=== rv_hazard_ctrl_flat ===
### config.mk
export PLATFORM = sky130hd
export DESIGN_NAME = rv_hazard_ctrl_flat
export DESIGN_NICKNAME = d
export VERILOG_FILES = /design/src/rtl/rv_pipe_pkg.sv /design/src/rtl/rv_hazard_ctrl_if.sv /design/src/rtl/rv_fwd_sel.sv /design/src/rtl/rv_hazard_ctrl.sv /design/src/flat_wrapper.sv
export SDC_FILE = /design/constraint.sdc
export NUM_CORES = 1
export LEC_CHECK = 0
export CAP_MARGIN = 5
export CELL_PAD_IN_SITES_DETAIL_PLACEMENT = 0
export CELL_PAD_IN_SITES_GLOBAL_PLACEMENT = 1
export CORE_AREA = 2 2 90 92
export DETAILED_ROUTE_END_ITERATION = 10
export DIE_AREA = 0 0 92 94
export PLACE_DENSITY = 0.9
export SYNTH_ARGS = -nofsm -noshare
export SYNTH_HDL_FRONTEND = slang
export SYNTH_SLANG_ARGS = --single-unit
### constraint.sdc
create_clock -name clk -period 2.62 [get_ports clk]
set_input_delay 0.524 -clock clk [delete_from_list [all_inputs] [get_ports clk]]
set_output_delay 0.524 -clock clk [all_outputs]
set_load 0.01 [all_outputs]
### src/rtl/rv_pipe_pkg.sv
// Shared pipeline types: hazard FSM states and ALU operand forwarding selects.
package rv_pipe_pkg;

  typedef enum logic [1:0] {
    RUN     = 2'd0,
    WAIT    = 2'd1,
    WAIT_FL = 2'd2
  } hz_state_e;

  localparam logic [1:0] FWD_RF    = 2'b00;
  localparam logic [1:0] FWD_EXMEM = 2'b10;
  localparam logic [1:0] FWD_MEMWB = 2'b01;

endpackage

### src/rtl/rv_hazard_ctrl_if.sv
// Pipeline-side bundle for the hazard controller: stage register indices and
// status in, forwarding selects / enables / flushes / counters out.
interface rv_hazard_ctrl_if #(
  parameter int REG_AW = 5,
  parameter int CNT_W  = 32
);
  logic [REG_AW-1:0] id_rs1, id_rs2, ex_rs1, ex_rs2, ex_rd, mem_rd, wb_rd;
  logic              id_use_rs1, id_use_rs2, ex_memread;
  logic              mem_regwrite, wb_regwrite, branch_taken, mem_busy;

  logic [1:0]        fwd_a, fwd_b;
  logic              pc_en, if_id_en, id_ex_en, ex_mem_en;
  logic              id_ex_bubble, mem_wb_bubble;
  logic              flush_if_id, flush_id_ex, flush_ex_mem, pc_redirect;
  logic [1:0]        state;
  logic [CNT_W-1:0]  stall_cnt, wait_cnt, flush_cnt;

  modport master (
    output id_rs1, id_rs2, ex_rs1, ex_rs2, ex_rd, mem_rd, wb_rd,
           id_use_rs1, id_use_rs2, ex_memread, mem_regwrite, wb_regwrite,
           branch_taken, mem_busy,
    input  fwd_a, fwd_b, pc_en, if_id_en, id_ex_en, ex_mem_en, id_ex_bubble,
           mem_wb_bubble, flush_if_id, flush_id_ex, flush_ex_mem, pc_redirect,
           state, stall_cnt, wait_cnt, flush_cnt
  );

  modport slave (
    input  id_rs1, id_rs2, ex_rs1, ex_rs2, ex_rd, mem_rd, wb_rd,
           id_use_rs1, id_use_rs2, ex_memread, mem_regwrite, wb_regwrite,
           branch_taken, mem_busy,
    output fwd_a, fwd_b, pc_en, if_id_en, id_ex_en, ex_mem_en, id_ex_bubble,
           mem_wb_bubble, flush_if_id, flush_id_ex, flush_ex_mem, pc_redirect,
           state, stall_cnt, wait_cnt, flush_cnt
  );
endinterface

### src/rtl/rv_fwd_sel.sv
// Forwarding select for one ALU operand; the younger EX/MEM result wins over MEM/WB.
module rv_fwd_sel
  import rv_pipe_pkg::*;
#(
  parameter int REG_AW = 5
) (
  input  logic [REG_AW-1:0] ex_rs,
  input  logic [REG_AW-1:0] mem_rd,
  input  logic              mem_regwrite,
  input  logic [REG_AW-1:0] wb_rd,
  input  logic              wb_regwrite,
  output logic [1:0]        fwd
);

  always_comb begin
    fwd = FWD_RF;
    if (mem_regwrite && (mem_rd != '0) && (mem_rd == ex_rs))
      fwd = FWD_EXMEM;
    else if (wb_regwrite && (wb_rd != '0) && (wb_rd == ex_rs))
      fwd = FWD_MEMWB;
  end

endmodule

### src/rtl/rv_hazard_ctrl.sv
// Hazard controller for the 5-stage RV32 pipe: forwarding, load-use stall,
// branch flush and memory-wait freeze. Optional counters under HAZARD_PERF_CNT_EN.
//
// state   | meaning
// RUN     | normal flow; flush / freeze / load-use stall applied as needed
// WAIT    | pipe frozen on mem_busy, no branch pending
// WAIT_FL | pipe frozen on mem_busy, a taken branch waits to be applied
module rv_hazard_ctrl
  import rv_pipe_pkg::*;
#(
  parameter int REG_AW   = 5,
  parameter int BR_STAGE = 3,
  parameter int CNT_W    = 32
) (
  input  logic            clk,
  input  logic            reset,
  rv_hazard_ctrl_if.slave hz
);

  hz_state_e state_q, state_nx;
  logic      lu, freeze, apply_fl, stall;

  rv_fwd_sel #(.REG_AW(REG_AW)) u_fwd_a (
    .ex_rs(hz.ex_rs1), .mem_rd(hz.mem_rd), .mem_regwrite(hz.mem_regwrite),
    .wb_rd(hz.wb_rd), .wb_regwrite(hz.wb_regwrite), .fwd(hz.fwd_a)
  );

  rv_fwd_sel #(.REG_AW(REG_AW)) u_fwd_b (
    .ex_rs(hz.ex_rs2), .mem_rd(hz.mem_rd), .mem_regwrite(hz.mem_regwrite),
    .wb_rd(hz.wb_rd), .wb_regwrite(hz.wb_regwrite), .fwd(hz.fwd_b)
  );

  assign lu = hz.ex_memread && (hz.ex_rd != '0) &&
              ((hz.id_use_rs1 && (hz.id_rs1 == hz.ex_rd)) ||
               (hz.id_use_rs2 && (hz.id_rs2 == hz.ex_rd)));

  always_ff @(posedge clk or negedge reset) begin
    if (!reset) state_q <= RUN;
    else        state_q <= state_nx;
  end

  always_comb begin
    state_nx = state_q;
    freeze   = 1'b0;
    apply_fl = 1'b0;
    stall    = 1'b0;
    case (state_q)
      RUN, WAIT: begin
        if (hz.mem_busy) begin
          freeze   = 1'b1;
          state_nx = hz.branch_taken ? WAIT_FL : WAIT;
        end else begin
          state_nx = RUN;
          apply_fl = hz.branch_taken;
          stall    = lu & ~hz.branch_taken;
        end
      end
      WAIT_FL: begin
        // a further branch_taken here is ignored: only one flush can be pending
        if (hz.mem_busy) begin
          freeze = 1'b1;
        end else begin
          apply_fl = 1'b1;
          state_nx = RUN;
        end
      end
      default: begin
        state_nx = RUN;
        freeze   = hz.mem_busy;
        apply_fl = hz.branch_taken & ~hz.mem_busy;
        stall    = lu & ~hz.branch_taken & ~hz.mem_busy;
      end
    endcase
  end

  assign hz.pc_en         = ~freeze & ~stall;
  assign hz.if_id_en      = ~freeze & ~stall;
  assign hz.id_ex_en      = ~freeze;
  assign hz.ex_mem_en     = ~freeze;
  assign hz.id_ex_bubble  = stall;
  assign hz.mem_wb_bubble = freeze;
  assign hz.flush_if_id   = apply_fl;
  assign hz.flush_id_ex   = apply_fl;
  assign hz.flush_ex_mem  = apply_fl & (BR_STAGE == 3);
  assign hz.pc_redirect   = apply_fl;
  assign hz.state         = state_q;

`ifdef HAZARD_PERF_CNT_EN
  logic [CNT_W-1:0] stall_q, wait_q, flush_q;

  always_ff @(posedge clk or negedge reset) begin
    if (!reset) begin
      stall_q <= '0;
      wait_q  <= '0;
      flush_q <= '0;
    end else begin
      if (stall && (stall_q != '1))    stall_q <= stall_q + CNT_W'(1);
      if (freeze && (wait_q != '1))    wait_q  <= wait_q + CNT_W'(1);
      if (apply_fl && (flush_q != '1)) flush_q <= flush_q + CNT_W'(1);
    end
  end

  assign hz.stall_cnt = stall_q;
  assign hz.wait_cnt  = wait_q;
  assign hz.flush_cnt = flush_q;
`else
  assign hz.stall_cnt = {CNT_W{1'b0}};
  assign hz.wait_cnt  = {CNT_W{1'b0}};
  assign hz.flush_cnt = {CNT_W{1'b0}};
`endif

endmodule
### src/flat_wrapper.sv
// flat-port wrapper written by rule: the top's interface ports become plain ports
module rv_hazard_ctrl_flat import rv_pipe_pkg::*;
#(
  parameter int REG_AW   = 5,
  parameter int BR_STAGE = 3,
  parameter int CNT_W    = 32
)
  (clk, reset, hz_id_rs1, hz_id_rs2, hz_ex_rs1, hz_ex_rs2, hz_ex_rd, hz_mem_rd, hz_wb_rd, hz_id_use_rs1, hz_id_use_rs2, hz_ex_memread, hz_mem_regwrite, hz_wb_regwrite, hz_branch_taken, hz_mem_busy, hz_fwd_a, hz_fwd_b, hz_pc_en, hz_if_id_en, hz_id_ex_en, hz_ex_mem_en, hz_id_ex_bubble, hz_mem_wb_bubble, hz_flush_if_id, hz_flush_id_ex, hz_flush_ex_mem, hz_pc_redirect, hz_state, hz_stall_cnt, hz_wait_cnt, hz_flush_cnt);
  rv_hazard_ctrl_if #(.REG_AW(REG_AW), .CNT_W(CNT_W)) hz_i ();
  input  logic clk;
  input  logic reset;
  input wire logic [$bits(hz_i.id_rs1)-1:0] hz_id_rs1;
  input wire logic [$bits(hz_i.id_rs2)-1:0] hz_id_rs2;
  input wire logic [$bits(hz_i.ex_rs1)-1:0] hz_ex_rs1;
  input wire logic [$bits(hz_i.ex_rs2)-1:0] hz_ex_rs2;
  input wire logic [$bits(hz_i.ex_rd)-1:0] hz_ex_rd;
  input wire logic [$bits(hz_i.mem_rd)-1:0] hz_mem_rd;
  input wire logic [$bits(hz_i.wb_rd)-1:0] hz_wb_rd;
  input wire logic [$bits(hz_i.id_use_rs1)-1:0] hz_id_use_rs1;
  input wire logic [$bits(hz_i.id_use_rs2)-1:0] hz_id_use_rs2;
  input wire logic [$bits(hz_i.ex_memread)-1:0] hz_ex_memread;
  input wire logic [$bits(hz_i.mem_regwrite)-1:0] hz_mem_regwrite;
  input wire logic [$bits(hz_i.wb_regwrite)-1:0] hz_wb_regwrite;
  input wire logic [$bits(hz_i.branch_taken)-1:0] hz_branch_taken;
  input wire logic [$bits(hz_i.mem_busy)-1:0] hz_mem_busy;
  output wire logic [$bits(hz_i.fwd_a)-1:0] hz_fwd_a;
  output wire logic [$bits(hz_i.fwd_b)-1:0] hz_fwd_b;
  output wire logic [$bits(hz_i.pc_en)-1:0] hz_pc_en;
  output wire logic [$bits(hz_i.if_id_en)-1:0] hz_if_id_en;
  output wire logic [$bits(hz_i.id_ex_en)-1:0] hz_id_ex_en;
  output wire logic [$bits(hz_i.ex_mem_en)-1:0] hz_ex_mem_en;
  output wire logic [$bits(hz_i.id_ex_bubble)-1:0] hz_id_ex_bubble;
  output wire logic [$bits(hz_i.mem_wb_bubble)-1:0] hz_mem_wb_bubble;
  output wire logic [$bits(hz_i.flush_if_id)-1:0] hz_flush_if_id;
  output wire logic [$bits(hz_i.flush_id_ex)-1:0] hz_flush_id_ex;
  output wire logic [$bits(hz_i.flush_ex_mem)-1:0] hz_flush_ex_mem;
  output wire logic [$bits(hz_i.pc_redirect)-1:0] hz_pc_redirect;
  output wire logic [$bits(hz_i.state)-1:0] hz_state;
  output wire logic [$bits(hz_i.stall_cnt)-1:0] hz_stall_cnt;
  output wire logic [$bits(hz_i.wait_cnt)-1:0] hz_wait_cnt;
  output wire logic [$bits(hz_i.flush_cnt)-1:0] hz_flush_cnt;
  assign hz_i.id_rs1 = hz_id_rs1;
  assign hz_i.id_rs2 = hz_id_rs2;
  assign hz_i.ex_rs1 = hz_ex_rs1;
  assign hz_i.ex_rs2 = hz_ex_rs2;
  assign hz_i.ex_rd = hz_ex_rd;
  assign hz_i.mem_rd = hz_mem_rd;
  assign hz_i.wb_rd = hz_wb_rd;
  assign hz_i.id_use_rs1 = hz_id_use_rs1;
  assign hz_i.id_use_rs2 = hz_id_use_rs2;
  assign hz_i.ex_memread = hz_ex_memread;
  assign hz_i.mem_regwrite = hz_mem_regwrite;
  assign hz_i.wb_regwrite = hz_wb_regwrite;
  assign hz_i.branch_taken = hz_branch_taken;
  assign hz_i.mem_busy = hz_mem_busy;
  assign hz_fwd_a = hz_i.fwd_a;
  assign hz_fwd_b = hz_i.fwd_b;
  assign hz_pc_en = hz_i.pc_en;
  assign hz_if_id_en = hz_i.if_id_en;
  assign hz_id_ex_en = hz_i.id_ex_en;
  assign hz_ex_mem_en = hz_i.ex_mem_en;
  assign hz_id_ex_bubble = hz_i.id_ex_bubble;
  assign hz_mem_wb_bubble = hz_i.mem_wb_bubble;
  assign hz_flush_if_id = hz_i.flush_if_id;
  assign hz_flush_id_ex = hz_i.flush_id_ex;
  assign hz_flush_ex_mem = hz_i.flush_ex_mem;
  assign hz_pc_redirect = hz_i.pc_redirect;
  assign hz_state = hz_i.state;
  assign hz_stall_cnt = hz_i.stall_cnt;
  assign hz_wait_cnt = hz_i.wait_cnt;
  assign hz_flush_cnt = hz_i.flush_cnt;
  rv_hazard_ctrl #(.REG_AW(REG_AW), .BR_STAGE(BR_STAGE), .CNT_W(CNT_W)) u_core (.clk(clk), .reset(reset), .hz(hz_i));
endmodule
Fig. 1: rv_hazard_ctrl_flat, metal 1
Scale bar: 20 um. Supply wires on this layer in grey.
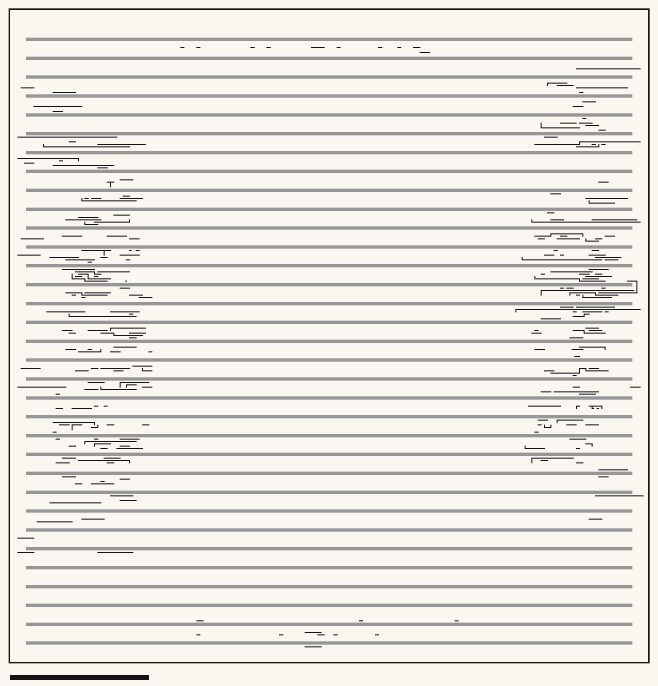
nets with wire on the layer: 167
share of all routed wire: 24%
wire length on this layer: 711 um
main direction: horizontal
longest straight run: 17.9 um
Vias: 1050
met1 Track Usage GR: 3.67%
Routed WL: 2910 um

==> out/qor.csv <==
stage,metric,value,unit
status,status,completed,
route,iteration tally of the first detailed-router pass,2,
layout,final instance area,1790,sq um
sta,number of setup violations in the final report,0,
die,Die Footprint,8650,sq um
worst_setup_path,worst reg2reg path endpoint,u_core.hz.state[1],
synth,yosys stat chip area,1260,sq um
global_route,Global Route met2 Usage,13.2,%
worst_hold_path,Min-Delay Path Class,primary input to asynchronous set/reset pin,
synth,cell taking the most area after synthesis,buf_4,
worst_setup_path,CP Max Fanout,2,
global_route,global-route wire length before repair,3860,um
layout,clock buf count,3,
synth,aoi share,3.37,%
sta,crit path time final,2570,ps
worst_setup_path,endpoint of the most critical setup path,hz_fwd_a[0],
power,Comb power frac,61.8,%
clocking,# resized after CTS,35,

=== hazard_forward_ctrl ===
## config.mk

```make
export PLATFORM = sky130hd
export DESIGN_NAME = hazard_forward_ctrl
export DESIGN_NICKNAME = d
export VERILOG_FILES = /design/src/rtl/hazard_pkg.sv /design/src/rtl/forward_select.sv /design/src/rtl/hazard_forward_ctrl.sv
export SDC_FILE = /design/constraint.sdc
export NUM_CORES = 1
export LEC_CHECK = 0
export ABC_AREA = 1
export ABC_CLOCK_PERIOD_IN_PS = 1980
export CAP_MARGIN = 15
export CORE_UTILIZATION = 48
export DETAILED_ROUTE_END_ITERATION = 8
export PLACE_DENSITY = 0.79
export SLEW_MARGIN = 20
export SYNTH_ARGS = -nofsm -noshare
export SYNTH_HDL_FRONTEND = slang
export SYNTH_SLANG_ARGS = --single-unit
```

## constraint.sdc

```tcl
create_clock -name clk -period 1.98 [get_ports clk]
set_input_delay 0.396 -clock clk [delete_from_list [all_inputs] [get_ports clk]]
set_output_delay 0.396 -clock clk [all_outputs]
set_load 0.01 [all_outputs]
```

## src/rtl/hazard_pkg.sv

```systemverilog
// rtl/hazard_pkg.sv - shared types for the forwarding and hazard controller
package hazard_pkg;

    typedef enum logic [1:0] {
        FWD_REG    = 2'b00,
        FWD_MEM_WB = 2'b01,
        FWD_EX_MEM = 2'b10
    } fwd_sel_t;

    typedef enum logic [1:0] {
        RUN,
        LU_STALL,
        MUL_BUSY,
        MUL_LAST
    } hz_state_t;

    localparam int HZ_CNT_W = 8;

endpackage

```

## src/rtl/forward_select.sv

```systemverilog
// rtl/forward_select.sv - single-operand forwarding source compare
import hazard_pkg::*;

module forward_select #(
    parameter int REG_W    = 5,
    parameter int ZERO_REG = 31
) (
    input  logic [REG_W-1:0] src_i,
    input  logic             ex_mem_regwrite_i,
    input  logic [REG_W-1:0] ex_mem_rw_i,
    input  logic             mem_wb_regwrite_i,
    input  logic [REG_W-1:0] mem_wb_rw_i,
    output fwd_sel_t         sel_o
);

    localparam logic [REG_W-1:0] ZERO = REG_W'(ZERO_REG);

    // The younger producer (EX/MEM) holds the newest value, so it wins.
    always_comb begin
        sel_o = FWD_REG;
        if (src_i != ZERO) begin
            if (ex_mem_regwrite_i && (ex_mem_rw_i == src_i)) begin
                sel_o = FWD_EX_MEM;
            end else if (mem_wb_regwrite_i && (mem_wb_rw_i == src_i)) begin
                sel_o = FWD_MEM_WB;
            end
        end
    end

endmodule

```

## src/rtl/hazard_forward_ctrl.sv

```systemverilog
// rtl/hazard_forward_ctrl.sv - operand forwarding, load-use/multiply stall FSM and stall counter
import hazard_pkg::*;

module hazard_forward_ctrl #(
    parameter int REG_W           = 5,
    parameter int NUM_SRC         = 2,
    parameter int ZERO_REG        = 31,
    parameter int LOAD_USE_STALLS = 1,
    parameter int MUL_STALLS      = 2,
    parameter int CNT_W           = 16
) (
    input  logic                     clk,
    input  logic                     reset,
    input  logic                     ex_mem_regwrite,
    input  logic [REG_W-1:0]         ex_mem_rw,
    input  logic                     mem_wb_regwrite,
    input  logic [REG_W-1:0]         mem_wb_rw,
    input  logic [NUM_SRC*REG_W-1:0] ex_src,
    input  logic [NUM_SRC*REG_W-1:0] id_src,
    input  logic [NUM_SRC-1:0]       id_src_used,
    input  logic                     id_ex_memread,
    input  logic [REG_W-1:0]         id_ex_rw,
    input  logic                     ex_is_mul,
    input  logic                     flush,
    output logic [NUM_SRC*2-1:0]     forward_sel,
    output logic                     pc_stall,
    output logic                     if_id_stall,
    output logic                     id_ex_bubble,
    output logic                     ex_hold,
    output logic [CNT_W-1:0]         stall_cycles
);

    localparam logic [REG_W-1:0]    ZERO     = REG_W'(ZERO_REG);
    localparam logic [HZ_CNT_W-1:0] MUL_INIT = (MUL_STALLS > 1) ? HZ_CNT_W'(MUL_STALLS - 2) : '0;
    localparam logic [HZ_CNT_W-1:0] LU_INIT  = (LOAD_USE_STALLS > 1) ? HZ_CNT_W'(LOAD_USE_STALLS - 2) : '0;

    hz_state_t             state_q, state_d;
    logic [HZ_CNT_W-1:0]   cnt_q, cnt_d;
    logic [CNT_W-1:0]      stall_cycles_q, stall_cycles_d;
    logic                  lu_hit;
    logic                  src_match;
    logic                  stall_fetch, bubble, hold;

    for (genvar i = 0; i < NUM_SRC; i++) begin : g_fwd
        fwd_sel_t sel;
        forward_select #(
            .REG_W   (REG_W),
            .ZERO_REG(ZERO_REG)
        ) u_forward_select (
            .src_i            (ex_src[i*REG_W +: REG_W]),
            .ex_mem_regwrite_i(ex_mem_regwrite),
            .ex_mem_rw_i      (ex_mem_rw),
            .mem_wb_regwrite_i(mem_wb_regwrite),
            .mem_wb_rw_i      (mem_wb_rw),
            .sel_o            (sel)
        );
        assign forward_sel[i*2 +: 2] = reset ? 2'b00 : sel;
    end

    always_comb begin
        src_match = 1'b0;
        for (int i = 0; i < NUM_SRC; i++) begin
            if (id_src_used[i] && (id_src[i*REG_W +: REG_W] == id_ex_rw)) begin
                src_match = 1'b1;
            end
        end
        lu_hit = id_ex_memread && (id_ex_rw != ZERO) && src_match;
    end

    always_comb begin
        state_d     = state_q;
        cnt_d       = cnt_q;
        stall_fetch = 1'b0;
        bubble      = 1'b0;
        hold        = 1'b0;
        case (state_q)
            RUN: begin
                if (ex_is_mul) begin
                    stall_fetch = 1'b1;
                    hold        = 1'b1;
                    cnt_d       = MUL_INIT;
                    state_d     = (MUL_STALLS > 1) ? MUL_BUSY : MUL_LAST;
                end else if (lu_hit) begin
                    stall_fetch = 1'b1;
                    bubble      = 1'b1;
                    cnt_d       = LU_INIT;
                    state_d     = (LOAD_USE_STALLS > 1) ? LU_STALL : RUN;
                end
            end
            LU_STALL: begin
                stall_fetch = 1'b1;
                bubble      = 1'b1;
                if (cnt_q == '0) state_d = RUN;
                else             cnt_d   = cnt_q - HZ_CNT_W'(1);
            end
            MUL_BUSY: begin
                stall_fetch = 1'b1;
                hold        = 1'b1;
                if (cnt_q == '0) state_d = MUL_LAST;
                else             cnt_d   = cnt_q - HZ_CNT_W'(1);
            end
            MUL_LAST: begin
                // The multiply is leaving EX, so ex_is_mul still being high is stale.
                state_d = RUN;
                if (lu_hit) begin
                    stall_fetch = 1'b1;
                    bubble      = 1'b1;
                    cnt_d       = LU_INIT;
                    state_d     = (LOAD_USE_STALLS > 1) ? LU_STALL : RUN;
                end
            end
            default: state_d = RUN;
        endcase
        if (flush) begin
            state_d     = RUN;
            cnt_d       = '0;
            stall_fetch = 1'b0;
            bubble      = 1'b0;
            hold        = 1'b0;
        end
        if (reset) begin
            stall_fetch = 1'b0;
            bubble      = 1'b0;
            hold        = 1'b0;
        end
    end

    assign pc_stall     = stall_fetch;
    assign if_id_stall  = stall_fetch;
    assign id_ex_bubble = bubble;
    assign ex_hold      = hold;

    always_comb begin
        stall_cycles_d = stall_cycles_q;
        if (stall_fetch && (stall_cycles_q != '1)) begin
            stall_cycles_d = stall_cycles_q + CNT_W'(1);
        end
    end

    always_ff @(posedge clk or posedge reset) begin
        if (reset) begin
            state_q        <= RUN;
            cnt_q          <= '0;
            stall_cycles_q <= '0;
        end else begin
            state_q        <= state_d;
            cnt_q          <= cnt_d;
            stall_cycles_q <= stall_cycles_d;
        end
    end

    assign stall_cycles = stall_cycles_q;

endmodule

```

==> out/qor.csv <==
stage,metric,value,unit
sta,maximum clock frequency,0.518,GHz
worst_setup_path,"Buf+Inv Stages, Crit Path",4,
synth,yosys adder share,4.30,%
power,combinational cell power,1780,uW
global_route,global-route wire length before repair,11100,um
synth,Synth Seq Share,28.0,%
layout,"Area growth, synth to finish",48.7,%
power,VDD IR max,0.800,mV
synth,Synth Area in Simple Gates,43.7,%
worst_setup_path,CP arrival,1530,ps
power,Cell Int Power,1690,uW
die,Die Ht,71.6,um
clocking,Late-Pin Clk Latency,280,ps
layout,# diodes,0,
clocking,total CTS buffers,3,
layout,clk cell area share,2.06,%
status,status,completed,
global_route,largest net degree at the start of global routing,27,
global_route,gr ovfl total,0,
place,GPL Wtd Cong,0.857,
layout,Inverters,46,
die,Die Footprint,5130,sq um
Fig. 2: hazard_forward_ctrl, metal 1
Scale bar: 20 um. Supply wires on this layer in grey.
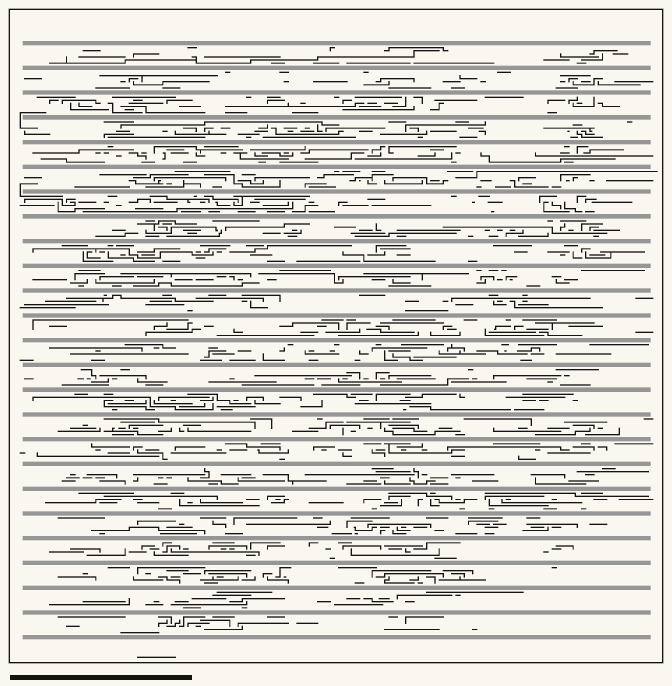
share of all routed wire: 43%
nets with wire on the layer: 458
main direction: horizontal

Fig. 3: hazard_forward_ctrl, signal wires on met2
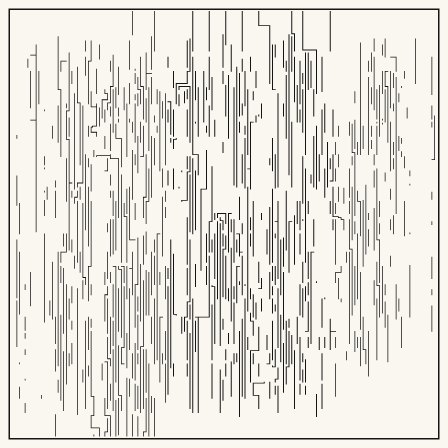
wire length on this layer: 3300 um
share of all routed wire: 50%
main direction: vertical
longest straight run: 31.3 um
nets with wire on the layer: 423


=== time_preset_entry ===
Fig. 4: time_preset_entry, clock routing
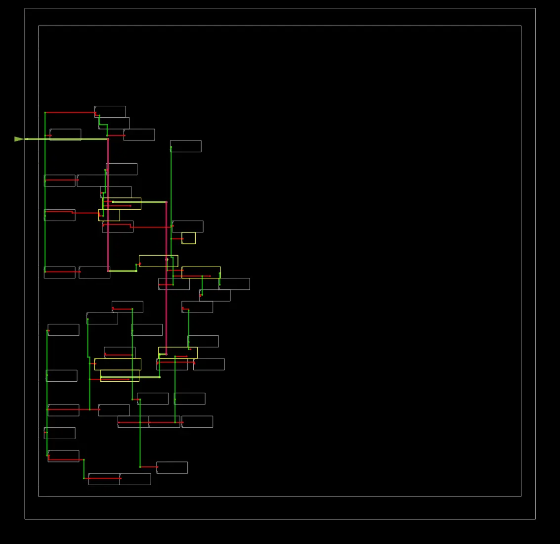
Fig. 5: time_preset_entry, met3 routing
Scale bar: 20 um.
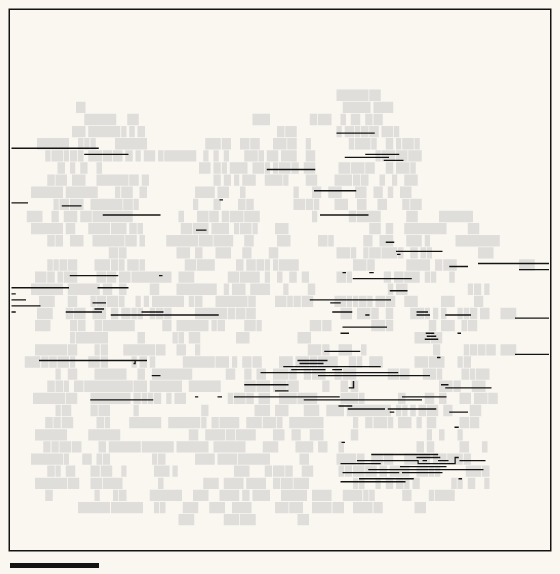
===== config.mk =====
export PLATFORM = sky130hd
export DESIGN_NAME = time_preset_entry
export DESIGN_NICKNAME = d
export VERILOG_FILES = /design/src/rtl/time_preset_entry.sv
export SDC_FILE = /design/constraint.sdc
export NUM_CORES = 1
export LEC_CHECK = 0
export ABC_AREA = 0
export CORE_MARGIN = 3
export CORE_UTILIZATION = 35
export DETAILED_ROUTE_END_ITERATION = 7
export SETUP_SLACK_MARGIN = 0.15
export SYNTH_ARGS = -nofsm -noshare
export SYNTH_HDL_FRONTEND = slang
export SYNTH_SLANG_ARGS = --single-unit

===== constraint.sdc =====
create_clock -name clk -period 9.85 [get_ports clk]
set_input_delay 0.985 -clock clk [delete_from_list [all_inputs] [get_ports clk]]
set_output_delay 0.985 -clock clk [all_outputs]
set_load 0.01 [all_outputs]

===== src/rtl/time_preset_entry.sv =====
// -----------------------------------------------------------------------------
// time_preset_entry
//
// Button-driven editor for a two-digit BCD preset (00..MAX_VAL) that is handed
// to a countdown counter with a valid/ready handshake. While editing, the
// selected digit blinks by requesting blanking from the display scanner.
//
// Ports
//   clk           : system clock, all state updates on the rising edge
//   reset         : synchronous, active-high reset
//   btn_inc       : one-cycle pulse, increment the selected digit
//   btn_dec       : one-cycle pulse, decrement the selected digit
//   btn_sel       : one-cycle pulse, enter edit mode / toggle the edited digit
//   btn_ok        : one-cycle pulse, offer the preset to the counter
//   load_ready    : counter accepts the preset this cycle
//   preset_d1/d0  : preset tens/ones digit (BCD, registered)
//   load_valid    : preset offered to the counter (registered)
//   editing       : high while in edit mode
//   edit_digit    : 0 = ones digit selected, 1 = tens digit selected
//   blank_d1/d0   : blank request for the tens/ones digit
// -----------------------------------------------------------------------------
module time_preset_entry #(
    parameter int MAX_D1     = 4,
    parameter int MAX_D0     = 0,
    parameter int INIT_D1    = 4,
    parameter int INIT_D0    = 0,
    parameter int BLINK_HALF = 25000000
) (
    input  logic       clk,
    input  logic       reset,
    input  logic       btn_inc,
    input  logic       btn_dec,
    input  logic       btn_sel,
    input  logic       btn_ok,
    input  logic       load_ready,
    output logic [3:0] preset_d1,
    output logic [3:0] preset_d0,
    output logic       load_valid,
    output logic       editing,
    output logic       edit_digit,
    output logic       blank_d1,
    output logic       blank_d0
);

    localparam int MAX_VAL = 10 * MAX_D1 + MAX_D0;
    localparam int CW      = (BLINK_HALF > 1) ? $clog2(BLINK_HALF) : 1;

    typedef enum logic [1:0] {
        IDLE,
        EDIT,
        LOAD
    } state_t;

    state_t        state;
    logic [CW-1:0] blink_cnt;
    logic          blink_phase;
    logic          blink_wrap;
    logic          adjust;
    int            cur_val;
    int            next_val;
    logic [3:0]    next_d1;
    logic [3:0]    next_d0;

    // Exactly one of inc/dec counts as an adjustment; both together cancel.
    assign adjust     = btn_inc ^ btn_dec;
    assign blink_wrap = (blink_cnt == CW'(BLINK_HALF - 1));

    // Adjusted preset, computed in binary and split back into BCD digits.
    always_comb begin
        // NOTE: every always_comb output gets a default first so no path
        // leaves it unassigned, which would infer a latch.
        cur_val  = int'(preset_d1) * 10 + int'(preset_d0);
        next_val = cur_val;
        if (adjust) begin
            if (!edit_digit) begin
                if (btn_inc) next_val = (cur_val == MAX_VAL) ? 0 : cur_val + 1;
                else         next_val = (cur_val == 0) ? MAX_VAL : cur_val - 1;
            end else begin
                if (btn_inc) next_val = (cur_val + 10 > MAX_VAL) ? 0 : cur_val + 10;
                else         next_val = (cur_val < 10) ? MAX_VAL : cur_val - 10;
            end
        end
        next_d1 = 4'(next_val / 10);
        next_d0 = 4'(next_val % 10);
    end

    // NOTE: sequential state uses non-blocking assignments so every register
    // samples the pre-edge values, independent of statement order.
    always_ff @(posedge clk) begin
        if (reset) begin
            state       <= IDLE;
            preset_d1   <= 4'(INIT_D1);
            preset_d0   <= 4'(INIT_D0);
            load_valid  <= 1'b0;
            editing     <= 1'b0;
            edit_digit  <= 1'b0;
            blink_cnt   <= '0;
            blink_phase <= 1'b0;
        end else begin
            case (state)
                IDLE: begin
                    blink_cnt   <= '0;
                    blink_phase <= 1'b0;
                    if (btn_ok) begin
                        state      <= LOAD;
                        load_valid <= 1'b1;
                    end else if (btn_sel) begin
                        state      <= EDIT;
                        editing    <= 1'b1;
                        edit_digit <= 1'b0;
                    end
                end

                EDIT: begin
                    if (btn_ok) begin
                        state       <= LOAD;
                        load_valid  <= 1'b1;
                        editing     <= 1'b0;
                        blink_cnt   <= '0;
                        blink_phase <= 1'b0;
                    end else if (btn_sel) begin
                        edit_digit  <= ~edit_digit;
                        blink_cnt   <= '0;
                        blink_phase <= 1'b0;
                    end else if (adjust) begin
                        preset_d1   <= next_d1;
                        preset_d0   <= next_d0;
                        blink_cnt   <= '0;
                        blink_phase <= 1'b0;
                    end else if (blink_wrap) begin
                        blink_cnt   <= '0;
                        blink_phase <= ~blink_phase;
                    end else begin
                        blink_cnt   <= blink_cnt + 1'b1;
                    end
                end

                LOAD: begin
                    // Preset is frozen and buttons are ignored until accepted.
                    if (load_ready) begin
                        state      <= IDLE;
                        load_valid <= 1'b0;
                    end
                end

                default: begin
                    state      <= IDLE;
                    load_valid <= 1'b0;
                    editing    <= 1'b0;
                end
            endcase
        end
    end

    // Only the selected digit blinks, and only while editing.
    assign blank_d1 = editing &  edit_digit & blink_phase;
    assign blank_d0 = editing & ~edit_digit & blink_phase;

endmodule


==> out/qor.csv <==
stage,metric,value,unit
synth,yosys stat chip area,4640,sq um
layout,Layout non-clock buf frac,4.32,%
place,dpl hpwl,11400,um
worst_setup_path,worst reg2reg path endpoint,preset_d0[3],
synth,Avg Synthesized Cell Area,7.27,sq um
worst_setup_path,CP arrival,7370,ps
clocking,H-tree depth,2,
die,Ports,20,
synth,Mux area share,1.35,%
layout,# diodes,0,
place,placed instance count,801,
synth,Top cells by area,"dfxtp_1 (17%), nor2_1 (7.1%), a21oi_1 (5.9%)",
run,Log Warnings,33,
layout,Signal buffers,23,
power,Pleak,0.00191,uW
power,power in sequential cells,163,uW
status,status,completed,
die,Core Footprint,12800,sq um
place,port bufs,19,
About Fig. 4:
count of flip-flops and latches: 39
total CTS buffers: 5

About Fig. 5:
main direction: horizontal
share of all routed wire: 4.8%
nets with wire on the layer: 68
longest straight run: 30.6 um
grt met3 use: 2.10%
Vias: 4992
Routed WL: 14900 um


=== part_4 ===
## config.mk

```make
export PLATFORM = sky130hd
export DESIGN_NAME = part_4
export DESIGN_NICKNAME = d
export VERILOG_FILES = /design/src/rtl/part_4.sv
export SDC_FILE = /design/constraint.sdc
export NUM_CORES = 1
export LEC_CHECK = 0
export CAP_MARGIN = 20
export CORE_AREA = 5 5 42 44
export CTS_CLUSTER_DIAMETER = 200
export DETAILED_ROUTE_END_ITERATION = 16
export DIE_AREA = 0 0 47 49
export GPL_TIMING_DRIVEN = 0
export HOLD_SLACK_MARGIN = 0.06
export SKIP_LAST_GASP = 1
export SLEW_MARGIN = 20
export SYNTH_ARGS = -nofsm -noshare
export SYNTH_HDL_FRONTEND = slang
export SYNTH_SLANG_ARGS = --single-unit
```

## constraint.sdc

```tcl
create_clock -name clk -period 1.34 [get_ports clk]
set_clock_uncertainty 0.15 [all_clocks]
set_input_delay 0.268 -clock clk [delete_from_list [all_inputs] [get_ports clk]]
set_output_delay 0.268 -clock clk [all_outputs]
set_load 0.01 [all_outputs]
```

## src/rtl/part_4.sv

```systemverilog
// part_4: registered 6-bit input classifier.
// outBus = {parity, nonZero, msbIndex[2:0]}, one cycle after sampling.
module part_4 (
  input  logic       clk,
  input  logic       reset,
  input  logic [5:0] inpBus,
  output logic [4:0] outBus
);

  function automatic logic parityOf(input logic [5:0] v);
    return ^v;
  endfunction

  function automatic logic nonZero(input logic [5:0] v);
    return |v;
  endfunction

  // Highest set bit wins; an all-zero word encodes as 0.
  function automatic logic [2:0] msbIndex(input logic [5:0] v);
    logic [2:0] idx;
    casez (v)
      6'b1?????: idx = 3'd5;
      6'b01????: idx = 3'd4;
      6'b001???: idx = 3'd3;
      6'b0001??: idx = 3'd2;
      6'b00001?: idx = 3'd1;
      default:   idx = 3'd0;
    endcase
    return idx;
  endfunction

  logic [4:0] nextOut;

  // Assemble the classification word from the live input.
  always_comb begin
    nextOut = {parityOf(inpBus), nonZero(inpBus), msbIndex(inpBus)};
  end

  // Output register; cleared asynchronously by reset.
  always_ff @(posedge clk or posedge reset) begin
    if (reset) outBus <= 5'b00000;
    else       outBus <= nextOut;
  end

endmodule

```

Fig. 6: part_4, metal 1
Scale bar: 10 um. Supply wires on this layer in grey.
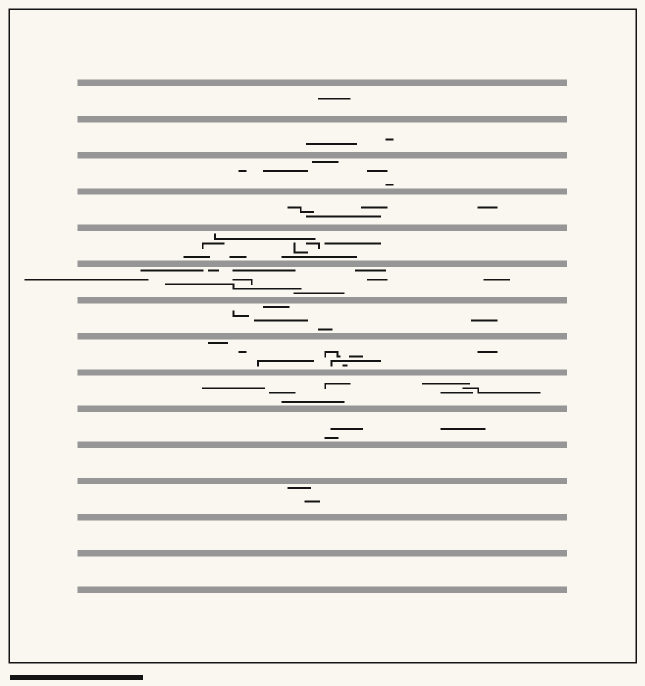
share of all routed wire: 32%
main direction: horizontal
wire length on this layer: 149 um
nets with wire on the layer: 38
met1 Track Usage GR: 5.15%
Routed WL: 459 um
Vias: 201

==> out/qor.csv <==
stage,metric,value,unit
status,status,completed,
power,Power Clock,166,uW
place,placed instance area,388,sq um
synth,Max-area cell share,50.5,%
power,Comb power frac,22.9,%
sta,maximum clock frequency,0.783,GHz
layout,mi-comb count,10,
clocking,Setup Buffers After CTS,0,
synth,ys flop type,dfrtp_1,
layout,logic share of the area,25.6,%
synth,Synth Area in XOR/XNOR,7.07,%
layout,Inverters,8,
worst_setup_path,crit path DRT,920,ps
clocking,total CTS buffers,3,
power,Pleak,0.000239,uW
clocking,TritonCTS clock tree,done,

=== dmem_arbiter_flat ===
File: src/rtl/dmem_arbiter_pkg.sv
// Shared types for the data-memory arbiter: port ids, read-sequencer states
// and the request record that is muxed onto the memory bus as one unit.
package common;

  typedef enum logic {
    ARB_CORE = 1'b0,
    ARB_DMA  = 1'b1
  } arb_port_e;

  typedef enum logic {
    RD_IDLE = 1'b0,
    RD_RESP = 1'b1
  } rd_state_e;

  typedef struct packed {
    logic        we;
    logic [31:0] addr;
    logic [31:0] wdata;
    logic [3:0]  wstrb;
  } dmem_req_t;

  localparam int NUM_PORTS = 2;

  // One-hot preference vector for a port id (bit 0 = core, bit 1 = dma).
  function automatic logic [NUM_PORTS-1:0] port_onehot(arb_port_e p);
    return (p == ARB_DMA) ? 2'b10 : 2'b01;
  endfunction

endpackage

File: src/rtl/dmem_arbiter_if.sv
// Bus bundle between the two requesters, the arbiter and the data memory.
// master = arbiter view, slave = requester/memory (environment) view.
interface dmem_arbiter_if;

  logic        core_req,    dma_req;
  logic        core_we,     dma_we;
  logic [31:0] core_addr,   dma_addr;
  logic [31:0] core_wdata,  dma_wdata;
  logic [3:0]  core_wstrb,  dma_wstrb;
  logic        core_gnt,    dma_gnt;
  logic        core_rvalid, dma_rvalid;
  logic [31:0] core_rdata,  dma_rdata;

  logic        mem_en;
  logic        mem_we;
  logic [31:0] mem_addr;
  logic [31:0] mem_wdata;
  logic [3:0]  mem_wstrb;
  logic [31:0] mem_rdata;

  modport master (
    input  core_req, core_we, core_addr, core_wdata, core_wstrb,
    input  dma_req,  dma_we,  dma_addr,  dma_wdata,  dma_wstrb,
    input  mem_rdata,
    output core_gnt, dma_gnt, core_rvalid, dma_rvalid, core_rdata, dma_rdata,
    output mem_en, mem_we, mem_addr, mem_wdata, mem_wstrb
  );

  modport slave (
    output core_req, core_we, core_addr, core_wdata, core_wstrb,
    output dma_req,  dma_we,  dma_addr,  dma_wdata,  dma_wstrb,
    output mem_rdata,
    input  core_gnt, dma_gnt, core_rvalid, dma_rvalid, core_rdata, dma_rdata,
    input  mem_en, mem_we, mem_addr, mem_wdata, mem_wstrb
  );

endinterface

File: src/rtl/dmem_arbiter_pick2.sv
// Combinational two-input grant selector. A lone requester always wins;
// on contention the preferred port wins (prefer[1] set -> dma, else core).
module arb_pick2 (
  input  logic [1:0] req,
  input  logic [1:0] prefer,
  output logic [1:0] gnt
);

  // One-hot grant; contention resolved by the preference vector.
  always_comb begin
    gnt = req;
    if (req == 2'b11) gnt = prefer[1] ? 2'b10 : 2'b01;
  end

endmodule

File: src/rtl/dmem_arbiter.sv
// Two-port arbiter and read sequencer in front of the single-ported data
// memory. Fixed core priority with dma aging by default; strict alternation
// when DMEM_ARB_RR_EN is defined.
module dmem_arbiter
  import common::*;
#(
  parameter int MAX_WAIT = 4
) (
  input  logic           clk,
  input  logic           reset_n,
  dmem_arbiter_if.master bus
);

  logic [1:0] req, prefer, pick, gnt;
  dmem_req_t  core_r, dma_r, sel_r;
  logic       rd_grant;
  arb_port_e  gnt_port;

  arb_port_e  last_gnt_q, last_gnt_d;
  rd_state_e  rd_state_q, rd_state_d;
  arb_port_e  rd_owner_q, rd_owner_d;

  assign req = {bus.dma_req, bus.core_req};

`ifdef DMEM_ARB_RR_EN
  // On contention, hand the memory to whoever did not get it last.
  assign prefer = (last_gnt_q == ARB_CORE) ? port_onehot(ARB_DMA) : port_onehot(ARB_CORE);
`else
  localparam int WCW = $clog2(MAX_WAIT + 1);

  logic [WCW-1:0] wait_cnt_q, wait_cnt_d;
  logic           aged;
  logic           unused_last_gnt;

  // last_gnt is kept for observability only; it never steers this build.
  assign unused_last_gnt = last_gnt_q;

  assign aged   = (wait_cnt_q == WCW'(MAX_WAIT));
  assign prefer = aged ? port_onehot(ARB_DMA) : port_onehot(ARB_CORE);

  // Count cycles the dma port loses while requesting; saturate at MAX_WAIT.
  always_comb begin
    wait_cnt_d = '0;
    if (bus.dma_req && !gnt[1]) wait_cnt_d = aged ? wait_cnt_q : wait_cnt_q + 1'b1;
  end

  // Aging counter register.
  always_ff @(posedge clk or negedge reset_n) begin
    if (!reset_n) wait_cnt_q <= '0;
    else          wait_cnt_q <= wait_cnt_d;
  end
`endif

  arb_pick2 u_pick (
    .req    (req),
    .prefer (prefer),
    .gnt    (pick)
  );

  // No access may be issued while reset is held.
  assign gnt      = pick & {2{reset_n}};
  assign gnt_port = gnt[1] ? ARB_DMA : ARB_CORE;

  assign core_r = '{we: bus.core_we, addr: bus.core_addr, wdata: bus.core_wdata, wstrb: bus.core_wstrb};
  assign dma_r  = '{we: bus.dma_we,  addr: bus.dma_addr,  wdata: bus.dma_wdata,  wstrb: bus.dma_wstrb};
  assign sel_r  = gnt[1] ? dma_r : core_r;

  assign bus.core_gnt  = gnt[0];
  assign bus.dma_gnt   = gnt[1];
  assign bus.mem_en    = |gnt;
  assign bus.mem_we    = bus.mem_en & sel_r.we;
  assign bus.mem_wstrb = bus.mem_we ? sel_r.wstrb : 4'h0;
  assign bus.mem_addr  = sel_r.addr;
  assign bus.mem_wdata = sel_r.wdata;

  assign rd_grant = bus.mem_en & ~sel_r.we;

  // Remember the most recent winner.
  always_comb begin
    last_gnt_d = last_gnt_q;
    if (|gnt) last_gnt_d = gnt_port;
  end

  // Read sequencer: one-cycle response slot, re-armed by each read grant so
  // back-to-back reads pipeline at one per cycle.
  always_comb begin
    rd_state_d     = RD_IDLE;
    rd_owner_d     = rd_owner_q;
    bus.core_rvalid = 1'b0;
    bus.dma_rvalid  = 1'b0;
    case (rd_state_q)
      RD_IDLE: begin
        if (rd_grant) begin
          rd_state_d = RD_RESP;
          rd_owner_d = gnt_port;
        end
      end
      RD_RESP: begin
        bus.core_rvalid = (rd_owner_q == ARB_CORE);
        bus.dma_rvalid  = (rd_owner_q == ARB_DMA);
        if (rd_grant) begin
          rd_state_d = RD_RESP;
          rd_owner_d = gnt_port;
        end
      end
      default: rd_state_d = RD_IDLE;
    endcase
  end

  assign bus.core_rdata = bus.mem_rdata;
  assign bus.dma_rdata  = bus.mem_rdata;

  // Arbitration history and read-sequencer state registers.
  always_ff @(posedge clk or negedge reset_n) begin
    if (!reset_n) begin
      last_gnt_q <= ARB_DMA;
      rd_state_q <= RD_IDLE;
      rd_owner_q <= ARB_CORE;
    end else begin
      last_gnt_q <= last_gnt_d;
      rd_state_q <= rd_state_d;
      rd_owner_q <= rd_owner_d;
    end
  end

endmodule
File: src/flat_wrapper.sv
// flat-port wrapper written by rule: the top's interface ports become plain ports
module dmem_arbiter_flat import common::*;
#(
  parameter int MAX_WAIT = 4
)
  (clk, reset_n, bus_core_req, bus_core_we, bus_core_addr, bus_core_wdata, bus_core_wstrb, bus_dma_req, bus_dma_we, bus_dma_addr, bus_dma_wdata, bus_dma_wstrb, bus_mem_rdata, bus_core_gnt, bus_dma_gnt, bus_core_rvalid, bus_dma_rvalid, bus_core_rdata, bus_dma_rdata, bus_mem_en, bus_mem_we, bus_mem_addr, bus_mem_wdata, bus_mem_wstrb);
  dmem_arbiter_if bus_i ();
  input  logic clk;
  input  logic reset_n;
  input wire logic [$bits(bus_i.core_req)-1:0] bus_core_req;
  input wire logic [$bits(bus_i.core_we)-1:0] bus_core_we;
  input wire logic [$bits(bus_i.core_addr)-1:0] bus_core_addr;
  input wire logic [$bits(bus_i.core_wdata)-1:0] bus_core_wdata;
  input wire logic [$bits(bus_i.core_wstrb)-1:0] bus_core_wstrb;
  input wire logic [$bits(bus_i.dma_req)-1:0] bus_dma_req;
  input wire logic [$bits(bus_i.dma_we)-1:0] bus_dma_we;
  input wire logic [$bits(bus_i.dma_addr)-1:0] bus_dma_addr;
  input wire logic [$bits(bus_i.dma_wdata)-1:0] bus_dma_wdata;
  input wire logic [$bits(bus_i.dma_wstrb)-1:0] bus_dma_wstrb;
  input wire logic [$bits(bus_i.mem_rdata)-1:0] bus_mem_rdata;
  output wire logic [$bits(bus_i.core_gnt)-1:0] bus_core_gnt;
  output wire logic [$bits(bus_i.dma_gnt)-1:0] bus_dma_gnt;
  output wire logic [$bits(bus_i.core_rvalid)-1:0] bus_core_rvalid;
  output wire logic [$bits(bus_i.dma_rvalid)-1:0] bus_dma_rvalid;
  output wire logic [$bits(bus_i.core_rdata)-1:0] bus_core_rdata;
  output wire logic [$bits(bus_i.dma_rdata)-1:0] bus_dma_rdata;
  output wire logic [$bits(bus_i.mem_en)-1:0] bus_mem_en;
  output wire logic [$bits(bus_i.mem_we)-1:0] bus_mem_we;
  output wire logic [$bits(bus_i.mem_addr)-1:0] bus_mem_addr;
  output wire logic [$bits(bus_i.mem_wdata)-1:0] bus_mem_wdata;
  output wire logic [$bits(bus_i.mem_wstrb)-1:0] bus_mem_wstrb;
  assign bus_i.core_req = bus_core_req;
  assign bus_i.core_we = bus_core_we;
  assign bus_i.core_addr = bus_core_addr;
  assign bus_i.core_wdata = bus_core_wdata;
  assign bus_i.core_wstrb = bus_core_wstrb;
  assign bus_i.dma_req = bus_dma_req;
  assign bus_i.dma_we = bus_dma_we;
  assign bus_i.dma_addr = bus_dma_addr;
  assign bus_i.dma_wdata = bus_dma_wdata;
  assign bus_i.dma_wstrb = bus_dma_wstrb;
  assign bus_i.mem_rdata = bus_mem_rdata;
  assign bus_core_gnt = bus_i.core_gnt;
  assign bus_dma_gnt = bus_i.dma_gnt;
  assign bus_core_rvalid = bus_i.core_rvalid;
  assign bus_dma_rvalid = bus_i.dma_rvalid;
  assign bus_core_rdata = bus_i.core_rdata;
  assign bus_dma_rdata = bus_i.dma_rdata;
  assign bus_mem_en = bus_i.mem_en;
  assign bus_mem_we = bus_i.mem_we;
  assign bus_mem_addr = bus_i.mem_addr;
  assign bus_mem_wdata = bus_i.mem_wdata;
  assign bus_mem_wstrb = bus_i.mem_wstrb;
  dmem_arbiter #(.MAX_WAIT(MAX_WAIT)) u_core (.clk(clk), .reset_n(reset_n), .bus(bus_i));
endmodule
File: config.mk
export PLATFORM = sky130hd
export DESIGN_NAME = dmem_arbiter_flat
export DESIGN_NICKNAME = d
export VERILOG_FILES = /design/src/rtl/dmem_arbiter_pkg.sv /design/src/rtl/dmem_arbiter_if.sv /design/src/rtl/dmem_arbiter_pick2.sv /design/src/rtl/dmem_arbiter.sv /design/src/flat_wrapper.sv
export SDC_FILE = /design/constraint.sdc
export NUM_CORES = 1
export LEC_CHECK = 0
export CAP_MARGIN = 10
export CORE_AREA = 8 8 116 118
export DETAILED_ROUTE_END_ITERATION = 8
export DIE_AREA = 0 0 124 126
export GPL_TIMING_DRIVEN = 0
export SLEW_MARGIN = 40
export SYNTH_ARGS = -nofsm -noshare
export SYNTH_HDL_FRONTEND = slang
export SYNTH_SLANG_ARGS = --single-unit
File: constraint.sdc
create_clock -name clk -period 3.4 [get_ports clk]
set_input_delay 0.51 -clock clk [delete_from_list [all_inputs] [get_ports clk]]
set_output_delay 0.51 -clock clk [all_outputs]
set_load 0.02 [all_outputs]
Fig. 7: dmem_arbiter_flat, metal 1
Scale bar: 20 um. Supply wires on this layer in grey.
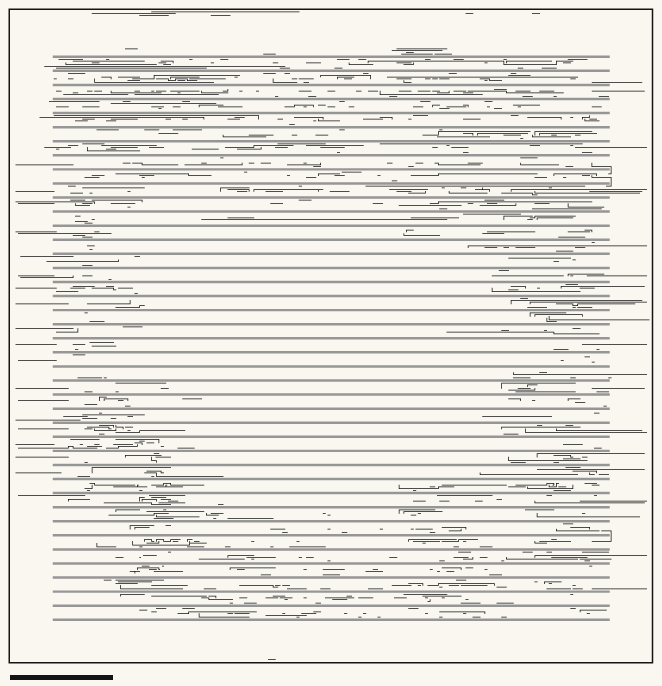
wire length on this layer: 3590 um
main direction: horizontal
share of all routed wire: 33%
nets with wire on the layer: 553
Vias: 2297
Routed WL: 10900 um
met1 Track Usage GR: 11.6%

Fig. 8: dmem_arbiter_flat, signal wires on met2
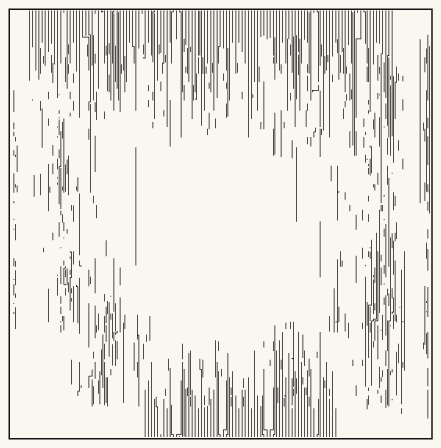
share of all routed wire: 55%
nets with wire on the layer: 566
main direction: vertical
longest straight run: 49.1 um
wire length on this layer: 5940 um

==> out/qor.csv <==
stage,metric,value,unit
worst_setup_path,worst reg2reg path endpoint,u_core.wait_cnt_q[2],
worst_setup_path,CP Max Fanout,10,
die,Core Footprint,11700,sq um
power,Comb power frac,73.2,%
route,DRC,0,
status,status,completed,
synth,Synth Seq Share,6.51,%
power,Power Clock,195,uW
global_route,initial antenna violation count,0,
die,Ports,312,
synth,Synth Area in XOR/XNOR,0.455,%
layout,Layout non-clock buf frac,68.3,%
route,initial DRC count,19,
layout,clk cell area share,1.58,%
sta,worst-margin pin slew,358,ps
layout,Top cells excl fill/tap,"clkdlybuf4s50_1 (278), buf_4 (64), mux2_4 (50), mux2_2 (14), nand2_1 (9)",
global_route,All-Layer GR Usage,12.2,%
synth,Avg Synthesized Cell Area,10.6,sq um
synth,Async SR Flop Fraction,100,%

=== match_result_collector ===
## src/rtl/match_result_collector.sv

```systemverilog
// Collects per-LMT search results into small FIFOs and serialises them through one
// round-robin arbitrated, valid/ready output register. Optional macro: MRC_MISS_FILTER_EN.
module match_result_collector #(
  parameter int NUM_LMTS       = 5,
  parameter int LMT_ADDR_WIDTH = 8,
  parameter int FIFO_DEPTH     = 4,
  parameter int LMT_ID_WIDTH   = 3
) (
  input  logic                               clk,
  input  logic                               rst_n,
  input  logic [NUM_LMTS-1:0]                lmt_search_en,
  input  logic [NUM_LMTS-1:0]                lmt_match_found,
  input  logic [NUM_LMTS*LMT_ADDR_WIDTH-1:0] lmt_match_addr,
  output logic                               res_valid,
  input  logic                               res_ready,
  output logic [LMT_ID_WIDTH-1:0]            res_lmt_id,
  output logic                               res_hit,
  output logic [LMT_ADDR_WIDTH-1:0]          res_addr,
  input  logic                               drop_clr,
  output logic [15:0]                        drop_count,
  output logic                               overflow,
  output logic [NUM_LMTS-1:0]                q_empty
);

  localparam int IDX_W   = (FIFO_DEPTH > 1) ? $clog2(FIFO_DEPTH) : 1;
  localparam int PTR_W   = IDX_W + 1;
  localparam int ENTRY_W = LMT_ADDR_WIDTH + 1;
  localparam int DROP_W  = $clog2(NUM_LMTS + 1);

  logic [ENTRY_W-1:0]      mem_r [NUM_LMTS][FIFO_DEPTH];
  logic [PTR_W-1:0]        wr_ptr_r [NUM_LMTS];
  logic [PTR_W-1:0]        rd_ptr_r [NUM_LMTS];
  logic [LMT_ID_WIDTH-1:0] rr_ptr_r;

  logic [NUM_LMTS-1:0]     empty_s;
  logic [NUM_LMTS-1:0]     full_s;
  logic [NUM_LMTS-1:0]     push_req_s;
  logic [NUM_LMTS-1:0]     push_s;
  logic [NUM_LMTS-1:0]     pop_s;
  logic [NUM_LMTS-1:0]     drop_s;
  logic                    load_s;
  logic                    grant_valid_s;
  logic [LMT_ID_WIDTH-1:0] grant_idx_s;
  logic [LMT_ID_WIDTH-1:0] next_rr_s;
  logic [LMT_ID_WIDTH:0]   scan_sum_s;
  logic [LMT_ID_WIDTH-1:0] scan_idx_s;
  logic                    scan_sel_s;
  logic [ENTRY_W-1:0]      head_s;
  logic [DROP_W-1:0]       drops_s;
  logic [16:0]             drop_sum_s;

`ifdef MRC_MISS_FILTER_EN
  assign push_req_s = lmt_search_en & lmt_match_found;
`else
  assign push_req_s = lmt_search_en;
`endif

  assign load_s  = !res_valid || res_ready;
  assign q_empty = empty_s;

  // Queue status: the extra pointer bit separates full from empty when indices coincide.
  always_comb begin
    empty_s = '0;
    full_s  = '0;
    for (int i = 0; i < NUM_LMTS; i++) begin
      empty_s[i] = (wr_ptr_r[i] == rd_ptr_r[i]);
      full_s[i]  = (wr_ptr_r[i][PTR_W-1] != rd_ptr_r[i][PTR_W-1]) &&
                   (wr_ptr_r[i][IDX_W-1:0] == rd_ptr_r[i][IDX_W-1:0]);
    end
  end

  // Round-robin arbiter: first non-empty queue at or after rr_ptr, wrapping at NUM_LMTS.
  always_comb begin
    grant_valid_s = 1'b0;
    grant_idx_s   = '0;
    scan_sum_s    = '0;
    scan_idx_s    = '0;
    scan_sel_s    = 1'b0;
    for (int k = 0; k < NUM_LMTS; k++) begin
      scan_sum_s    = {1'b0, rr_ptr_r} + (LMT_ID_WIDTH+1)'(k);
      scan_idx_s    = (scan_sum_s >= (LMT_ID_WIDTH+1)'(NUM_LMTS)) ?
                      LMT_ID_WIDTH'(scan_sum_s - (LMT_ID_WIDTH+1)'(NUM_LMTS)) :
                      LMT_ID_WIDTH'(scan_sum_s);
      scan_sel_s    = load_s && !grant_valid_s && !empty_s[scan_idx_s];
      grant_idx_s   = scan_sel_s ? scan_idx_s : grant_idx_s;
      grant_valid_s = grant_valid_s | scan_sel_s;
    end
    next_rr_s = (grant_idx_s == LMT_ID_WIDTH'(NUM_LMTS - 1)) ? '0 : grant_idx_s + 1'b1;
    head_s    = mem_r[grant_idx_s][rd_ptr_r[grant_idx_s][IDX_W-1:0]];
  end

  // Push/pop/drop decisions; a full queue still accepts when it pops in the same cycle.
  always_comb begin
    pop_s   = '0;
    push_s  = '0;
    drop_s  = '0;
    drops_s = '0;
    for (int i = 0; i < NUM_LMTS; i++) begin
      pop_s[i]  = grant_valid_s && (grant_idx_s == LMT_ID_WIDTH'(i));
      push_s[i] = push_req_s[i] && (!full_s[i] || pop_s[i]);
      drop_s[i] = push_req_s[i] && full_s[i] && !pop_s[i];
      drops_s   = drops_s + DROP_W'(drop_s[i]);
    end
    drop_sum_s = {1'b0, drop_count} + 17'(drops_s);
  end

  // Queue pointers advance by one on push/pop and wrap through the extra bit.
  always_ff @(posedge clk or negedge rst_n) begin
    if (!rst_n) begin
      for (int i = 0; i < NUM_LMTS; i++) begin
        wr_ptr_r[i] <= '0;
        rd_ptr_r[i] <= '0;
      end
    end else begin
      for (int i = 0; i < NUM_LMTS; i++) begin
        wr_ptr_r[i] <= wr_ptr_r[i] + PTR_W'(push_s[i]);
        rd_ptr_r[i] <= rd_ptr_r[i] + PTR_W'(pop_s[i]);
      end
    end
  end

  // Queue storage: entry is {hit, addr}; contents are don't-care after reset.
  always_ff @(posedge clk) begin
    for (int i = 0; i < NUM_LMTS; i++) begin
      if (push_s[i]) begin
        mem_r[i][wr_ptr_r[i][IDX_W-1:0]] <=
          {lmt_match_found[i], lmt_match_addr[i*LMT_ADDR_WIDTH +: LMT_ADDR_WIDTH]};
      end
    end
  end

  // Output register and round-robin pointer; payload holds while stalled.
  always_ff @(posedge clk or negedge rst_n) begin
    if (!rst_n) begin
      res_valid  <= 1'b0;
      res_lmt_id <= '0;
      res_hit    <= 1'b0;
      res_addr   <= '0;
      rr_ptr_r   <= '0;
    end else if (load_s) begin
      res_valid <= grant_valid_s;
      if (grant_valid_s) begin
        res_lmt_id <= grant_idx_s;
        res_hit    <= head_s[LMT_ADDR_WIDTH];
        res_addr   <= head_s[LMT_ADDR_WIDTH] ? head_s[LMT_ADDR_WIDTH-1:0] : '0;
        rr_ptr_r   <= next_rr_s;
      end
    end
  end

  // Drop accounting: a clear pulse restarts the count from this cycle's drops.
  always_ff @(posedge clk or negedge rst_n) begin
    if (!rst_n) begin
      drop_count <= 16'd0;
      overflow   <= 1'b0;
    end else if (drop_clr) begin
      drop_count <= 16'(drops_s);
      overflow   <= (drops_s != '0);
    end else begin
      drop_count <= drop_sum_s[16] ? 16'hFFFF : drop_sum_s[15:0];
      overflow   <= overflow | (drops_s != '0);
    end
  end

endmodule

```

## config.mk

```make
export PLATFORM = sky130hd
export DESIGN_NAME = match_result_collector
export DESIGN_NICKNAME = d
export VERILOG_FILES = /design/src/rtl/match_result_collector.sv
export SDC_FILE = /design/constraint.sdc
export NUM_CORES = 1
export LEC_CHECK = 0
export ABC_CLOCK_PERIOD_IN_PS = 13150
export CAP_MARGIN = 40
export CORE_UTILIZATION = 40
export DETAILED_ROUTE_END_ITERATION = 7
export SYNTH_ARGS = -nofsm -noshare
export SYNTH_HDL_FRONTEND = slang
export SYNTH_SLANG_ARGS = --single-unit
export TNS_END_PERCENT = 1
```

## constraint.sdc

```tcl
create_clock -name clk -period 13.15 [get_ports clk]
set_input_delay 1.9725 -clock clk [delete_from_list [all_inputs] [get_ports clk]]
set_output_delay 1.9725 -clock clk [all_outputs]
set_load 0.03 [all_outputs]
```

Fig. 9: match_result_collector, met3 routing
Scale bar: 50 um.
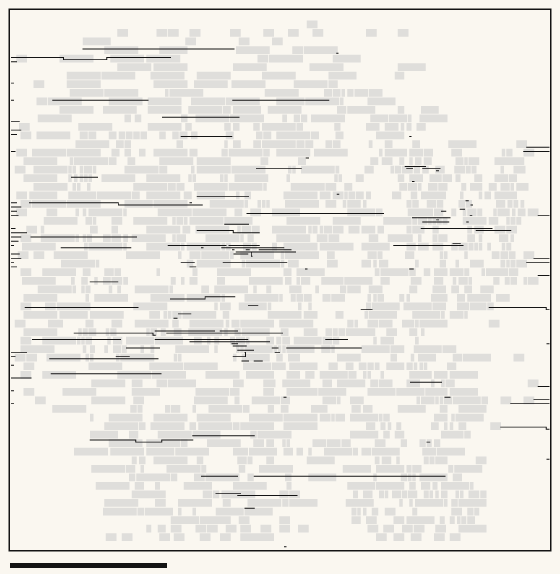
share of all routed wire: 4.8%
longest straight run: 60.7 um
Vias: 7705
grt met3 use: 2.31%
Routed WL: 28000 um

Fig. 10: match_result_collector, signal wires on met2
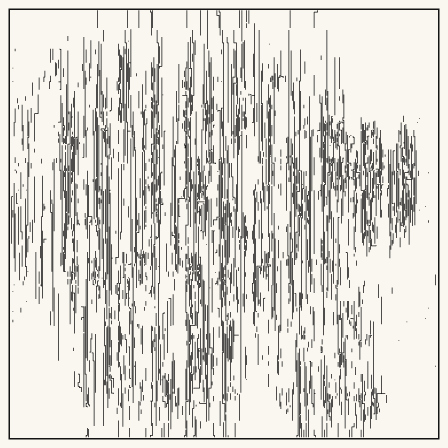
main direction: vertical
share of all routed wire: 50%
longest straight run: 68.3 um

Fig. 11: match_result_collector, metal 1
Scale bar: 50 um. Supply wires on this layer in grey.
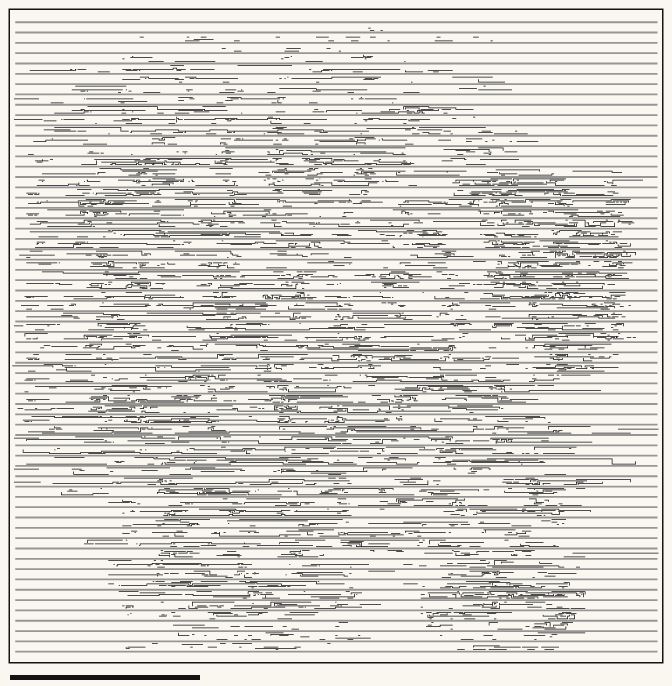
longest straight run: 47.4 um
nets with wire on the layer: 1021
met1 Track Usage GR: 25.4%

==> out/qor.csv <==
stage,metric,value,unit
route,WL met1,12000,um
run,Log Warnings,31,
synth,yosys cell count,922,
synth,aoi share,12.4,%
layout,clk cell area share,6.17,%
clocking,# resized after CTS,0,
sta,worst setup margin,4100,ps
status,status,completed,
clocking,clk root buf,clkbuf_16,
worst_hold_path,Min-Delay Path Class,register to register,
layout,Top class by area,registers,
place,placed instance count,1361,
synth,Top cells by area,"edfxtp_1 (47%), dfrtp_1 (14%), nand2_1 (4.4%)",
layout,Seq area share,50.7,%
route,DRC,0,
sta,final hold viol count,0,
layout,count of flip-flops and latches,243,
layout,Seq. cell area,6980,sq um
layout,logic share of the area,31.1,%
place,placed instance area,12900,sq um
clocking,CTS Buffer Depth,3,
worst_setup_path,Crit path largest cell delay,610,ps
synth,Synth flops,243,

=== imm_fmt_issue_ctrl ===
Fig. 12: imm_fmt_issue_ctrl, clock routing
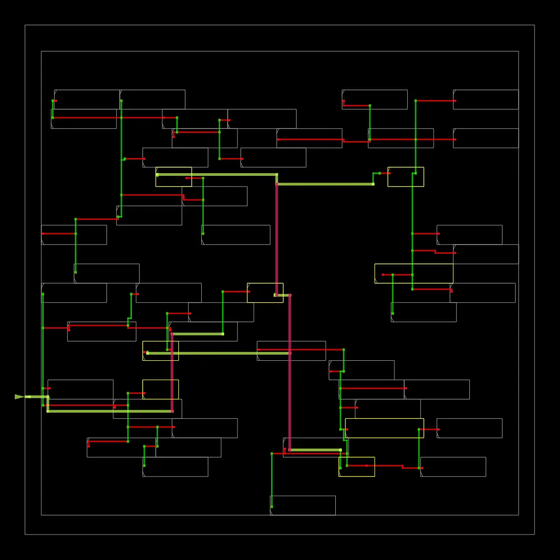
File: config.mk
export PLATFORM = sky130hd
export DESIGN_NAME = imm_fmt_issue_ctrl
export DESIGN_NICKNAME = d
export VERILOG_FILES = /design/src/rtl/imm_fmt_issue_ctrl.sv
export SDC_FILE = /design/constraint.sdc
export NUM_CORES = 1
export LEC_CHECK = 0
export CAP_MARGIN = 20
export CORE_MARGIN = 2
export CORE_UTILIZATION = 43
export DETAILED_ROUTE_END_ITERATION = 6
export MAX_ROUTING_LAYER = met4
export PLACE_DENSITY = 0.8
export SYNTH_ARGS = -nofsm -noshare
export SYNTH_HDL_FRONTEND = slang
export SYNTH_SLANG_ARGS = --single-unit
export TNS_END_PERCENT = 50
File: constraint.sdc
create_clock -name clk -period 2.8 [get_ports clk]
set_input_delay 0.7 -clock clk [delete_from_list [all_inputs] [get_ports clk]]
set_output_delay 0.7 -clock clk [all_outputs]
set_load 0.1 [all_outputs]
File: src/rtl/imm_fmt_issue_ctrl.sv
// Decode-stage issue controller: holds one instruction, registers its immediate-format
// flags, and inserts a one-cycle bubble on load-use hazards. Optional macro: STALL_CNT_EN.
module imm_fmt_issue_ctrl #(
   parameter int CNT_W = 16
) (
   input  logic             clk,
   input  logic             rst,
   input  logic             flush,
   input  logic             in_valid,
   output logic             in_ready,
   input  logic [31:0]      in_instr,
   output logic             out_valid,
   input  logic             out_ready,
   output logic [31:0]      out_instr,
   output logic             Rformat,
   output logic             Iformat,
   output logic             IbutnotSRAIformat,
   output logic             Sformat,
   output logic             SBformat,
   output logic             Uformat,
   output logic             UJformat,
   output logic             illegal
`ifdef STALL_CNT_EN
   ,
   output logic [CNT_W-1:0] bubble_cnt
`endif
);

   typedef enum logic [1:0] {
      EMPTY  = 2'd0,
      FULL   = 2'd1,
      BUBBLE = 2'd2
   } state_t;

   state_t      state_q, state_d;
   logic [31:0] instr_q;
   // Flag order: {R, I, IbutnotSRAI, S, SB, U, UJ, illegal}
   logic [7:0]  fmt_q, fmt_d;

   logic [6:0]  in_op;
   logic [2:0]  in_funct3;
   logic        uses_rs1, uses_rs2;
   logic        held_is_load;
   logic [4:0]  held_rd;
   logic        hazard;
   logic        load;

   assign in_op     = in_instr[6:0];
   assign in_funct3 = in_instr[14:12];

   always_comb begin
      fmt_d = 8'b0;
      unique case (in_op)
         7'b0110011: fmt_d[7] = 1'b1;
         7'b0010011: begin
            fmt_d[6] = 1'b1;
            fmt_d[5] = (in_funct3 != 3'b101);
         end
         7'b0000011,
         7'b1100111: fmt_d[6:5] = 2'b11;
         7'b0100011: fmt_d[4] = 1'b1;
         7'b1100011: fmt_d[3] = 1'b1;
         7'b0110111,
         7'b0010111: fmt_d[2] = 1'b1;
         7'b1101111: fmt_d[1] = 1'b1;
         default:    fmt_d[0] = 1'b1;
      endcase
   end

   assign uses_rs1 = fmt_d[7] | fmt_d[6] | fmt_d[4] | fmt_d[3];
   assign uses_rs2 = fmt_d[7] | fmt_d[4] | fmt_d[3];

   // Load-use check is made against the instruction currently sitting on out_*.
   assign held_is_load = (instr_q[6:0] == 7'b0000011);
   assign held_rd      = instr_q[11:7];
   assign out_valid    = (state_q == FULL);

   assign hazard = out_valid & held_is_load & (held_rd != 5'd0) & in_valid &
                   ((uses_rs1 & (in_instr[19:15] == held_rd)) |
                    (uses_rs2 & (in_instr[24:20] == held_rd)));

   assign in_ready = ~flush & (~out_valid | out_ready) & ~hazard;
   assign load     = in_valid & in_ready;

   always_comb begin
      state_d = state_q;
      if (flush) begin
         state_d = EMPTY;
      end else begin
         unique case (state_q)
            EMPTY,
            BUBBLE: state_d = load ? FULL : EMPTY;
            FULL: begin
               if (out_ready) begin
                  if (hazard)
                     state_d = BUBBLE;
                  else if (in_valid)
                     state_d = FULL;
                  else
                     state_d = EMPTY;
               end
            end
            default: state_d = EMPTY;
         endcase
      end
   end

   always_ff @(posedge clk or posedge rst) begin
      if (rst) begin
         state_q <= EMPTY;
         instr_q <= 32'h0;
         fmt_q   <= 8'h0;
      end else begin
         state_q <= state_d;
         if (load) begin
            instr_q <= in_instr;
            fmt_q   <= fmt_d;
         end
      end
   end

   assign out_instr         = instr_q;
   assign Rformat           = fmt_q[7];
   assign Iformat           = fmt_q[6];
   assign IbutnotSRAIformat = fmt_q[5];
   assign Sformat           = fmt_q[4];
   assign SBformat          = fmt_q[3];
   assign Uformat           = fmt_q[2];
   assign UJformat          = fmt_q[1];
   assign illegal           = fmt_q[0];

`ifdef STALL_CNT_EN
   logic [CNT_W-1:0] cnt_q, cnt_d;
   logic             bubble_inc;

   // A flush in the same cycle cancels the bubble, so it is not counted.
   assign bubble_inc = ~flush & (state_q == FULL) & out_ready & hazard;
   assign cnt_d      = cnt_q + {{(CNT_W-1){1'b0}}, bubble_inc};

   always_ff @(posedge clk or posedge rst) begin
      if (rst)
         cnt_q <= '0;
      else
         cnt_q <= cnt_d;
   end

   assign bubble_cnt = cnt_q;
`else
   if (CNT_W > 0) begin : g_no_bubble_cnt
   end
`endif

endmodule
==> out/qor.csv <==
stage,metric,value,unit
synth,Avg Synthesized Cell Area,13.1,sq um
global_route,gr ovfl total,0,
synth,Max-area cell share,53.3,%
route,DRC,0,
worst_setup_path,crit path max-delay cell type,clkdlybuf4s50_1,
clocking,CTS Buffer Depth,2,
status,status,"finished, violations left",
worst_setup_path,r2r startpoint,out_instr[10],
layout,Top class by area,registers,
route,routed length on met2,2360,um
global_route,initial antenna violation count,0,
global_route,gr busiest metal,met2,
clocking,clock slew at reported path FFs,80,ps
synth,distinct cell type count after synthesis,33,
worst_hold_path,min-delay src,state_q[1],
power,final total power,2380,uW
layout,# diodes,0,
worst_hold_path,Hold Crit Depth,1,
sta,worst setup margin,-29.9,ps
layout,Nets,289,
worst_setup_path,CP Max Fanout,2,
die,# rows,24,
die,Ports,79,
sta,number of setup violations in the final report,1,
power,Reg power frac,32.1,%
synth,Synth Warn #,0,
layout,Seq. cell area,1060,sq um
clocking,clk root buf,clkbuf_8,
layout,"Area growth, synth to finish",54.4,%
status,violated checks,negative setup slack,
## Picture notes: Fig. 12
total CTS buffers: 5
Power Clock: 592 uW
count of flip-flops and latches: 42


=== sh4a_mac_seq ===
Fig. 13: sh4a_mac_seq, metal 1
Scale bar: 50 um. Supply wires on this layer in grey.
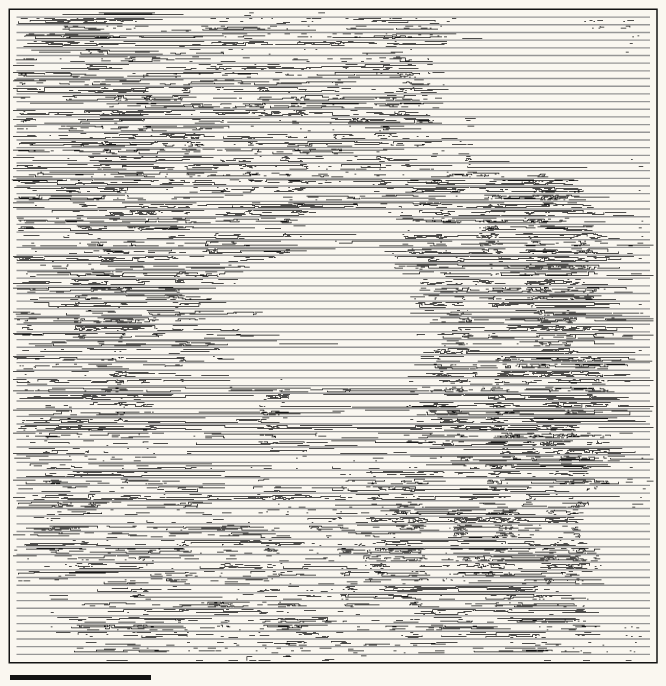
Fig. 14: sh4a_mac_seq, signal wires on met2
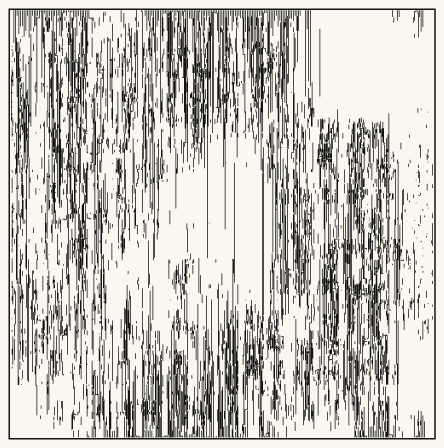
Fig. 15: sh4a_mac_seq, met3 routing
Scale bar: 50 um.
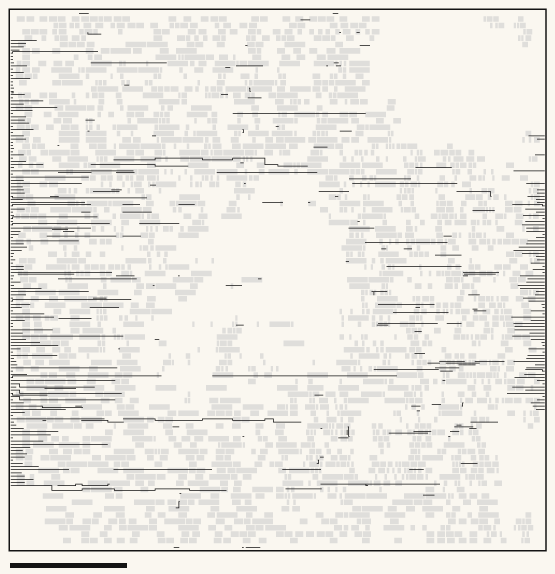
**config.mk**
```make
export PLATFORM = sky130hd
export DESIGN_NAME = sh4a_mac_seq
export DESIGN_NICKNAME = d
export VERILOG_FILES = /design/src/rtl/sh4a_mac_pkg.sv /design/src/rtl/sh4a_mac_sat.sv /design/src/rtl/sh4a_mac_seq.sv
export SDC_FILE = /design/constraint.sdc
export NUM_CORES = 1
export LEC_CHECK = 0
export CAP_MARGIN = 20
export CORE_AREA = 2 2 227 229
export CTS_CLUSTER_SIZE = 8
export DETAILED_ROUTE_END_ITERATION = 6
export DIE_AREA = 0 0 229 231
export GPL_ROUTABILITY_DRIVEN = 0
export GPL_TIMING_DRIVEN = 0
export PLACE_DENSITY = 0.53
export SYNTH_ARGS = -nofsm -noshare
export SYNTH_HDL_FRONTEND = slang
export SYNTH_SLANG_ARGS = --single-unit
```
**constraint.sdc**
```tcl
create_clock -name clk -period 18.3 [get_ports clk]
set_clock_uncertainty 0.1 [all_clocks]
set_input_delay 3.66 -clock clk [delete_from_list [all_inputs] [get_ports clk]]
set_output_delay 3.66 -clock clk [all_outputs]
set_load 0.05 [all_outputs]
```
**src/rtl/sh4a_mac_pkg.sv**
```systemverilog
// Shared types and constants for the SH4A MAC sequencer: FSM state encoding,
// register post-increment amounts and the signed saturation bounds.
package sh4a_mac_pkg;

    typedef enum logic [2:0] {
        ST_IDLE = 3'd0,
        ST_RD_N = 3'd1,
        ST_RD_M = 3'd2,
        ST_EXEC = 3'd3,
        ST_WAIT = 3'd4,
        ST_WB   = 3'd5
    } state_e;

    // Post-increment applied to Rn/Rm by the pipeline after the op.
    localparam logic [2:0] INC_W = 3'd2;
    localparam logic [2:0] INC_L = 3'd4;

    // MAC.L saturation: signed 48-bit range, sign-extended to 64 bits.
    localparam logic signed [63:0] SAT48_MIN = 64'shFFFF_8000_0000_0000;
    localparam logic signed [63:0] SAT48_MAX = 64'sh0000_7FFF_FFFF_FFFF;

    // MAC.W saturation: signed 32-bit range, sign-extended to 64 bits.
    localparam logic signed [63:0] SAT32_MIN = 64'shFFFF_FFFF_8000_0000;
    localparam logic signed [63:0] SAT32_MAX = 64'sh0000_0000_7FFF_FFFF;

endpackage

```
**src/rtl/sh4a_mac_sat.sv**
```systemverilog
// Combinational writeback clamp for the MAC sequencer. Only instantiated when
// SH4A_MAC_SAT_EN is defined. With s_bit clear the raw 64-bit result passes
// through; MAC.L clamps to signed 48 bits, MAC.W clamps to signed 32 bits
// into MACL and leaves MACH untouched.
module sh4a_mac_sat
    import sh4a_mac_pkg::*;
(
    input  logic [63:0] result_i,
    input  logic        op_long_i,
    input  logic        s_bit_i,
    input  logic [31:0] mach_i,
    output logic [31:0] mach_o,
    output logic [31:0] macl_o
);

    function automatic logic signed [63:0] clamp(
        input logic signed [63:0] v,
        input logic signed [63:0] lo,
        input logic signed [63:0] hi
    );
        if (v < lo) return lo;
        if (v > hi) return hi;
        return v;
    endfunction

    logic signed [63:0] clamped;

    // Select pass-through, 48-bit clamp or 32-bit clamp for the new MACH/MACL.
    always_comb begin
        clamped = result_i;
        mach_o  = result_i[63:32];
        macl_o  = result_i[31:0];
        if (s_bit_i) begin
            if (op_long_i) begin
                clamped = clamp(result_i, SAT48_MIN, SAT48_MAX);
                mach_o  = clamped[63:32];
                macl_o  = clamped[31:0];
            end else begin
                clamped = clamp(result_i, SAT32_MIN, SAT32_MAX);
                mach_o  = mach_i;
                macl_o  = clamped[31:0];
            end
        end
    end

endmodule

```
**src/rtl/sh4a_mac_seq.sv**
```systemverilog
// SH4A MAC.W/MAC.L initiator-side sequencer. Owns MACH/MACL, fetches both
// memory operands, drives the external multiply-accumulate unit with
// sign-corrected operands and writes the result back.
// Optional feature: define SH4A_MAC_SAT_EN to honour SR.S saturation;
// without it s_bit is ignored and every op wraps in the full 64 bits.
module sh4a_mac_seq
    import sh4a_mac_pkg::*;
(
    input  logic        clk,
    input  logic        rst,
    input  logic        start,
    input  logic        op_long,
    input  logic        s_bit,
    input  logic [31:0] rn_addr,
    input  logic [31:0] rm_addr,
    input  logic        clrmac,
    input  logic        mach_we,
    input  logic        macl_we,
    input  logic [31:0] wdata,
    output logic [31:0] mach,
    output logic [31:0] macl,
    output logic        busy,
    output logic        done,
    output logic [2:0]  rn_inc,
    output logic [2:0]  rm_inc,
    output logic        mem_req,
    output logic [31:0] mem_addr,
    output logic        mem_long,
    input  logic        mem_ack,
    input  logic [31:0] mem_rdata,
    output logic [31:0] mul_src1,
    output logic [31:0] mul_src2,
    output logic [63:0] add_src1,
    output logic [63:0] add_src2,
    input  logic [63:0] mac_result
);

    state_e      state_q, state_d;
    logic [31:0] rn_q, rm_q;
    logic        long_q;
    logic [31:0] opa_q, opb_q;
    logic [63:0] res_q;
    logic [31:0] mach_q, macl_q;

    logic [31:0] rd_ext;
    logic [63:0] corr;
    logic [63:0] acc;
    logic        acc_sext;
    logic [31:0] wb_mach, wb_macl;

`ifdef SH4A_MAC_SAT_EN
    logic sat_q;

    // Latch the saturation mode together with the launching start.
    always_ff @(posedge clk or posedge rst) begin
        if (rst) begin
            sat_q <= 1'b0;
        end else if (state_q == ST_IDLE && start) begin
            sat_q <= s_bit;
        end
    end

    sh4a_mac_sat u_sat (
        .result_i  (res_q),
        .op_long_i (long_q),
        .s_bit_i   (sat_q),
        .mach_i    (mach_q),
        .mach_o    (wb_mach),
        .macl_o    (wb_macl)
    );

    // MAC.W in saturating mode accumulates onto MACL alone.
    assign acc_sext = ~long_q & sat_q;
`else
    // s_bit has no effect in this build.
    logic unused_s_bit;
    assign unused_s_bit = s_bit;

    assign wb_mach  = res_q[63:32];
    assign wb_macl  = res_q[31:0];
    assign acc_sext = 1'b0;
`endif

    // MAC.W reads return 16 bits in [15:0]; sign-extend them to 32.
    assign rd_ext = long_q ? mem_rdata : {{16{mem_rdata[15]}}, mem_rdata[15:0]};
    assign acc    = acc_sext ? {{32{macl_q[31]}}, macl_q} : {mach_q, macl_q};
    assign mach   = mach_q;
    assign macl   = macl_q;

    // Turn the unsigned 32x32 product into a signed one: subtract B<<32 when A
    // is negative and A<<32 when B is negative (mod 2^64).
    always_comb begin
        corr = 64'd0;
        if (opa_q[31]) corr = corr - {opb_q, 32'd0};
        if (opb_q[31]) corr = corr - {opa_q, 32'd0};
    end

    // FSM state register.
    always_ff @(posedge clk or posedge rst) begin
        if (rst) begin
            state_q <= ST_IDLE;
        end else begin
            state_q <= state_d;
        end
    end

    // Next-state logic: reads stall on mem_ack, MAC unit takes EXEC+WAIT.
    always_comb begin
        state_d = state_q;
        case (state_q)
            ST_IDLE: if (start)   state_d = ST_RD_N;
            ST_RD_N: if (mem_ack) state_d = ST_RD_M;
            ST_RD_M: if (mem_ack) state_d = ST_EXEC;
            ST_EXEC: state_d = ST_WAIT;
            ST_WAIT: state_d = ST_WB;
            ST_WB:   state_d = ST_IDLE;
            default: state_d = ST_IDLE;
        endcase
    end

    // Outputs are decoded from state so reset drops them immediately.
    always_comb begin
        busy     = (state_q != ST_IDLE);
        done     = 1'b0;
        rn_inc   = 3'd0;
        rm_inc   = 3'd0;
        mem_req  = 1'b0;
        mem_addr = 32'd0;
        mem_long = 1'b0;
        mul_src1 = 32'd0;
        mul_src2 = 32'd0;
        add_src1 = 64'd0;
        add_src2 = 64'd0;
        case (state_q)
            ST_RD_N: begin
                mem_req  = 1'b1;
                mem_addr = rn_q;
                mem_long = long_q;
            end
            ST_RD_M: begin
                mem_req  = 1'b1;
                mem_addr = rm_q;
                mem_long = long_q;
            end
            ST_EXEC, ST_WAIT: begin
                mul_src1 = opa_q;
                mul_src2 = opb_q;
                add_src1 = acc;
                add_src2 = corr;
            end
            ST_WB: begin
                done   = 1'b1;
                rn_inc = long_q ? INC_L : INC_W;
                rm_inc = long_q ? INC_L : INC_W;
            end
            default: ;
        endcase
    end

    // Architectural registers, latched operands and MAC result capture.
    always_ff @(posedge clk or posedge rst) begin
        if (rst) begin
            rn_q   <= 32'd0;
            rm_q   <= 32'd0;
            long_q <= 1'b0;
            opa_q  <= 32'd0;
            opb_q  <= 32'd0;
            res_q  <= 64'd0;
            mach_q <= 32'd0;
            macl_q <= 32'd0;
        end else begin
            case (state_q)
                ST_IDLE: begin
                    if (clrmac) begin
                        mach_q <= 32'd0;
                        macl_q <= 32'd0;
                    end else begin
                        if (mach_we) mach_q <= wdata;
                        if (macl_we) macl_q <= wdata;
                    end
                    if (start) begin
                        rn_q   <= rn_addr;
                        rm_q   <= rm_addr;
                        long_q <= op_long;
                    end
                end
                ST_RD_N: if (mem_ack) opa_q <= rd_ext;
                ST_RD_M: if (mem_ack) opb_q <= rd_ext;
                ST_WAIT: res_q <= mac_result;
                ST_WB: begin
                    mach_q <= wb_mach;
                    macl_q <= wb_macl;
                end
                default: ;
            endcase
        end
    end

endmodule
```
==> out/qor.csv <==
stage,metric,value,unit
synth,yosys stat chip area,15000,sq um
worst_setup_path,Crit path largest cell delay,850,ps
run,max_cap viols,0,
layout,mi-comb count,1175,
synth,"top cells by count, synth","dfrtp_1 (260), mux2_2 (150), a21oi_1 (134)",
clocking,CTS Buffer Depth,3,
synth,Synth flops,260,
die,Core Footprint,50700,sq um
clocking,clock slew at reported path FFs,50,ps
route,DRT antenna net count,0,
synth,ys flop type,dfrtp_1,
clocking,TritonCTS clock tree,done,
synth,Synth Warn #,0,
worst_setup_path,CP Max Fanout,10,
place,placed instance area,20700,sq um
worst_setup_path,crit path DRT,14540,ps
power,Comb power frac,63.4,%
die,Die Span X,229,um
route,WL met1,25000,um
worst_setup_path,R2R Setup Slk,14940,ps
power,power in sequential cells,1090,uW
layout,count of flip-flops and latches,260,
route,routed length on met2,29800,um
layout,Seq. cell area,6510,sq um
place,placed instance count,2764,
power,final total power,4690,uW
status,status,completed,
worst_setup_path,Setup CP Type,register to primary output,
power,Reg power frac,23.3,%
Notes on Fig. 13 above:
nets with wire on the layer: 2111
main direction: horizontal
Routed WL: 59900 um
Vias: 14000
met1 Track Usage GR: 27.9%

Notes on Fig. 14 above:
share of all routed wire: 50%
nets with wire on the layer: 2053
main direction: vertical

Notes on Fig. 15 above:
nets with wire on the layer: 301
wire length on this layer: 3730 um
longest straight run: 78.7 um
main direction: horizontal
grt met3 use: 5.22%


=== fpu_arbiter_flat ===
--- src/rtl/fpu_arbiter_pkg.sv ---
// rtl/fpu_arbiter_pkg.sv - shared widths and arbiter state encodings for the fpu arbiter
package fpu_arbiter_pkg;

  localparam int EXP_W_DEF = 7;
  localparam int MAN_W_DEF = 15;

  typedef enum logic [2:0] {
    ST_IDLE  = 3'd0,
    ST_ISSUE = 3'd1,
    ST_GUARD = 3'd2,
    ST_BUSY  = 3'd3,
    ST_DONE  = 3'd4
  } arb_state_t;

endpackage

--- src/rtl/fpu_arbiter_if.sv ---
// rtl/fpu_arbiter_if.sv - requester and fpu side signals of the fpu arbiter
interface fpu_arbiter_if
  import fpu_arbiter_pkg::*;
#(
  parameter int NUM_REQ = 2,
  parameter int EXP_W   = EXP_W_DEF,
  parameter int MAN_W   = MAN_W_DEF
);
  logic [NUM_REQ-1:0]       req;
  logic [NUM_REQ*EXP_W-1:0] req_ae;
  logic [NUM_REQ*MAN_W-1:0] req_am;
  logic [NUM_REQ*EXP_W-1:0] req_be;
  logic [NUM_REQ*MAN_W-1:0] req_bm;
  logic [NUM_REQ-1:0]       grant;
  logic [NUM_REQ-1:0]       rsp_valid;
  logic [EXP_W-1:0]         rsp_e;
  logic [MAN_W-1:0]         rsp_m;
  logic                     rsp_err;
  logic                     busy;
  logic                     fpu_add;
  logic [EXP_W-1:0]         fpu_r1e;
  logic [MAN_W-1:0]         fpu_r1m;
  logic [EXP_W-1:0]         fpu_r2e;
  logic [MAN_W-1:0]         fpu_r2m;
  logic [EXP_W-1:0]         fpu_res_e;
  logic [MAN_W-1:0]         fpu_res_m;
  logic                     fpu_idle;

  modport master (
    output req, req_ae, req_am, req_be, req_bm, fpu_res_e, fpu_res_m, fpu_idle,
    input  grant, rsp_valid, rsp_e, rsp_m, rsp_err, busy,
           fpu_add, fpu_r1e, fpu_r1m, fpu_r2e, fpu_r2m
  );

  modport slave (
    input  req, req_ae, req_am, req_be, req_bm, fpu_res_e, fpu_res_m, fpu_idle,
    output grant, rsp_valid, rsp_e, rsp_m, rsp_err, busy,
           fpu_add, fpu_r1e, fpu_r1m, fpu_r2e, fpu_r2m
  );

endinterface

--- src/rtl/fpu_arbiter_rr_pick.sv ---
// rtl/fpu_arbiter_rr_pick.sv - combinational round-robin picker, first request at or above ptr with wrap
module fpu_arbiter_rr_pick #(
  parameter int NUM_REQ = 2,
  parameter int IDX_W   = 1
) (
  input  logic [NUM_REQ-1:0] req,
  input  logic [IDX_W-1:0]   ptr,
  output logic [NUM_REQ-1:0] onehot,
  output logic [IDX_W-1:0]   index,
  output logic               any
);

  always_comb begin
    int j;
    onehot = '0;
    index  = '0;
    any    = 1'b0;
    j      = 0;
    for (int k = 0; k < NUM_REQ; k++) begin
      j = int'(ptr) + k;
      if (j >= NUM_REQ) j = j - NUM_REQ;
      if (!any && req[j]) begin
        any       = 1'b1;
        onehot[j] = 1'b1;
        index     = IDX_W'(j);
      end
    end
  end

endmodule

--- src/rtl/fpu_arbiter.sv ---
// rtl/fpu_arbiter.sv - round-robin sharing of the fpu add datapath between NUM_REQ requesters
// FPU_ARB_TIMEOUT_EN adds a BUSY-state abort after TIMEOUT cycles, flagged on rsp_err.
module fpu_arbiter
  import fpu_arbiter_pkg::*;
#(
  parameter int NUM_REQ = 2,
  parameter int EXP_W   = EXP_W_DEF,
  parameter int MAN_W   = MAN_W_DEF,
  parameter int GUARD   = 2
`ifdef FPU_ARB_TIMEOUT_EN
  , parameter int TIMEOUT = 255
`endif
) (
  input  logic         clk,
  input  logic         reset,
  fpu_arbiter_if.slave bus
);

  localparam int IDX_W = (NUM_REQ > 1) ? $clog2(NUM_REQ) : 1;

  arb_state_t         state, state_d;
  logic [IDX_W-1:0]   ptr, owner;
  logic [2:0]         gcnt;
  logic [NUM_REQ-1:0] pick_onehot, grant_d, rsp_valid_d;
  logic [IDX_W-1:0]   pick_idx;
  logic               pick_any;
`ifdef FPU_ARB_TIMEOUT_EN
  localparam int TO_W = $clog2(TIMEOUT + 1);
  logic [TO_W-1:0]    to_cnt;
  logic               to_hit;
  assign to_hit = (to_cnt == TO_W'(TIMEOUT - 1));
`endif

  fpu_arbiter_rr_pick #(.NUM_REQ(NUM_REQ), .IDX_W(IDX_W)) u_pick (
    .req    (bus.req),
    .ptr    (ptr),
    .onehot (pick_onehot),
    .index  (pick_idx),
    .any    (pick_any)
  );

  always_ff @(posedge clk or posedge reset) begin
    if (reset) begin
      state         <= ST_IDLE;
      ptr           <= '0;
      owner         <= '0;
      gcnt          <= '0;
      bus.grant     <= '0;
      bus.rsp_valid <= '0;
      bus.busy      <= 1'b0;
      bus.fpu_add   <= 1'b0;
      bus.fpu_r1e   <= '0;
      bus.fpu_r1m   <= '0;
      bus.fpu_r2e   <= '0;
      bus.fpu_r2m   <= '0;
      bus.rsp_e     <= '0;
      bus.rsp_m     <= '0;
`ifdef FPU_ARB_TIMEOUT_EN
      bus.rsp_err   <= 1'b0;
      to_cnt        <= '0;
`endif
    end else begin
      state         <= state_d;
      bus.grant     <= grant_d;
      bus.fpu_add   <= |grant_d;
      bus.rsp_valid <= rsp_valid_d;
      bus.busy      <= (state_d != ST_IDLE);
      case (state)
        ST_IDLE: if (pick_any) begin
          bus.fpu_r1e <= bus.req_ae[int'(pick_idx)*EXP_W +: EXP_W];
          bus.fpu_r1m <= bus.req_am[int'(pick_idx)*MAN_W +: MAN_W];
          bus.fpu_r2e <= bus.req_be[int'(pick_idx)*EXP_W +: EXP_W];
          bus.fpu_r2m <= bus.req_bm[int'(pick_idx)*MAN_W +: MAN_W];
          owner       <= pick_idx;
          ptr         <= (pick_idx == IDX_W'(NUM_REQ - 1)) ? '0 : pick_idx + 1'b1;
        end
        ST_ISSUE: begin
          gcnt <= 3'(GUARD - 1);
`ifdef FPU_ARB_TIMEOUT_EN
          to_cnt <= '0;
`endif
        end
        ST_GUARD: if (gcnt != 3'd0) gcnt <= gcnt - 3'd1;
        ST_BUSY: begin
          if (bus.fpu_idle) begin
            bus.rsp_e <= bus.fpu_res_e;
            bus.rsp_m <= bus.fpu_res_m;
`ifdef FPU_ARB_TIMEOUT_EN
            bus.rsp_err <= 1'b0;
          end else if (to_hit) begin
            bus.rsp_e   <= '0;
            bus.rsp_m   <= '0;
            bus.rsp_err <= 1'b1;
          end else begin
            to_cnt <= to_cnt + 1'b1;
`endif
          end
        end
        default: ;
      endcase
    end
  end

`ifndef FPU_ARB_TIMEOUT_EN
  assign bus.rsp_err = 1'b0;
`endif

  always_comb begin
    state_d = state;
    case (state)
      ST_IDLE:  if (pick_any) state_d = ST_ISSUE;
      ST_ISSUE: state_d = ST_GUARD;
      ST_GUARD: if (gcnt == 3'd0) state_d = ST_BUSY;
`ifdef FPU_ARB_TIMEOUT_EN
      ST_BUSY:  if (bus.fpu_idle || to_hit) state_d = ST_DONE;
`else
      ST_BUSY:  if (bus.fpu_idle) state_d = ST_DONE;
`endif
      ST_DONE:  state_d = ST_IDLE;
      default:  state_d = ST_IDLE;
    endcase
  end

  // Outputs are computed one cycle ahead and registered alongside the state.
  always_comb begin
    grant_d     = '0;
    rsp_valid_d = '0;
    if (state == ST_IDLE && pick_any) grant_d = pick_onehot;
    if (state == ST_BUSY && state_d == ST_DONE) rsp_valid_d = NUM_REQ'(1) << owner;
  end

endmodule

--- src/flat_wrapper.sv ---
// flat-port wrapper written by rule: the top's interface ports become plain ports
module fpu_arbiter_flat import fpu_arbiter_pkg::*;
#(
  parameter int NUM_REQ = 2,
  parameter int EXP_W   = EXP_W_DEF,
  parameter int MAN_W   = MAN_W_DEF,
  parameter int GUARD   = 2

)
  (clk, reset, bus_req, bus_req_ae, bus_req_am, bus_req_be, bus_req_bm, bus_fpu_res_e, bus_fpu_res_m, bus_fpu_idle, bus_grant, bus_rsp_valid, bus_rsp_e, bus_rsp_m, bus_rsp_err, bus_busy, bus_fpu_add, bus_fpu_r1e, bus_fpu_r1m, bus_fpu_r2e, bus_fpu_r2m);
  fpu_arbiter_if #(.NUM_REQ(NUM_REQ), .EXP_W(EXP_W), .MAN_W(MAN_W)) bus_i ();
  input  logic clk;
  input  logic reset;
  input wire logic [$bits(bus_i.req)-1:0] bus_req;
  input wire logic [$bits(bus_i.req_ae)-1:0] bus_req_ae;
  input wire logic [$bits(bus_i.req_am)-1:0] bus_req_am;
  input wire logic [$bits(bus_i.req_be)-1:0] bus_req_be;
  input wire logic [$bits(bus_i.req_bm)-1:0] bus_req_bm;
  input wire logic [$bits(bus_i.fpu_res_e)-1:0] bus_fpu_res_e;
  input wire logic [$bits(bus_i.fpu_res_m)-1:0] bus_fpu_res_m;
  input wire logic [$bits(bus_i.fpu_idle)-1:0] bus_fpu_idle;
  output wire logic [$bits(bus_i.grant)-1:0] bus_grant;
  output wire logic [$bits(bus_i.rsp_valid)-1:0] bus_rsp_valid;
  output wire logic [$bits(bus_i.rsp_e)-1:0] bus_rsp_e;
  output wire logic [$bits(bus_i.rsp_m)-1:0] bus_rsp_m;
  output wire logic [$bits(bus_i.rsp_err)-1:0] bus_rsp_err;
  output wire logic [$bits(bus_i.busy)-1:0] bus_busy;
  output wire logic [$bits(bus_i.fpu_add)-1:0] bus_fpu_add;
  output wire logic [$bits(bus_i.fpu_r1e)-1:0] bus_fpu_r1e;
  output wire logic [$bits(bus_i.fpu_r1m)-1:0] bus_fpu_r1m;
  output wire logic [$bits(bus_i.fpu_r2e)-1:0] bus_fpu_r2e;
  output wire logic [$bits(bus_i.fpu_r2m)-1:0] bus_fpu_r2m;
  assign bus_i.req = bus_req;
  assign bus_i.req_ae = bus_req_ae;
  assign bus_i.req_am = bus_req_am;
  assign bus_i.req_be = bus_req_be;
  assign bus_i.req_bm = bus_req_bm;
  assign bus_i.fpu_res_e = bus_fpu_res_e;
  assign bus_i.fpu_res_m = bus_fpu_res_m;
  assign bus_i.fpu_idle = bus_fpu_idle;
  assign bus_grant = bus_i.grant;
  assign bus_rsp_valid = bus_i.rsp_valid;
  assign bus_rsp_e = bus_i.rsp_e;
  assign bus_rsp_m = bus_i.rsp_m;
  assign bus_rsp_err = bus_i.rsp_err;
  assign bus_busy = bus_i.busy;
  assign bus_fpu_add = bus_i.fpu_add;
  assign bus_fpu_r1e = bus_i.fpu_r1e;
  assign bus_fpu_r1m = bus_i.fpu_r1m;
  assign bus_fpu_r2e = bus_i.fpu_r2e;
  assign bus_fpu_r2m = bus_i.fpu_r2m;
  fpu_arbiter #(.NUM_REQ(NUM_REQ), .EXP_W(EXP_W), .MAN_W(MAN_W), .GUARD(GUARD)) u_core (.clk(clk), .reset(reset), .bus(bus_i));
endmodule
--- config.mk ---
export PLATFORM = sky130hd
export DESIGN_NAME = fpu_arbiter_flat
export DESIGN_NICKNAME = d
export VERILOG_FILES = /design/src/rtl/fpu_arbiter_pkg.sv /design/src/rtl/fpu_arbiter_if.sv /design/src/rtl/fpu_arbiter_rr_pick.sv /design/src/rtl/fpu_arbiter.sv /design/src/flat_wrapper.sv
export SDC_FILE = /design/constraint.sdc
export NUM_CORES = 1
export LEC_CHECK = 0
export ABC_AREA = 1
export CAP_MARGIN = 20
export CORE_MARGIN = 2
export CORE_UTILIZATION = 36
export DETAILED_ROUTE_END_ITERATION = 16
export PLACE_DENSITY = 0.87
export SYNTH_ARGS = -nofsm -noshare
export SYNTH_HDL_FRONTEND = slang
export SYNTH_HIERARCHICAL = 1
export SYNTH_SLANG_ARGS = --single-unit
--- constraint.sdc ---
create_clock -name clk -period 2.4 [get_ports clk]
set_input_delay 0.36 -clock clk [delete_from_list [all_inputs] [get_ports clk]]
set_output_delay 0.36 -clock clk [all_outputs]
set_load 0.005 [all_outputs]
Fig. 16: fpu_arbiter_flat, metal 1
Scale bar: 20 um. Supply wires on this layer in grey.
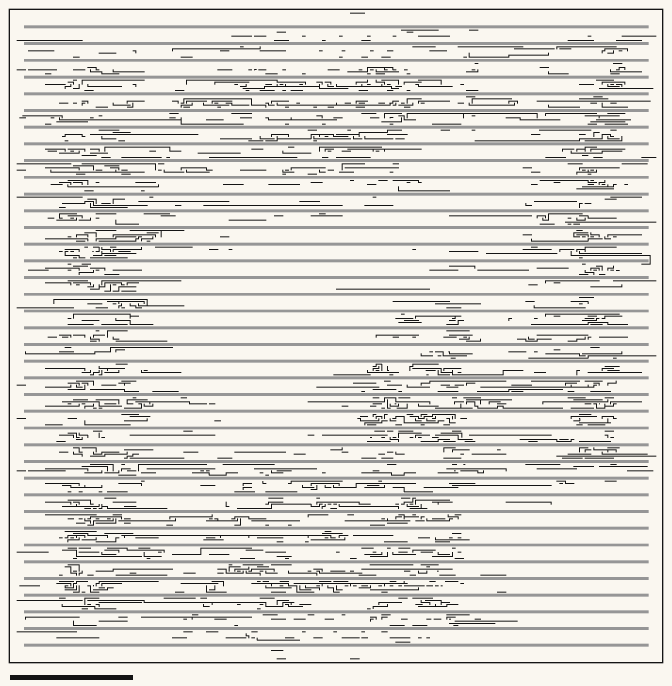
longest straight run: 34.0 um
share of all routed wire: 40%
wire length on this layer: 3990 um
nets with wire on the layer: 673
main direction: horizontal
Routed WL: 10000 um
met1 Track Usage GR: 19.6%

Fig. 17: fpu_arbiter_flat, signal wires on met2
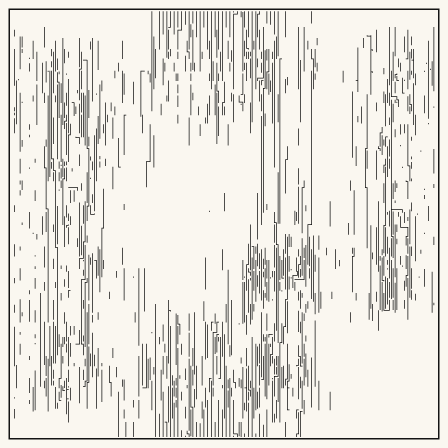
nets with wire on the layer: 628
longest straight run: 40.8 um
share of all routed wire: 49%
main direction: vertical
wire length on this layer: 4910 um

==> out/qor.csv <==
stage,metric,value,unit
status,status,completed,
sta,maximum clock frequency,0.579,GHz
synth,"EDFF count, synth",0,
route,Top Layer Used,met4,
power,sw frac,37.2,%
sta,setup TNS,0,ps
worst_setup_path,crit path max-delay cell type,clkdlybuf4s50_1,
worst_setup_path,CP Max Fanout,31,
synth,Synth Seq Share,53.3,%
worst_setup_path,worst reg2reg path endpoint,u_core/bus.busy,
clocking,H-tree depth,3,
global_route,number of global-route vias before repair,3779,
clocking,Late-Pin Clk Latency,350,ps
global_route,gr ovfl total,0,
layout,Gate Area,1510,sq um
layout,Seq area share,34.1,%
sta,max-slew violations,0,
layout,Top cells excl fill/tap,"nand2_1 (351), clkdlybuf4s50_1 (186), dfrtp_1 (80), inv_1 (17), nor2_1 (13)",
run,max_cap viols,0,
layout,Seq. cell area,2000,sq um
synth,Max-area cell share,53.3,%
worst_setup_path,"Buf+Inv Stages, Crit Path",4,
worst_setup_path,Worst R2R Path Depth,11,
layout,Inverters,22,
sta,Final Skew,7.37,ps
power,combinational cell power,3010,uW
synth,synthesized net count,626,
global_route,All-Layer GR Usage,18.1,%

=== uart_rx_flat ===
Fig. 18: uart_rx_flat, metal 1
Scale bar: 20 um. Supply wires on this layer in grey.
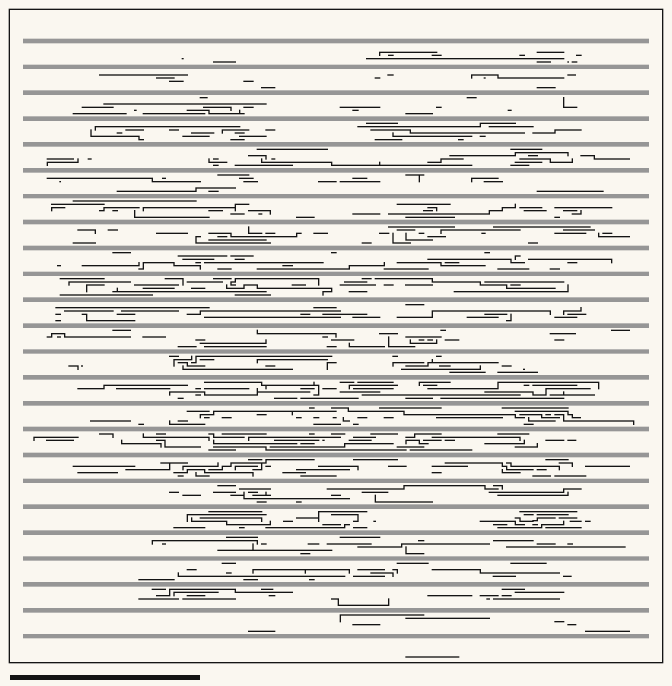
Fig. 19: uart_rx_flat, signal wires on met2
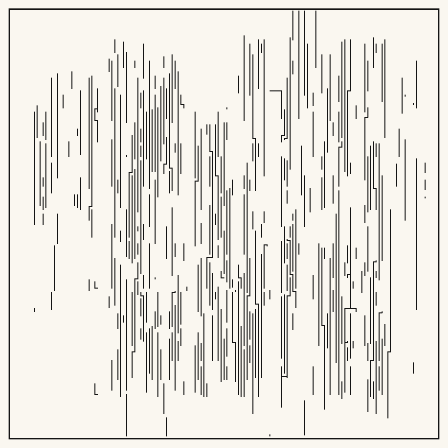
Fig. 20: uart_rx_flat, met3 routing
Scale bar: 20 um.
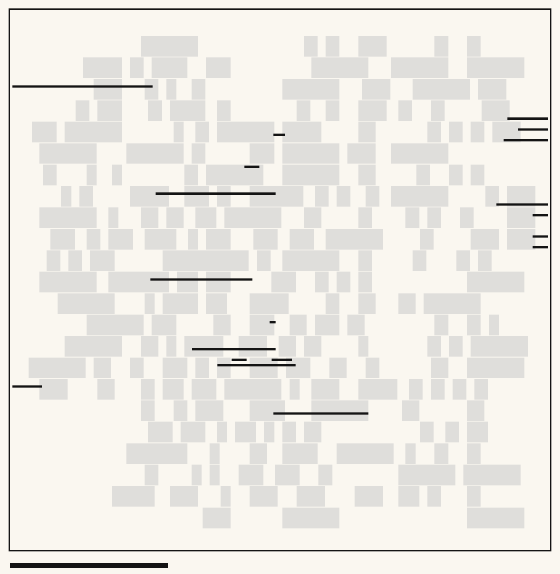
`src/rtl/uart_rx_if.sv`:
```
// Byte handshake between the UART receiver and the RX byte FIFO.
// The receiver drives data/valid and the FIFO drives ready.
interface uart_rx_if;
    logic [7:0] rx_data;
    logic       rx_valid;
    logic       rx_ready;

    modport master (output rx_data, output rx_valid, input rx_ready);
    modport slave  (input rx_data, input rx_valid, output rx_ready);
endinterface

```
`src/rtl/uart_rx.sv`:
```
// Oversampled 8N1 UART receiver. It holds one completed byte for the downstream FIFO
// and reports framing and overrun errors as one-cycle pulses.
module uart_rx #(
    parameter int CLKS_PER_BIT = 868
) (
    input  logic       clk,
    input  logic       rst,
    input  logic       rxd,
    uart_rx_if.master  rx_if,
    output logic       frame_err,
    output logic       overrun_err,
    output logic       busy
);
    localparam int CW = $clog2(CLKS_PER_BIT);
    localparam logic [CW-1:0] HALF_LAST = CW'(CLKS_PER_BIT / 2 - 1);
    localparam logic [CW-1:0] BIT_LAST  = CW'(CLKS_PER_BIT - 1);

    typedef enum logic [2:0] {IDLE, START, DATA, STOP, WAIT_IDLE} state_e;

    state_e        state_q, state_d;
    logic [CW-1:0] cnt_q, cnt_d;
    logic [2:0]    bit_q, bit_d;
    logic [7:0]    shift_q, shift_d;
    logic [1:0]    sync_q;
    logic [7:0]    data_q, data_d;
    logic          valid_q, valid_d;
    logic          ferr_q, ferr_d;
    logic          oerr_q, oerr_d;
    logic          rxd_s;
    logic          bit_tick, half_tick, byte_done, frame_bad;

    assign rxd_s = sync_q[1];

    // State register.
    always_ff @(posedge clk) begin
        if (rst) begin
            state_q <= IDLE;
            cnt_q   <= '0;
            bit_q   <= '0;
            shift_q <= '0;
        end else begin
            state_q <= state_d;
            cnt_q   <= cnt_d;
            bit_q   <= bit_d;
            shift_q <= shift_d;
        end
    end

    // Next-state logic.
    always_comb begin
        state_d = state_q;
        cnt_d   = cnt_q + CW'(1);
        bit_d   = bit_q;
        shift_d = shift_q;
        case (state_q)
            IDLE: begin
                cnt_d = '0;
                if (!rxd_s) state_d = START;
            end
            START: begin
                if (half_tick) begin
                    cnt_d = '0;
                    bit_d = '0;
                    // A line that is high again at mid start bit was only a glitch.
                    state_d = rxd_s ? IDLE : DATA;
                end
            end
            DATA: begin
                if (bit_tick) begin
                    cnt_d          = '0;
                    shift_d[bit_q] = rxd_s;
                    if (bit_q == 3'd7) state_d = STOP;
                    else               bit_d   = bit_q + 3'd1;
                end
            end
            STOP: begin
                if (bit_tick) begin
                    cnt_d   = '0;
                    state_d = rxd_s ? IDLE : WAIT_IDLE;
                end
            end
            WAIT_IDLE: begin
                cnt_d = '0;
                if (rxd_s) state_d = IDLE;
            end
            default: state_d = IDLE;
        endcase
    end

    // Output decode.
    always_comb begin
        busy      = (state_q != IDLE);
        half_tick = (cnt_q == HALF_LAST);
        bit_tick  = (cnt_q == BIT_LAST);
        byte_done = (state_q == STOP) && bit_tick && rxd_s;
        frame_bad = (state_q == STOP) && bit_tick && !rxd_s;
    end

    // Holding register and handshake. A same-cycle accept frees the slot for the new byte.
    always_comb begin
        data_d  = data_q;
        valid_d = valid_q;
        if (valid_q && rx_if.rx_ready) valid_d = 1'b0;
        if (byte_done && (!valid_q || rx_if.rx_ready)) begin
            data_d  = shift_q;
            valid_d = 1'b1;
        end
        ferr_d = frame_bad;
        oerr_d = byte_done && valid_q && !rx_if.rx_ready;
    end

    always_ff @(posedge clk) begin
        if (rst) begin
            sync_q  <= 2'b11;
            data_q  <= '0;
            valid_q <= 1'b0;
            ferr_q  <= 1'b0;
            oerr_q  <= 1'b0;
        end else begin
            sync_q  <= {sync_q[0], rxd};
            data_q  <= data_d;
            valid_q <= valid_d;
            ferr_q  <= ferr_d;
            oerr_q  <= oerr_d;
        end
    end

    assign rx_if.rx_data  = data_q;
    assign rx_if.rx_valid = valid_q;
    assign frame_err      = ferr_q;
    assign overrun_err    = oerr_q;
endmodule
```
`src/flat_wrapper.sv`:
```
// flat-port wrapper written by rule: the top's interface ports become plain ports
module uart_rx_flat 
#(
    parameter int CLKS_PER_BIT = 868
)
  (clk, rst, rxd, frame_err, overrun_err, busy, rx_if_rx_data, rx_if_rx_valid, rx_if_rx_ready);
  uart_rx_if rx_if_i ();
  input  logic clk;
  input  logic rst;
  input  logic rxd;
  output logic frame_err;
  output logic overrun_err;
  output logic busy;
  output wire logic [$bits(rx_if_i.rx_data)-1:0] rx_if_rx_data;
  output wire logic [$bits(rx_if_i.rx_valid)-1:0] rx_if_rx_valid;
  input wire logic [$bits(rx_if_i.rx_ready)-1:0] rx_if_rx_ready;
  assign rx_if_rx_data = rx_if_i.rx_data;
  assign rx_if_rx_valid = rx_if_i.rx_valid;
  assign rx_if_i.rx_ready = rx_if_rx_ready;
  uart_rx #(.CLKS_PER_BIT(CLKS_PER_BIT)) u_core (.clk(clk), .rst(rst), .rxd(rxd), .rx_if(rx_if_i), .frame_err(frame_err), .overrun_err(overrun_err), .busy(busy));
endmodule
```
`config.mk`:
```
export PLATFORM = sky130hd
export DESIGN_NAME = uart_rx_flat
export DESIGN_NICKNAME = d
export VERILOG_FILES = /design/src/rtl/uart_rx_if.sv /design/src/rtl/uart_rx.sv /design/src/flat_wrapper.sv
export SDC_FILE = /design/constraint.sdc
export NUM_CORES = 1
export LEC_CHECK = 0
export CELL_PAD_IN_SITES_DETAIL_PLACEMENT = 1
export CELL_PAD_IN_SITES_GLOBAL_PLACEMENT = 1
export CORE_UTILIZATION = 40
export CTS_CLUSTER_SIZE = 30
export DETAILED_ROUTE_END_ITERATION = 8
export MAX_ROUTING_LAYER = met4
export PLACE_DENSITY_LB_ADDON = 0.15
export SKIP_LAST_GASP = 1
export SLEW_MARGIN = 20
export SYNTH_ARGS = -nofsm -noshare
export SYNTH_HDL_FRONTEND = slang
export SYNTH_SLANG_ARGS = --single-unit
```
`constraint.sdc`:
```
create_clock -name clk -period 2.4 [get_ports clk]
set_input_delay 0.6 -clock clk [delete_from_list [all_inputs] [get_ports clk]]
set_output_delay 0.6 -clock clk [all_outputs]
set_load 0.005 [all_outputs]
```
==> out/qor.csv <==
stage,metric,value,unit
status,status,completed,
synth,aoi share,14.8,%
layout,# diodes,0,
clocking,CTS Sinks,37,
layout,Signal buffers,17,
worst_setup_path,CP arrival,1610,ps
global_route,largest net degree at the start of global routing,25,
global_route,number of global-route vias before repair,1559,
worst_setup_path,R2R Setup Slk,380,ps
power,sw frac,21.2,%
synth,Synth Seq Share,41.8,%
sta,Worst slew margin,67.2,%
power,VDD IR max,0.326,mV
place,placed instance area,1940,sq um
sta,maximum clock frequency,0.453,GHz
layout,Fillers,490,
power,top power group,registers,
die,Die Span X,68.5,um
sta,RSZ-0062 raised after global routing,false,
route,Top Layer Used,met4,
synth,Synth Area in Simple Gates,30.1,%
power,Cell Int Power,980,uW
synth,yosys cell count,204,
global_route,global-route wire length before repair,7330,um
Notes on Fig. 18 above:
wire length on this layer: 1990 um
nets with wire on the layer: 202

Notes on Fig. 19 above:
wire length on this layer: 2390 um
nets with wire on the layer: 194
Routed WL: 4580 um
Vias: 1550
Global Route met2 Usage: 40.4%

Notes on Fig. 20 above:
share of all routed wire: 2.5%
main direction: horizontal
grt met3 use: 5.10%


=== i2c_master_rw_flat ===
Fig. 21: i2c_master_rw_flat, metal 1
Scale bar: 20 um. Supply wires on this layer in grey.
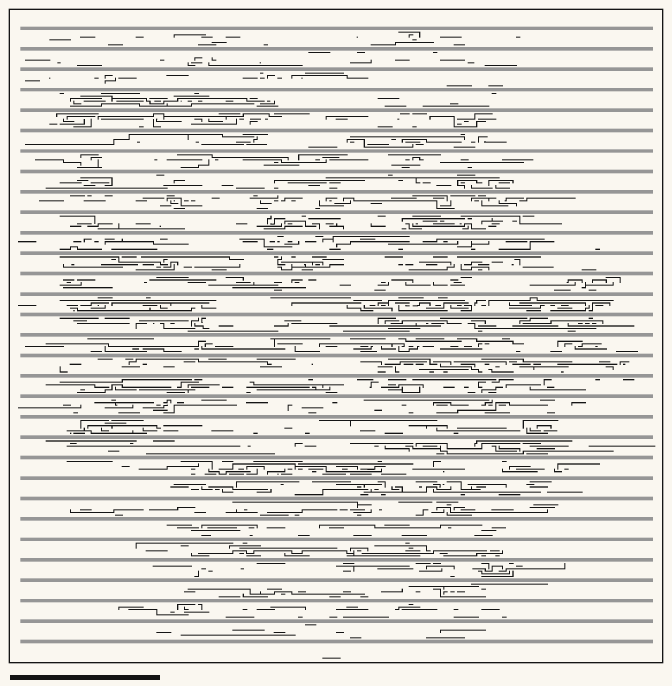
Fig. 22: i2c_master_rw_flat, signal wires on met2
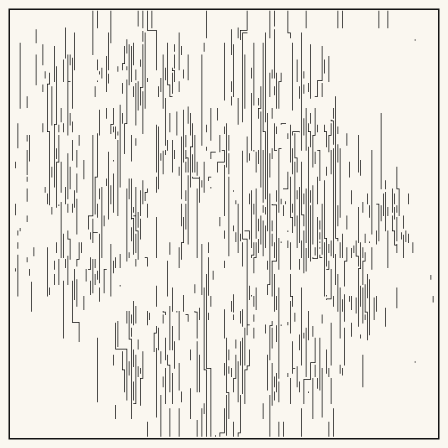
===== config.mk =====
export PLATFORM = sky130hd
export DESIGN_NAME = i2c_master_rw_flat
export DESIGN_NICKNAME = d
export VERILOG_FILES = /design/src/rtl/i2c_master_rw_pkg.sv /design/src/rtl/i2c_master_rw_if.sv /design/src/rtl/i2c_master_rw_qtick.sv /design/src/rtl/i2c_master_rw.sv /design/src/flat_wrapper.sv
export SDC_FILE = /design/constraint.sdc
export NUM_CORES = 1
export LEC_CHECK = 0
export ABC_AREA = 1
export CAP_MARGIN = 20
export CORE_UTILIZATION = 45
export DETAILED_ROUTE_END_ITERATION = 8
export HOLD_SLACK_MARGIN = 0.12
export PLACE_DENSITY = 0.73
export SLEW_MARGIN = 20
export SYNTH_ARGS = -nofsm -noshare
export SYNTH_HDL_FRONTEND = slang
export SYNTH_SLANG_ARGS = --single-unit

===== constraint.sdc =====
create_clock -name i_clk -period 3.9 [get_ports i_clk]
set_input_delay 0.78 -clock i_clk [delete_from_list [all_inputs] [get_ports i_clk]]
set_output_delay 0.78 -clock i_clk [all_outputs]
set_load 0.1 [all_outputs]

===== src/rtl/i2c_master_rw_pkg.sv =====
// Shared types for the I2C read/write master.
// FSM state codes and the quarter-period index type.
package i2c_master_rw_pkg;

    typedef logic [2:0] state_t;
    typedef logic [1:0] quarter_t;

    localparam state_t IDLE  = 3'd0;
    localparam state_t START = 3'd1;
    localparam state_t BIT   = 3'd2;
    localparam state_t ACK   = 3'd3;
    localparam state_t STOP  = 3'd4;
    localparam state_t DONE  = 3'd5;

    // SCL is high in the middle two quarters of a bit slot
    function automatic logic scl_high(input quarter_t q);
        return (q == 2'd1) || (q == 2'd2);
    endfunction

endpackage


===== src/rtl/i2c_master_rw_if.sv =====
// Request/response and pin bundle between the init FSM and the I2C master.
// The master modport is the DUT side, slave is the requester/pin side.
interface i2c_master_rw_if #(
    parameter int BYTE = 3
);
    localparam int NW = $clog2(BYTE + 1);

    logic              i_start;
    logic              i_rw;
    logic [NW-1:0]     i_nbyte;
    logic [8*BYTE-1:0] i_dat;
    logic              i_sdat;
    logic [8*BYTE-1:0] o_dat;
    logic              o_busy;
    logic              o_finished;
    logic              o_nack;
    logic              o_sclk;
    logic              o_sdat;
    logic              o_sdat_oe;

    modport master (
        input  i_start, i_rw, i_nbyte, i_dat, i_sdat,
        output o_dat, o_busy, o_finished, o_nack,
        output o_sclk, o_sdat, o_sdat_oe
    );

    modport slave (
        output i_start, i_rw, i_nbyte, i_dat, i_sdat,
        input  o_dat, o_busy, o_finished, o_nack,
        input  o_sclk, o_sdat, o_sdat_oe
    );

endinterface


===== src/rtl/i2c_master_rw_qtick.sv =====
// SCL quarter-period timebase: one tick every CLK_DIV cycles while enabled.
// Clearing restarts both the cycle counter and the quarter index.
module i2c_master_rw_qtick
    import i2c_master_rw_pkg::*;
#(
    parameter int CLK_DIV = 4
) (
    input  logic     i_clk,
    input  logic     i_rst,
    input  logic     i_clear,
    input  logic     i_en,
    output logic     o_tick,
    output quarter_t o_quarter
);
    localparam int CW = (CLK_DIV > 1) ? $clog2(CLK_DIV) : 1;

    logic [CW-1:0] cnt;

    assign o_tick = i_en && !i_clear && (cnt == CW'(CLK_DIV - 1));

    always_ff @(posedge i_clk) begin
        if (i_rst || i_clear) begin
            cnt       <= '0;
            o_quarter <= '0;
        end else if (o_tick) begin
            cnt       <= '0;
            o_quarter <= o_quarter + 2'd1;
        end else if (i_en) begin
            cnt <= cnt + CW'(1);
        end
    end

endmodule


===== src/rtl/i2c_master_rw.sv =====
// I2C master: START, address byte, up to BYTE-1 write/read bytes, STOP.
// All pin and status outputs are registered from the next-state values.
module i2c_master_rw
    import i2c_master_rw_pkg::*;
#(
    parameter int BYTE      = 3,
    parameter int CLK_DIV   = 4,
    parameter int ACK_CHECK = 1
) (
    input logic             i_clk,
    input logic             i_rst,
    i2c_master_rw_if.master bus
);
    localparam int NW = $clog2(BYTE + 1);
    localparam int DW = 8 * BYTE;

    state_t        state, state_n;
    quarter_t      quarter, quarter_n;
    logic          tick, clear, run;
    logic [2:0]    bit_cnt, bit_n;
    logic [NW-1:0] byte_cnt, byte_n;
    logic [NW-1:0] nbyte, nbyte_n, nbyte_req;
    logic          rw, rw_n;
    logic [DW-1:0] sh, sh_n;
    logic [DW-1:0] dat, dat_n;
    logic [7:0]    rd, rd_n;
    logic          nack, nack_n;
    logic          rd_byte, last;
    logic          rd_byte_n, last_n;
    logic          sclk, sdat, oe, busy, finished;
    logic          sclk_n, sdat_n, oe_n;

    assign clear = (state == IDLE) && bus.i_start;
    assign run   = (state != IDLE) && (state != DONE);

    i2c_master_rw_qtick #(
        .CLK_DIV(CLK_DIV)
    ) u_qtick (
        .i_clk    (i_clk),
        .i_rst    (i_rst),
        .i_clear  (clear),
        .i_en     (run),
        .o_tick   (tick),
        .o_quarter(quarter)
    );

    always_comb begin
        if (bus.i_nbyte == '0)
            nbyte_req = NW'(1);
        else if ({1'b0, bus.i_nbyte} > (NW + 1)'(BYTE))
            nbyte_req = NW'(BYTE);
        else
            nbyte_req = bus.i_nbyte;
    end

    assign rd_byte   = rw && (byte_cnt != '0);
    assign last      = byte_cnt == nbyte - NW'(1);
    assign rd_byte_n = rw_n && (byte_n != '0);
    assign last_n    = byte_n == nbyte_n - NW'(1);

    always_comb begin
        state_n   = state;
        bit_n     = bit_cnt;
        byte_n    = byte_cnt;
        nbyte_n   = nbyte;
        rw_n      = rw;
        sh_n      = sh;
        rd_n      = rd;
        dat_n     = dat;
        nack_n    = nack;
        quarter_n = clear ? '0 : (tick ? quarter + 2'd1 : quarter);
        case (state)
            IDLE: begin
                if (bus.i_start) begin
                    state_n = START;
                    bit_n   = '0;
                    byte_n  = '0;
                    nbyte_n = nbyte_req;
                    rw_n    = bus.i_rw;
                    sh_n    = bus.i_dat;
                    dat_n   = '0;
                    nack_n  = 1'b0;
                end
            end
            START: begin
                if (tick && quarter == 2'd3)
                    state_n = BIT;
            end
            BIT: begin
                if (tick) begin
                    if (quarter == 2'd2 && rd_byte) begin
                        rd_n = {rd[6:0], bus.i_sdat};
                        if (bit_cnt == 3'd7) begin
                            for (int k = 1; k < BYTE; k++)
                                if (byte_cnt == NW'(k))
                                    dat_n[DW-8*k-1 -: 8] = rd_n;
                        end
                    end
                    if (quarter == 2'd3) begin
                        sh_n = sh << 1;
                        if (bit_cnt == 3'd7)
                            state_n = ACK;
                        else
                            bit_n = bit_cnt + 3'd1;
                    end
                end
            end
            ACK: begin
                if (tick) begin
                    if (quarter == 2'd2 && !rd_byte && bus.i_sdat)
                        nack_n = 1'b1;
                    if (quarter == 2'd3) begin
                        if (ACK_CHECK != 0 && !rd_byte && nack) begin
                            state_n = STOP;
                        end else if (last) begin
                            state_n = STOP;
                        end else begin
                            state_n = BIT;
                            bit_n   = '0;
                            byte_n  = byte_cnt + NW'(1);
                        end
                    end
                end
            end
            STOP: begin
                if (tick && quarter == 2'd3)
                    state_n = DONE;
            end
            DONE:    state_n = IDLE;
            default: state_n = IDLE;
        endcase
    end

    // Pin levels for the quarter about to start
    always_comb begin
        sclk_n = 1'b1;
        sdat_n = 1'b1;
        oe_n   = 1'b0;
        case (state_n)
            START: begin
                sclk_n = quarter_n != 2'd3;
                sdat_n = quarter_n == 2'd0;
                oe_n   = 1'b1;
            end
            BIT: begin
                sclk_n = scl_high(quarter_n);
                if (!rd_byte_n) begin
                    oe_n   = 1'b1;
                    sdat_n = sh_n[DW-1];
                end
            end
            ACK: begin
                sclk_n = scl_high(quarter_n);
                if (rd_byte_n && !last_n) begin
                    oe_n   = 1'b1;
                    sdat_n = 1'b0;
                end
            end
            STOP: begin
                sclk_n = quarter_n != 2'd0;
                sdat_n = quarter_n[1];
                oe_n   = quarter_n != 2'd3;
            end
            default: ;
        endcase
    end

    always_ff @(posedge i_clk) begin
        if (i_rst) begin
            state    <= IDLE;
            bit_cnt  <= '0;
            byte_cnt <= '0;
            nbyte    <= NW'(1);
            rw       <= 1'b0;
            sh       <= '0;
            rd       <= '0;
            dat      <= '0;
            nack     <= 1'b0;
            sclk     <= 1'b1;
            sdat     <= 1'b1;
            oe       <= 1'b0;
            busy     <= 1'b0;
            finished <= 1'b0;
        end else begin
            state    <= state_n;
            bit_cnt  <= bit_n;
            byte_cnt <= byte_n;
            nbyte    <= nbyte_n;
            rw       <= rw_n;
            sh       <= sh_n;
            rd       <= rd_n;
            dat      <= dat_n;
            nack     <= nack_n;
            sclk     <= sclk_n;
            sdat     <= sdat_n;
            oe       <= oe_n;
            busy     <= state_n != IDLE;
            finished <= state_n == DONE;
        end
    end

    assign bus.o_dat      = dat;
    assign bus.o_busy     = busy;
    assign bus.o_finished = finished;
    assign bus.o_nack     = nack;
    assign bus.o_sclk     = sclk;
    assign bus.o_sdat     = sdat;
    assign bus.o_sdat_oe  = oe;

endmodule


===== src/flat_wrapper.sv =====
// flat-port wrapper written by rule: the top's interface ports become plain ports
module i2c_master_rw_flat import i2c_master_rw_pkg::*;
#(
    parameter int BYTE      = 3,
    parameter int CLK_DIV   = 4,
    parameter int ACK_CHECK = 1
)
  (i_clk, i_rst, bus_i_start, bus_i_rw, bus_i_nbyte, bus_i_dat, bus_i_sdat, bus_o_dat, bus_o_busy, bus_o_finished, bus_o_nack, bus_o_sclk, bus_o_sdat, bus_o_sdat_oe);
  i2c_master_rw_if #(.BYTE(BYTE)) bus_i ();
  input logic i_clk;
  input logic i_rst;
  input wire logic [$bits(bus_i.i_start)-1:0] bus_i_start;
  input wire logic [$bits(bus_i.i_rw)-1:0] bus_i_rw;
  input wire logic [$bits(bus_i.i_nbyte)-1:0] bus_i_nbyte;
  input wire logic [$bits(bus_i.i_dat)-1:0] bus_i_dat;
  input wire logic [$bits(bus_i.i_sdat)-1:0] bus_i_sdat;
  output wire logic [$bits(bus_i.o_dat)-1:0] bus_o_dat;
  output wire logic [$bits(bus_i.o_busy)-1:0] bus_o_busy;
  output wire logic [$bits(bus_i.o_finished)-1:0] bus_o_finished;
  output wire logic [$bits(bus_i.o_nack)-1:0] bus_o_nack;
  output wire logic [$bits(bus_i.o_sclk)-1:0] bus_o_sclk;
  output wire logic [$bits(bus_i.o_sdat)-1:0] bus_o_sdat;
  output wire logic [$bits(bus_i.o_sdat_oe)-1:0] bus_o_sdat_oe;
  assign bus_i.i_start = bus_i_start;
  assign bus_i.i_rw = bus_i_rw;
  assign bus_i.i_nbyte = bus_i_nbyte;
  assign bus_i.i_dat = bus_i_dat;
  assign bus_i.i_sdat = bus_i_sdat;
  assign bus_o_dat = bus_i.o_dat;
  assign bus_o_busy = bus_i.o_busy;
  assign bus_o_finished = bus_i.o_finished;
  assign bus_o_nack = bus_i.o_nack;
  assign bus_o_sclk = bus_i.o_sclk;
  assign bus_o_sdat = bus_i.o_sdat;
  assign bus_o_sdat_oe = bus_i.o_sdat_oe;
  i2c_master_rw #(.BYTE(BYTE), .CLK_DIV(CLK_DIV), .ACK_CHECK(ACK_CHECK)) u_core (.i_clk(i_clk), .i_rst(i_rst), .bus(bus_i));
endmodule

==> out/qor.csv <==
stage,metric,value,unit
worst_setup_path,crit-path cells,clkdlybuf4s50_1,
clocking,clk root buf,clkbuf_8,
synth,Synth Seq Share,42.1,%
synth,ys flop type,dfxtp_1,
run,max_cap viols,0,
status,status,completed,
global_route,initial antenna violation count,0,
worst_setup_path,CP Capture Type,primary output,
route,DRC,0,
synth,Synth Warn #,0,
synth,aoi share,19.0,%
layout,final instance area,3980,sq um
layout,Top cells excl fill/tap,"nand2_1 (84), dfxtp_1 (68), clkdlybuf4s50_1 (52), a21oi_1 (49), nor2_1 (39)",
synth,cell taking the most area after synthesis,dfxtp_1,
power,Pleak,0.00162,uW
sta,WHS,455,ps
layout,Largest Register,u_core.sh,
layout,Gate Area,1590,sq um
worst_setup_path,R2R Setup Slk,1700,ps
Notes on Fig. 21 above:
longest straight run: 23.0 um
share of all routed wire: 46%
nets with wire on the layer: 468
main direction: horizontal
Vias: 2896
met1 Track Usage GR: 24.4%
Routed WL: 6920 um

Notes on Fig. 22 above:
nets with wire on the layer: 417
longest straight run: 28.7 um
share of all routed wire: 47%
main direction: vertical
wire length on this layer: 3280 um


=== md_sequencer ===
`src/rtl/md_sequencer_pkg.sv`:
```
// Execute-stage constants and state encoding shared by the multdiv sequencer
// and any other unit that needs to recognise mul/div instructions.
package md_sequencer_pkg;

  localparam logic [4:0]  OPC_RTYPE = 5'b00000;
  localparam logic [4:0]  ALU_MUL   = 5'b00110;
  localparam logic [4:0]  ALU_DIV   = 5'b00111;
  localparam logic [31:0] EXC_MUL   = 32'd4;
  localparam logic [31:0] EXC_DIV   = 32'd5;

  typedef enum logic [1:0] {
    MD_IDLE = 2'b00,
    MD_BUSY = 2'b01,
    MD_DONE = 2'b10
  } md_state_e;

  function automatic logic [31:0] exc_code(input logic is_mul);
    return is_mul ? EXC_MUL : EXC_DIV;
  endfunction

endpackage

```
`src/rtl/md_decode.sv`:
```
// Combinational recogniser for R-type mul/div instructions.
module md_decode
  import md_sequencer_pkg::*;
(
  input  logic [31:0] insn_i,
  output logic        is_mul_o,
  output logic        is_div_o
);

  logic rtype_s;

  assign rtype_s  = (insn_i[31:27] == OPC_RTYPE);
  assign is_mul_o = rtype_s && (insn_i[6:2] == ALU_MUL);
  assign is_div_o = rtype_s && (insn_i[6:2] == ALU_DIV);

endmodule

```
`src/rtl/md_sequencer.sv`:
```
// Launches the multi-cycle multiplier/divider, stalls the front end while it
// works and hands its result (or exception code) to the X/M latch.
module md_sequencer
  import md_sequencer_pkg::*;
#(
  parameter int MAX_CYCLES = 40,
  parameter int CNT_W      = 6
) (
  input  logic        clock,
  input  logic        reset,
  input  logic [31:0] insn_x,
  input  logic [31:0] operand_a,
  input  logic [31:0] operand_b,
  input  logic        kill_x,
  input  logic [31:0] md_result,
  input  logic        md_exception,
  input  logic        md_ready,
  output logic        ctrl_mult,
  output logic        ctrl_div,
  output logic [31:0] md_operand_a,
  output logic [31:0] md_operand_b,
  output logic        stall,
  output logic        bubble_xm,
  output logic        md_valid,
  output logic [31:0] md_out,
  output logic        md_write_exception
);

  md_state_e        state_q, state_d;
  logic [CNT_W-1:0] cnt_q, cnt_d;
  logic             op_mul_q, op_mul_d;
  logic [31:0]      res_q, res_d;
  logic             exc_q, exc_d;
  logic [31:0]      opa_q, opa_d;
  logic [31:0]      opb_q, opb_d;
  logic             rst_q;
  logic             is_mul_s, is_div_s, is_md_s;
  logic             launch_s;
  logic             quiet_s;

  md_decode u_decode (
    .insn_i   (insn_x),
    .is_mul_o (is_mul_s),
    .is_div_o (is_div_s)
  );

  assign is_md_s = is_mul_s | is_div_s;
  // The cycle right after reset is kept silent, so nothing may launch in it.
  assign quiet_s  = reset | rst_q;
  assign launch_s = (state_q == MD_IDLE) && is_md_s && !kill_x && !quiet_s;

  always_ff @(posedge clock) begin
    if (reset) begin
      state_q  <= MD_IDLE;
      cnt_q    <= '0;
      op_mul_q <= 1'b0;
      res_q    <= 32'd0;
      exc_q    <= 1'b0;
      opa_q    <= 32'd0;
      opb_q    <= 32'd0;
      rst_q    <= 1'b1;
    end else begin
      state_q  <= state_d;
      cnt_q    <= cnt_d;
      op_mul_q <= op_mul_d;
      res_q    <= res_d;
      exc_q    <= exc_d;
      opa_q    <= opa_d;
      opb_q    <= opb_d;
      rst_q    <= 1'b0;
    end
  end

  always_comb begin
    state_d  = state_q;
    cnt_d    = cnt_q;
    op_mul_d = op_mul_q;
    res_d    = res_q;
    exc_d    = exc_q;
    opa_d    = opa_q;
    opb_d    = opb_q;
    case (state_q)
      MD_IDLE: begin
        if (launch_s) begin
          state_d  = MD_BUSY;
          cnt_d    = '0;
          op_mul_d = is_mul_s;
          opa_d    = operand_a;
          opb_d    = operand_b;
        end else begin
          state_d = MD_IDLE;
        end
      end
      MD_BUSY: begin
        cnt_d = cnt_q + CNT_W'(1);
        // A squash wins over everything; a completion wins over the timeout.
        if (kill_x) begin
          state_d = MD_IDLE;
        end else if (md_ready) begin
          state_d = MD_DONE;
          res_d   = md_result;
          exc_d   = md_exception;
        end else if (cnt_q == CNT_W'(MAX_CYCLES - 1)) begin
          state_d = MD_DONE;
          res_d   = 32'd0;
          exc_d   = 1'b1;
        end else begin
          state_d = MD_BUSY;
        end
      end
      MD_DONE: state_d = MD_IDLE;
      default: state_d = MD_IDLE;
    endcase
  end

  always_comb begin
    ctrl_mult          = 1'b0;
    ctrl_div           = 1'b0;
    stall              = 1'b0;
    bubble_xm          = 1'b0;
    md_valid           = 1'b0;
    md_out             = 32'd0;
    md_write_exception = 1'b0;
    md_operand_a       = 32'd0;
    md_operand_b       = 32'd0;
    if (quiet_s) begin
      stall = 1'b0;
    end else begin
      md_operand_a = opa_q;
      md_operand_b = opb_q;
      case (state_q)
        MD_IDLE: begin
          if (launch_s) begin
            ctrl_mult = is_mul_s;
            ctrl_div  = is_div_s;
            stall     = 1'b1;
            bubble_xm = 1'b1;
          end else begin
            stall = 1'b0;
          end
        end
        MD_BUSY: begin
          stall     = 1'b1;
          bubble_xm = 1'b1;
        end
        MD_DONE: begin
          if (!kill_x) begin
            md_valid           = 1'b1;
            md_out             = exc_q ? exc_code(op_mul_q) : res_q;
            md_write_exception = exc_q;
          end else begin
            md_valid = 1'b0;
          end
        end
        default: stall = 1'b0;
      endcase
    end
  end

endmodule

```
`config.mk`:
```
export PLATFORM = sky130hd
export DESIGN_NAME = md_sequencer
export DESIGN_NICKNAME = d
export VERILOG_FILES = /design/src/rtl/md_sequencer_pkg.sv /design/src/rtl/md_decode.sv /design/src/rtl/md_sequencer.sv
export SDC_FILE = /design/constraint.sdc
export NUM_CORES = 1
export LEC_CHECK = 0
export ABC_CLOCK_PERIOD_IN_PS = 1360
export CORE_MARGIN = 2
export CORE_UTILIZATION = 37
export DETAILED_ROUTE_END_ITERATION = 12
export PLACE_DENSITY_LB_ADDON = 0.05
export RECOVER_POWER = 25
export SYNTH_ARGS = -nofsm -noshare
export SYNTH_HDL_FRONTEND = slang
export SYNTH_SLANG_ARGS = --single-unit
```
`constraint.sdc`:
```
create_clock -name clock -period 1.36 [get_ports clock]
set_input_delay 0.136 -clock clock [delete_from_list [all_inputs] [get_ports clock]]
set_output_delay 0.136 -clock clock [all_outputs]
set_load 0.1 [all_outputs]
```
Fig. 23: md_sequencer, metal 1
Scale bar: 20 um. Supply wires on this layer in grey.
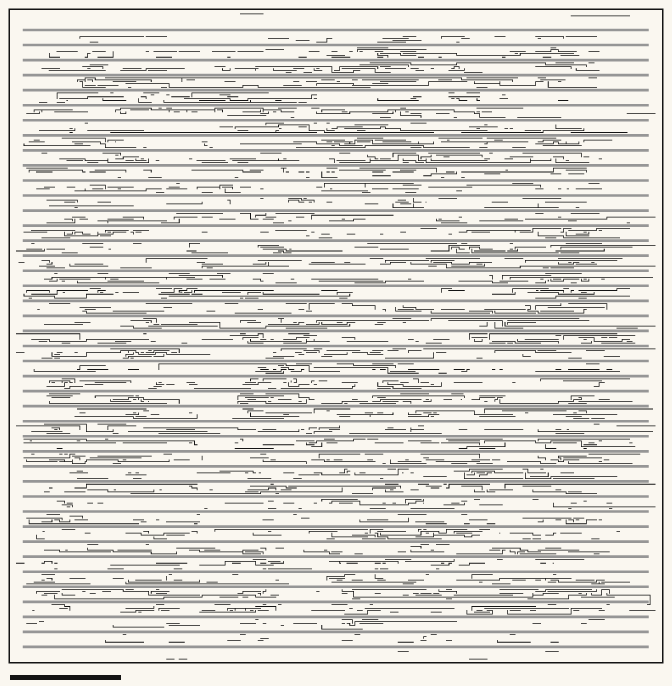
share of all routed wire: 39%
main direction: horizontal
met1 Track Usage GR: 27.5%
Routed WL: 17600 um
Vias: 4811

Fig. 24: md_sequencer, signal wires on met2
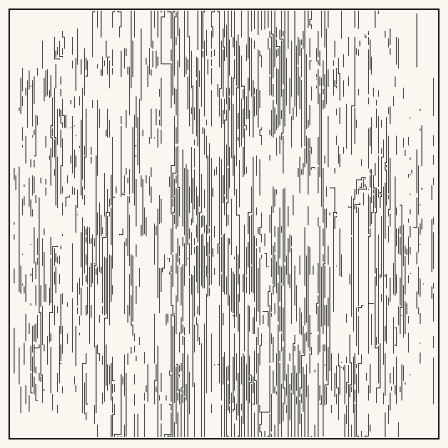
main direction: vertical
longest straight run: 49.0 um
share of all routed wire: 53%
nets with wire on the layer: 821

Fig. 25: md_sequencer, met3 routing
Scale bar: 20 um.
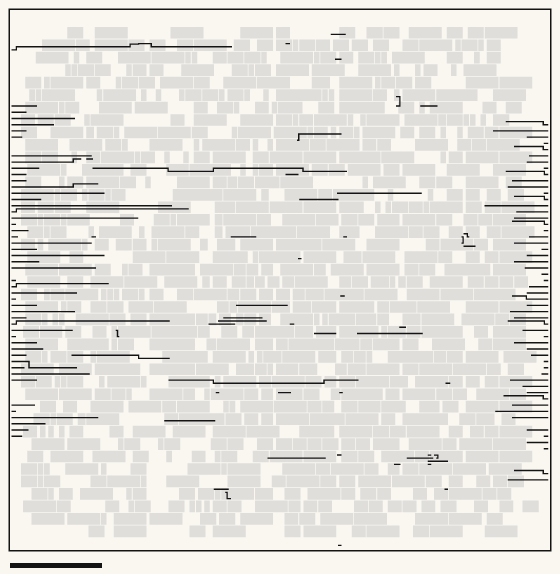
main direction: horizontal
nets with wire on the layer: 129
longest straight run: 37.5 um
grt met3 use: 8.62%

==> out/qor.csv <==
stage,metric,value,unit
worst_setup_path,crit path max-delay cell type,or4b_4,
layout,Signal buffers,299,
power,PwrDens,653,nW/um^2
layout,count of flip-flops and latches,107,
layout,Regs by FF count,"opa_q: 32 flops, opb_q: 32 flops, res_q: 32 flops",
route,Top Layer Used,met4,
global_route,global-route wire length before repair,27600,um
status,status,"finished, violations left",
power,Comb power frac,12.1,%
die,Tapcells,172,
status,violated checks,negative setup slack,
synth,aoi share,8.32,%
route,Via-to-Cell Ratio,4.95,
global_route,number of global-route vias before repair,5209,
sta,max-slew violations,0,
sta,WHS,333,ps
route,WL met1,6830,um
sta,number of setup violations in the final report,208,
synth,distinct cell type count after synthesis,43,
sta,worst setup margin,-725,ps
power,top power group,registers,
synth,post-synthesis instance total,525,

=== mem_write_res ===
Fig. 26: mem_write_res, metal 1
Scale bar: 20 um. Supply wires on this layer in grey.
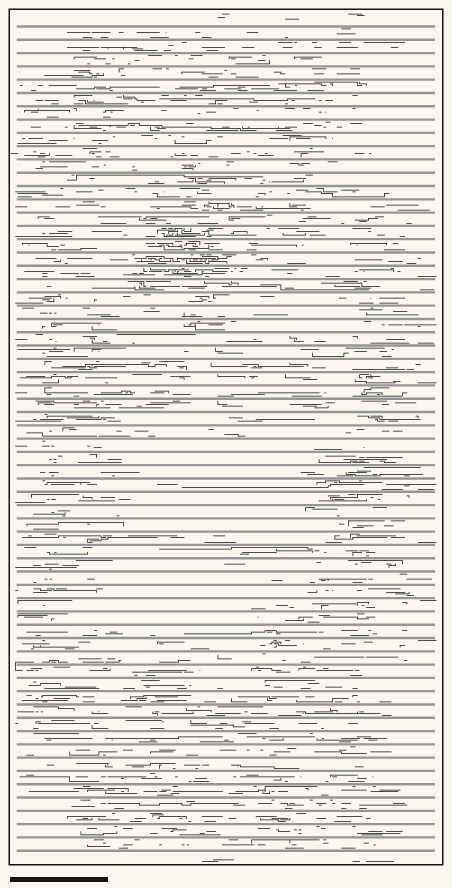
Fig. 27: mem_write_res, signal wires on met2
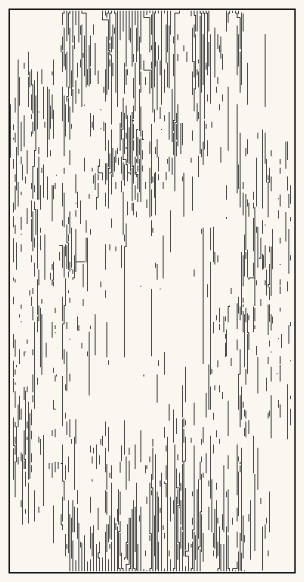
Fig. 28: mem_write_res, met3 routing
Scale bar: 20 um.
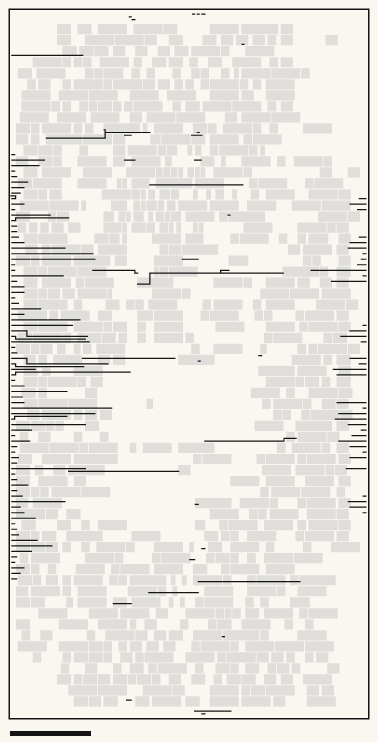
### config.mk
export PLATFORM = sky130hd
export DESIGN_NAME = mem_write_res
export DESIGN_NICKNAME = d
export VERILOG_FILES = /design/src/rtl/mem_pkg.sv /design/src/rtl/mem_wr_skew.sv /design/src/rtl/mem_write_res.sv
export SDC_FILE = /design/constraint.sdc
export NUM_CORES = 1
export LEC_CHECK = 0
export CORE_ASPECT_RATIO = 2
export CORE_UTILIZATION = 46
export DETAILED_ROUTE_END_ITERATION = 6
export GPL_ROUTABILITY_DRIVEN = 1
export PLACE_DENSITY = 0.79
export RECOVER_POWER = 100
export SYNTH_ARGS = -nofsm -noshare
export SYNTH_HDL_FRONTEND = slang
export SYNTH_SLANG_ARGS = --single-unit
### constraint.sdc
create_clock -name clk -period 1.7 [get_ports clk]
set_input_delay 0.17 -clock clk [delete_from_list [all_inputs] [get_ports clk]]
set_output_delay 0.17 -clock clk [all_outputs]
set_load 0.05 [all_outputs]
### src/rtl/mem_pkg.sv
// mem_pkg: FSM state encoding and address-width helpers shared by the result-matrix
// read and write address generators.
package mem_pkg;

  typedef enum logic [1:0] {
    IDLE  = 2'd0,
    RUN   = 2'd1,
    DRAIN = 2'd2,
    DONE  = 2'd3
  } state_t;

  function automatic int clog2_min1(input int v);
    int w;
    w = $clog2(v);
    return (w < 1) ? 1 : w;
  endfunction

  function automatic int rw_width(input int m, input int n);
    return clog2_min1(m / n);
  endfunction

  function automatic int cw_width(input int m);
    return clog2_min1(m);
  endfunction

  function automatic int aw_width(input int m, input int n);
    return clog2_min1((m * m) / n);
  endfunction

endpackage

### src/rtl/mem_wr_skew.sv
// mem_wr_skew: valid-tagged shift register; stage j+1 takes stage j every cycle, so
// stage k is the beat accepted k+1 cycles ago.
module mem_wr_skew #(
  parameter int DEPTH = 3,
  parameter int PW    = 8
) (
  input  logic                     clk,
  input  logic                     rst_n,
  input  logic                     i_valid,
  input  logic [PW-1:0]            i_payload,
  output logic [DEPTH-1:0]         o_valid,
  output logic [DEPTH-1:0][PW-1:0] o_payload
);

  logic [DEPTH-1:0]         r_valid;
  logic [DEPTH-1:0][PW-1:0] r_payload;

  always_ff @(posedge clk) begin
    if (!rst_n) begin
      r_valid   <= '0;
      r_payload <= '0;
    end else begin
      r_valid[0]   <= i_valid;
      r_payload[0] <= i_payload;
      for (int j = 1; j < DEPTH; j++) begin
        r_valid[j]   <= r_valid[j-1];
        r_payload[j] <= r_payload[j-1];
      end
    end
  end

  assign o_valid   = r_valid;
  assign o_payload = r_payload;

endmodule

### src/rtl/mem_write_res.sv
// mem_write_res: write-side address generator for the result banks; lane k of each beat
// is written to bank k k+1 cycles after acceptance. Optional err port: MEM_WRITE_RES_ERR_EN.
module mem_write_res
  import mem_pkg::*;
#(
  parameter int  D_W = 32,
  parameter int  N   = 3,
  parameter int  M   = 6,
  localparam int AW  = aw_width(M, N)
) (
  input  logic             clk,
  input  logic             rst_n,
  input  logic             start,
  input  logic             in_valid,
  input  logic [N*D_W-1:0] in_data,
  output logic             in_ready,
  output logic [N*AW-1:0]  wr_addr,
  output logic [N*D_W-1:0] wr_data,
  output logic [N-1:0]     wr_en,
  output logic             busy,
  output logic             done
`ifdef MEM_WRITE_RES_ERR_EN
  , output logic           err
`endif
);

  localparam int RW   = rw_width(M, N);
  localparam int CW   = cw_width(M);
  localparam int PW   = AW + N * D_W;
  localparam int CNTW = clog2_min1(N + 1);
  localparam int ROWS = M / N;

  state_t              r_state;
  state_t              w_state_next;
  logic [RW-1:0]       r_row;
  logic [CW-1:0]       r_col;
  logic [CNTW-1:0]     r_drain_cnt;
  logic                r_in_ready;
  logic                r_busy;
  logic                r_done;
  logic                w_accept;
  logic                w_last_beat;
  logic [AW-1:0]       w_addr;
  logic [PW-1:0]       w_skew_in;
  logic [N-1:0]        w_stg_valid;
  logic [N-1:0][PW-1:0] w_stg_payload;
  logic                w_lanes_unused;

  assign w_accept    = in_valid && r_in_ready;
  assign w_last_beat = w_accept && (r_row == RW'(ROWS - 1)) && (r_col == CW'(M - 1));
  assign w_addr      = AW'((int'(r_row) * M) + int'(r_col));
  assign w_skew_in   = w_accept ? {w_addr, in_data} : '0;

  always_ff @(posedge clk) begin
    if (!rst_n) begin
      r_state <= IDLE;
    end else begin
      r_state <= w_state_next;
    end
  end

  always_comb begin
    w_state_next = r_state;
    case (r_state)
      IDLE:    if (start) w_state_next = RUN; else w_state_next = IDLE;
      RUN:     if (w_last_beat) w_state_next = DRAIN; else w_state_next = RUN;
      // Leave once this cycle's decrement empties the counter.
      DRAIN:   if (r_drain_cnt <= CNTW'(1)) w_state_next = DONE; else w_state_next = DRAIN;
      DONE:    w_state_next = IDLE;
      default: w_state_next = IDLE;
    endcase
  end

  always_ff @(posedge clk) begin
    if (!rst_n) begin
      r_row <= '0;
      r_col <= '0;
    end else begin
      case (r_state)
        IDLE: begin
          r_row <= '0;
          r_col <= '0;
        end
        RUN: begin
          if (w_accept) begin
            if (r_col == CW'(M - 1)) begin
              r_col <= '0;
              r_row <= r_row + RW'(1);
            end else begin
              r_col <= r_col + CW'(1);
            end
          end
        end
        default: begin
          r_row <= r_row;
          r_col <= r_col;
        end
      endcase
    end
  end

  always_ff @(posedge clk) begin
    if (!rst_n) begin
      r_drain_cnt <= '0;
    end else if (w_last_beat) begin
      r_drain_cnt <= CNTW'(N);
    end else if (r_state == DRAIN) begin
      r_drain_cnt <= r_drain_cnt - CNTW'(1);
    end else begin
      r_drain_cnt <= r_drain_cnt;
    end
  end

  always_ff @(posedge clk) begin
    if (!rst_n) begin
      r_in_ready <= 1'b0;
      r_busy     <= 1'b0;
      r_done     <= 1'b0;
    end else begin
      r_in_ready <= (w_state_next == RUN);
      r_busy     <= (w_state_next == RUN) || (w_state_next == DRAIN);
      r_done     <= (w_state_next == DONE);
    end
  end

  assign in_ready = r_in_ready;
  assign busy     = r_busy;
  assign done     = r_done;

  mem_wr_skew #(
    .DEPTH (N),
    .PW    (PW)
  ) u_skew (
    .clk       (clk),
    .rst_n     (rst_n),
    .i_valid   (w_accept),
    .i_payload (w_skew_in),
    .o_valid   (w_stg_valid),
    .o_payload (w_stg_payload)
  );

  for (genvar k = 0; k < N; k++) begin : g_tap
    assign wr_en[k]                = w_stg_valid[k];
    assign wr_addr[k*AW +: AW]     = w_stg_payload[k][PW-1 -: AW];
    assign wr_data[k*D_W +: D_W]   = w_stg_payload[k][k*D_W +: D_W];
  end

  assign w_lanes_unused = ^w_stg_payload;

`ifdef MEM_WRITE_RES_ERR_EN
  logic r_err;

  // Sticky flag for beats offered outside RUN; an accepted start takes priority.
  always_ff @(posedge clk) begin
    if (!rst_n) begin
      r_err <= 1'b0;
    end else if ((r_state == IDLE) && start) begin
      r_err <= 1'b0;
    end else if (in_valid && (r_state != RUN)) begin
      r_err <= 1'b1;
    end else begin
      r_err <= r_err;
    end
  end

  assign err = r_err;
`endif

endmodule

==> out/qor.csv <==
stage,metric,value,unit
status,status,completed,
synth,Synth Seq Share,63.6,%
global_route,initial antenna violation count,0,
clocking,TritonCTS clock tree,done,
synth,Largest logic family,simple AND/OR/NAND/NOR gates,
layout,"Area growth, synth to finish",27.9,%
clocking,Post-CTS Hold Buffers,0,
synth,Mapped Area,6860,sq um
global_route,met1 Track Usage GR,15.5,%
power,PwrDens,1130,nW/um^2
synth,Synth flops,218,
worst_setup_path,r2r startpoint,in_ready,
worst_hold_path,min-delay src,rst_n,
global_route,global-route wire length before repair,19200,um
layout,Nets,815,
sta,worst setup margin,180,ps
synth,"top cells by count, synth","dfxtp_1 (218), and2_1 (205), buf_4 (108)",
sta,Worst slew margin,54.7,%
global_route,Global Route met2 Usage,29.2,%
place,port bufs,213,
synth,Avg Synthesized Cell Area,11.4,sq um
die,Die Span X,88.4,um
layout,share of layout cells above drive strength 1,5.25,%
power,combinational cell power,520,uW
layout,clk cell area share,7.09,%
power,Comb power frac,5.2,%
synth,Top cells by area,"dfxtp_1 (64%), and2_1 (19%), buf_4 (12%)",
worst_setup_path,crit path max-delay cell type,dlygate4sd2_1,
route,met3 WL,923,um
power,Cell Int Power,7860,uW
## Picture notes: Fig. 26
nets with wire on the layer: 717
longest straight run: 29.9 um
wire length on this layer: 4100 um
Vias: 3876
Routed WL: 11900 um

## Picture notes: Fig. 27
longest straight run: 42.8 um
nets with wire on the layer: 700
main direction: vertical
share of all routed wire: 54%

## Picture notes: Fig. 28
wire length on this layer: 923 um
longest straight run: 32.9 um
share of all routed wire: 7.8%
nets with wire on the layer: 126
main direction: horizontal
grt met3 use: 4.63%


=== return_address_stack ===
Fig. 29: return_address_stack, metal 1
Scale bar: 50 um. Supply wires on this layer in grey.
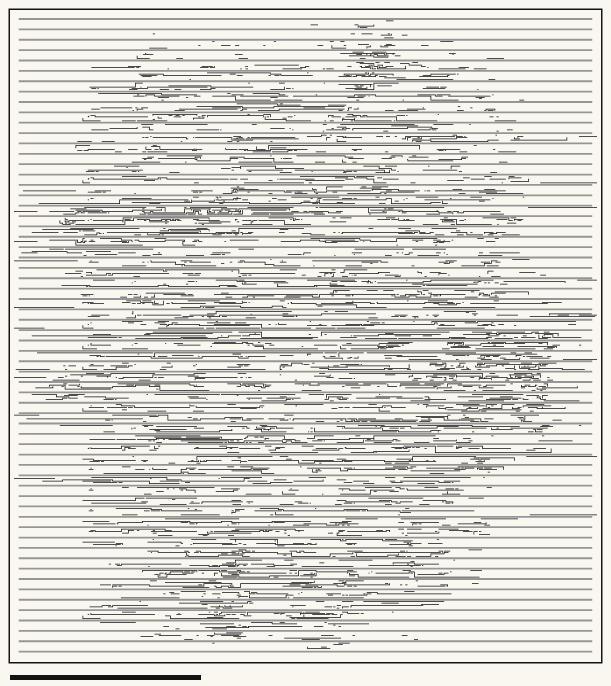
Fig. 30: return_address_stack, signal wires on met2
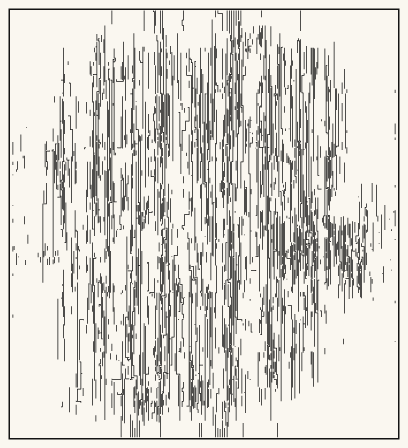
Fig. 31: return_address_stack, met3 routing
Scale bar: 50 um.
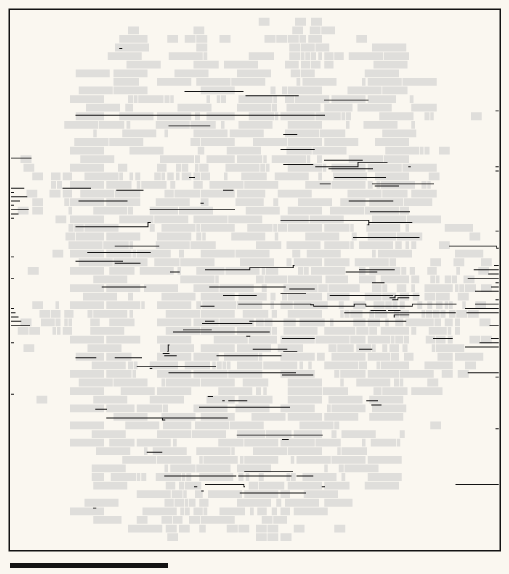
$ cat config.mk
export PLATFORM = sky130hd
export DESIGN_NAME = return_address_stack
export DESIGN_NICKNAME = d
export VERILOG_FILES = /design/src/rtl/ras_pkg.sv /design/src/rtl/ras_regfile.sv /design/src/rtl/return_address_stack.sv
export SDC_FILE = /design/constraint.sdc
export NUM_CORES = 1
export LEC_CHECK = 0
export CORE_AREA = 2 2 153 169
export CTS_CLUSTER_DIAMETER = 120
export DETAILED_ROUTE_END_ITERATION = 8
export DIE_AREA = 0 0 155 171
export GPL_TIMING_DRIVEN = 0
export MAX_ROUTING_LAYER = met4
export PLACE_DENSITY = 0.71
export SLEW_MARGIN = 20
export SYNTH_ARGS = -nofsm -noshare
export SYNTH_HDL_FRONTEND = slang
export SYNTH_SLANG_ARGS = --single-unit
$ cat constraint.sdc
create_clock -name Clock -period 4.52 [get_ports Clock]
set_input_delay 0.904 -clock Clock [delete_from_list [all_inputs] [get_ports Clock]]
set_output_delay 0.904 -clock Clock [all_outputs]
set_load 0.005 [all_outputs]
$ cat src/rtl/ras_pkg.sv
// Shared defaults, operation decode and width helper for the return-address stack.
package ras_pkg;

  localparam int RAS_DEPTH      = 8;
  localparam int RAS_AW         = 32;
  localparam int RAS_RET_OFFSET = 1;

  // Encoding matches the {Push, Pop} input pair.
  typedef enum logic [1:0] {
    NOP     = 2'b00,
    POP     = 2'b01,
    PUSH    = 2'b10,
    REPLACE = 2'b11
  } ras_op_e;

  function automatic int ras_cnt_w(input int depth);
    return $clog2(depth + 1);
  endfunction

endpackage

$ cat src/rtl/ras_regfile.sv
// DEPTH x AW storage for the return-address stack: one write port, one async read port, no reset.
module ras_regfile #(
  parameter int DEPTH = 8,
  parameter int AW    = 32
) (
  input  logic                     clk_i,
  input  logic                     we_i,
  input  logic [$clog2(DEPTH)-1:0] waddr_i,
  input  logic [AW-1:0]            wdata_i,
  input  logic [$clog2(DEPTH)-1:0] raddr_i,
  output logic [AW-1:0]            rdata_o
);

  logic [AW-1:0] mem_q [DEPTH];

  always_ff @(posedge clk_i) begin
    if (we_i) begin
      mem_q[waddr_i] <= wdata_i;
    end
  end

  assign rdata_o = mem_q[raddr_i];

endmodule

$ cat src/rtl/return_address_stack.sv
// Return-address stack beside the PC logic: nested call/return, full/empty status, sticky errors.
// Build option RAS_WRAP_EN: push while full overwrites the oldest entry instead of raising Overflow.
module return_address_stack
  import ras_pkg::*;
#(
  parameter int DEPTH      = RAS_DEPTH,
  parameter int AW         = RAS_AW,
  parameter int RET_OFFSET = RAS_RET_OFFSET
) (
  input  logic                          Clock,
  input  logic                          Reset_n,
  input  logic                          Push,
  input  logic                          Pop,
  input  logic [AW-1:0]                 PushAddr,
  input  logic                          ClearErr,
  output logic [AW-1:0]                 RA,
  output logic                          Empty,
  output logic                          Full,
  output logic [ras_cnt_w(DEPTH)-1:0]   Count,
  output logic                          Overflow,
  output logic                          Underflow
);

  localparam int TPW = $clog2(DEPTH);
  localparam int CW  = ras_cnt_w(DEPTH);

  logic [TPW-1:0] tp_q, tp_d, tp_m1;
  logic [CW-1:0]  cnt_q, cnt_d;
  logic           ovf_q, ovf_d, unf_q, unf_d;
  logic           ovf_set, unf_set;
  logic           empty, full;
  logic           we;
  logic [TPW-1:0] waddr;
  logic [AW-1:0]  wdata, rdata;
  ras_op_e        op;

  assign op    = ras_op_e'({Push, Pop});
  assign empty = (cnt_q == '0);
  assign full  = (cnt_q == CW'(DEPTH));
  assign tp_m1 = tp_q - 1'b1;
  assign wdata = PushAddr + AW'(RET_OFFSET);

  always_comb begin
    we      = 1'b0;
    waddr   = tp_q;
    tp_d    = tp_q;
    cnt_d   = cnt_q;
    ovf_set = 1'b0;
    unf_set = 1'b0;
    unique case (op)
      PUSH: begin
        if (!full) begin
          we    = 1'b1;
          tp_d  = tp_q + 1'b1;
          cnt_d = cnt_q + 1'b1;
        end else begin
`ifdef RAS_WRAP_EN
          // When full, TP already points at the oldest slot, so this write evicts it.
          we   = 1'b1;
          tp_d = tp_q + 1'b1;
`else
          ovf_set = 1'b1;
`endif
        end
      end
      POP: begin
        if (!empty) begin
          tp_d  = tp_m1;
          cnt_d = cnt_q - 1'b1;
        end else begin
          unf_set = 1'b1;
        end
      end
      REPLACE: begin
        // Tail call: overwrite the top in place; on an empty stack this is a plain push.
        we = 1'b1;
        if (!empty) begin
          waddr = tp_m1;
        end else begin
          tp_d  = tp_q + 1'b1;
          cnt_d = cnt_q + 1'b1;
        end
      end
      default: ;
    endcase
  end

  assign ovf_d = ClearErr ? 1'b0 : (ovf_q | ovf_set);
  assign unf_d = ClearErr ? 1'b0 : (unf_q | unf_set);

  always_ff @(posedge Clock or negedge Reset_n) begin
    if (!Reset_n) begin
      tp_q  <= '0;
      cnt_q <= '0;
      ovf_q <= 1'b0;
      unf_q <= 1'b0;
    end else begin
      tp_q  <= tp_d;
      cnt_q <= cnt_d;
      ovf_q <= ovf_d;
      unf_q <= unf_d;
    end
  end

  // Gating the write with Reset_n drops a push that is in flight when reset asserts.
  ras_regfile #(
    .DEPTH (DEPTH),
    .AW    (AW)
  ) u_regfile (
    .clk_i   (Clock),
    .we_i    (we & Reset_n),
    .waddr_i (waddr),
    .wdata_i (wdata),
    .raddr_i (tp_m1),
    .rdata_o (rdata)
  );

  assign RA        = empty ? '0 : rdata;
  assign Empty     = empty;
  assign Full      = full;
  assign Count     = cnt_q;
  assign Overflow  = ovf_q;
  assign Underflow = unf_q;

endmodule

==> out/qor.csv <==
stage,metric,value,unit
status,status,completed,
sta,worst setup margin,186,ps
worst_setup_path,crit path DRT,3620,ps
layout,final instance area,13300,sq um
synth,Async SR Flop Fraction,3.40,%
clocking,Late-Pin Clk Latency,530,ps
place,port bufs,75,
route,Top Layer Used,met4,
layout,Top cells excl fill/tap,"edfxtp_1 (256), nand2_1 (76), clkdlybuf4s50_1 (75), mux4_2 (64), a21oi_1 (37)",
worst_setup_path,worst reg2reg path endpoint,u_regfile.mem_q[6][19],
power,final total power,8990,uW
layout,Top class by area,registers,
die,# rows,61,
layout,max FFs per register,256,
power,power share of the clock group,22.4,%
synth,Avg Synthesized Cell Area,17.8,sq um
global_route,All-Layer GR Usage,20.1,%
synth,aoi share,3.11,%
layout,count of flip-flops and latches,265,
global_route,number of global-route vias before repair,6371,
synth,Synth flops,265,
route,met3 WL,1420,um
die,Core Footprint,25000,sq um
global_route,initial antenna violation count,0,
## Picture notes: Fig. 29
main direction: horizontal
longest straight run: 45.5 um
wire length on this layer: 10200 um
share of all routed wire: 41%

## Picture notes: Fig. 30
main direction: vertical
wire length on this layer: 12700 um
share of all routed wire: 51%
nets with wire on the layer: 694
longest straight run: 99.3 um
Global Route met2 Usage: 34.0%
Routed WL: 24900 um
Vias: 6074

## Picture notes: Fig. 31
nets with wire on the layer: 95
share of all routed wire: 5.7%
wire length on this layer: 1420 um
main direction: horizontal
grt met3 use: 2.63%


=== spi_bus_sequencer_flat ===
Fig. 32: spi_bus_sequencer_flat, metal 1
Scale bar: 50 um. Supply wires on this layer in grey.
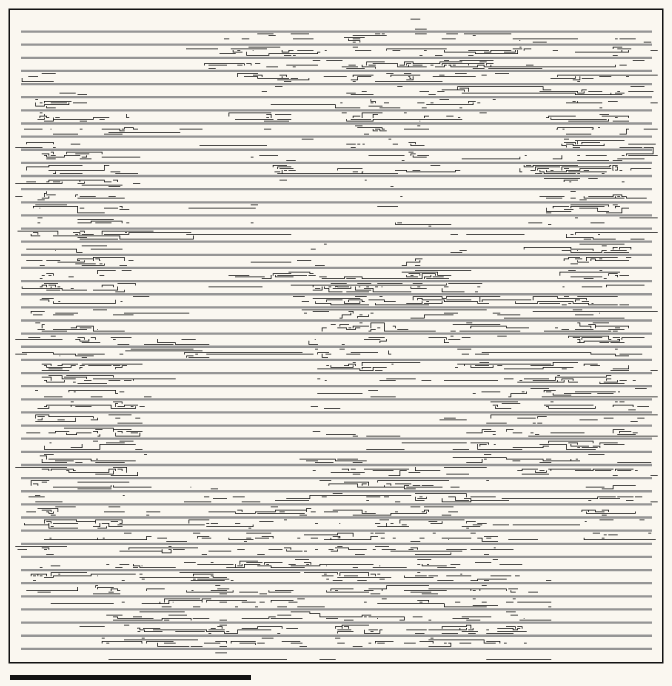
File: config.mk
export PLATFORM = sky130hd
export DESIGN_NAME = spi_bus_sequencer_flat
export DESIGN_NICKNAME = d
export VERILOG_FILES = /design/src/rtl/spi_bus_sequencer_if.sv /design/src/rtl/spi_bus_sequencer.sv /design/src/flat_wrapper.sv
export SDC_FILE = /design/constraint.sdc
export NUM_CORES = 1
export LEC_CHECK = 0
export CAP_MARGIN = 25
export CORE_MARGIN = 2
export CORE_UTILIZATION = 30
export CTS_BUF_LIST = sky130_fd_sc_hd__clkbuf_2
export CTS_CLUSTER_DIAMETER = 150
export DETAILED_ROUTE_END_ITERATION = 6
export HOLD_SLACK_MARGIN = 0.05
export PLACE_DENSITY = 0.74
export SKIP_LAST_GASP = 1
export SLEW_MARGIN = 20
export SYNTH_ARGS = -nofsm -noshare
export SYNTH_HDL_FRONTEND = slang
export SYNTH_SLANG_ARGS = --single-unit
File: constraint.sdc
create_clock -name clk -period 2.5 [get_ports clk]
set_input_delay 0.625 -clock clk [delete_from_list [all_inputs] [get_ports clk]]
set_output_delay 0.625 -clock clk [all_outputs]
set_load 0.02 [all_outputs]
File: src/rtl/spi_bus_sequencer_if.sv
`default_nettype none
// ============================================================================
// Module      : spi_bus_sequencer_if
// Description : Register-bus request/response bundle between the SPI frame
//               sequencer (master) and the on-chip register fabric (slave).
// Revision    : 1.0 - initial release
// ============================================================================
interface spi_bus_sequencer_if #(
    parameter int DATA_WIDTH = 32,
    parameter int ADDR_WIDTH = 32
) ();
    logic                  req;
    logic                  we;
    logic [ADDR_WIDTH-1:0] addr;
    logic [DATA_WIDTH-1:0] wdata;
    logic [3:0]            be;
    logic                  gnt;
    logic                  rvalid;
    logic [DATA_WIDTH-1:0] rdata;
    logic                  err;

    modport master (
        output req, we, addr, wdata, be,
        input  gnt, rvalid, rdata, err
    );

    modport slave (
        input  req, we, addr, wdata, be,
        output gnt, rvalid, rdata, err
    );
endinterface
`default_nettype wire

File: src/rtl/spi_bus_sequencer.sv
`default_nettype none
// ============================================================================
// Module      : spi_bus_sequencer
// Description : Turns completed SPI register frames into a single
//               req/gnt/rvalid transaction on the register bus and reports
//               read data and status back to the SPI slave.
// Revision    : 1.0 - initial release
// ============================================================================
module spi_bus_sequencer #(
    parameter int DATA_WIDTH     = 32,
    parameter int ADDR_WIDTH     = 32,
    parameter int TIMEOUT_CYCLES = 256
) (
    input  logic                   clk,
    input  logic                   reset,
    input  logic                   spi_ss,
    input  logic [ADDR_WIDTH-1:0]  spi_addr,
    input  logic [DATA_WIDTH-1:0]  spi_din,
    input  logic [DATA_WIDTH-1:0]  spi_misc,
    spi_bus_sequencer_if.master    bus,
    output logic [DATA_WIDTH-1:0]  reg_dout,
    output logic [DATA_WIDTH-1:0]  status
);

    localparam int CNT_W = $clog2(TIMEOUT_CYCLES);
    localparam logic [CNT_W-1:0] CNT_LAST = CNT_W'(TIMEOUT_CYCLES - 1);

    typedef enum logic [1:0] {
        IDLE = 2'd0,
        REQ  = 2'd1,
        RESP = 2'd2
    } state_t;

    state_t state, state_nxt;

    logic                  ss_q1, ss_q2, ss_q3;
    logic                  frame_end;
    logic                  new_cmd;
    logic                  launch, overrun_evt;
    logic                  gnt_evt, rsp_evt, tmo_evt, timer_expired;
    logic                  req_c;
    logic [CNT_W-1:0]      tmo_cnt;

    logic                  req_we;
    logic [ADDR_WIDTH-1:0] req_addr;
    logic [DATA_WIDTH-1:0] req_wdata;
    logic [3:0]            req_be;
    logic [7:0]            last_tag;
    logic                  st_busy, st_done, st_berr, st_tmo, st_ovr;

    // Only go/we/be/tag are meaningful in MISC; the rest is reserved.
    logic unused_misc;
    assign unused_misc = ^{spi_misc[DATA_WIDTH-1:16], spi_misc[7:6]};

    // SS crosses from the SPI domain: two flops to resynchronise plus one
    // to detect the rising (deassert) edge that ends a frame.
    always_ff @(posedge clk) begin
        if (reset) begin
            ss_q1 <= 1'b1;
            ss_q2 <= 1'b1;
            ss_q3 <= 1'b1;
        end else begin
            ss_q1 <= spi_ss;
            ss_q2 <= ss_q1;
            ss_q3 <= ss_q2;
        end
    end

    assign frame_end   = ss_q2 & ~ss_q3;
    // A frame only counts when go is set and its tag differs from the last
    // launched one, so re-sending a stale MISC word is harmless.
    assign new_cmd     = frame_end & spi_misc[0] & (spi_misc[15:8] != last_tag);
    assign launch      = new_cmd & (state == IDLE);
    assign overrun_evt = new_cmd & (state != IDLE);

    // A handshake arriving on the last allowed cycle wins over the abort.
    assign timer_expired = (tmo_cnt == CNT_LAST);
    assign gnt_evt       = (state == REQ)  & bus.gnt;
    assign rsp_evt       = (state == RESP) & bus.rvalid;
    assign tmo_evt       = ((state == REQ)  & ~bus.gnt    & timer_expired) |
                           ((state == RESP) & ~bus.rvalid & timer_expired);

    // State register.
    always_ff @(posedge clk) begin
        if (reset) state <= IDLE;
        else       state <= state_nxt;
    end

    // Next-state logic; bus_req is simply "we are in REQ".
    always_comb begin
        state_nxt = state;
        req_c     = 1'b0;
        unique case (state)
            IDLE: if (launch) state_nxt = REQ;
            REQ: begin
                req_c = 1'b1;
                if (gnt_evt)      state_nxt = RESP;
                else if (tmo_evt) state_nxt = IDLE;
            end
            RESP: if (rsp_evt || tmo_evt) state_nxt = IDLE;
            default: state_nxt = IDLE;
        endcase
    end

    // Per-state watchdog: restarts on every state change, idle in IDLE.
    always_ff @(posedge clk) begin
        if (reset || state == IDLE || state_nxt != state) tmo_cnt <= '0;
        else                                              tmo_cnt <= tmo_cnt + 1'b1;
    end

    // Request capture, read-data return and status flags.
    always_ff @(posedge clk) begin
        if (reset) begin
            req_we    <= 1'b0;
            req_addr  <= '0;
            req_wdata <= '0;
            req_be    <= '0;
            last_tag  <= '0;
            reg_dout  <= '0;
            st_busy   <= 1'b0;
            st_done   <= 1'b0;
            st_berr   <= 1'b0;
            st_tmo    <= 1'b0;
            st_ovr    <= 1'b0;
        end else begin
            if (launch) begin
                req_we    <= spi_misc[1];
                req_be    <= spi_misc[5:2];
                req_addr  <= spi_addr;
                req_wdata <= spi_din;
                last_tag  <= spi_misc[15:8];
                st_busy   <= 1'b1;
                st_done   <= 1'b0;
                st_berr   <= 1'b0;
                st_tmo    <= 1'b0;
                st_ovr    <= 1'b0;
            end
            if (overrun_evt) st_ovr <= 1'b1;
            if (rsp_evt) begin
                st_busy <= 1'b0;
                st_done <= 1'b1;
                st_berr <= bus.err;
                if (!req_we) reg_dout <= bus.rdata;
            end
            if (tmo_evt) begin
                st_busy <= 1'b0;
                st_done <= 1'b1;
                st_tmo  <= 1'b1;
            end
        end
    end

    assign bus.req   = req_c;
    assign bus.we    = req_we;
    assign bus.addr  = req_addr;
    assign bus.wdata = req_wdata;
    assign bus.be    = req_be;

    assign status = DATA_WIDTH'({last_tag, 3'b000, st_ovr, st_tmo, st_berr, st_done, st_busy});

endmodule
`default_nettype wire

File: src/flat_wrapper.sv
// flat-port wrapper written by rule: the top's interface ports become plain ports
module spi_bus_sequencer_flat 
#(
    parameter int DATA_WIDTH     = 32,
    parameter int ADDR_WIDTH     = 32,
    parameter int TIMEOUT_CYCLES = 256
)
  (clk, reset, spi_ss, spi_addr, spi_din, spi_misc, reg_dout, status, bus_req, bus_we, bus_addr, bus_wdata, bus_be, bus_gnt, bus_rvalid, bus_rdata, bus_err);
  spi_bus_sequencer_if #(.DATA_WIDTH(DATA_WIDTH), .ADDR_WIDTH(ADDR_WIDTH)) bus_i ();
  input  logic clk;
  input  logic reset;
  input  logic spi_ss;
  input  logic [ADDR_WIDTH-1:0] spi_addr;
  input  logic [DATA_WIDTH-1:0] spi_din;
  input  logic [DATA_WIDTH-1:0] spi_misc;
  output logic [DATA_WIDTH-1:0] reg_dout;
  output logic [DATA_WIDTH-1:0] status;
  output wire logic [$bits(bus_i.req)-1:0] bus_req;
  output wire logic [$bits(bus_i.we)-1:0] bus_we;
  output wire logic [$bits(bus_i.addr)-1:0] bus_addr;
  output wire logic [$bits(bus_i.wdata)-1:0] bus_wdata;
  output wire logic [$bits(bus_i.be)-1:0] bus_be;
  input wire logic [$bits(bus_i.gnt)-1:0] bus_gnt;
  input wire logic [$bits(bus_i.rvalid)-1:0] bus_rvalid;
  input wire logic [$bits(bus_i.rdata)-1:0] bus_rdata;
  input wire logic [$bits(bus_i.err)-1:0] bus_err;
  assign bus_req = bus_i.req;
  assign bus_we = bus_i.we;
  assign bus_addr = bus_i.addr;
  assign bus_wdata = bus_i.wdata;
  assign bus_be = bus_i.be;
  assign bus_i.gnt = bus_gnt;
  assign bus_i.rvalid = bus_rvalid;
  assign bus_i.rdata = bus_rdata;
  assign bus_i.err = bus_err;
  spi_bus_sequencer #(.DATA_WIDTH(DATA_WIDTH), .ADDR_WIDTH(ADDR_WIDTH), .TIMEOUT_CYCLES(TIMEOUT_CYCLES)) u_core (.clk(clk), .reset(reset), .spi_ss(spi_ss), .spi_addr(spi_addr), .spi_din(spi_din), .spi_misc(spi_misc), .bus(bus_i), .reg_dout(reg_dout), .status(status));
endmodule
==> out/qor.csv <==
stage,metric,value,unit
status,status,completed,
worst_setup_path,CP Capture Type,primary output,
layout,clk cell area share,2.48,%
place,GPL Wtd Cong,0.745,
global_route,number of global-route vias before repair,4253,
sta,maximum clock frequency,0.426,GHz
synth,Mux area share,15.0,%
synth,"count leader, synth",nand2_1,
power,Cell Int Power,2700,uW
clocking,Setup Buffers After CTS,0,
place,placed instance area,7530,sq um
synth,Synth Seq Share,49.4,%
synth,cell taking the most area after synthesis,dfxtp_1,
synth,distinct cell type count after synthesis,34,
synth,Synth Warn #,0,
worst_hold_path,Hold Crit Depth,2,
sta,number of setup violations in the final report,0,
synth,yosys stat chip area,5150,sq um
layout,clock buf count,18,
die,Tapcells,220,
layout,final instance area,7730,sq um
synth,Synth Area in XOR/XNOR,2.38,%
global_route,grt met3 use,7.13,%
die,Die Ht,135,um
power,Comb power frac,11.2,%
worst_setup_path,Worst R2R Path Depth,5,
synth,"top cells by count, synth","nand2_1 (226), dfxtp_1 (127), mux2i_1 (77)",
power,power share of the clock group,31.8,%
synth,Avg Synthesized Cell Area,8.77,sq um
global_route,gr busiest metal,met2,
## Picture notes: Fig. 32
longest straight run: 38.2 um
share of all routed wire: 43%
Routed WL: 13400 um
Vias: 4430


=== poly_dds ===
==> src/rtl/poly_dds.sv <==
// poly_dds: bank of note-driven phase accumulators (polyphonic DDS).
// A note request is turned into a phase increment by a short octave-
// reduction loop, then loaded into one channel; every channel accumulates
// its current increment on every clock edge.
// Optional build macro POLY_DDS_GLIDE_EN adds glide (portamento) on legato
// note-on; without it the new increment takes effect immediately.
module poly_dds #(
    parameter int  CHANNELS    = 4,
    parameter int  PHASE_W     = 32,
    parameter int  GLIDE_SHIFT = 4,
    localparam int CW          = (CHANNELS > 1) ? $clog2(CHANNELS) : 1
) (
    input  logic                        CLK,
    input  logic                        RESET,
    input  logic                        NOTE_VALID,
    output logic                        NOTE_READY,
    input  logic [CW-1:0]               NOTE_CHAN,
    input  logic [7:0]                  NOTE,
    input  logic                        GATE,
    output logic [CHANNELS*PHASE_W-1:0] PHASE,
    output logic [CHANNELS-1:0]         ACTIVE,
    output logic                        NOTE_ERR
);

    localparam logic [1:0] S_IDLE = 2'd0;
    localparam logic [1:0] S_CALC = 2'd1;
    localparam logic [1:0] S_LOAD = 2'd2;

    if (CHANNELS < 1 || CHANNELS > 16 || PHASE_W < 32 || PHASE_W > 48 ||
        GLIDE_SHIFT < 1 || GLIDE_SHIFT > 8) begin : g_param_check
        $error("poly_dds: parameter out of legal range");
    end

    // Top-octave (octave 13) increments for the twelve semitones, 32-bit scale.
    function automatic logic [15:0] base_inc(input logic [3:0] semi);
        case (semi)
            4'd0:    base_inc = 16'd22473;
            4'd1:    base_inc = 16'd23809;
            4'd2:    base_inc = 16'd25225;
            4'd3:    base_inc = 16'd26725;
            4'd4:    base_inc = 16'd28314;
            4'd5:    base_inc = 16'd29998;
            4'd6:    base_inc = 16'd31782;
            4'd7:    base_inc = 16'd33672;
            4'd8:    base_inc = 16'd35674;
            4'd9:    base_inc = 16'd37795;
            4'd10:   base_inc = 16'd40043;
            4'd11:   base_inc = 16'd42424;
            default: base_inc = 16'd0;
        endcase
    endfunction

    // Scale the base to the accumulator width, then divide down by octave (truncating).
    function automatic logic [PHASE_W-1:0] note_inc(input logic [3:0] semi, input logic [3:0] oct);
        logic [PHASE_W-1:0] scaled;
        scaled   = {{(PHASE_W-16){1'b0}}, base_inc(semi)} << (PHASE_W - 32);
        note_inc = scaled >> (4'd13 - oct);
    endfunction

`ifdef POLY_DDS_GLIDE_EN
    // One glide step: move by 1/2^GLIDE_SHIFT of the gap, snap when the gap is small.
    function automatic logic [PHASE_W-1:0] glide_next(input logic [PHASE_W-1:0] cur,
                                                      input logic [PHASE_W-1:0] tgt);
        logic signed [PHASE_W:0] diff;
        logic signed [PHASE_W:0] mag;
        diff = $signed({1'b0, tgt}) - $signed({1'b0, cur});
        mag  = diff[PHASE_W] ? -diff : diff;
        if (mag < (PHASE_W+1)'(2 ** GLIDE_SHIFT))
            glide_next = tgt;
        else
            glide_next = cur + PHASE_W'(diff >>> GLIDE_SHIFT);
    endfunction
`endif

    logic [1:0]          r_state;
    logic [CW-1:0]       r_chan;
    logic [7:0]          r_rem;
    logic [3:0]          r_oct;
    logic                r_gate;
    logic                r_err;
    logic [PHASE_W-1:0]  r_phase [CHANNELS];
    logic [PHASE_W-1:0]  r_cur   [CHANNELS];
`ifdef POLY_DDS_GLIDE_EN
    logic [PHASE_W-1:0]  r_tgt   [CHANNELS];
`endif
    logic [CHANNELS-1:0] r_active;

    logic                w_accept;
    logic                w_reject;
    logic                w_load;
    logic [PHASE_W-1:0]  w_inc;

    assign w_accept = NOTE_VALID && (r_state == S_IDLE);
    assign w_reject = ({1'b0, NOTE_CHAN} >= (CW+1)'(CHANNELS)) || (GATE && (NOTE > 8'd167));
    assign w_load   = (r_state == S_LOAD);
    assign w_inc    = note_inc(r_rem[3:0], r_oct);

    // Request FSM: capture, reduce note to (octave, semitone), then load one channel.
    always_ff @(posedge CLK or posedge RESET) begin
        if (RESET) begin
            r_state <= S_IDLE;
            r_chan  <= '0;
            r_rem   <= '0;
            r_oct   <= '0;
            r_gate  <= 1'b0;
            r_err   <= 1'b0;
        end else begin
            r_err <= 1'b0;
            case (r_state)
                S_IDLE: begin
                    if (w_accept) begin
                        if (w_reject) begin
                            r_err <= 1'b1;
                        end else begin
                            r_chan  <= NOTE_CHAN;
                            r_rem   <= NOTE;
                            r_oct   <= '0;
                            r_gate  <= GATE;
                            r_state <= GATE ? S_CALC : S_LOAD;
                        end
                    end
                end
                S_CALC: begin
                    if (r_rem >= 8'd12) begin
                        r_rem <= r_rem - 8'd12;
                        r_oct <= r_oct + 4'd1;
                    end else begin
                        r_state <= S_LOAD;
                    end
                end
                S_LOAD:  r_state <= S_IDLE;
                default: r_state <= S_IDLE;
            endcase
        end
    end

    // Per-channel accumulators; the LOAD edge rewrites only the addressed channel.
    always_ff @(posedge CLK or posedge RESET) begin
        if (RESET) begin
            for (int i = 0; i < CHANNELS; i++) begin
                r_phase[i] <= '0;
                r_cur[i]   <= '0;
`ifdef POLY_DDS_GLIDE_EN
                r_tgt[i]   <= '0;
`endif
            end
            r_active <= '0;
        end else begin
            for (int i = 0; i < CHANNELS; i++) begin
                r_phase[i] <= r_phase[i] + r_cur[i];
`ifdef POLY_DDS_GLIDE_EN
                r_cur[i]   <= glide_next(r_cur[i], r_tgt[i]);
`endif
                if (w_load && (r_chan == CW'(i))) begin
                    if (r_gate) begin
                        r_active[i] <= 1'b1;
                        // A fresh note restarts its waveform; legato keeps phase continuity.
                        if (!r_active[i])
                            r_phase[i] <= '0;
`ifdef POLY_DDS_GLIDE_EN
                        r_tgt[i] <= w_inc;
                        if (!r_active[i])
                            r_cur[i] <= w_inc;
                        else
                            r_cur[i] <= r_cur[i];
`else
                        r_cur[i] <= w_inc;
`endif
                    end else begin
                        r_active[i] <= 1'b0;
                        r_cur[i]    <= '0;
`ifdef POLY_DDS_GLIDE_EN
                        r_tgt[i]    <= '0;
`endif
                    end
                end
            end
        end
    end

    // Pack channel accumulators onto the flat output bus.
    always_comb begin
        PHASE = '0;
        for (int i = 0; i < CHANNELS; i++)
            PHASE[i*PHASE_W +: PHASE_W] = r_phase[i];
    end

    assign NOTE_READY = (r_state == S_IDLE);
    assign ACTIVE     = r_active;
    assign NOTE_ERR   = r_err;

endmodule

==> config.mk <==
export PLATFORM = sky130hd
export DESIGN_NAME = poly_dds
export DESIGN_NICKNAME = d
export VERILOG_FILES = /design/src/rtl/poly_dds.sv
export SDC_FILE = /design/constraint.sdc
export NUM_CORES = 1
export LEC_CHECK = 0
export CELL_PAD_IN_SITES_DETAIL_PLACEMENT = 1
export CELL_PAD_IN_SITES_GLOBAL_PLACEMENT = 1
export CORE_MARGIN = 8
export CORE_UTILIZATION = 44
export DETAILED_ROUTE_END_ITERATION = 7
export PLACE_DENSITY_LB_ADDON = 0.05
export SYNTH_ARGS = -nofsm -noshare
export SYNTH_HDL_FRONTEND = slang
export SYNTH_SLANG_ARGS = --single-unit
==> constraint.sdc <==
create_clock -name CLK -period 10.9 [get_ports CLK]
set_input_delay 3.27 -clock CLK [delete_from_list [all_inputs] [get_ports CLK]]
set_output_delay 3.27 -clock CLK [all_outputs]
set_load 0.1 [all_outputs]
Fig. 33: poly_dds, metal 1
Scale bar: 50 um. Supply wires on this layer in grey.
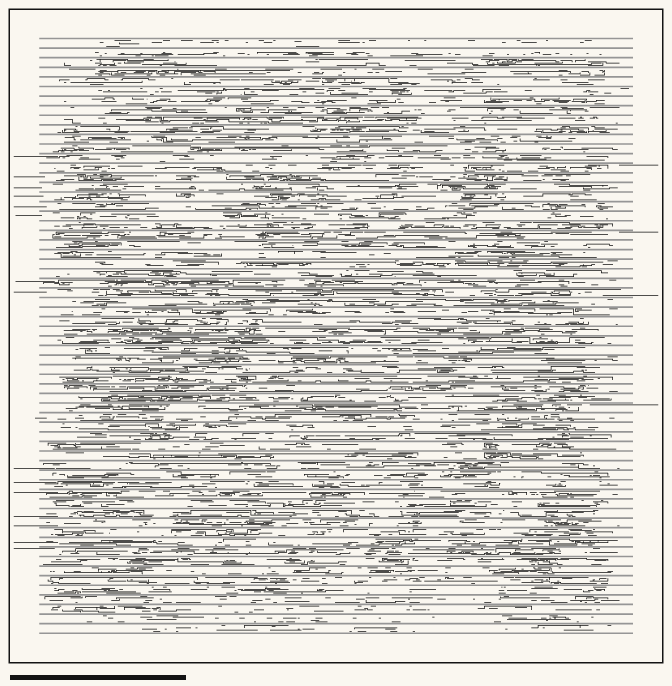
share of all routed wire: 45%
nets with wire on the layer: 1457
wire length on this layer: 16200 um
main direction: horizontal
longest straight run: 55.2 um
Routed WL: 36000 um
met1 Track Usage GR: 27.1%
Vias: 10600

Fig. 34: poly_dds, signal wires on met2
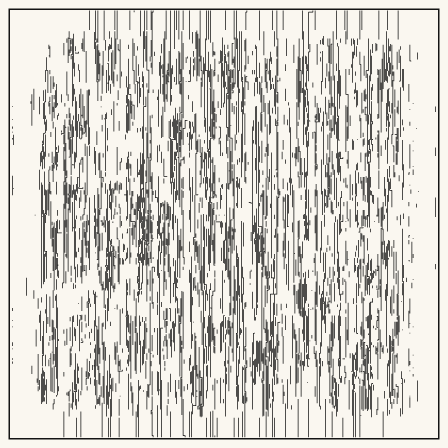
longest straight run: 59.5 um
share of all routed wire: 49%
Global Route met2 Usage: 36.5%

==> out/qor.csv <==
stage,metric,value,unit
layout,"Area growth, synth to finish",21.8,%
power,Comb power frac,51.9,%
route,routed length on met2,17500,um
clocking,Post-CTS Hold Buffers,0,
sta,number of setup violations in the final report,0,
sta,Tcrit/Tclk final,51.2,%
worst_setup_path,Setup crit start kind,register,
synth,cell taking the most area after synthesis,dfrtp_1,
sta,final hold viol count,0,
power,combinational cell power,2280,uW
route,iteration tally of the first detailed-router pass,5,
clocking,# resized after CTS,0,
synth,"EDFF count, synth",0,
global_route,largest net degree at the start of global routing,91,
synth,Synth Area in Simple Gates,19.0,%
status,status,completed,
power,power in sequential cells,1180,uW
layout,clock buf count,36,
sta,RSZ-0062 raised after global routing,false,

=== compare ===
Fig. 35: compare, cells coloured by class
Scale bar: 10 um. Fill, decap, tap and diode cells in grey.
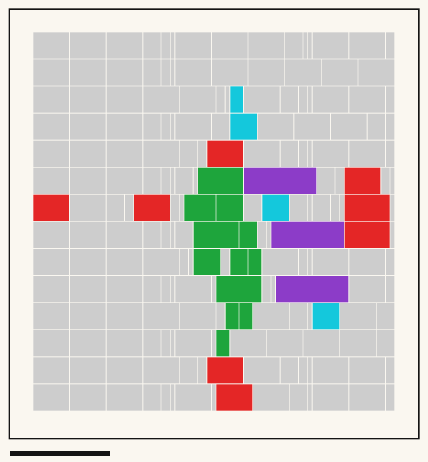
Fig. 36: compare, clock routing
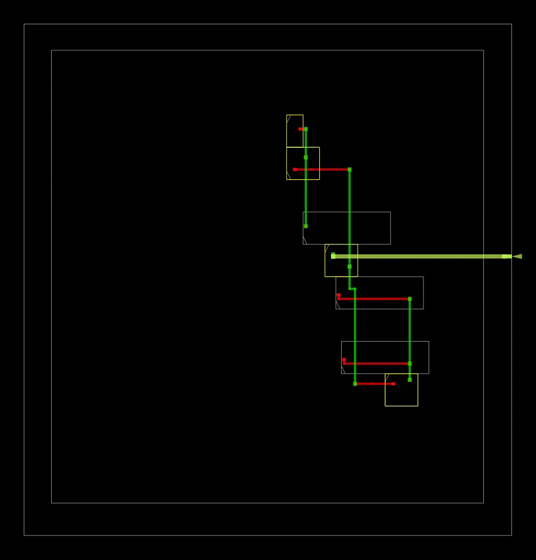
**src/rtl/compare.sv**
```systemverilog
// Registered 2-bit unsigned magnitude comparator.
// It drives one-hot lt/gt/eq flags one clock after the operands are sampled.
module compare (
   input  logic A1,
   input  logic A0,
   input  logic B1,
   input  logic B0,
   output logic lt,
   output logic gt,
   output logic eq,
   input  logic clk,
   input  logic rst
);

   logic lt_n;
   logic gt_n;
   logic eq_n;
   logic msb_same;

   // The MSB decides the result unless both MSBs match; only then does the LSB matter.
   // Plain gate equations are used so that an X on any operand bit reaches the flags.
   always_comb begin
      msb_same = ~(A1 ^ B1);
      gt_n     = (A1 & ~B1) | (msb_same & A0 & ~B0);
      lt_n     = (~A1 & B1) | (msb_same & ~A0 & B0);
      eq_n     = msb_same & ~(A0 ^ B0);
   end

   // NOTE: sequential state uses non-blocking assignments so that every flag
   // samples the same pre-edge values. Reset gives 000, the "no result" state.
   always_ff @(posedge clk) begin
      if (rst) begin
         lt <= 1'b0;
         gt <= 1'b0;
         eq <= 1'b0;
      end else begin
         lt <= lt_n;
         gt <= gt_n;
         eq <= eq_n;
      end
   end

endmodule

```
**config.mk**
```make
export PLATFORM = sky130hd
export DESIGN_NAME = compare
export DESIGN_NICKNAME = d
export VERILOG_FILES = /design/src/rtl/compare.sv
export SDC_FILE = /design/constraint.sdc
export NUM_CORES = 1
export LEC_CHECK = 0
export CAP_MARGIN = 20
export CORE_AREA = 2 2 39 41
export CTS_CLUSTER_DIAMETER = 150
export CTS_CLUSTER_SIZE = 20
export DETAILED_ROUTE_END_ITERATION = 7
export DIE_AREA = 0 0 41 43
export SYNTH_ARGS = -nofsm -noshare
export SYNTH_HDL_FRONTEND = slang
export SYNTH_SLANG_ARGS = --single-unit
```
**constraint.sdc**
```tcl
create_clock -name clk -period 1.9 [get_ports clk]
set_clock_uncertainty 0.2 [all_clocks]
set_input_delay 0.475 -clock clk [delete_from_list [all_inputs] [get_ports clk]]
set_output_delay 0.475 -clock clk [all_outputs]
set_load 0.03 [all_outputs]
```
==> out/qor.csv <==
stage,metric,value,unit
status,status,completed,
synth,Largest logic family,simple AND/OR/NAND/NOR gates,
clocking,Setup Buffers After CTS,0,
layout,Top cells excl fill/tap,"clkdlybuf4s50_1 (6), inv_1 (4), clkbuf_4 (3), dfxtp_1 (3)",
sta,worst-margin pin slew,315,ps
layout,final instance area,278,sq um
place,GPL Wtd Cong,0.569,
global_route,gr ovfl total,0,
worst_setup_path,CP Max Fanout,1,
clocking,H-tree depth,1,
sta,WHS,665,ps
synth,aoi share,6.84,%
route,Top Layer Used,met3,
synth,synthesized net count,23,
layout,Seq. cell area,60.1,sq um
sta,setup TNS,0,ps
layout,Seq area share,21.6,%
synth,Max-area cell share,41.0,%
worst_hold_path,min-delay src,rst,
power,Pleak,0.000146,uW
route,Routed WL,293,um
power,combinational cell power,40.6,uW
synth,Synth Area in XOR/XNOR,5.98,%
sta,max-slew violations,0,
synth,Mux area share,0,%
global_route,Global Route met2 Usage,6.56,%
route,DRC,0,
route,WL met1,104,um
Notes on Fig. 35 above:
| colour | class | cells | share of their area |
|---|---|---|---|
| cyan | clock drivers and dummy loads | 4 | 10% |
| red | remaining buffers and delay cells | 8 | 33% |
| purple | registers | 3 | 23% |
| green | remaining logic cells | 12 | 33% |

Notes on Fig. 36 above:
clock buf count: 4
total CTS buffers: 3
CTS Sinks: 3


=== systolic_seq_ctrl_flat ===
[config.mk]
export PLATFORM = sky130hd
export DESIGN_NAME = systolic_seq_ctrl_flat
export DESIGN_NICKNAME = d
export VERILOG_FILES = /design/src/rtl/systolic_ctrl_pkg.sv /design/src/rtl/systolic_seq_ctrl_if.sv /design/src/rtl/systolic_seq_ctrl.sv /design/src/flat_wrapper.sv
export SDC_FILE = /design/constraint.sdc
export NUM_CORES = 1
export LEC_CHECK = 0
export CORE_ASPECT_RATIO = 0.9
export CORE_MARGIN = 3
export CORE_UTILIZATION = 30
export DETAILED_ROUTE_END_ITERATION = 8
export HOLD_SLACK_MARGIN = 0.1
export PLACE_DENSITY = 0.6
export SETUP_SLACK_MARGIN = 0.2
export SYNTH_ARGS = -nofsm -noshare
export SYNTH_HDL_FRONTEND = slang
export SYNTH_SLANG_ARGS = --single-unit
[constraint.sdc]
create_clock -name Clock -period 4.6 [get_ports Clock]
set_input_delay 0.92 -clock Clock [delete_from_list [all_inputs] [get_ports Clock]]
set_output_delay 0.92 -clock Clock [all_outputs]
set_load 0.005 [all_outputs]
[src/rtl/systolic_ctrl_pkg.sv]
// Shared types and constants for the systolic array job sequencer.
package systolic_ctrl_pkg;

    localparam int unsigned N        = 4;
    localparam int unsigned DATA_W   = 16;
    localparam int unsigned PIPE_LAT = 2 * N - 1;
    localparam int unsigned VEC_W    = 4 * DATA_W;

    typedef enum logic [3:0] {
        IDLE,
        CLEAR,
        LOAD_B,
        LATCH_B,
        A_WR,
        SHIFT,
        CAP,
        OUT,
        DONE
    } state_e;

endpackage

[src/rtl/systolic_seq_ctrl_if.sv]
// Host-side streams of the sequencer: weight and A inputs, result output.
interface systolic_seq_ctrl_if #(
    parameter int unsigned DATA_W = systolic_ctrl_pkg::DATA_W,
    parameter int unsigned VEC_W  = systolic_ctrl_pkg::VEC_W
);
    logic              w_valid;
    logic              w_ready;
    logic [DATA_W-1:0] w_data;
    logic              a_valid;
    logic              a_ready;
    logic [DATA_W-1:0] a_data;
    logic              res_valid;
    logic              res_ready;
    logic [VEC_W-1:0]  res_data;

    modport master (
        output w_valid, w_data, a_valid, a_data, res_ready,
        input  w_ready, a_ready, res_valid, res_data
    );

    modport slave (
        input  w_valid, w_data, a_valid, a_data, res_ready,
        output w_ready, a_ready, res_valid, res_data
    );
endinterface

[src/rtl/systolic_seq_ctrl.sv]
// Job sequencer for the 4x4 systolic array wrapper: clear, load weights,
// feed/flush A vectors, shift, and return bottom-row results.
module systolic_seq_ctrl #(
    parameter int unsigned DATA_W   = systolic_ctrl_pkg::DATA_W,
    parameter int unsigned N        = systolic_ctrl_pkg::N,
    parameter int unsigned PIPE_LAT = systolic_ctrl_pkg::PIPE_LAT
) (
    input  logic                       Clock,
    input  logic                       rst,
    input  logic                       start,
    input  logic [7:0]                 num_steps,
    output logic                       busy,
    output logic                       done,
    systolic_seq_ctrl_if.slave         strm,
    output logic                       ext_we,
    output logic                       ext_sel_a_or_b,
    output logic [$clog2(N*N)-1:0]     ext_b_sel,
    output logic [$clog2(N)-1:0]       ext_a_sel,
    output logic [DATA_W-1:0]          ext_wdata,
    output logic [N*N-1:0]             b_we,
    output logic                       data_clear,
    output logic                       en_shift_right,
    output logic                       en_shift_bottom,
    input  logic [N*DATA_W-1:0]        ps_bottom_out
);
    import systolic_ctrl_pkg::*;

    localparam int unsigned CNT_W  = $clog2(N * N);
    localparam int unsigned ASEL_W = $clog2(N);
    localparam int unsigned STEP_W = 9;
    localparam int unsigned RES_W  = N * DATA_W;

    state_e             state_q;
    state_e             state_d;
    logic [CNT_W-1:0]   wcnt_q;
    logic [STEP_W-1:0]  step_q;
    logic [7:0]         nsteps_q;
    logic [RES_W-1:0]   res_q;

    logic feed_c;
    logic last_c;
    logic a_acc_c;

    // Feed while A vectors remain, then flush zeros to drain the array.
    assign feed_c  = (step_q <= STEP_W'(nsteps_q));
    assign last_c  = (step_q == STEP_W'(nsteps_q) + STEP_W'(PIPE_LAT) - STEP_W'(1));
    assign a_acc_c = (state_q == A_WR) && (!feed_c || strm.a_valid);

    always_ff @(posedge Clock) begin
        if (rst) begin
            state_q <= IDLE;
        end else begin
            state_q <= state_d;
        end
    end

    always_comb begin
        state_d = state_q;
        case (state_q)
            IDLE: begin
                if (start) begin
                    state_d = (num_steps == 8'd0) ? DONE : CLEAR;
                end
            end
            CLEAR:   state_d = LOAD_B;
            LOAD_B: begin
                if (strm.w_valid && (wcnt_q == CNT_W'(N * N - 1))) begin
                    state_d = LATCH_B;
                end
            end
            LATCH_B: state_d = A_WR;
            A_WR: begin
                if (a_acc_c && (wcnt_q == CNT_W'(N - 1))) begin
                    state_d = SHIFT;
                end
            end
            SHIFT:   state_d = CAP;
            CAP: begin
                if (step_q >= STEP_W'(PIPE_LAT)) begin
                    state_d = OUT;
                end else if (last_c) begin
                    state_d = DONE;
                end else begin
                    state_d = A_WR;
                end
            end
            OUT: begin
                if (strm.res_ready) begin
                    state_d = last_c ? DONE : A_WR;
                end
            end
            DONE:    state_d = IDLE;
            default: state_d = IDLE;
        endcase
    end

    // Word/step counters and result capture.
    always_ff @(posedge Clock) begin
        if (rst) begin
            wcnt_q   <= '0;
            step_q   <= '0;
            nsteps_q <= '0;
            res_q    <= '0;
        end else begin
            case (state_q)
                IDLE: begin
                    if (start) begin
                        nsteps_q <= num_steps;
                        wcnt_q   <= '0;
                        step_q   <= STEP_W'(1);
                    end
                end
                LOAD_B: begin
                    if (strm.w_valid) begin
                        wcnt_q <= wcnt_q + CNT_W'(1);
                    end
                end
                LATCH_B: begin
                    wcnt_q <= '0;
                    step_q <= STEP_W'(1);
                end
                A_WR: begin
                    if (a_acc_c) begin
                        wcnt_q <= (wcnt_q == CNT_W'(N - 1)) ? '0 : wcnt_q + CNT_W'(1);
                    end
                end
                CAP: begin
                    res_q <= ps_bottom_out;
                end
                default: ;
            endcase
            if (((state_q == CAP) || (state_q == OUT)) && (state_d == A_WR)) begin
                step_q <= step_q + STEP_W'(1);
            end
        end
    end

    always_comb begin
        busy            = 1'b0;
        done            = 1'b0;
        strm.w_ready    = 1'b0;
        strm.a_ready    = 1'b0;
        strm.res_valid  = 1'b0;
        strm.res_data   = '0;
        ext_we          = 1'b0;
        ext_sel_a_or_b  = 1'b0;
        ext_b_sel       = '0;
        ext_a_sel       = '0;
        ext_wdata       = '0;
        b_we            = '0;
        data_clear      = 1'b0;
        en_shift_right  = 1'b0;
        en_shift_bottom = 1'b0;

        busy = (state_q != IDLE);
        case (state_q)
            CLEAR: data_clear = 1'b1;
            LOAD_B: begin
                strm.w_ready = 1'b1;
                if (strm.w_valid) begin
                    ext_we    = 1'b1;
                    ext_b_sel = wcnt_q;
                    ext_wdata = strm.w_data;
                end
            end
            LATCH_B: b_we = '1;
            A_WR: begin
                strm.a_ready = feed_c;
                if (a_acc_c) begin
                    ext_we         = 1'b1;
                    ext_sel_a_or_b = 1'b1;
                    ext_a_sel      = ASEL_W'(wcnt_q);
                    ext_wdata      = feed_c ? strm.a_data : '0;
                end
            end
            SHIFT: begin
                en_shift_right  = 1'b1;
                en_shift_bottom = 1'b1;
            end
            OUT: begin
                strm.res_valid = 1'b1;
                strm.res_data  = res_q;
            end
            DONE: done = 1'b1;
            default: ;
        endcase
    end

endmodule

[src/flat_wrapper.sv]
// flat-port wrapper written by rule: the top's interface ports become plain ports
module systolic_seq_ctrl_flat import systolic_ctrl_pkg::*;
#(
    parameter int unsigned DATA_W   = systolic_ctrl_pkg::DATA_W,
    parameter int unsigned N        = systolic_ctrl_pkg::N,
    parameter int unsigned PIPE_LAT = systolic_ctrl_pkg::PIPE_LAT
)
  (Clock, rst, start, num_steps, busy, done, ext_we, ext_sel_a_or_b, ext_b_sel, ext_a_sel, ext_wdata, b_we, data_clear, en_shift_right, en_shift_bottom, ps_bottom_out, strm_w_valid, strm_w_data, strm_a_valid, strm_a_data, strm_res_ready, strm_w_ready, strm_a_ready, strm_res_valid, strm_res_data);
  systolic_seq_ctrl_if #(.DATA_W(DATA_W)) strm_i ();
  input  logic Clock;
  input  logic rst;
  input  logic start;
  input  logic [7:0] num_steps;
  output logic busy;
  output logic done;
  output logic ext_we;
  output logic ext_sel_a_or_b;
  output logic [$clog2(N*N)-1:0] ext_b_sel;
  output logic [$clog2(N)-1:0] ext_a_sel;
  output logic [DATA_W-1:0] ext_wdata;
  output logic [N*N-1:0] b_we;
  output logic data_clear;
  output logic en_shift_right;
  output logic en_shift_bottom;
  input  logic [N*DATA_W-1:0] ps_bottom_out;
  input wire logic [$bits(strm_i.w_valid)-1:0] strm_w_valid;
  input wire logic [$bits(strm_i.w_data)-1:0] strm_w_data;
  input wire logic [$bits(strm_i.a_valid)-1:0] strm_a_valid;
  input wire logic [$bits(strm_i.a_data)-1:0] strm_a_data;
  input wire logic [$bits(strm_i.res_ready)-1:0] strm_res_ready;
  output wire logic [$bits(strm_i.w_ready)-1:0] strm_w_ready;
  output wire logic [$bits(strm_i.a_ready)-1:0] strm_a_ready;
  output wire logic [$bits(strm_i.res_valid)-1:0] strm_res_valid;
  output wire logic [$bits(strm_i.res_data)-1:0] strm_res_data;
  assign strm_i.w_valid = strm_w_valid;
  assign strm_i.w_data = strm_w_data;
  assign strm_i.a_valid = strm_a_valid;
  assign strm_i.a_data = strm_a_data;
  assign strm_i.res_ready = strm_res_ready;
  assign strm_w_ready = strm_i.w_ready;
  assign strm_a_ready = strm_i.a_ready;
  assign strm_res_valid = strm_i.res_valid;
  assign strm_res_data = strm_i.res_data;
  systolic_seq_ctrl #(.DATA_W(DATA_W), .N(N), .PIPE_LAT(PIPE_LAT)) u_core (.Clock(Clock), .rst(rst), .start(start), .num_steps(num_steps), .busy(busy), .done(done), .strm(strm_i), .ext_we(ext_we), .ext_sel_a_or_b(ext_sel_a_or_b), .ext_b_sel(ext_b_sel), .ext_a_sel(ext_a_sel), .ext_wdata(ext_wdata), .b_we(b_we), .data_clear(data_clear), .en_shift_right(en_shift_right), .en_shift_bottom(en_shift_bottom), .ps_bottom_out(ps_bottom_out));
endmodule
Fig. 37: systolic_seq_ctrl_flat, metal 1
Scale bar: 50 um. Supply wires on this layer in grey.
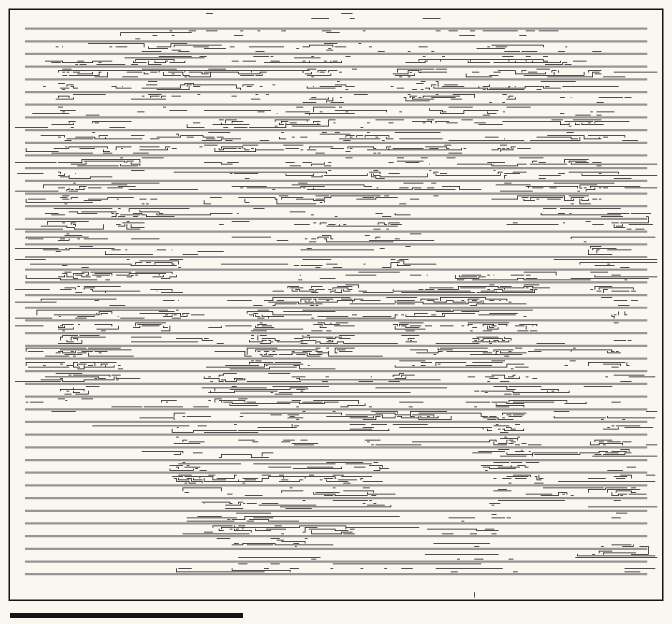
wire length on this layer: 6570 um
nets with wire on the layer: 834
main direction: horizontal

Fig. 38: systolic_seq_ctrl_flat, signal wires on met2
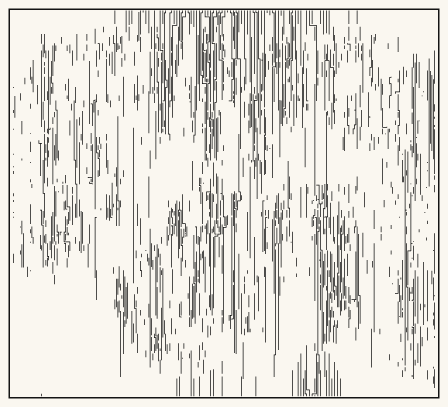
nets with wire on the layer: 750
wire length on this layer: 7430 um
longest straight run: 70.4 um

Fig. 39: systolic_seq_ctrl_flat, met3 routing
Scale bar: 50 um.
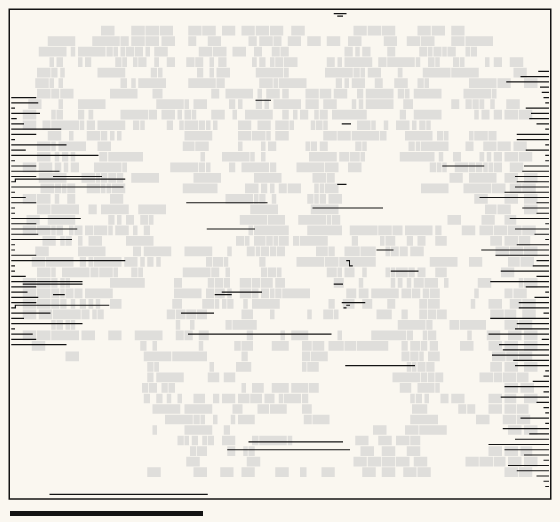
main direction: horizontal
wire length on this layer: 1210 um
longest straight run: 40.7 um
nets with wire on the layer: 146
Vias: 4911
grt met3 use: 5.96%

==> out/qor.csv <==
stage,metric,value,unit
worst_setup_path,r2r startpoint,u_core.state_q[2],
worst_setup_path,endpoint of the most critical setup path,ext_wdata[14],
sta,crit path time final,4150,ps
place,Place WS,780,ps
clocking,TritonCTS clock tree,done,
layout,clock buf count,9,
route,WL met1,6570,um
sta,max-slew violations,0,
synth,Synth flops,89,
global_route,largest net degree at the start of global routing,65,
sta,setup TNS,0,ps
synth,Max-area cell share,36.9,%
route,Via-to-Cell Ratio,4.77,
sta,worst-margin pin slew,1040,ps
power,combinational cell power,253,uW
layout,Inverters,24,
layout,Seq area share,24.2,%
die,Die Ht,126,um
worst_setup_path,crit-path cells,"inv_1, ha_1, nand4_1, o22a_1, o32a_4, nor3b_4, a22o_1, clkdlybuf4s50_1",
status,status,completed,
worst_setup_path,CP Capture Type,primary output,
layout,Top class by area,multi-input combinational cells,
power,Cell Int Power,1310,uW
layout,clk cell area share,3.85,%
power,top power group,registers,
synth,distinct cell type count after synthesis,59,

=== bk16_add_arbiter ===
`src/rtl/bk16_add_arbiter.sv`:
```
`default_nettype none
// ============================================================================
// Module   : bk16_add_arbiter
// Purpose  : Round-robin arbiter sharing one 16-bit Brent-Kung adder between
//            NREQ requesters through a two-stage valid/ready pipeline.
// Revision : 1.0  initial release
// ============================================================================

module BK_16b (
    input  logic [15:0] i_a,
    input  logic [15:0] i_b,
    output logic [16:0] o_sum
);
    logic [15:0] w_x;
    logic [15:0] w_g;
    logic [15:0] w_p;

    // Prefix tree built in place: up-sweep forms power-of-two spans, down-sweep fills the gaps.
    always_comb begin
        w_x = i_a ^ i_b;
        w_g = i_a & i_b;
        w_p = w_x;
        for (int l = 0; l < 4; l++) begin
            for (int i = 0; i < 16; i++) begin
                if (((i + 1) % (2 << l)) == 0) begin
                    w_g[i] = w_g[i] | (w_p[i] & w_g[i - (1 << l)]);
                    w_p[i] = w_p[i] & w_p[i - (1 << l)];
                end
            end
        end
        for (int l = 2; l >= 0; l--) begin
            for (int i = 0; i < 16; i++) begin
                if ((((i + 1) % (2 << l)) == (1 << l)) && (i >= (2 << l))) begin
                    w_g[i] = w_g[i] | (w_p[i] & w_g[i - (1 << l)]);
                end
            end
        end
    end

    assign o_sum = {w_g[15], w_x[15:1] ^ w_g[14:0], w_x[0]};
endmodule

module bk16_add_arbiter #(
    parameter int NREQ = 4,
    parameter int IDW  = 2
) (
    input  logic                 clk,
    input  logic                 rst,
    input  logic [NREQ-1:0]      req_valid,
    output logic [NREQ-1:0]      req_ready,
    input  logic [16*NREQ-1:0]   req_a,
    input  logic [16*NREQ-1:0]   req_b,
    output logic                 rsp_valid,
    input  logic                 rsp_ready,
    output logic [16:0]          rsp_sum,
    output logic [IDW-1:0]       rsp_id,
    output logic [15:0]          txn_count
);
    localparam logic [IDW-1:0] c_LAST = IDW'(NREQ - 1);

    logic            r_s1_valid;
    logic [15:0]     r_s1_a;
    logic [15:0]     r_s1_b;
    logic [IDW-1:0]  r_s1_id;
    logic            r_rsp_valid;
    logic [16:0]     r_rsp_sum;
    logic [IDW-1:0]  r_rsp_id;
    logic [IDW-1:0]  r_ptr;
    logic [15:0]     r_txn_count;

    logic            w_adv1;
    logic            w_adv2;
    logic            w_accept;
    logic [NREQ-1:0] w_grant;
    logic [IDW-1:0]  w_scan;
    logic [IDW-1:0]  w_gnt_id;
    logic [IDW-1:0]  w_ptr_nxt;
    logic [15:0]     w_a;
    logic [15:0]     w_b;
    logic [16:0]     w_bk_sum;

    assign w_adv2 = !r_rsp_valid || rsp_ready;
    assign w_adv1 = !r_s1_valid || w_adv2;

    // Walk the requesters starting at r_ptr, wrapping at NREQ-1; first valid wins.
    always_comb begin
        w_grant = '0;
        w_scan  = r_ptr;
        for (int k = 0; k < NREQ; k++) begin
            if ((w_grant == '0) && req_valid[w_scan]) begin
                w_grant[w_scan] = 1'b1;
            end
            w_scan = (w_scan == c_LAST) ? '0 : w_scan + IDW'(1);
        end
    end

    assign req_ready = (w_adv1 && !rst) ? w_grant : '0;
    assign w_accept  = |req_ready;

    always_comb begin
        w_a      = '0;
        w_b      = '0;
        w_gnt_id = '0;
        for (int i = 0; i < NREQ; i++) begin
            if (req_ready[i]) begin
                w_a      = req_a[16*i +: 16];
                w_b      = req_b[16*i +: 16];
                w_gnt_id = IDW'(i);
            end
        end
    end

    assign w_ptr_nxt = (w_gnt_id == c_LAST) ? '0 : w_gnt_id + IDW'(1);

    BK_16b u_bk (
        .i_a   (r_s1_a),
        .i_b   (r_s1_b),
        .o_sum (w_bk_sum)
    );

    always_ff @(posedge clk) begin
        if (rst) begin
            r_s1_valid  <= 1'b0;
            r_s1_a      <= '0;
            r_s1_b      <= '0;
            r_s1_id     <= '0;
            r_rsp_valid <= 1'b0;
            r_rsp_sum   <= '0;
            r_rsp_id    <= '0;
            r_ptr       <= '0;
            r_txn_count <= '0;
        end else begin
            if (w_adv1) begin
                r_s1_valid <= w_accept;
            end
            if (w_accept) begin
                r_s1_a      <= w_a;
                r_s1_b      <= w_b;
                r_s1_id     <= w_gnt_id;
                r_ptr       <= w_ptr_nxt;
                r_txn_count <= r_txn_count + 16'd1;
            end
            if (w_adv2) begin
                r_rsp_valid <= r_s1_valid;
                if (r_s1_valid) begin
                    r_rsp_sum <= w_bk_sum;
                    r_rsp_id  <= r_s1_id;
                end
            end
        end
    end

    assign rsp_valid = r_rsp_valid;
    assign rsp_sum   = r_rsp_sum;
    assign rsp_id    = r_rsp_id;
    assign txn_count = r_txn_count;
endmodule

`default_nettype wire
```
`config.mk`:
```
export PLATFORM = sky130hd
export DESIGN_NAME = bk16_add_arbiter
export DESIGN_NICKNAME = d
export VERILOG_FILES = /design/src/rtl/bk16_add_arbiter.sv
export SDC_FILE = /design/constraint.sdc
export NUM_CORES = 1
export LEC_CHECK = 0
export CORE_UTILIZATION = 45
export CTS_CLUSTER_SIZE = 8
export DETAILED_ROUTE_END_ITERATION = 7
export DONT_BUFFER_PORTS = 1
export HOLD_SLACK_MARGIN = 0.08
export SLEW_MARGIN = 20
export SYNTH_ARGS = -nofsm -noshare
export SYNTH_HDL_FRONTEND = slang
export SYNTH_SLANG_ARGS = --single-unit
```
`constraint.sdc`:
```
create_clock -name clk -period 5.1 [get_ports clk]
set_input_delay 1.275 -clock clk [delete_from_list [all_inputs] [get_ports clk]]
set_output_delay 1.275 -clock clk [all_outputs]
set_load 0.02 [all_outputs]
```
Fig. 40: bk16_add_arbiter, signal wires on met4
Supply wires on this layer in grey.
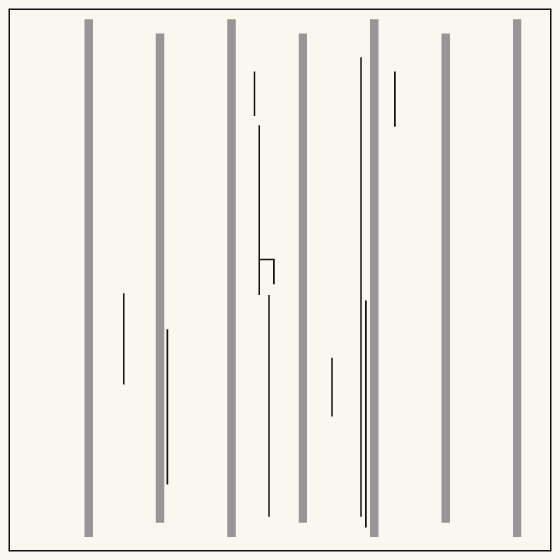
main direction: vertical
wire length on this layer: 287 um

==> out/qor.csv <==
stage,metric,value,unit
synth,synthesized net count,704,
worst_setup_path,CP top delay family,AND-OR/OR-AND gates,
sta,Tcrit/Tclk final,91.5,%
layout,Finished Layout Cells,667,
status,status,completed,
worst_setup_path,crit-path cells,"inv_1, ha_1, mux2_1, mux2_2, a32oi_4, o2111ai_2, a21oi_4, a41o_1",
power,Comb power frac,62.1,%
synth,"top cells by count, synth","dfxtp_1 (73), nand2_1 (73), a21oi_1 (56)",
run,Log Warnings,32,
die,Tapcells,133,
global_route,Global Route met2 Usage,42.9,%
global_route,initial antenna violation count,0,
route,Via-to-Cell Ratio,6.07,
synth,aoi share,29.0,%
power,top power group,combinational logic,
clocking,CTS Sinks,73,
clocking,CTS Buffer Depth,2,
worst_hold_path,min-delay src,r_s1_a[1],
route,routed length on met2,6290,um
global_route,number of global-route vias before repair,3800,
synth,yosys cell count,538,
synth,Max-area cell share,32.1,%
place,placed instance area,4670,sq um
synth,"EDFF count, synth",0,
worst_setup_path,crit path max-delay cell type,dfxtp_1,
worst_setup_path,endpoint of the most critical setup path,req_ready[2],
worst_setup_path,Setup CP Type,register to primary output,

=== usage_profile_gen_flat ===
Fig. 41: usage_profile_gen_flat, metal 1
Scale bar: 50 um. Supply wires on this layer in grey.
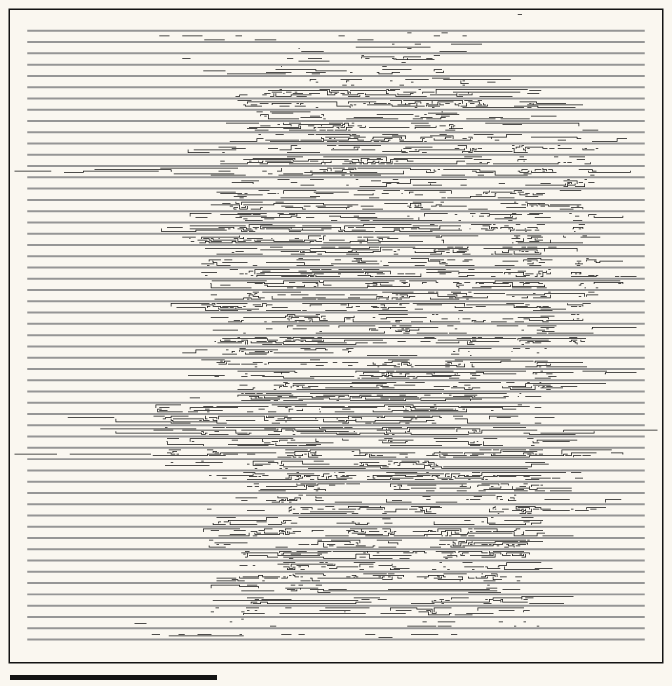
Fig. 42: usage_profile_gen_flat, signal wires on met2
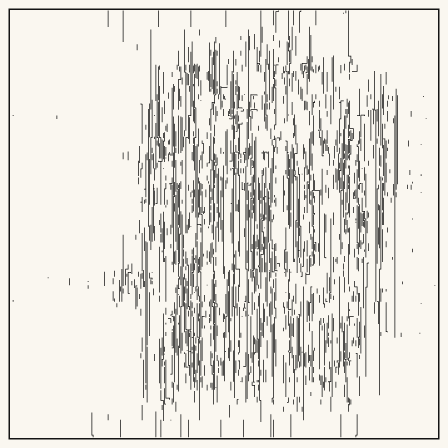
Fig. 43: usage_profile_gen_flat, met3 routing
Scale bar: 50 um.
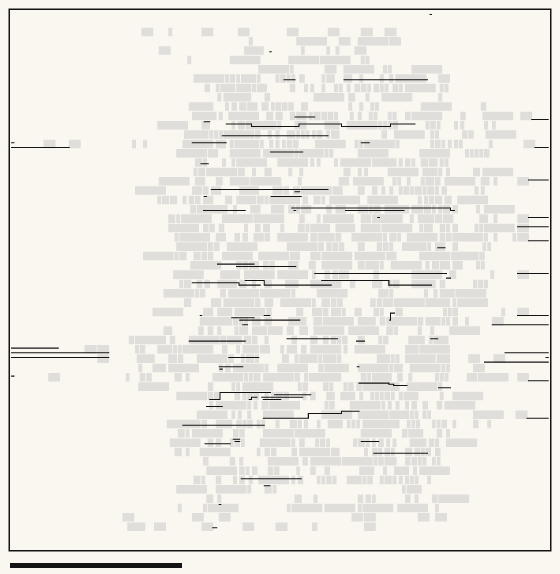
**src/rtl/usage_profile_gen_if.sv**
```systemverilog
// Handshake bundle between the usage sample source, the profile builder and
// the plan-selection consumer.
interface usage_profile_gen_if #(
  parameter int W  = 6,
  parameter int AW = 2
);
  logic          in_valid;
  logic          in_ready;
  logic [W-1:0]  in_talk;
  logic [W-1:0]  in_data;
  logic [W-1:0]  in_spend;
  logic          prof_valid;
  logic          prof_ready;
  logic [W-1:0]  avgtalk;
  logic [W-1:0]  avgdata;
  logic [W-1:0]  budjet;
  logic          window_full;
  logic [AW:0]   count;

  modport master (
    output in_valid, in_talk, in_data, in_spend, prof_ready,
    input  in_ready, prof_valid, avgtalk, avgdata, budjet, window_full, count
  );

  modport slave (
    input  in_valid, in_talk, in_data, in_spend, prof_ready,
    output in_ready, prof_valid, avgtalk, avgdata, budjet, window_full, count
  );
endinterface

```
**src/rtl/usage_profile_gen.sv**
```systemverilog
// Subscriber usage profile: sliding window of DEPTH billing periods producing
// rounded-up average talk/data and the peak spend for the plan selector.
module usage_profile_gen #(
  parameter int W     = 6,
  parameter int DEPTH = 4,
  parameter int AW    = 2
) (
  input  logic               clk,
  input  logic               rst_n,
  input  logic               clr,
  usage_profile_gen_if.slave bus
);

  typedef enum logic [1:0] {IDLE, SCAN, OUT} state_t;

  state_t          state, state_nx;
  logic [W-1:0]    win_talk  [DEPTH];
  logic [W-1:0]    win_data  [DEPTH];
  logic [W-1:0]    win_spend [DEPTH];
  logic [AW-1:0]   wr_ptr;
  logic [AW:0]     cnt;
  logic [AW:0]     idx;
  logic [W+AW-1:0] sum_talk, sum_data;
  logic [W-1:0]    max_spend;
  logic [W-1:0]    avgtalk_r, avgdata_r, budjet_r;
  logic            accept, full;

  function automatic logic [W-1:0] ceil_avg(input logic [W+AW-1:0] s);
    return W'((s + (W+AW)'(DEPTH-1)) >> AW);
  endfunction

  assign full   = (cnt == (AW+1)'(DEPTH));
  assign accept = (state == IDLE) && bus.in_valid && !clr;

  assign bus.in_ready    = (state == IDLE);
  assign bus.prof_valid  = (state == OUT);
  assign bus.avgtalk     = avgtalk_r;
  assign bus.avgdata     = avgdata_r;
  assign bus.budjet      = budjet_r;
  assign bus.window_full = full;
  assign bus.count       = cnt;

  // Warm-up windows return to IDLE right after the last entry is scanned;
  // a full window takes one more cycle to load the profile registers.
  always_comb begin
    state_nx = state;
    unique case (state)
      IDLE: if (accept) state_nx = SCAN;
      SCAN: begin
        if (idx == (AW+1)'(DEPTH-1) && !full) state_nx = IDLE;
        else if (idx == (AW+1)'(DEPTH))       state_nx = OUT;
      end
      OUT:  if (bus.prof_ready) state_nx = IDLE;
      default: state_nx = IDLE;
    endcase
    if (clr) state_nx = IDLE;
  end

  always_ff @(posedge clk or negedge rst_n) begin
    if (!rst_n) begin
      state     <= IDLE;
      wr_ptr    <= '0;
      cnt       <= '0;
      idx       <= '0;
      sum_talk  <= '0;
      sum_data  <= '0;
      max_spend <= '0;
      avgtalk_r <= '0;
      avgdata_r <= '0;
      budjet_r  <= '0;
      for (int i = 0; i < DEPTH; i++) begin
        win_talk[i]  <= '0;
        win_data[i]  <= '0;
        win_spend[i] <= '0;
      end
    end else begin
      state <= state_nx;
      if (clr) begin
        wr_ptr    <= '0;
        cnt       <= '0;
        idx       <= '0;
        sum_talk  <= '0;
        sum_data  <= '0;
        max_spend <= '0;
        avgtalk_r <= '0;
        avgdata_r <= '0;
        budjet_r  <= '0;
        for (int i = 0; i < DEPTH; i++) begin
          win_talk[i]  <= '0;
          win_data[i]  <= '0;
          win_spend[i] <= '0;
        end
      end else begin
        if (accept) begin
          win_talk[wr_ptr]  <= bus.in_talk;
          win_data[wr_ptr]  <= bus.in_data;
          win_spend[wr_ptr] <= bus.in_spend;
          wr_ptr            <= wr_ptr + 1'b1;
          sum_talk <= sum_talk + (W+AW)'(bus.in_talk)
                      - (full ? (W+AW)'(win_talk[wr_ptr]) : '0);
          sum_data <= sum_data + (W+AW)'(bus.in_data)
                      - (full ? (W+AW)'(win_data[wr_ptr]) : '0);
          if (!full) cnt <= cnt + 1'b1;
          idx       <= '0;
          max_spend <= '0;
        end
        if (state == SCAN) begin
          if (idx < (AW+1)'(DEPTH)) begin
            if (win_spend[idx[AW-1:0]] > max_spend) max_spend <= win_spend[idx[AW-1:0]];
            idx <= idx + 1'b1;
          end else begin
            avgtalk_r <= ceil_avg(sum_talk);
            avgdata_r <= ceil_avg(sum_data);
            budjet_r  <= max_spend;
          end
        end
      end
    end
  end

endmodule

```
**src/flat_wrapper.sv**
```systemverilog
// flat-port wrapper written by rule: the top's interface ports become plain ports
module usage_profile_gen_flat 
#(
  parameter int W     = 6,
  parameter int DEPTH = 4,
  parameter int AW    = 2
)
  (clk, rst_n, clr, bus_in_valid, bus_in_talk, bus_in_data, bus_in_spend, bus_prof_ready, bus_in_ready, bus_prof_valid, bus_avgtalk, bus_avgdata, bus_budjet, bus_window_full, bus_count);
  usage_profile_gen_if #(.W(W), .AW(AW)) bus_i ();
  input  logic clk;
  input  logic rst_n;
  input  logic clr;
  input wire logic [$bits(bus_i.in_valid)-1:0] bus_in_valid;
  input wire logic [$bits(bus_i.in_talk)-1:0] bus_in_talk;
  input wire logic [$bits(bus_i.in_data)-1:0] bus_in_data;
  input wire logic [$bits(bus_i.in_spend)-1:0] bus_in_spend;
  input wire logic [$bits(bus_i.prof_ready)-1:0] bus_prof_ready;
  output wire logic [$bits(bus_i.in_ready)-1:0] bus_in_ready;
  output wire logic [$bits(bus_i.prof_valid)-1:0] bus_prof_valid;
  output wire logic [$bits(bus_i.avgtalk)-1:0] bus_avgtalk;
  output wire logic [$bits(bus_i.avgdata)-1:0] bus_avgdata;
  output wire logic [$bits(bus_i.budjet)-1:0] bus_budjet;
  output wire logic [$bits(bus_i.window_full)-1:0] bus_window_full;
  output wire logic [$bits(bus_i.count)-1:0] bus_count;
  assign bus_i.in_valid = bus_in_valid;
  assign bus_i.in_talk = bus_in_talk;
  assign bus_i.in_data = bus_in_data;
  assign bus_i.in_spend = bus_in_spend;
  assign bus_i.prof_ready = bus_prof_ready;
  assign bus_in_ready = bus_i.in_ready;
  assign bus_prof_valid = bus_i.prof_valid;
  assign bus_avgtalk = bus_i.avgtalk;
  assign bus_avgdata = bus_i.avgdata;
  assign bus_budjet = bus_i.budjet;
  assign bus_window_full = bus_i.window_full;
  assign bus_count = bus_i.count;
  usage_profile_gen #(.W(W), .DEPTH(DEPTH), .AW(AW)) u_core (.clk(clk), .rst_n(rst_n), .clr(clr), .bus(bus_i));
endmodule
```
**config.mk**
```make
export PLATFORM = sky130hd
export DESIGN_NAME = usage_profile_gen_flat
export DESIGN_NICKNAME = d
export VERILOG_FILES = /design/src/rtl/usage_profile_gen_if.sv /design/src/rtl/usage_profile_gen.sv /design/src/flat_wrapper.sv
export SDC_FILE = /design/constraint.sdc
export NUM_CORES = 1
export LEC_CHECK = 0
export ABC_AREA = 1
export CAP_MARGIN = 0
export CORE_MARGIN = 4
export CORE_UTILIZATION = 30
export DETAILED_ROUTE_END_ITERATION = 8
export GPL_TIMING_DRIVEN = 0
export SLEW_MARGIN = 40
export SYNTH_ARGS = -nofsm -noshare
export SYNTH_HDL_FRONTEND = slang
export SYNTH_SLANG_ARGS = --single-unit
export TNS_END_PERCENT = 20
```
**constraint.sdc**
```tcl
create_clock -name clk -period 2.55 [get_ports clk]
set_input_delay 0.3825 -clock clk [delete_from_list [all_inputs] [get_ports clk]]
set_output_delay 0.3825 -clock clk [all_outputs]
set_load 0.005 [all_outputs]
```
==> out/qor.csv <==
stage,metric,value,unit
clocking,Setup Buffers After CTS,6,
clocking,CTS Buffer Depth,2,
worst_setup_path,CP top delay family,adder cells,
power,VDD IR max,0.472,mV
layout,"Core Util, Final",40.1,%
synth,yosys adder share,9.20,%
route,drt wl/cell,15.7,um
sta,number of setup violations in the final report,2,
layout,share of layout cells above drive strength 1,17.8,%
status,violated checks,negative setup slack,
layout,Layout non-clock buf frac,9.60,%
place,dpl hpwl,12800,um
route,Vias,5870,
status,status,"finished, violations left",
global_route,global-route wire length before repair,30200,um
worst_setup_path,critical path depth,16,
synth,Synth Area in Simple Gates,19.0,%
layout,clk cell area share,6.76,%
sta,worst setup margin,-30.1,ps
synth,Mapped Area,6690,sq um
worst_setup_path,CP Max Fanout,10,
power,combinational cell power,2160,uW
## Picture notes: Fig. 41
wire length on this layer: 8780 um
share of all routed wire: 47%

## Picture notes: Fig. 42
main direction: vertical
share of all routed wire: 46%
longest straight run: 81.6 um
nets with wire on the layer: 771
wire length on this layer: 8580 um
Global Route met2 Usage: 24.3%
Routed WL: 18800 um

## Picture notes: Fig. 43
wire length on this layer: 882 um
longest straight run: 46.2 um
share of all routed wire: 4.7%
nets with wire on the layer: 55


=== row_load_controller ===
--- config.mk ---
export PLATFORM = sky130hd
export DESIGN_NAME = row_load_controller
export DESIGN_NICKNAME = d
export VERILOG_FILES = /design/src/rtl/row_load_controller.sv
export SDC_FILE = /design/constraint.sdc
export NUM_CORES = 1
export LEC_CHECK = 0
export CORE_MARGIN = 5
export CORE_UTILIZATION = 30
export DETAILED_ROUTE_END_ITERATION = 10
export GPL_ROUTABILITY_DRIVEN = 1
export GPL_TIMING_DRIVEN = 0
export PLACE_DENSITY_LB_ADDON = 0.3
export REMOVE_ABC_BUFFERS = 1
export SYNTH_ARGS = -nofsm -noshare
export SYNTH_HDL_FRONTEND = slang
export SYNTH_SLANG_ARGS = --single-unit
--- constraint.sdc ---
create_clock -name clk_in -period 2.3 [get_ports clk_in]
set_input_delay 0.575 -clock clk_in [delete_from_list [all_inputs] [get_ports clk_in]]
set_output_delay 0.575 -clock clk_in [all_outputs]
set_load 0.005 [all_outputs]
--- src/rtl/row_load_controller.sv ---
// Row-load command sequencer: parses 'L' row commands from the UART byte stream into
// per-pixel framebuffer writes and keeps the double-buffer select for the display scan.
module row_load_controller #(
    parameter logic [7:0]  CMD_ROW        = 8'h4C,
    parameter logic [7:0]  CMD_SWAP       = 8'h53,
    parameter int unsigned ROW_BITS       = 5,
    parameter int unsigned COL_BITS       = 6,
    parameter int unsigned PIXELS_PER_ROW = 64,
    parameter int unsigned TIMEOUT_TICKS  = 160000,
    parameter int unsigned TIMEOUT_WIDTH  = 20
) (
    input  logic                         clk_in,
    input  logic                         reset,
    input  logic [7:0]                   rx_data,
    input  logic                         rx_valid,
    output logic [ROW_BITS+COL_BITS:0]   ram_waddr,
    output logic [15:0]                  ram_wdata,
    output logic                         ram_we,
    output logic                         display_buffer,
    output logic                         row_done,
    output logic                         busy,
    output logic                         frame_error,
    output logic [ROW_BITS:0]            rows_loaded
);

    localparam int unsigned DISC_BYTES = 2 * PIXELS_PER_ROW;
    localparam int unsigned DISC_BITS  = $clog2(DISC_BYTES);

    localparam logic [COL_BITS-1:0]      LAST_COL  = COL_BITS'(PIXELS_PER_ROW - 1);
    localparam logic [DISC_BITS-1:0]     LAST_DISC = DISC_BITS'(DISC_BYTES - 1);
    localparam logic [TIMEOUT_WIDTH-1:0] LAST_TICK = TIMEOUT_WIDTH'(TIMEOUT_TICKS - 1);
    localparam logic [ROW_BITS:0]        ROWS_MAX  = {1'b1, {ROW_BITS{1'b0}}};

    typedef enum logic [2:0] {
        StIdle,
        StRow,
        StPixHi,
        StPixLo,
        StDiscard
    } state_e;

    state_e                   state_q;
    logic [ROW_BITS-1:0]      row_q;
    logic [COL_BITS-1:0]      col_q;
    logic [7:0]               hi_q;
    logic [DISC_BITS-1:0]     disc_q;
    logic [TIMEOUT_WIDTH-1:0] tick_q;

    always_ff @(posedge clk_in or negedge reset) begin
        if (!reset) begin
            state_q        <= StIdle;
            row_q          <= '0;
            col_q          <= '0;
            hi_q           <= '0;
            disc_q         <= '0;
            tick_q         <= '0;
            ram_waddr      <= '0;
            ram_wdata      <= '0;
            ram_we         <= 1'b0;
            display_buffer <= 1'b0;
            row_done       <= 1'b0;
            busy           <= 1'b0;
            frame_error    <= 1'b0;
            rows_loaded    <= '0;
        end else begin
            ram_we   <= 1'b0;
            row_done <= 1'b0;

            // A byte arriving on the expiry cycle takes priority over the timeout abort.
            if (rx_valid) begin
                tick_q <= '0;
                unique case (state_q)
                    StIdle: begin
                        if (rx_data == CMD_ROW) begin
                            state_q     <= StRow;
                            busy        <= 1'b1;
                            frame_error <= 1'b0;
                        end else if (rx_data == CMD_SWAP) begin
                            display_buffer <= ~display_buffer;
                            rows_loaded    <= '0;
                        end
                    end
                    StRow: begin
                        row_q <= rx_data[ROW_BITS-1:0];
                        col_q <= '0;
                        if (rx_data[7:ROW_BITS] != '0) begin
                            frame_error <= 1'b1;
                            disc_q      <= '0;
                            state_q     <= StDiscard;
                        end else begin
                            state_q <= StPixHi;
                        end
                    end
                    StPixHi: begin
                        hi_q    <= rx_data;
                        state_q <= StPixLo;
                    end
                    StPixLo: begin
                        ram_we    <= 1'b1;
                        ram_wdata <= {hi_q, rx_data};
                        ram_waddr <= {~display_buffer, row_q, col_q};
                        if (col_q == LAST_COL) begin
                            state_q  <= StIdle;
                            busy     <= 1'b0;
                            row_done <= 1'b1;
                            if (rows_loaded != ROWS_MAX) begin
                                rows_loaded <= rows_loaded + 1'b1;
                            end
                        end else begin
                            col_q   <= col_q + 1'b1;
                            state_q <= StPixHi;
                        end
                    end
                    StDiscard: begin
                        if (disc_q == LAST_DISC) begin
                            state_q <= StIdle;
                            busy    <= 1'b0;
                        end else begin
                            disc_q <= disc_q + 1'b1;
                        end
                    end
                    default: begin
                        state_q <= StIdle;
                        busy    <= 1'b0;
                    end
                endcase
            end else if (state_q != StIdle) begin
                // Silent link mid-command: abandon the row, leaving any written pixels in RAM.
                if (tick_q == LAST_TICK) begin
                    state_q     <= StIdle;
                    busy        <= 1'b0;
                    frame_error <= 1'b1;
                    tick_q      <= '0;
                end else begin
                    tick_q <= tick_q + 1'b1;
                end
            end else begin
                tick_q <= '0;
            end
        end
    end

endmodule

Fig. 44: row_load_controller, metal 1
Scale bar: 50 um. Supply wires on this layer in grey.
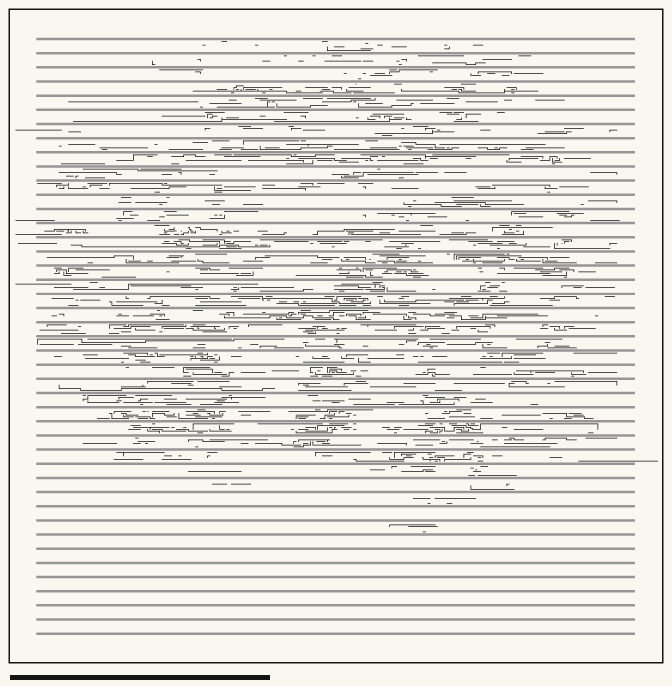
main direction: horizontal
nets with wire on the layer: 430
Vias: 3054
met1 Track Usage GR: 15.0%
Routed WL: 8720 um

Fig. 45: row_load_controller, signal wires on met2
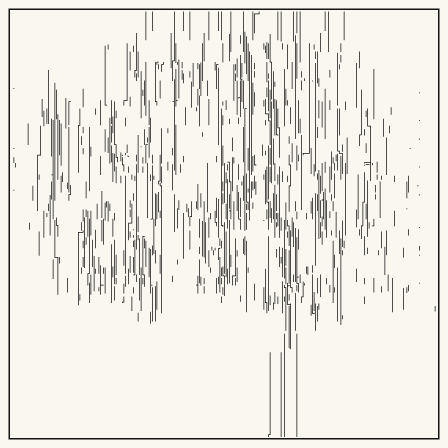
main direction: vertical
nets with wire on the layer: 392
longest straight run: 49.3 um
share of all routed wire: 48%
wire length on this layer: 4200 um

==> out/qor.csv <==
stage,metric,value,unit
global_route,largest net degree at the start of global routing,55,
layout,Nets,482,
sta,worst setup margin,-3.55,ps
global_route,gr busiest metal,met2,
global_route,initial antenna violation count,0,
worst_setup_path,critical path depth,6,
sta,RSZ-0062 raised after global routing,true,
layout,max FFs per register,20,
layout,Signal buffers,63,
layout,"Area growth, synth to finish",28.8,%
layout,Top class by area,registers,
sta,number of setup violations in the final report,1,
sta,WHS,202,ps
route,Via-to-Cell Ratio,4.72,
power,PwrDens,1080,nW/um^2
layout,clk cell area share,6.00,%
worst_setup_path,crit-path cells,"buf_8, or3b_4, or4_4, a221o_2, or4_4, a21oi_2",
clocking,Post-CTS Hold Buffers,0,
status,status,"finished, violations left",
status,violated checks,negative setup slack,

=== switch_debounce ===
`config.mk`:
```
export PLATFORM = sky130hd
export DESIGN_NAME = switch_debounce
export DESIGN_NICKNAME = d
export VERILOG_FILES = /design/src/rtl/switch_pkg.sv /design/src/rtl/switch_debounce_bit.sv /design/src/rtl/switch_debounce.sv
export SDC_FILE = /design/constraint.sdc
export NUM_CORES = 1
export LEC_CHECK = 0
export ABC_AREA = 1
export CORE_MARGIN = 3
export CORE_UTILIZATION = 30
export CTS_CLUSTER_DIAMETER = 50
export CTS_CLUSTER_SIZE = 10
export DETAILED_ROUTE_END_ITERATION = 8
export PLACE_DENSITY = 0.53
export SLEW_MARGIN = 20
export SYNTH_ARGS = -nofsm -noshare
export SYNTH_HDL_FRONTEND = slang
export SYNTH_SLANG_ARGS = --single-unit
```
`constraint.sdc`:
```
create_clock -name clk -period 1.9 [get_ports clk]
set_input_delay 0.19 -clock clk [delete_from_list [all_inputs] [get_ports clk]]
set_output_delay 0.19 -clock clk [all_outputs]
set_load 0.01 [all_outputs]
```
`src/rtl/switch_pkg.sv`:
```
// Shared constants for the slide-switch conditioning block.
package switch_pkg;

    localparam int SW_WIDTH                = 16;
    localparam int DEBOUNCE_CYCLES_DEFAULT = 240000;
    localparam int DEBOUNCE_CYCLES_SIM     = 8;

    // Stability counter width; holds values up to DEBOUNCE_CYCLES-1 with headroom.
    function automatic int cnt_width(input int cycles);
        return $clog2(cycles) + 1;
    endfunction

endpackage

```
`src/rtl/switch_debounce_bit.sv`:
```
// One switch bit: two-flop synchroniser, stability counter, stable level and edge strobes.
module switch_debounce_bit
    import switch_pkg::*;
#(
    parameter int   DEBOUNCE_CYCLES = DEBOUNCE_CYCLES_DEFAULT,
    parameter logic RESET_VALUE     = 1'b0
) (
    input  logic clk,
    input  logic rst,
    input  logic sw_raw,
    output logic sw_stable,
    output logic sw_rise,
    output logic sw_fall,
    output logic settle
);

    localparam int               CNT_W   = cnt_width(DEBOUNCE_CYCLES);
    localparam logic [CNT_W-1:0] CNT_MAX = CNT_W'(DEBOUNCE_CYCLES - 1);

    logic             sync_p1;
    logic             sync_p2;
    logic [CNT_W-1:0] cnt;
    logic             differ;

    assign differ = (sync_p2 != sw_stable);
    // High in the cycle before sw_stable takes the new level; the top registers it too.
    assign settle = differ && (cnt == CNT_MAX);

    always_ff @(posedge clk) begin
        if (rst) begin
            sync_p1   <= RESET_VALUE;
            sync_p2   <= RESET_VALUE;
            sw_stable <= RESET_VALUE;
            cnt       <= '0;
            sw_rise   <= 1'b0;
            sw_fall   <= 1'b0;
        end else begin
            // stage p1/p2: metastability synchroniser
            sync_p1 <= sw_raw;
            sync_p2 <= sync_p1;
            // stage p3: stability counter and stable level
            sw_rise <= settle && sync_p2;
            sw_fall <= settle && !sync_p2;
            if (settle) begin
                sw_stable <= sync_p2;
                cnt       <= '0;
            end else if (differ) begin
                cnt <= cnt + 1'b1;
            end else begin
                cnt <= '0;
            end
        end
    end

endmodule

```
`src/rtl/switch_debounce.sv`:
```
// Debounces SW_WIDTH slide switches and flags any settled level change.
module switch_debounce
    import switch_pkg::*;
#(
    parameter int                  SW_WIDTH        = switch_pkg::SW_WIDTH,
    parameter int                  DEBOUNCE_CYCLES = DEBOUNCE_CYCLES_DEFAULT,
    parameter logic [SW_WIDTH-1:0] RESET_VALUE     = {SW_WIDTH{1'b0}}
) (
    input  logic                clk,
    input  logic                rst,
    input  logic [SW_WIDTH-1:0] sw_raw,
    output logic [SW_WIDTH-1:0] sw_stable,
    output logic [SW_WIDTH-1:0] sw_rise,
    output logic [SW_WIDTH-1:0] sw_fall,
    output logic                sw_changed
);

    logic [SW_WIDTH-1:0] settle;

    for (genvar i = 0; i < SW_WIDTH; i++) begin : g_bit
        switch_debounce_bit #(
            .DEBOUNCE_CYCLES(DEBOUNCE_CYCLES),
            .RESET_VALUE    (RESET_VALUE[i])
        ) u_bit (
            .clk      (clk),
            .rst      (rst),
            .sw_raw   (sw_raw[i]),
            .sw_stable(sw_stable[i]),
            .sw_rise  (sw_rise[i]),
            .sw_fall  (sw_fall[i]),
            .settle   (settle[i])
        );
    end

    // Registered from the pre-strobe settle terms so it lines up with sw_rise/sw_fall.
    always_ff @(posedge clk) begin
        if (rst) begin
            sw_changed <= 1'b0;
        end else begin
            sw_changed <= |settle;
        end
    end

endmodule

```
Fig. 46: switch_debounce, metal 1
Scale bar: 50 um. Supply wires on this layer in grey.
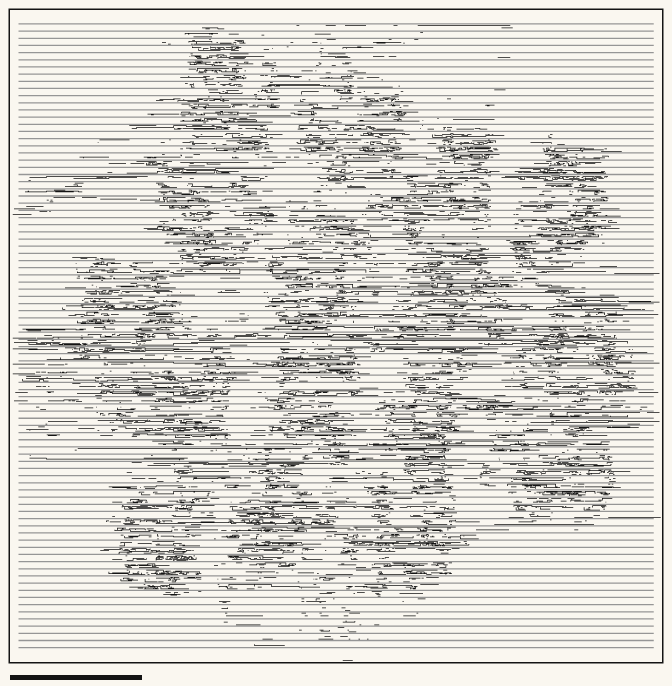
share of all routed wire: 49%
longest straight run: 84.9 um
nets with wire on the layer: 2319
wire length on this layer: 18100 um
main direction: horizontal
Routed WL: 36900 um
Vias: 14000
met1 Track Usage GR: 16.2%

Fig. 47: switch_debounce, signal wires on met2
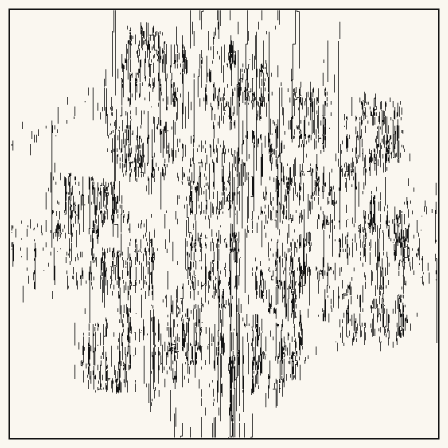
longest straight run: 80.2 um
nets with wire on the layer: 1922
wire length on this layer: 16400 um
main direction: vertical
Global Route met2 Usage: 19.9%

==> out/qor.csv <==
stage,metric,value,unit
status,status,completed,
route,iteration tally of the first detailed-router pass,8,
layout,Top cells excl fill/tap,"nor2_1 (457), nand2_1 (405), dfxtp_1 (385), inv_1 (269), nand3_1 (138)",
worst_setup_path,critical path depth,1,
synth,Async SR Flop Fraction,0,%
synth,Top cells by area,"dfxtp_1 (44%), nor2_1 (9.8%), nand2_1 (8.7%)",
worst_setup_path,crit path DRT,1710,ps
synth,Mapped Area,17500,sq um
clocking,Late-Pin Clk Latency,580,ps
clocking,Setup Buffers After CTS,0,
worst_setup_path,Worst R2R Path Depth,7,
layout,clock buf count,71,
clocking,Post-CTS Hold Buffers,0,
clocking,# resized after CTS,2,
power,Cell Int Power,14200,uW
layout,logic share of the area,40.3,%
worst_setup_path,crit-path cells,clkdlybuf4s50_1,
die,Ports,67,
synth,Synth Area in Simple Gates,34.3,%
power,VDD IR max,0.663,mV
synth,"count leader, synth",nor2_1,
die,# rows,87,
sta,worst-margin pin slew,491,ps
synth,Synth Seq Share,44.1,%

=== imem_fetch_unit ===
### src/rtl/imem_fetch_unit.sv
`default_nettype none
// ============================================================================
// Module   : imem_fetch_unit
// Brief    : Instruction-fetch stage. On a fetch request it issues a single
//            AXI4-Lite read at the current PC, latches the returned word
//            into the instruction register and pulses C_IMEM_DONE.
//            Optional macro IMEM_FAULT_EN adds C_IMEM_FAULT reporting for a
//            misaligned PC and for a non-OKAY read response.
// Revision : 1.0 - initial release
// ============================================================================
module imem_fetch_unit #(
  parameter int          ADDR_W      = 32,
  parameter logic [31:0] RESET_INSTR = 32'h0000_0013,
  parameter logic [2:0]  ARPROT_VAL  = 3'b100
) (
  input  logic              CLK,
  input  logic              RST,
  input  logic              C_FETCH_REQ,
  input  logic [ADDR_W-1:0] PC,
  output logic              C_IMEM_DONE,
`ifdef IMEM_FAULT_EN
  output logic              C_IMEM_FAULT,
`endif
  output logic [31:0]       INSTR,
  output logic [6:0]        OPCODE,
  output logic [ADDR_W-1:0] M_ARADDR,
  output logic              M_ARVALID,
  input  logic              M_ARREADY,
  output logic [2:0]        M_ARPROT,
  input  logic [31:0]       M_RDATA,
  input  logic [1:0]        M_RRESP,
  input  logic              M_RVALID,
  output logic              M_RREADY
);

  localparam logic [1:0] S_IDLE = 2'd0;
  localparam logic [1:0] S_ADDR = 2'd1;
  localparam logic [1:0] S_DATA = 2'd2;
  localparam logic [1:0] S_DONE = 2'd3;

  logic [1:0]        r_state;
  logic [ADDR_W-1:0] r_araddr;
  logic              r_arvalid;
  logic              r_rready;
  logic              r_done;
  logic [31:0]       r_instr;
`ifdef IMEM_FAULT_EN
  logic              r_fault;
  // A launch with a non-word-aligned PC never reaches the bus.
  logic              w_misaligned;
  // Any response other than OKAY leaves the instruction register untouched.
  logic              w_bad_resp;
  assign w_misaligned = (PC[1:0] != 2'b00);
  assign w_bad_resp   = (M_RRESP != 2'b00);
`else
  // Low PC bits and the read response carry no meaning without fault reporting.
  logic              w_unused;
  assign w_unused = ^{PC[1:0], M_RRESP};
`endif

  // Fetch sequencer: one outstanding read, AR and R phases strictly serial.
  always_ff @(posedge CLK or posedge RST) begin
    if (RST) begin
      r_state   <= S_IDLE;
      r_araddr  <= '0;
      r_arvalid <= 1'b0;
      r_rready  <= 1'b0;
      r_done    <= 1'b0;
      r_instr   <= RESET_INSTR;
`ifdef IMEM_FAULT_EN
      r_fault   <= 1'b0;
`endif
    end else begin
      r_done  <= 1'b0;
`ifdef IMEM_FAULT_EN
      r_fault <= 1'b0;
`endif
      case (r_state)
        S_IDLE: begin
          if (C_FETCH_REQ) begin
`ifdef IMEM_FAULT_EN
            if (w_misaligned) begin
              r_done  <= 1'b1;
              r_fault <= 1'b1;
              r_state <= S_DONE;
            end else begin
              r_araddr  <= {PC[ADDR_W-1:2], 2'b00};
              r_arvalid <= 1'b1;
              r_state   <= S_ADDR;
            end
`else
            r_araddr  <= {PC[ADDR_W-1:2], 2'b00};
            r_arvalid <= 1'b1;
            r_state   <= S_ADDR;
`endif
          end
        end
        S_ADDR: begin
          // ARVALID/ARADDR are held until the slave accepts the address.
          if (M_ARREADY) begin
            r_arvalid <= 1'b0;
            r_rready  <= 1'b1;
            r_state   <= S_DATA;
          end
        end
        S_DATA: begin
          if (M_RVALID) begin
            r_rready <= 1'b0;
            r_done   <= 1'b1;
            r_state  <= S_DONE;
`ifdef IMEM_FAULT_EN
            if (w_bad_resp) begin
              r_fault <= 1'b1;
            end else begin
              r_instr <= M_RDATA;
            end
`else
            r_instr <= M_RDATA;
`endif
          end
        end
        S_DONE: begin
          // Request is ignored here so the control can leave IFETCH
          // before a new fetch could be launched.
          r_state <= S_IDLE;
        end
        default: begin
          r_state <= S_IDLE;
        end
      endcase
    end
  end

  assign C_IMEM_DONE  = r_done;
`ifdef IMEM_FAULT_EN
  assign C_IMEM_FAULT = r_fault;
`endif
  assign INSTR        = r_instr;
  assign OPCODE       = r_instr[6:0];
  assign M_ARADDR     = r_araddr;
  assign M_ARVALID    = r_arvalid;
  assign M_ARPROT     = ARPROT_VAL;
  assign M_RREADY     = r_rready;

endmodule
`default_nettype wire
### config.mk
export PLATFORM = sky130hd
export DESIGN_NAME = imem_fetch_unit
export DESIGN_NICKNAME = d
export VERILOG_FILES = /design/src/rtl/imem_fetch_unit.sv
export SDC_FILE = /design/constraint.sdc
export NUM_CORES = 1
export LEC_CHECK = 0
export CAP_MARGIN = 20
export CORE_MARGIN = 4
export CORE_UTILIZATION = 35
export DETAILED_ROUTE_END_ITERATION = 10
export HOLD_SLACK_MARGIN = 0.03
export PLACE_DENSITY_LB_ADDON = 0.15
export SLEW_MARGIN = 10
export SYNTH_ARGS = -nofsm -noshare
export SYNTH_HDL_FRONTEND = slang
export SYNTH_SLANG_ARGS = --single-unit
### constraint.sdc
create_clock -name CLK -period 1.94 [get_ports CLK]
set_clock_uncertainty 0.05 [all_clocks]
set_input_delay 0.388 -clock CLK [delete_from_list [all_inputs] [get_ports CLK]]
set_output_delay 0.388 -clock CLK [all_outputs]
set_load 0.02 [all_outputs]
Fig. 48: imem_fetch_unit, metal 1
Scale bar: 20 um. Supply wires on this layer in grey.
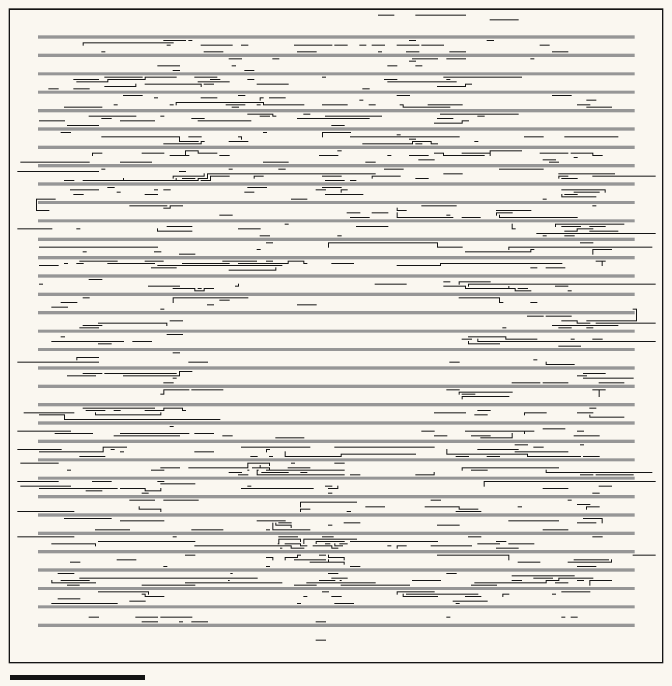
wire length on this layer: 2290 um
share of all routed wire: 38%
main direction: horizontal
nets with wire on the layer: 309
longest straight run: 27.6 um

==> out/qor.csv <==
stage,metric,value,unit
status,status,completed,
clocking,Post-CTS Hold Buffers,0,
synth,"top cells by count, synth","dfrtp_1 (64), mux2_2 (62), buf_4 (12)",
power,VDD IR max,0.839,mV
global_route,grt met3 use,6.89,%
place,placed instance area,4240,sq um
sta,RSZ-0062 raised after global routing,false,
synth,"count leader, synth",dfrtp_1,
layout,mi-comb count,88,
layout,"Core Util, Final",57.6,%
worst_setup_path,CP Max Fanout,4,
die,Die Span X,96.5,um
synth,Synth Area in Simple Gates,1.64,%
layout,Top cells excl fill/tap,"clkdlybuf4s50_1 (132), dfrtp_1 (64), mux2_2 (62), clkbuf_8 (11), inv_1 (6)",
route,WL met1,2290,um
power,Cell Int Power,4840,uW
clocking,# resized after CTS,3,
route,Top Layer Used,met4,
sta,number of setup violations in the final report,0,
clocking,Late-Pin Clk Latency,330,ps
die,Core Footprint,7690,sq um
synth,yosys adder share,2.28,%
layout,most used logic cell in the final layout,clkdlybuf4s50_1,
die,Ports,148,
worst_setup_path,Crit path largest cell delay,620,ps
synth,Largest logic family,multiplexers,
die,Die Ht,96.5,um
route,Routed WL,6050,um
synth,Synth Area in XOR/XNOR,0,%
layout,clk cell area share,4.07,%

=== sync_read_mem_lanes ===
Fig. 49: sync_read_mem_lanes, metal 1
Scale bar: 20 um. Supply wires on this layer in grey.
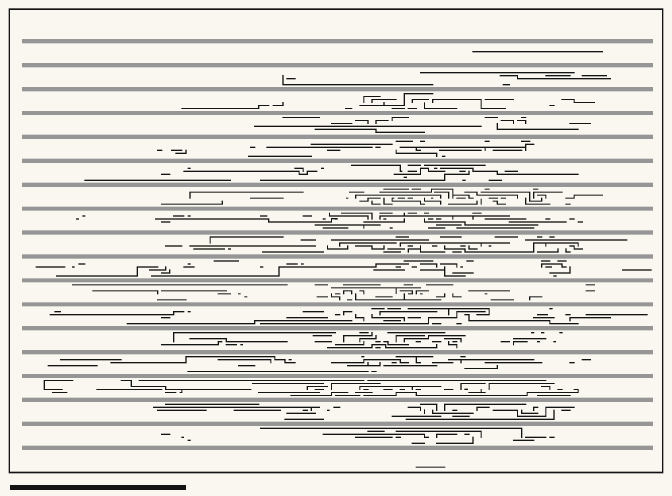
Fig. 50: sync_read_mem_lanes, met3 routing
Scale bar: 20 um.
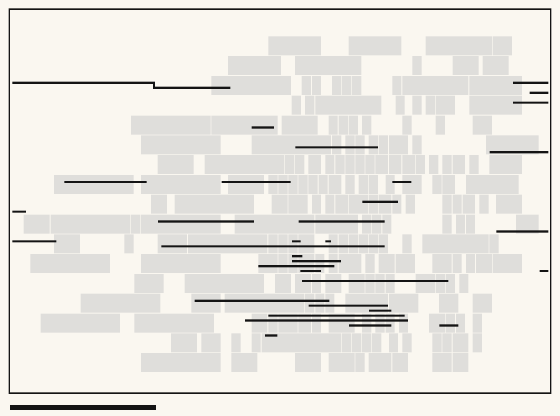
Fig. 51: sync_read_mem_lanes, signal wires on met2
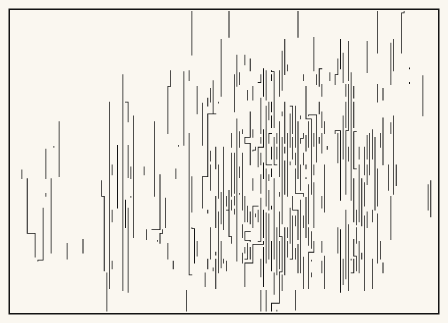
[config.mk]
export PLATFORM = sky130hd
export DESIGN_NAME = sync_read_mem_lanes
export DESIGN_NICKNAME = d
export VERILOG_FILES = /design/src/rtl/sync_mem_pkg.sv /design/src/rtl/sync_mem_out_stage.sv /design/src/rtl/sync_read_mem_lanes.sv
export SDC_FILE = /design/constraint.sdc
export NUM_CORES = 1
export LEC_CHECK = 0
export ABC_AREA = 1
export CORE_ASPECT_RATIO = 0.7
export CORE_UTILIZATION = 37
export CTS_CLUSTER_SIZE = 12
export DETAILED_ROUTE_END_ITERATION = 7
export GPL_TIMING_DRIVEN = 1
export PLACE_DENSITY = 0.67
export SYNTH_ARGS = -nofsm -noshare
export SYNTH_HDL_FRONTEND = slang
export SYNTH_SLANG_ARGS = --single-unit
[constraint.sdc]
create_clock -name clk -period 1.2 [get_ports clk]
set_clock_uncertainty 0.1 [all_clocks]
set_input_delay 0.24 -clock clk [delete_from_list [all_inputs] [get_ports clk]]
set_output_delay 0.24 -clock clk [all_outputs]
set_load 0.05 [all_outputs]
[src/rtl/sync_mem_pkg.sv]
// Shared constants and the lane-merge helper for the lane-masked synchronous memory.
// The same merge serves the array write path and the read-during-write forwarding path.
package sync_mem_pkg;

    localparam int RDW_OLD = 0;
    localparam int RDW_NEW = 1;

    // Widest word the merge helper handles; callers zero-extend in and truncate out.
    localparam int MAX_W = 256;

    function automatic logic [MAX_W-1:0] lane_merge(
        input logic [MAX_W-1:0] old_w,
        input logic [MAX_W-1:0] new_w,
        input logic [MAX_W-1:0] mask,
        input int               lane_w
    );
        logic [MAX_W-1:0] res;
        int               lane_idx;
        res      = old_w;
        lane_idx = 0;
        for (int b = 0; b < MAX_W; b++) begin
            if (lane_w > 0) begin
                lane_idx = b / lane_w;
            end else begin
                lane_idx = 0;
            end
            if (mask[lane_idx[7:0]]) begin
                res[b] = new_w[b];
            end else begin
                res[b] = old_w[b];
            end
        end
        return res;
    endfunction

endpackage

[src/rtl/sync_mem_out_stage.sv]
// Optional second output register for read data and its valid qualifier.
// Data holds unless a valid result arrives; async reset clears both.
module sync_mem_out_stage #(
    parameter int WIDTH = 5
) (
    input  logic             clk,
    input  logic             arst_n,
    input  logic [WIDTH-1:0] data_i,
    input  logic             valid_i,
    output logic [WIDTH-1:0] data_o,
    output logic             valid_o
);

    logic [WIDTH-1:0] data_q;
    logic [WIDTH-1:0] data_d;
    logic             valid_q;

    // Capture data only when a completed read passes through.
    always_comb begin
        data_d = data_q;
        if (valid_i) begin
            data_d = data_i;
        end else begin
            data_d = data_q;
        end
    end

    // Output register with async reset.
    always_ff @(posedge clk or negedge arst_n) begin
        if (!arst_n) begin
            data_q  <= '0;
            valid_q <= 1'b0;
        end else begin
            data_q  <= data_d;
            valid_q <= valid_i;
        end
    end

    assign data_o  = data_q;
    assign valid_o = valid_q;

endmodule

[src/rtl/sync_read_mem_lanes.sv]
// Single-write / single-read synchronous memory with per-lane write masks,
// selectable read-during-write policy and an optional extra output register.
module sync_read_mem_lanes
    import sync_mem_pkg::*;
#(
    parameter int                     WIDTH    = 5,
    parameter int                     DEPTH    = 4,
    parameter int                     LANE_W   = WIDTH,
    parameter int                     HAS_INIT = 0,
    parameter logic [WIDTH*DEPTH-1:0] INIT     = '0,
    parameter int                     RDW_MODE = 0,
    parameter int                     OUT_REG  = 0,
    localparam int                    NLANES   = WIDTH / LANE_W,
    localparam int                    AW       = $clog2(DEPTH)
) (
    input  logic              clk,
    input  logic              arst_n,
    input  logic              wen,
    input  logic [AW-1:0]     waddr,
    input  logic [WIDTH-1:0]  wdata,
    input  logic [NLANES-1:0] wmask,
    input  logic              ren,
    input  logic [AW-1:0]     raddr,
    output logic [WIDTH-1:0]  rdata,
    output logic              rvalid
);

    if (LANE_W < 1 || (WIDTH % LANE_W) != 0) begin : g_chk_lane
        $fatal(1, "sync_read_mem_lanes: WIDTH must be a multiple of LANE_W");
    end
    if (DEPTH < 2) begin : g_chk_depth
        $fatal(1, "sync_read_mem_lanes: DEPTH must be at least 2");
    end
    if (RDW_MODE != RDW_OLD && RDW_MODE != RDW_NEW) begin : g_chk_rdw
        $fatal(1, "sync_read_mem_lanes: RDW_MODE must be 0 or 1");
    end
    if (OUT_REG != 0 && OUT_REG != 1) begin : g_chk_outreg
        $fatal(1, "sync_read_mem_lanes: OUT_REG must be 0 or 1");
    end
    if (WIDTH > MAX_W) begin : g_chk_width
        $fatal(1, "sync_read_mem_lanes: WIDTH exceeds lane_merge capacity");
    end

    localparam logic [AW:0] DEPTH_C = (AW + 1)'(DEPTH);

    // Array is loaded at elaboration and never touched by reset.
    logic [DEPTH-1:0][WIDTH-1:0] mem_q = (HAS_INIT != 0) ? INIT : '0;

    logic             waddr_ok_s;
    logic             raddr_ok_s;
    logic             wr_en_s;
    logic             fwd_s;
    logic [WIDTH-1:0] wr_old_s;
    logic [WIDTH-1:0] wr_word_s;
    logic [WIDTH-1:0] rd_word_s;
    logic [WIDTH-1:0] rd_next_s;
    logic [WIDTH-1:0] rdata1_q;
    logic [WIDTH-1:0] rdata1_d;
    logic             rvalid1_q;

    assign waddr_ok_s = ({1'b0, waddr} < DEPTH_C);
    assign raddr_ok_s = ({1'b0, raddr} < DEPTH_C);
    assign wr_en_s    = wen && waddr_ok_s;
    assign fwd_s      = (RDW_MODE == RDW_NEW) && wr_en_s && raddr_ok_s && (waddr == raddr);

    // Fetch the word under write; an all-zero mask merges back to itself.
    always_comb begin
        wr_old_s = '0;
        if (waddr_ok_s) begin
            wr_old_s = mem_q[waddr];
        end else begin
            wr_old_s = '0;
        end
        wr_word_s = WIDTH'(lane_merge(MAX_W'(wr_old_s), MAX_W'(wdata), MAX_W'(wmask), LANE_W));
    end

    // Read mux: out-of-range reads return zero, same-address NEW mode forwards the merged word.
    always_comb begin
        rd_word_s = '0;
        rd_next_s = '0;
        if (raddr_ok_s) begin
            rd_word_s = mem_q[raddr];
        end else begin
            rd_word_s = '0;
        end
        if (fwd_s) begin
            rd_next_s = wr_word_s;
        end else begin
            rd_next_s = rd_word_s;
        end
    end

    // Array write port, deliberately outside reset so writes land even while reset is held.
    always_ff @(posedge clk) begin
        if (wr_en_s) begin
            mem_q[waddr] <= wr_word_s;
        end
    end

    // Stage-1 data holds its value when no read is requested.
    always_comb begin
        rdata1_d = rdata1_q;
        if (ren) begin
            rdata1_d = rd_next_s;
        end else begin
            rdata1_d = rdata1_q;
        end
    end

    // Stage-1 read register with async reset discarding in-flight results.
    always_ff @(posedge clk or negedge arst_n) begin
        if (!arst_n) begin
            rdata1_q  <= '0;
            rvalid1_q <= 1'b0;
        end else begin
            rdata1_q  <= rdata1_d;
            rvalid1_q <= ren;
        end
    end

    if (OUT_REG == 1) begin : g_out_reg
        sync_mem_out_stage #(
            .WIDTH(WIDTH)
        ) u_out_stage (
            .clk    (clk),
            .arst_n (arst_n),
            .data_i (rdata1_q),
            .valid_i(rvalid1_q),
            .data_o (rdata),
            .valid_o(rvalid)
        );
    end else begin : g_no_out_reg
        assign rdata  = rdata1_q;
        assign rvalid = rvalid1_q;
    end

endmodule
==> out/qor.csv <==
stage,metric,value,unit
synth,Mapped Area,1350,sq um
status,violated checks,negative setup slack,
die,Ports,20,
clocking,# resized after CTS,19,
synth,Synth Area in Simple Gates,34.5,%
worst_setup_path,Worst R2R Path Depth,6,
status,status,"finished, violations left",
worst_setup_path,critical path depth,6,
synth,Max-area cell share,44.5,%
sta,number of setup violations in the final report,12,
worst_setup_path,Critical Path Most Common Cell,nand2_1,
clocking,Late-Pin Clk Latency,270,ps
synth,Synth flops,26,
layout,Top class by area,registers,
route,drt wl/cell,13.3,um
power,sw frac,25.0,%
worst_setup_path,Critical Path Start,mem_q[5],
worst_setup_path,crit-path cells,"nand2_1, nand2_1, nand2_1, nand2_1, nand2_1, nand2_2",
die,Initial Util,40.6,%
layout,clock buf count,3,
worst_setup_path,CP Capture Type,register,
sta,Tcrit/Tclk final,101,%
power,power in sequential cells,1070,uW
synth,Synth Seq Share,55.7,%
layout,mi-comb count,114,
sta,worst setup margin,-16.1,ps
layout,max FFs per register,20,
global_route,largest net degree at the start of global routing,16,
## Picture notes: Fig. 49
nets with wire on the layer: 202
main direction: horizontal
longest straight run: 29.7 um
wire length on this layer: 1620 um
share of all routed wire: 47%

## Picture notes: Fig. 50
share of all routed wire: 8.3%
main direction: horizontal
Vias: 1230
grt met3 use: 4.62%
Routed WL: 3420 um

## Picture notes: Fig. 51
wire length on this layer: 1510 um
share of all routed wire: 44%
nets with wire on the layer: 180
main direction: vertical
longest straight run: 37.4 um



==> screenshots <==
Metal 1.
picture 1
Scale bar: 20 um. Supply wires on this layer in grey.
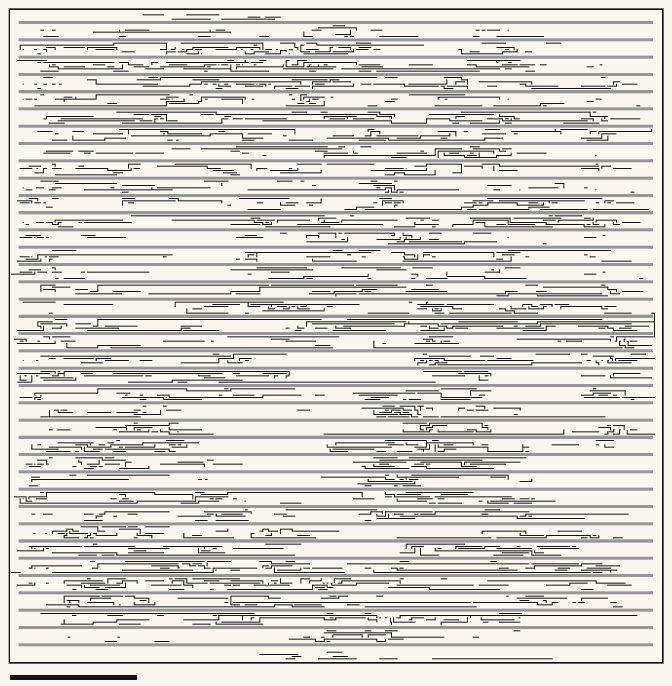
picture 2
Scale bar: 10 um. Supply wires on this layer in grey.
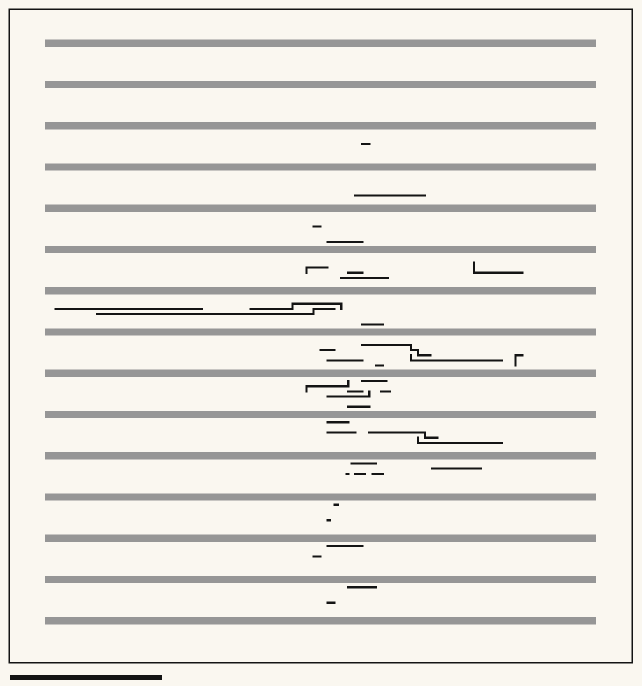
picture 3
Scale bar: 20 um. Supply wires on this layer in grey.
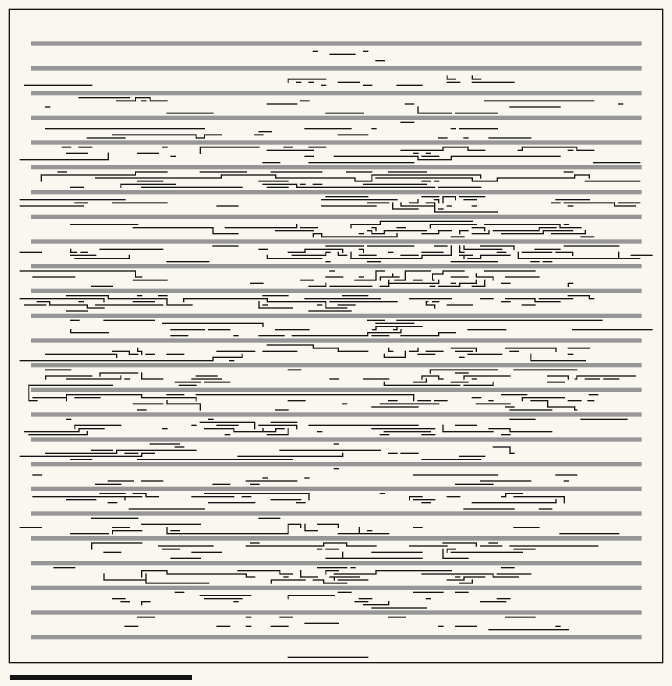
picture 4
Scale bar: 20 um. Supply wires on this layer in grey.
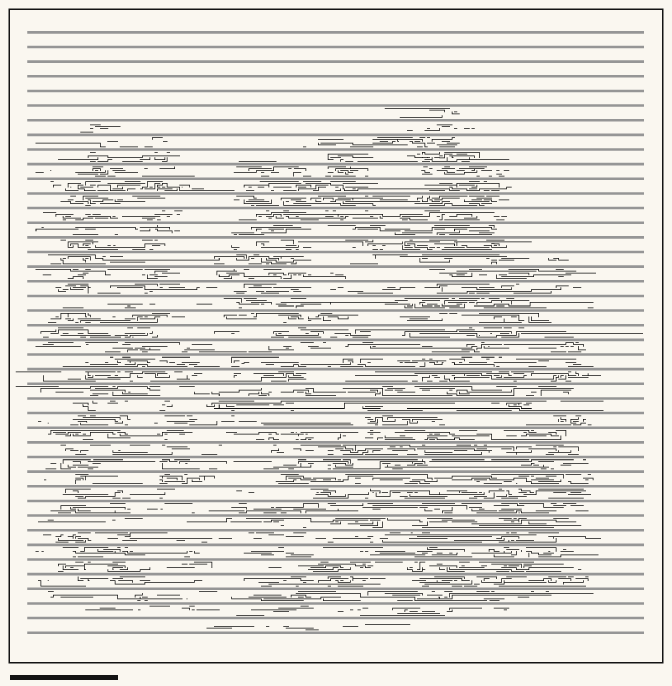
Picture 2 comes from compare.
Picture 4 comes from time_preset_entry.
Picture 1 comes from bk16_add_arbiter.
Picture 3 comes from imm_fmt_issue_ctrl.

Key to picture 2:
share of all routed wire: 35%
longest straight run: 14.3 um
main direction: horizontal


==> gallery <==
Gate-type map.
(a)
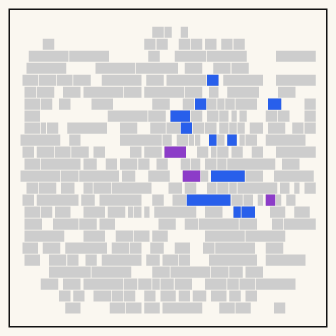
(b)
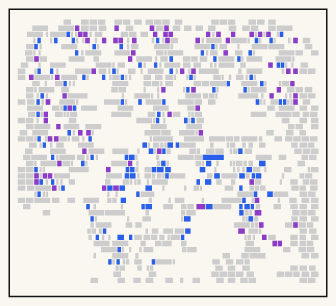
(c)
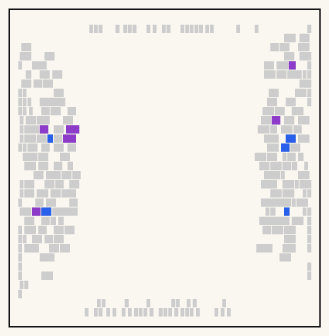
(d)
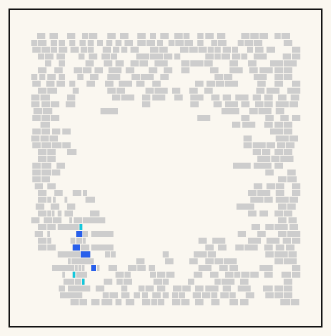
(e)
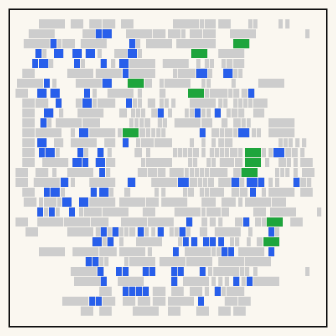
(f)
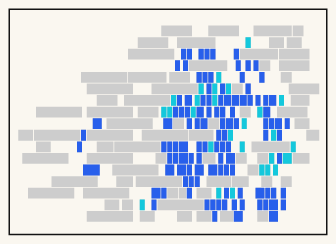
(b) -> systolic_seq_ctrl_flat
(a) -> imm_fmt_issue_ctrl
(c) -> rv_hazard_ctrl_flat
(f) -> sync_read_mem_lanes
(d) -> dmem_arbiter_flat
(e) -> i2c_master_rw_flat
- most cells: (b)

Key to (e):
| colour | family | cells |
|---|---|---|
| green | fa/ha/maj cells | 10 |
| blue | aoi and oai cells | 103 |

Power is estimated from default activity; no workload was simulated.
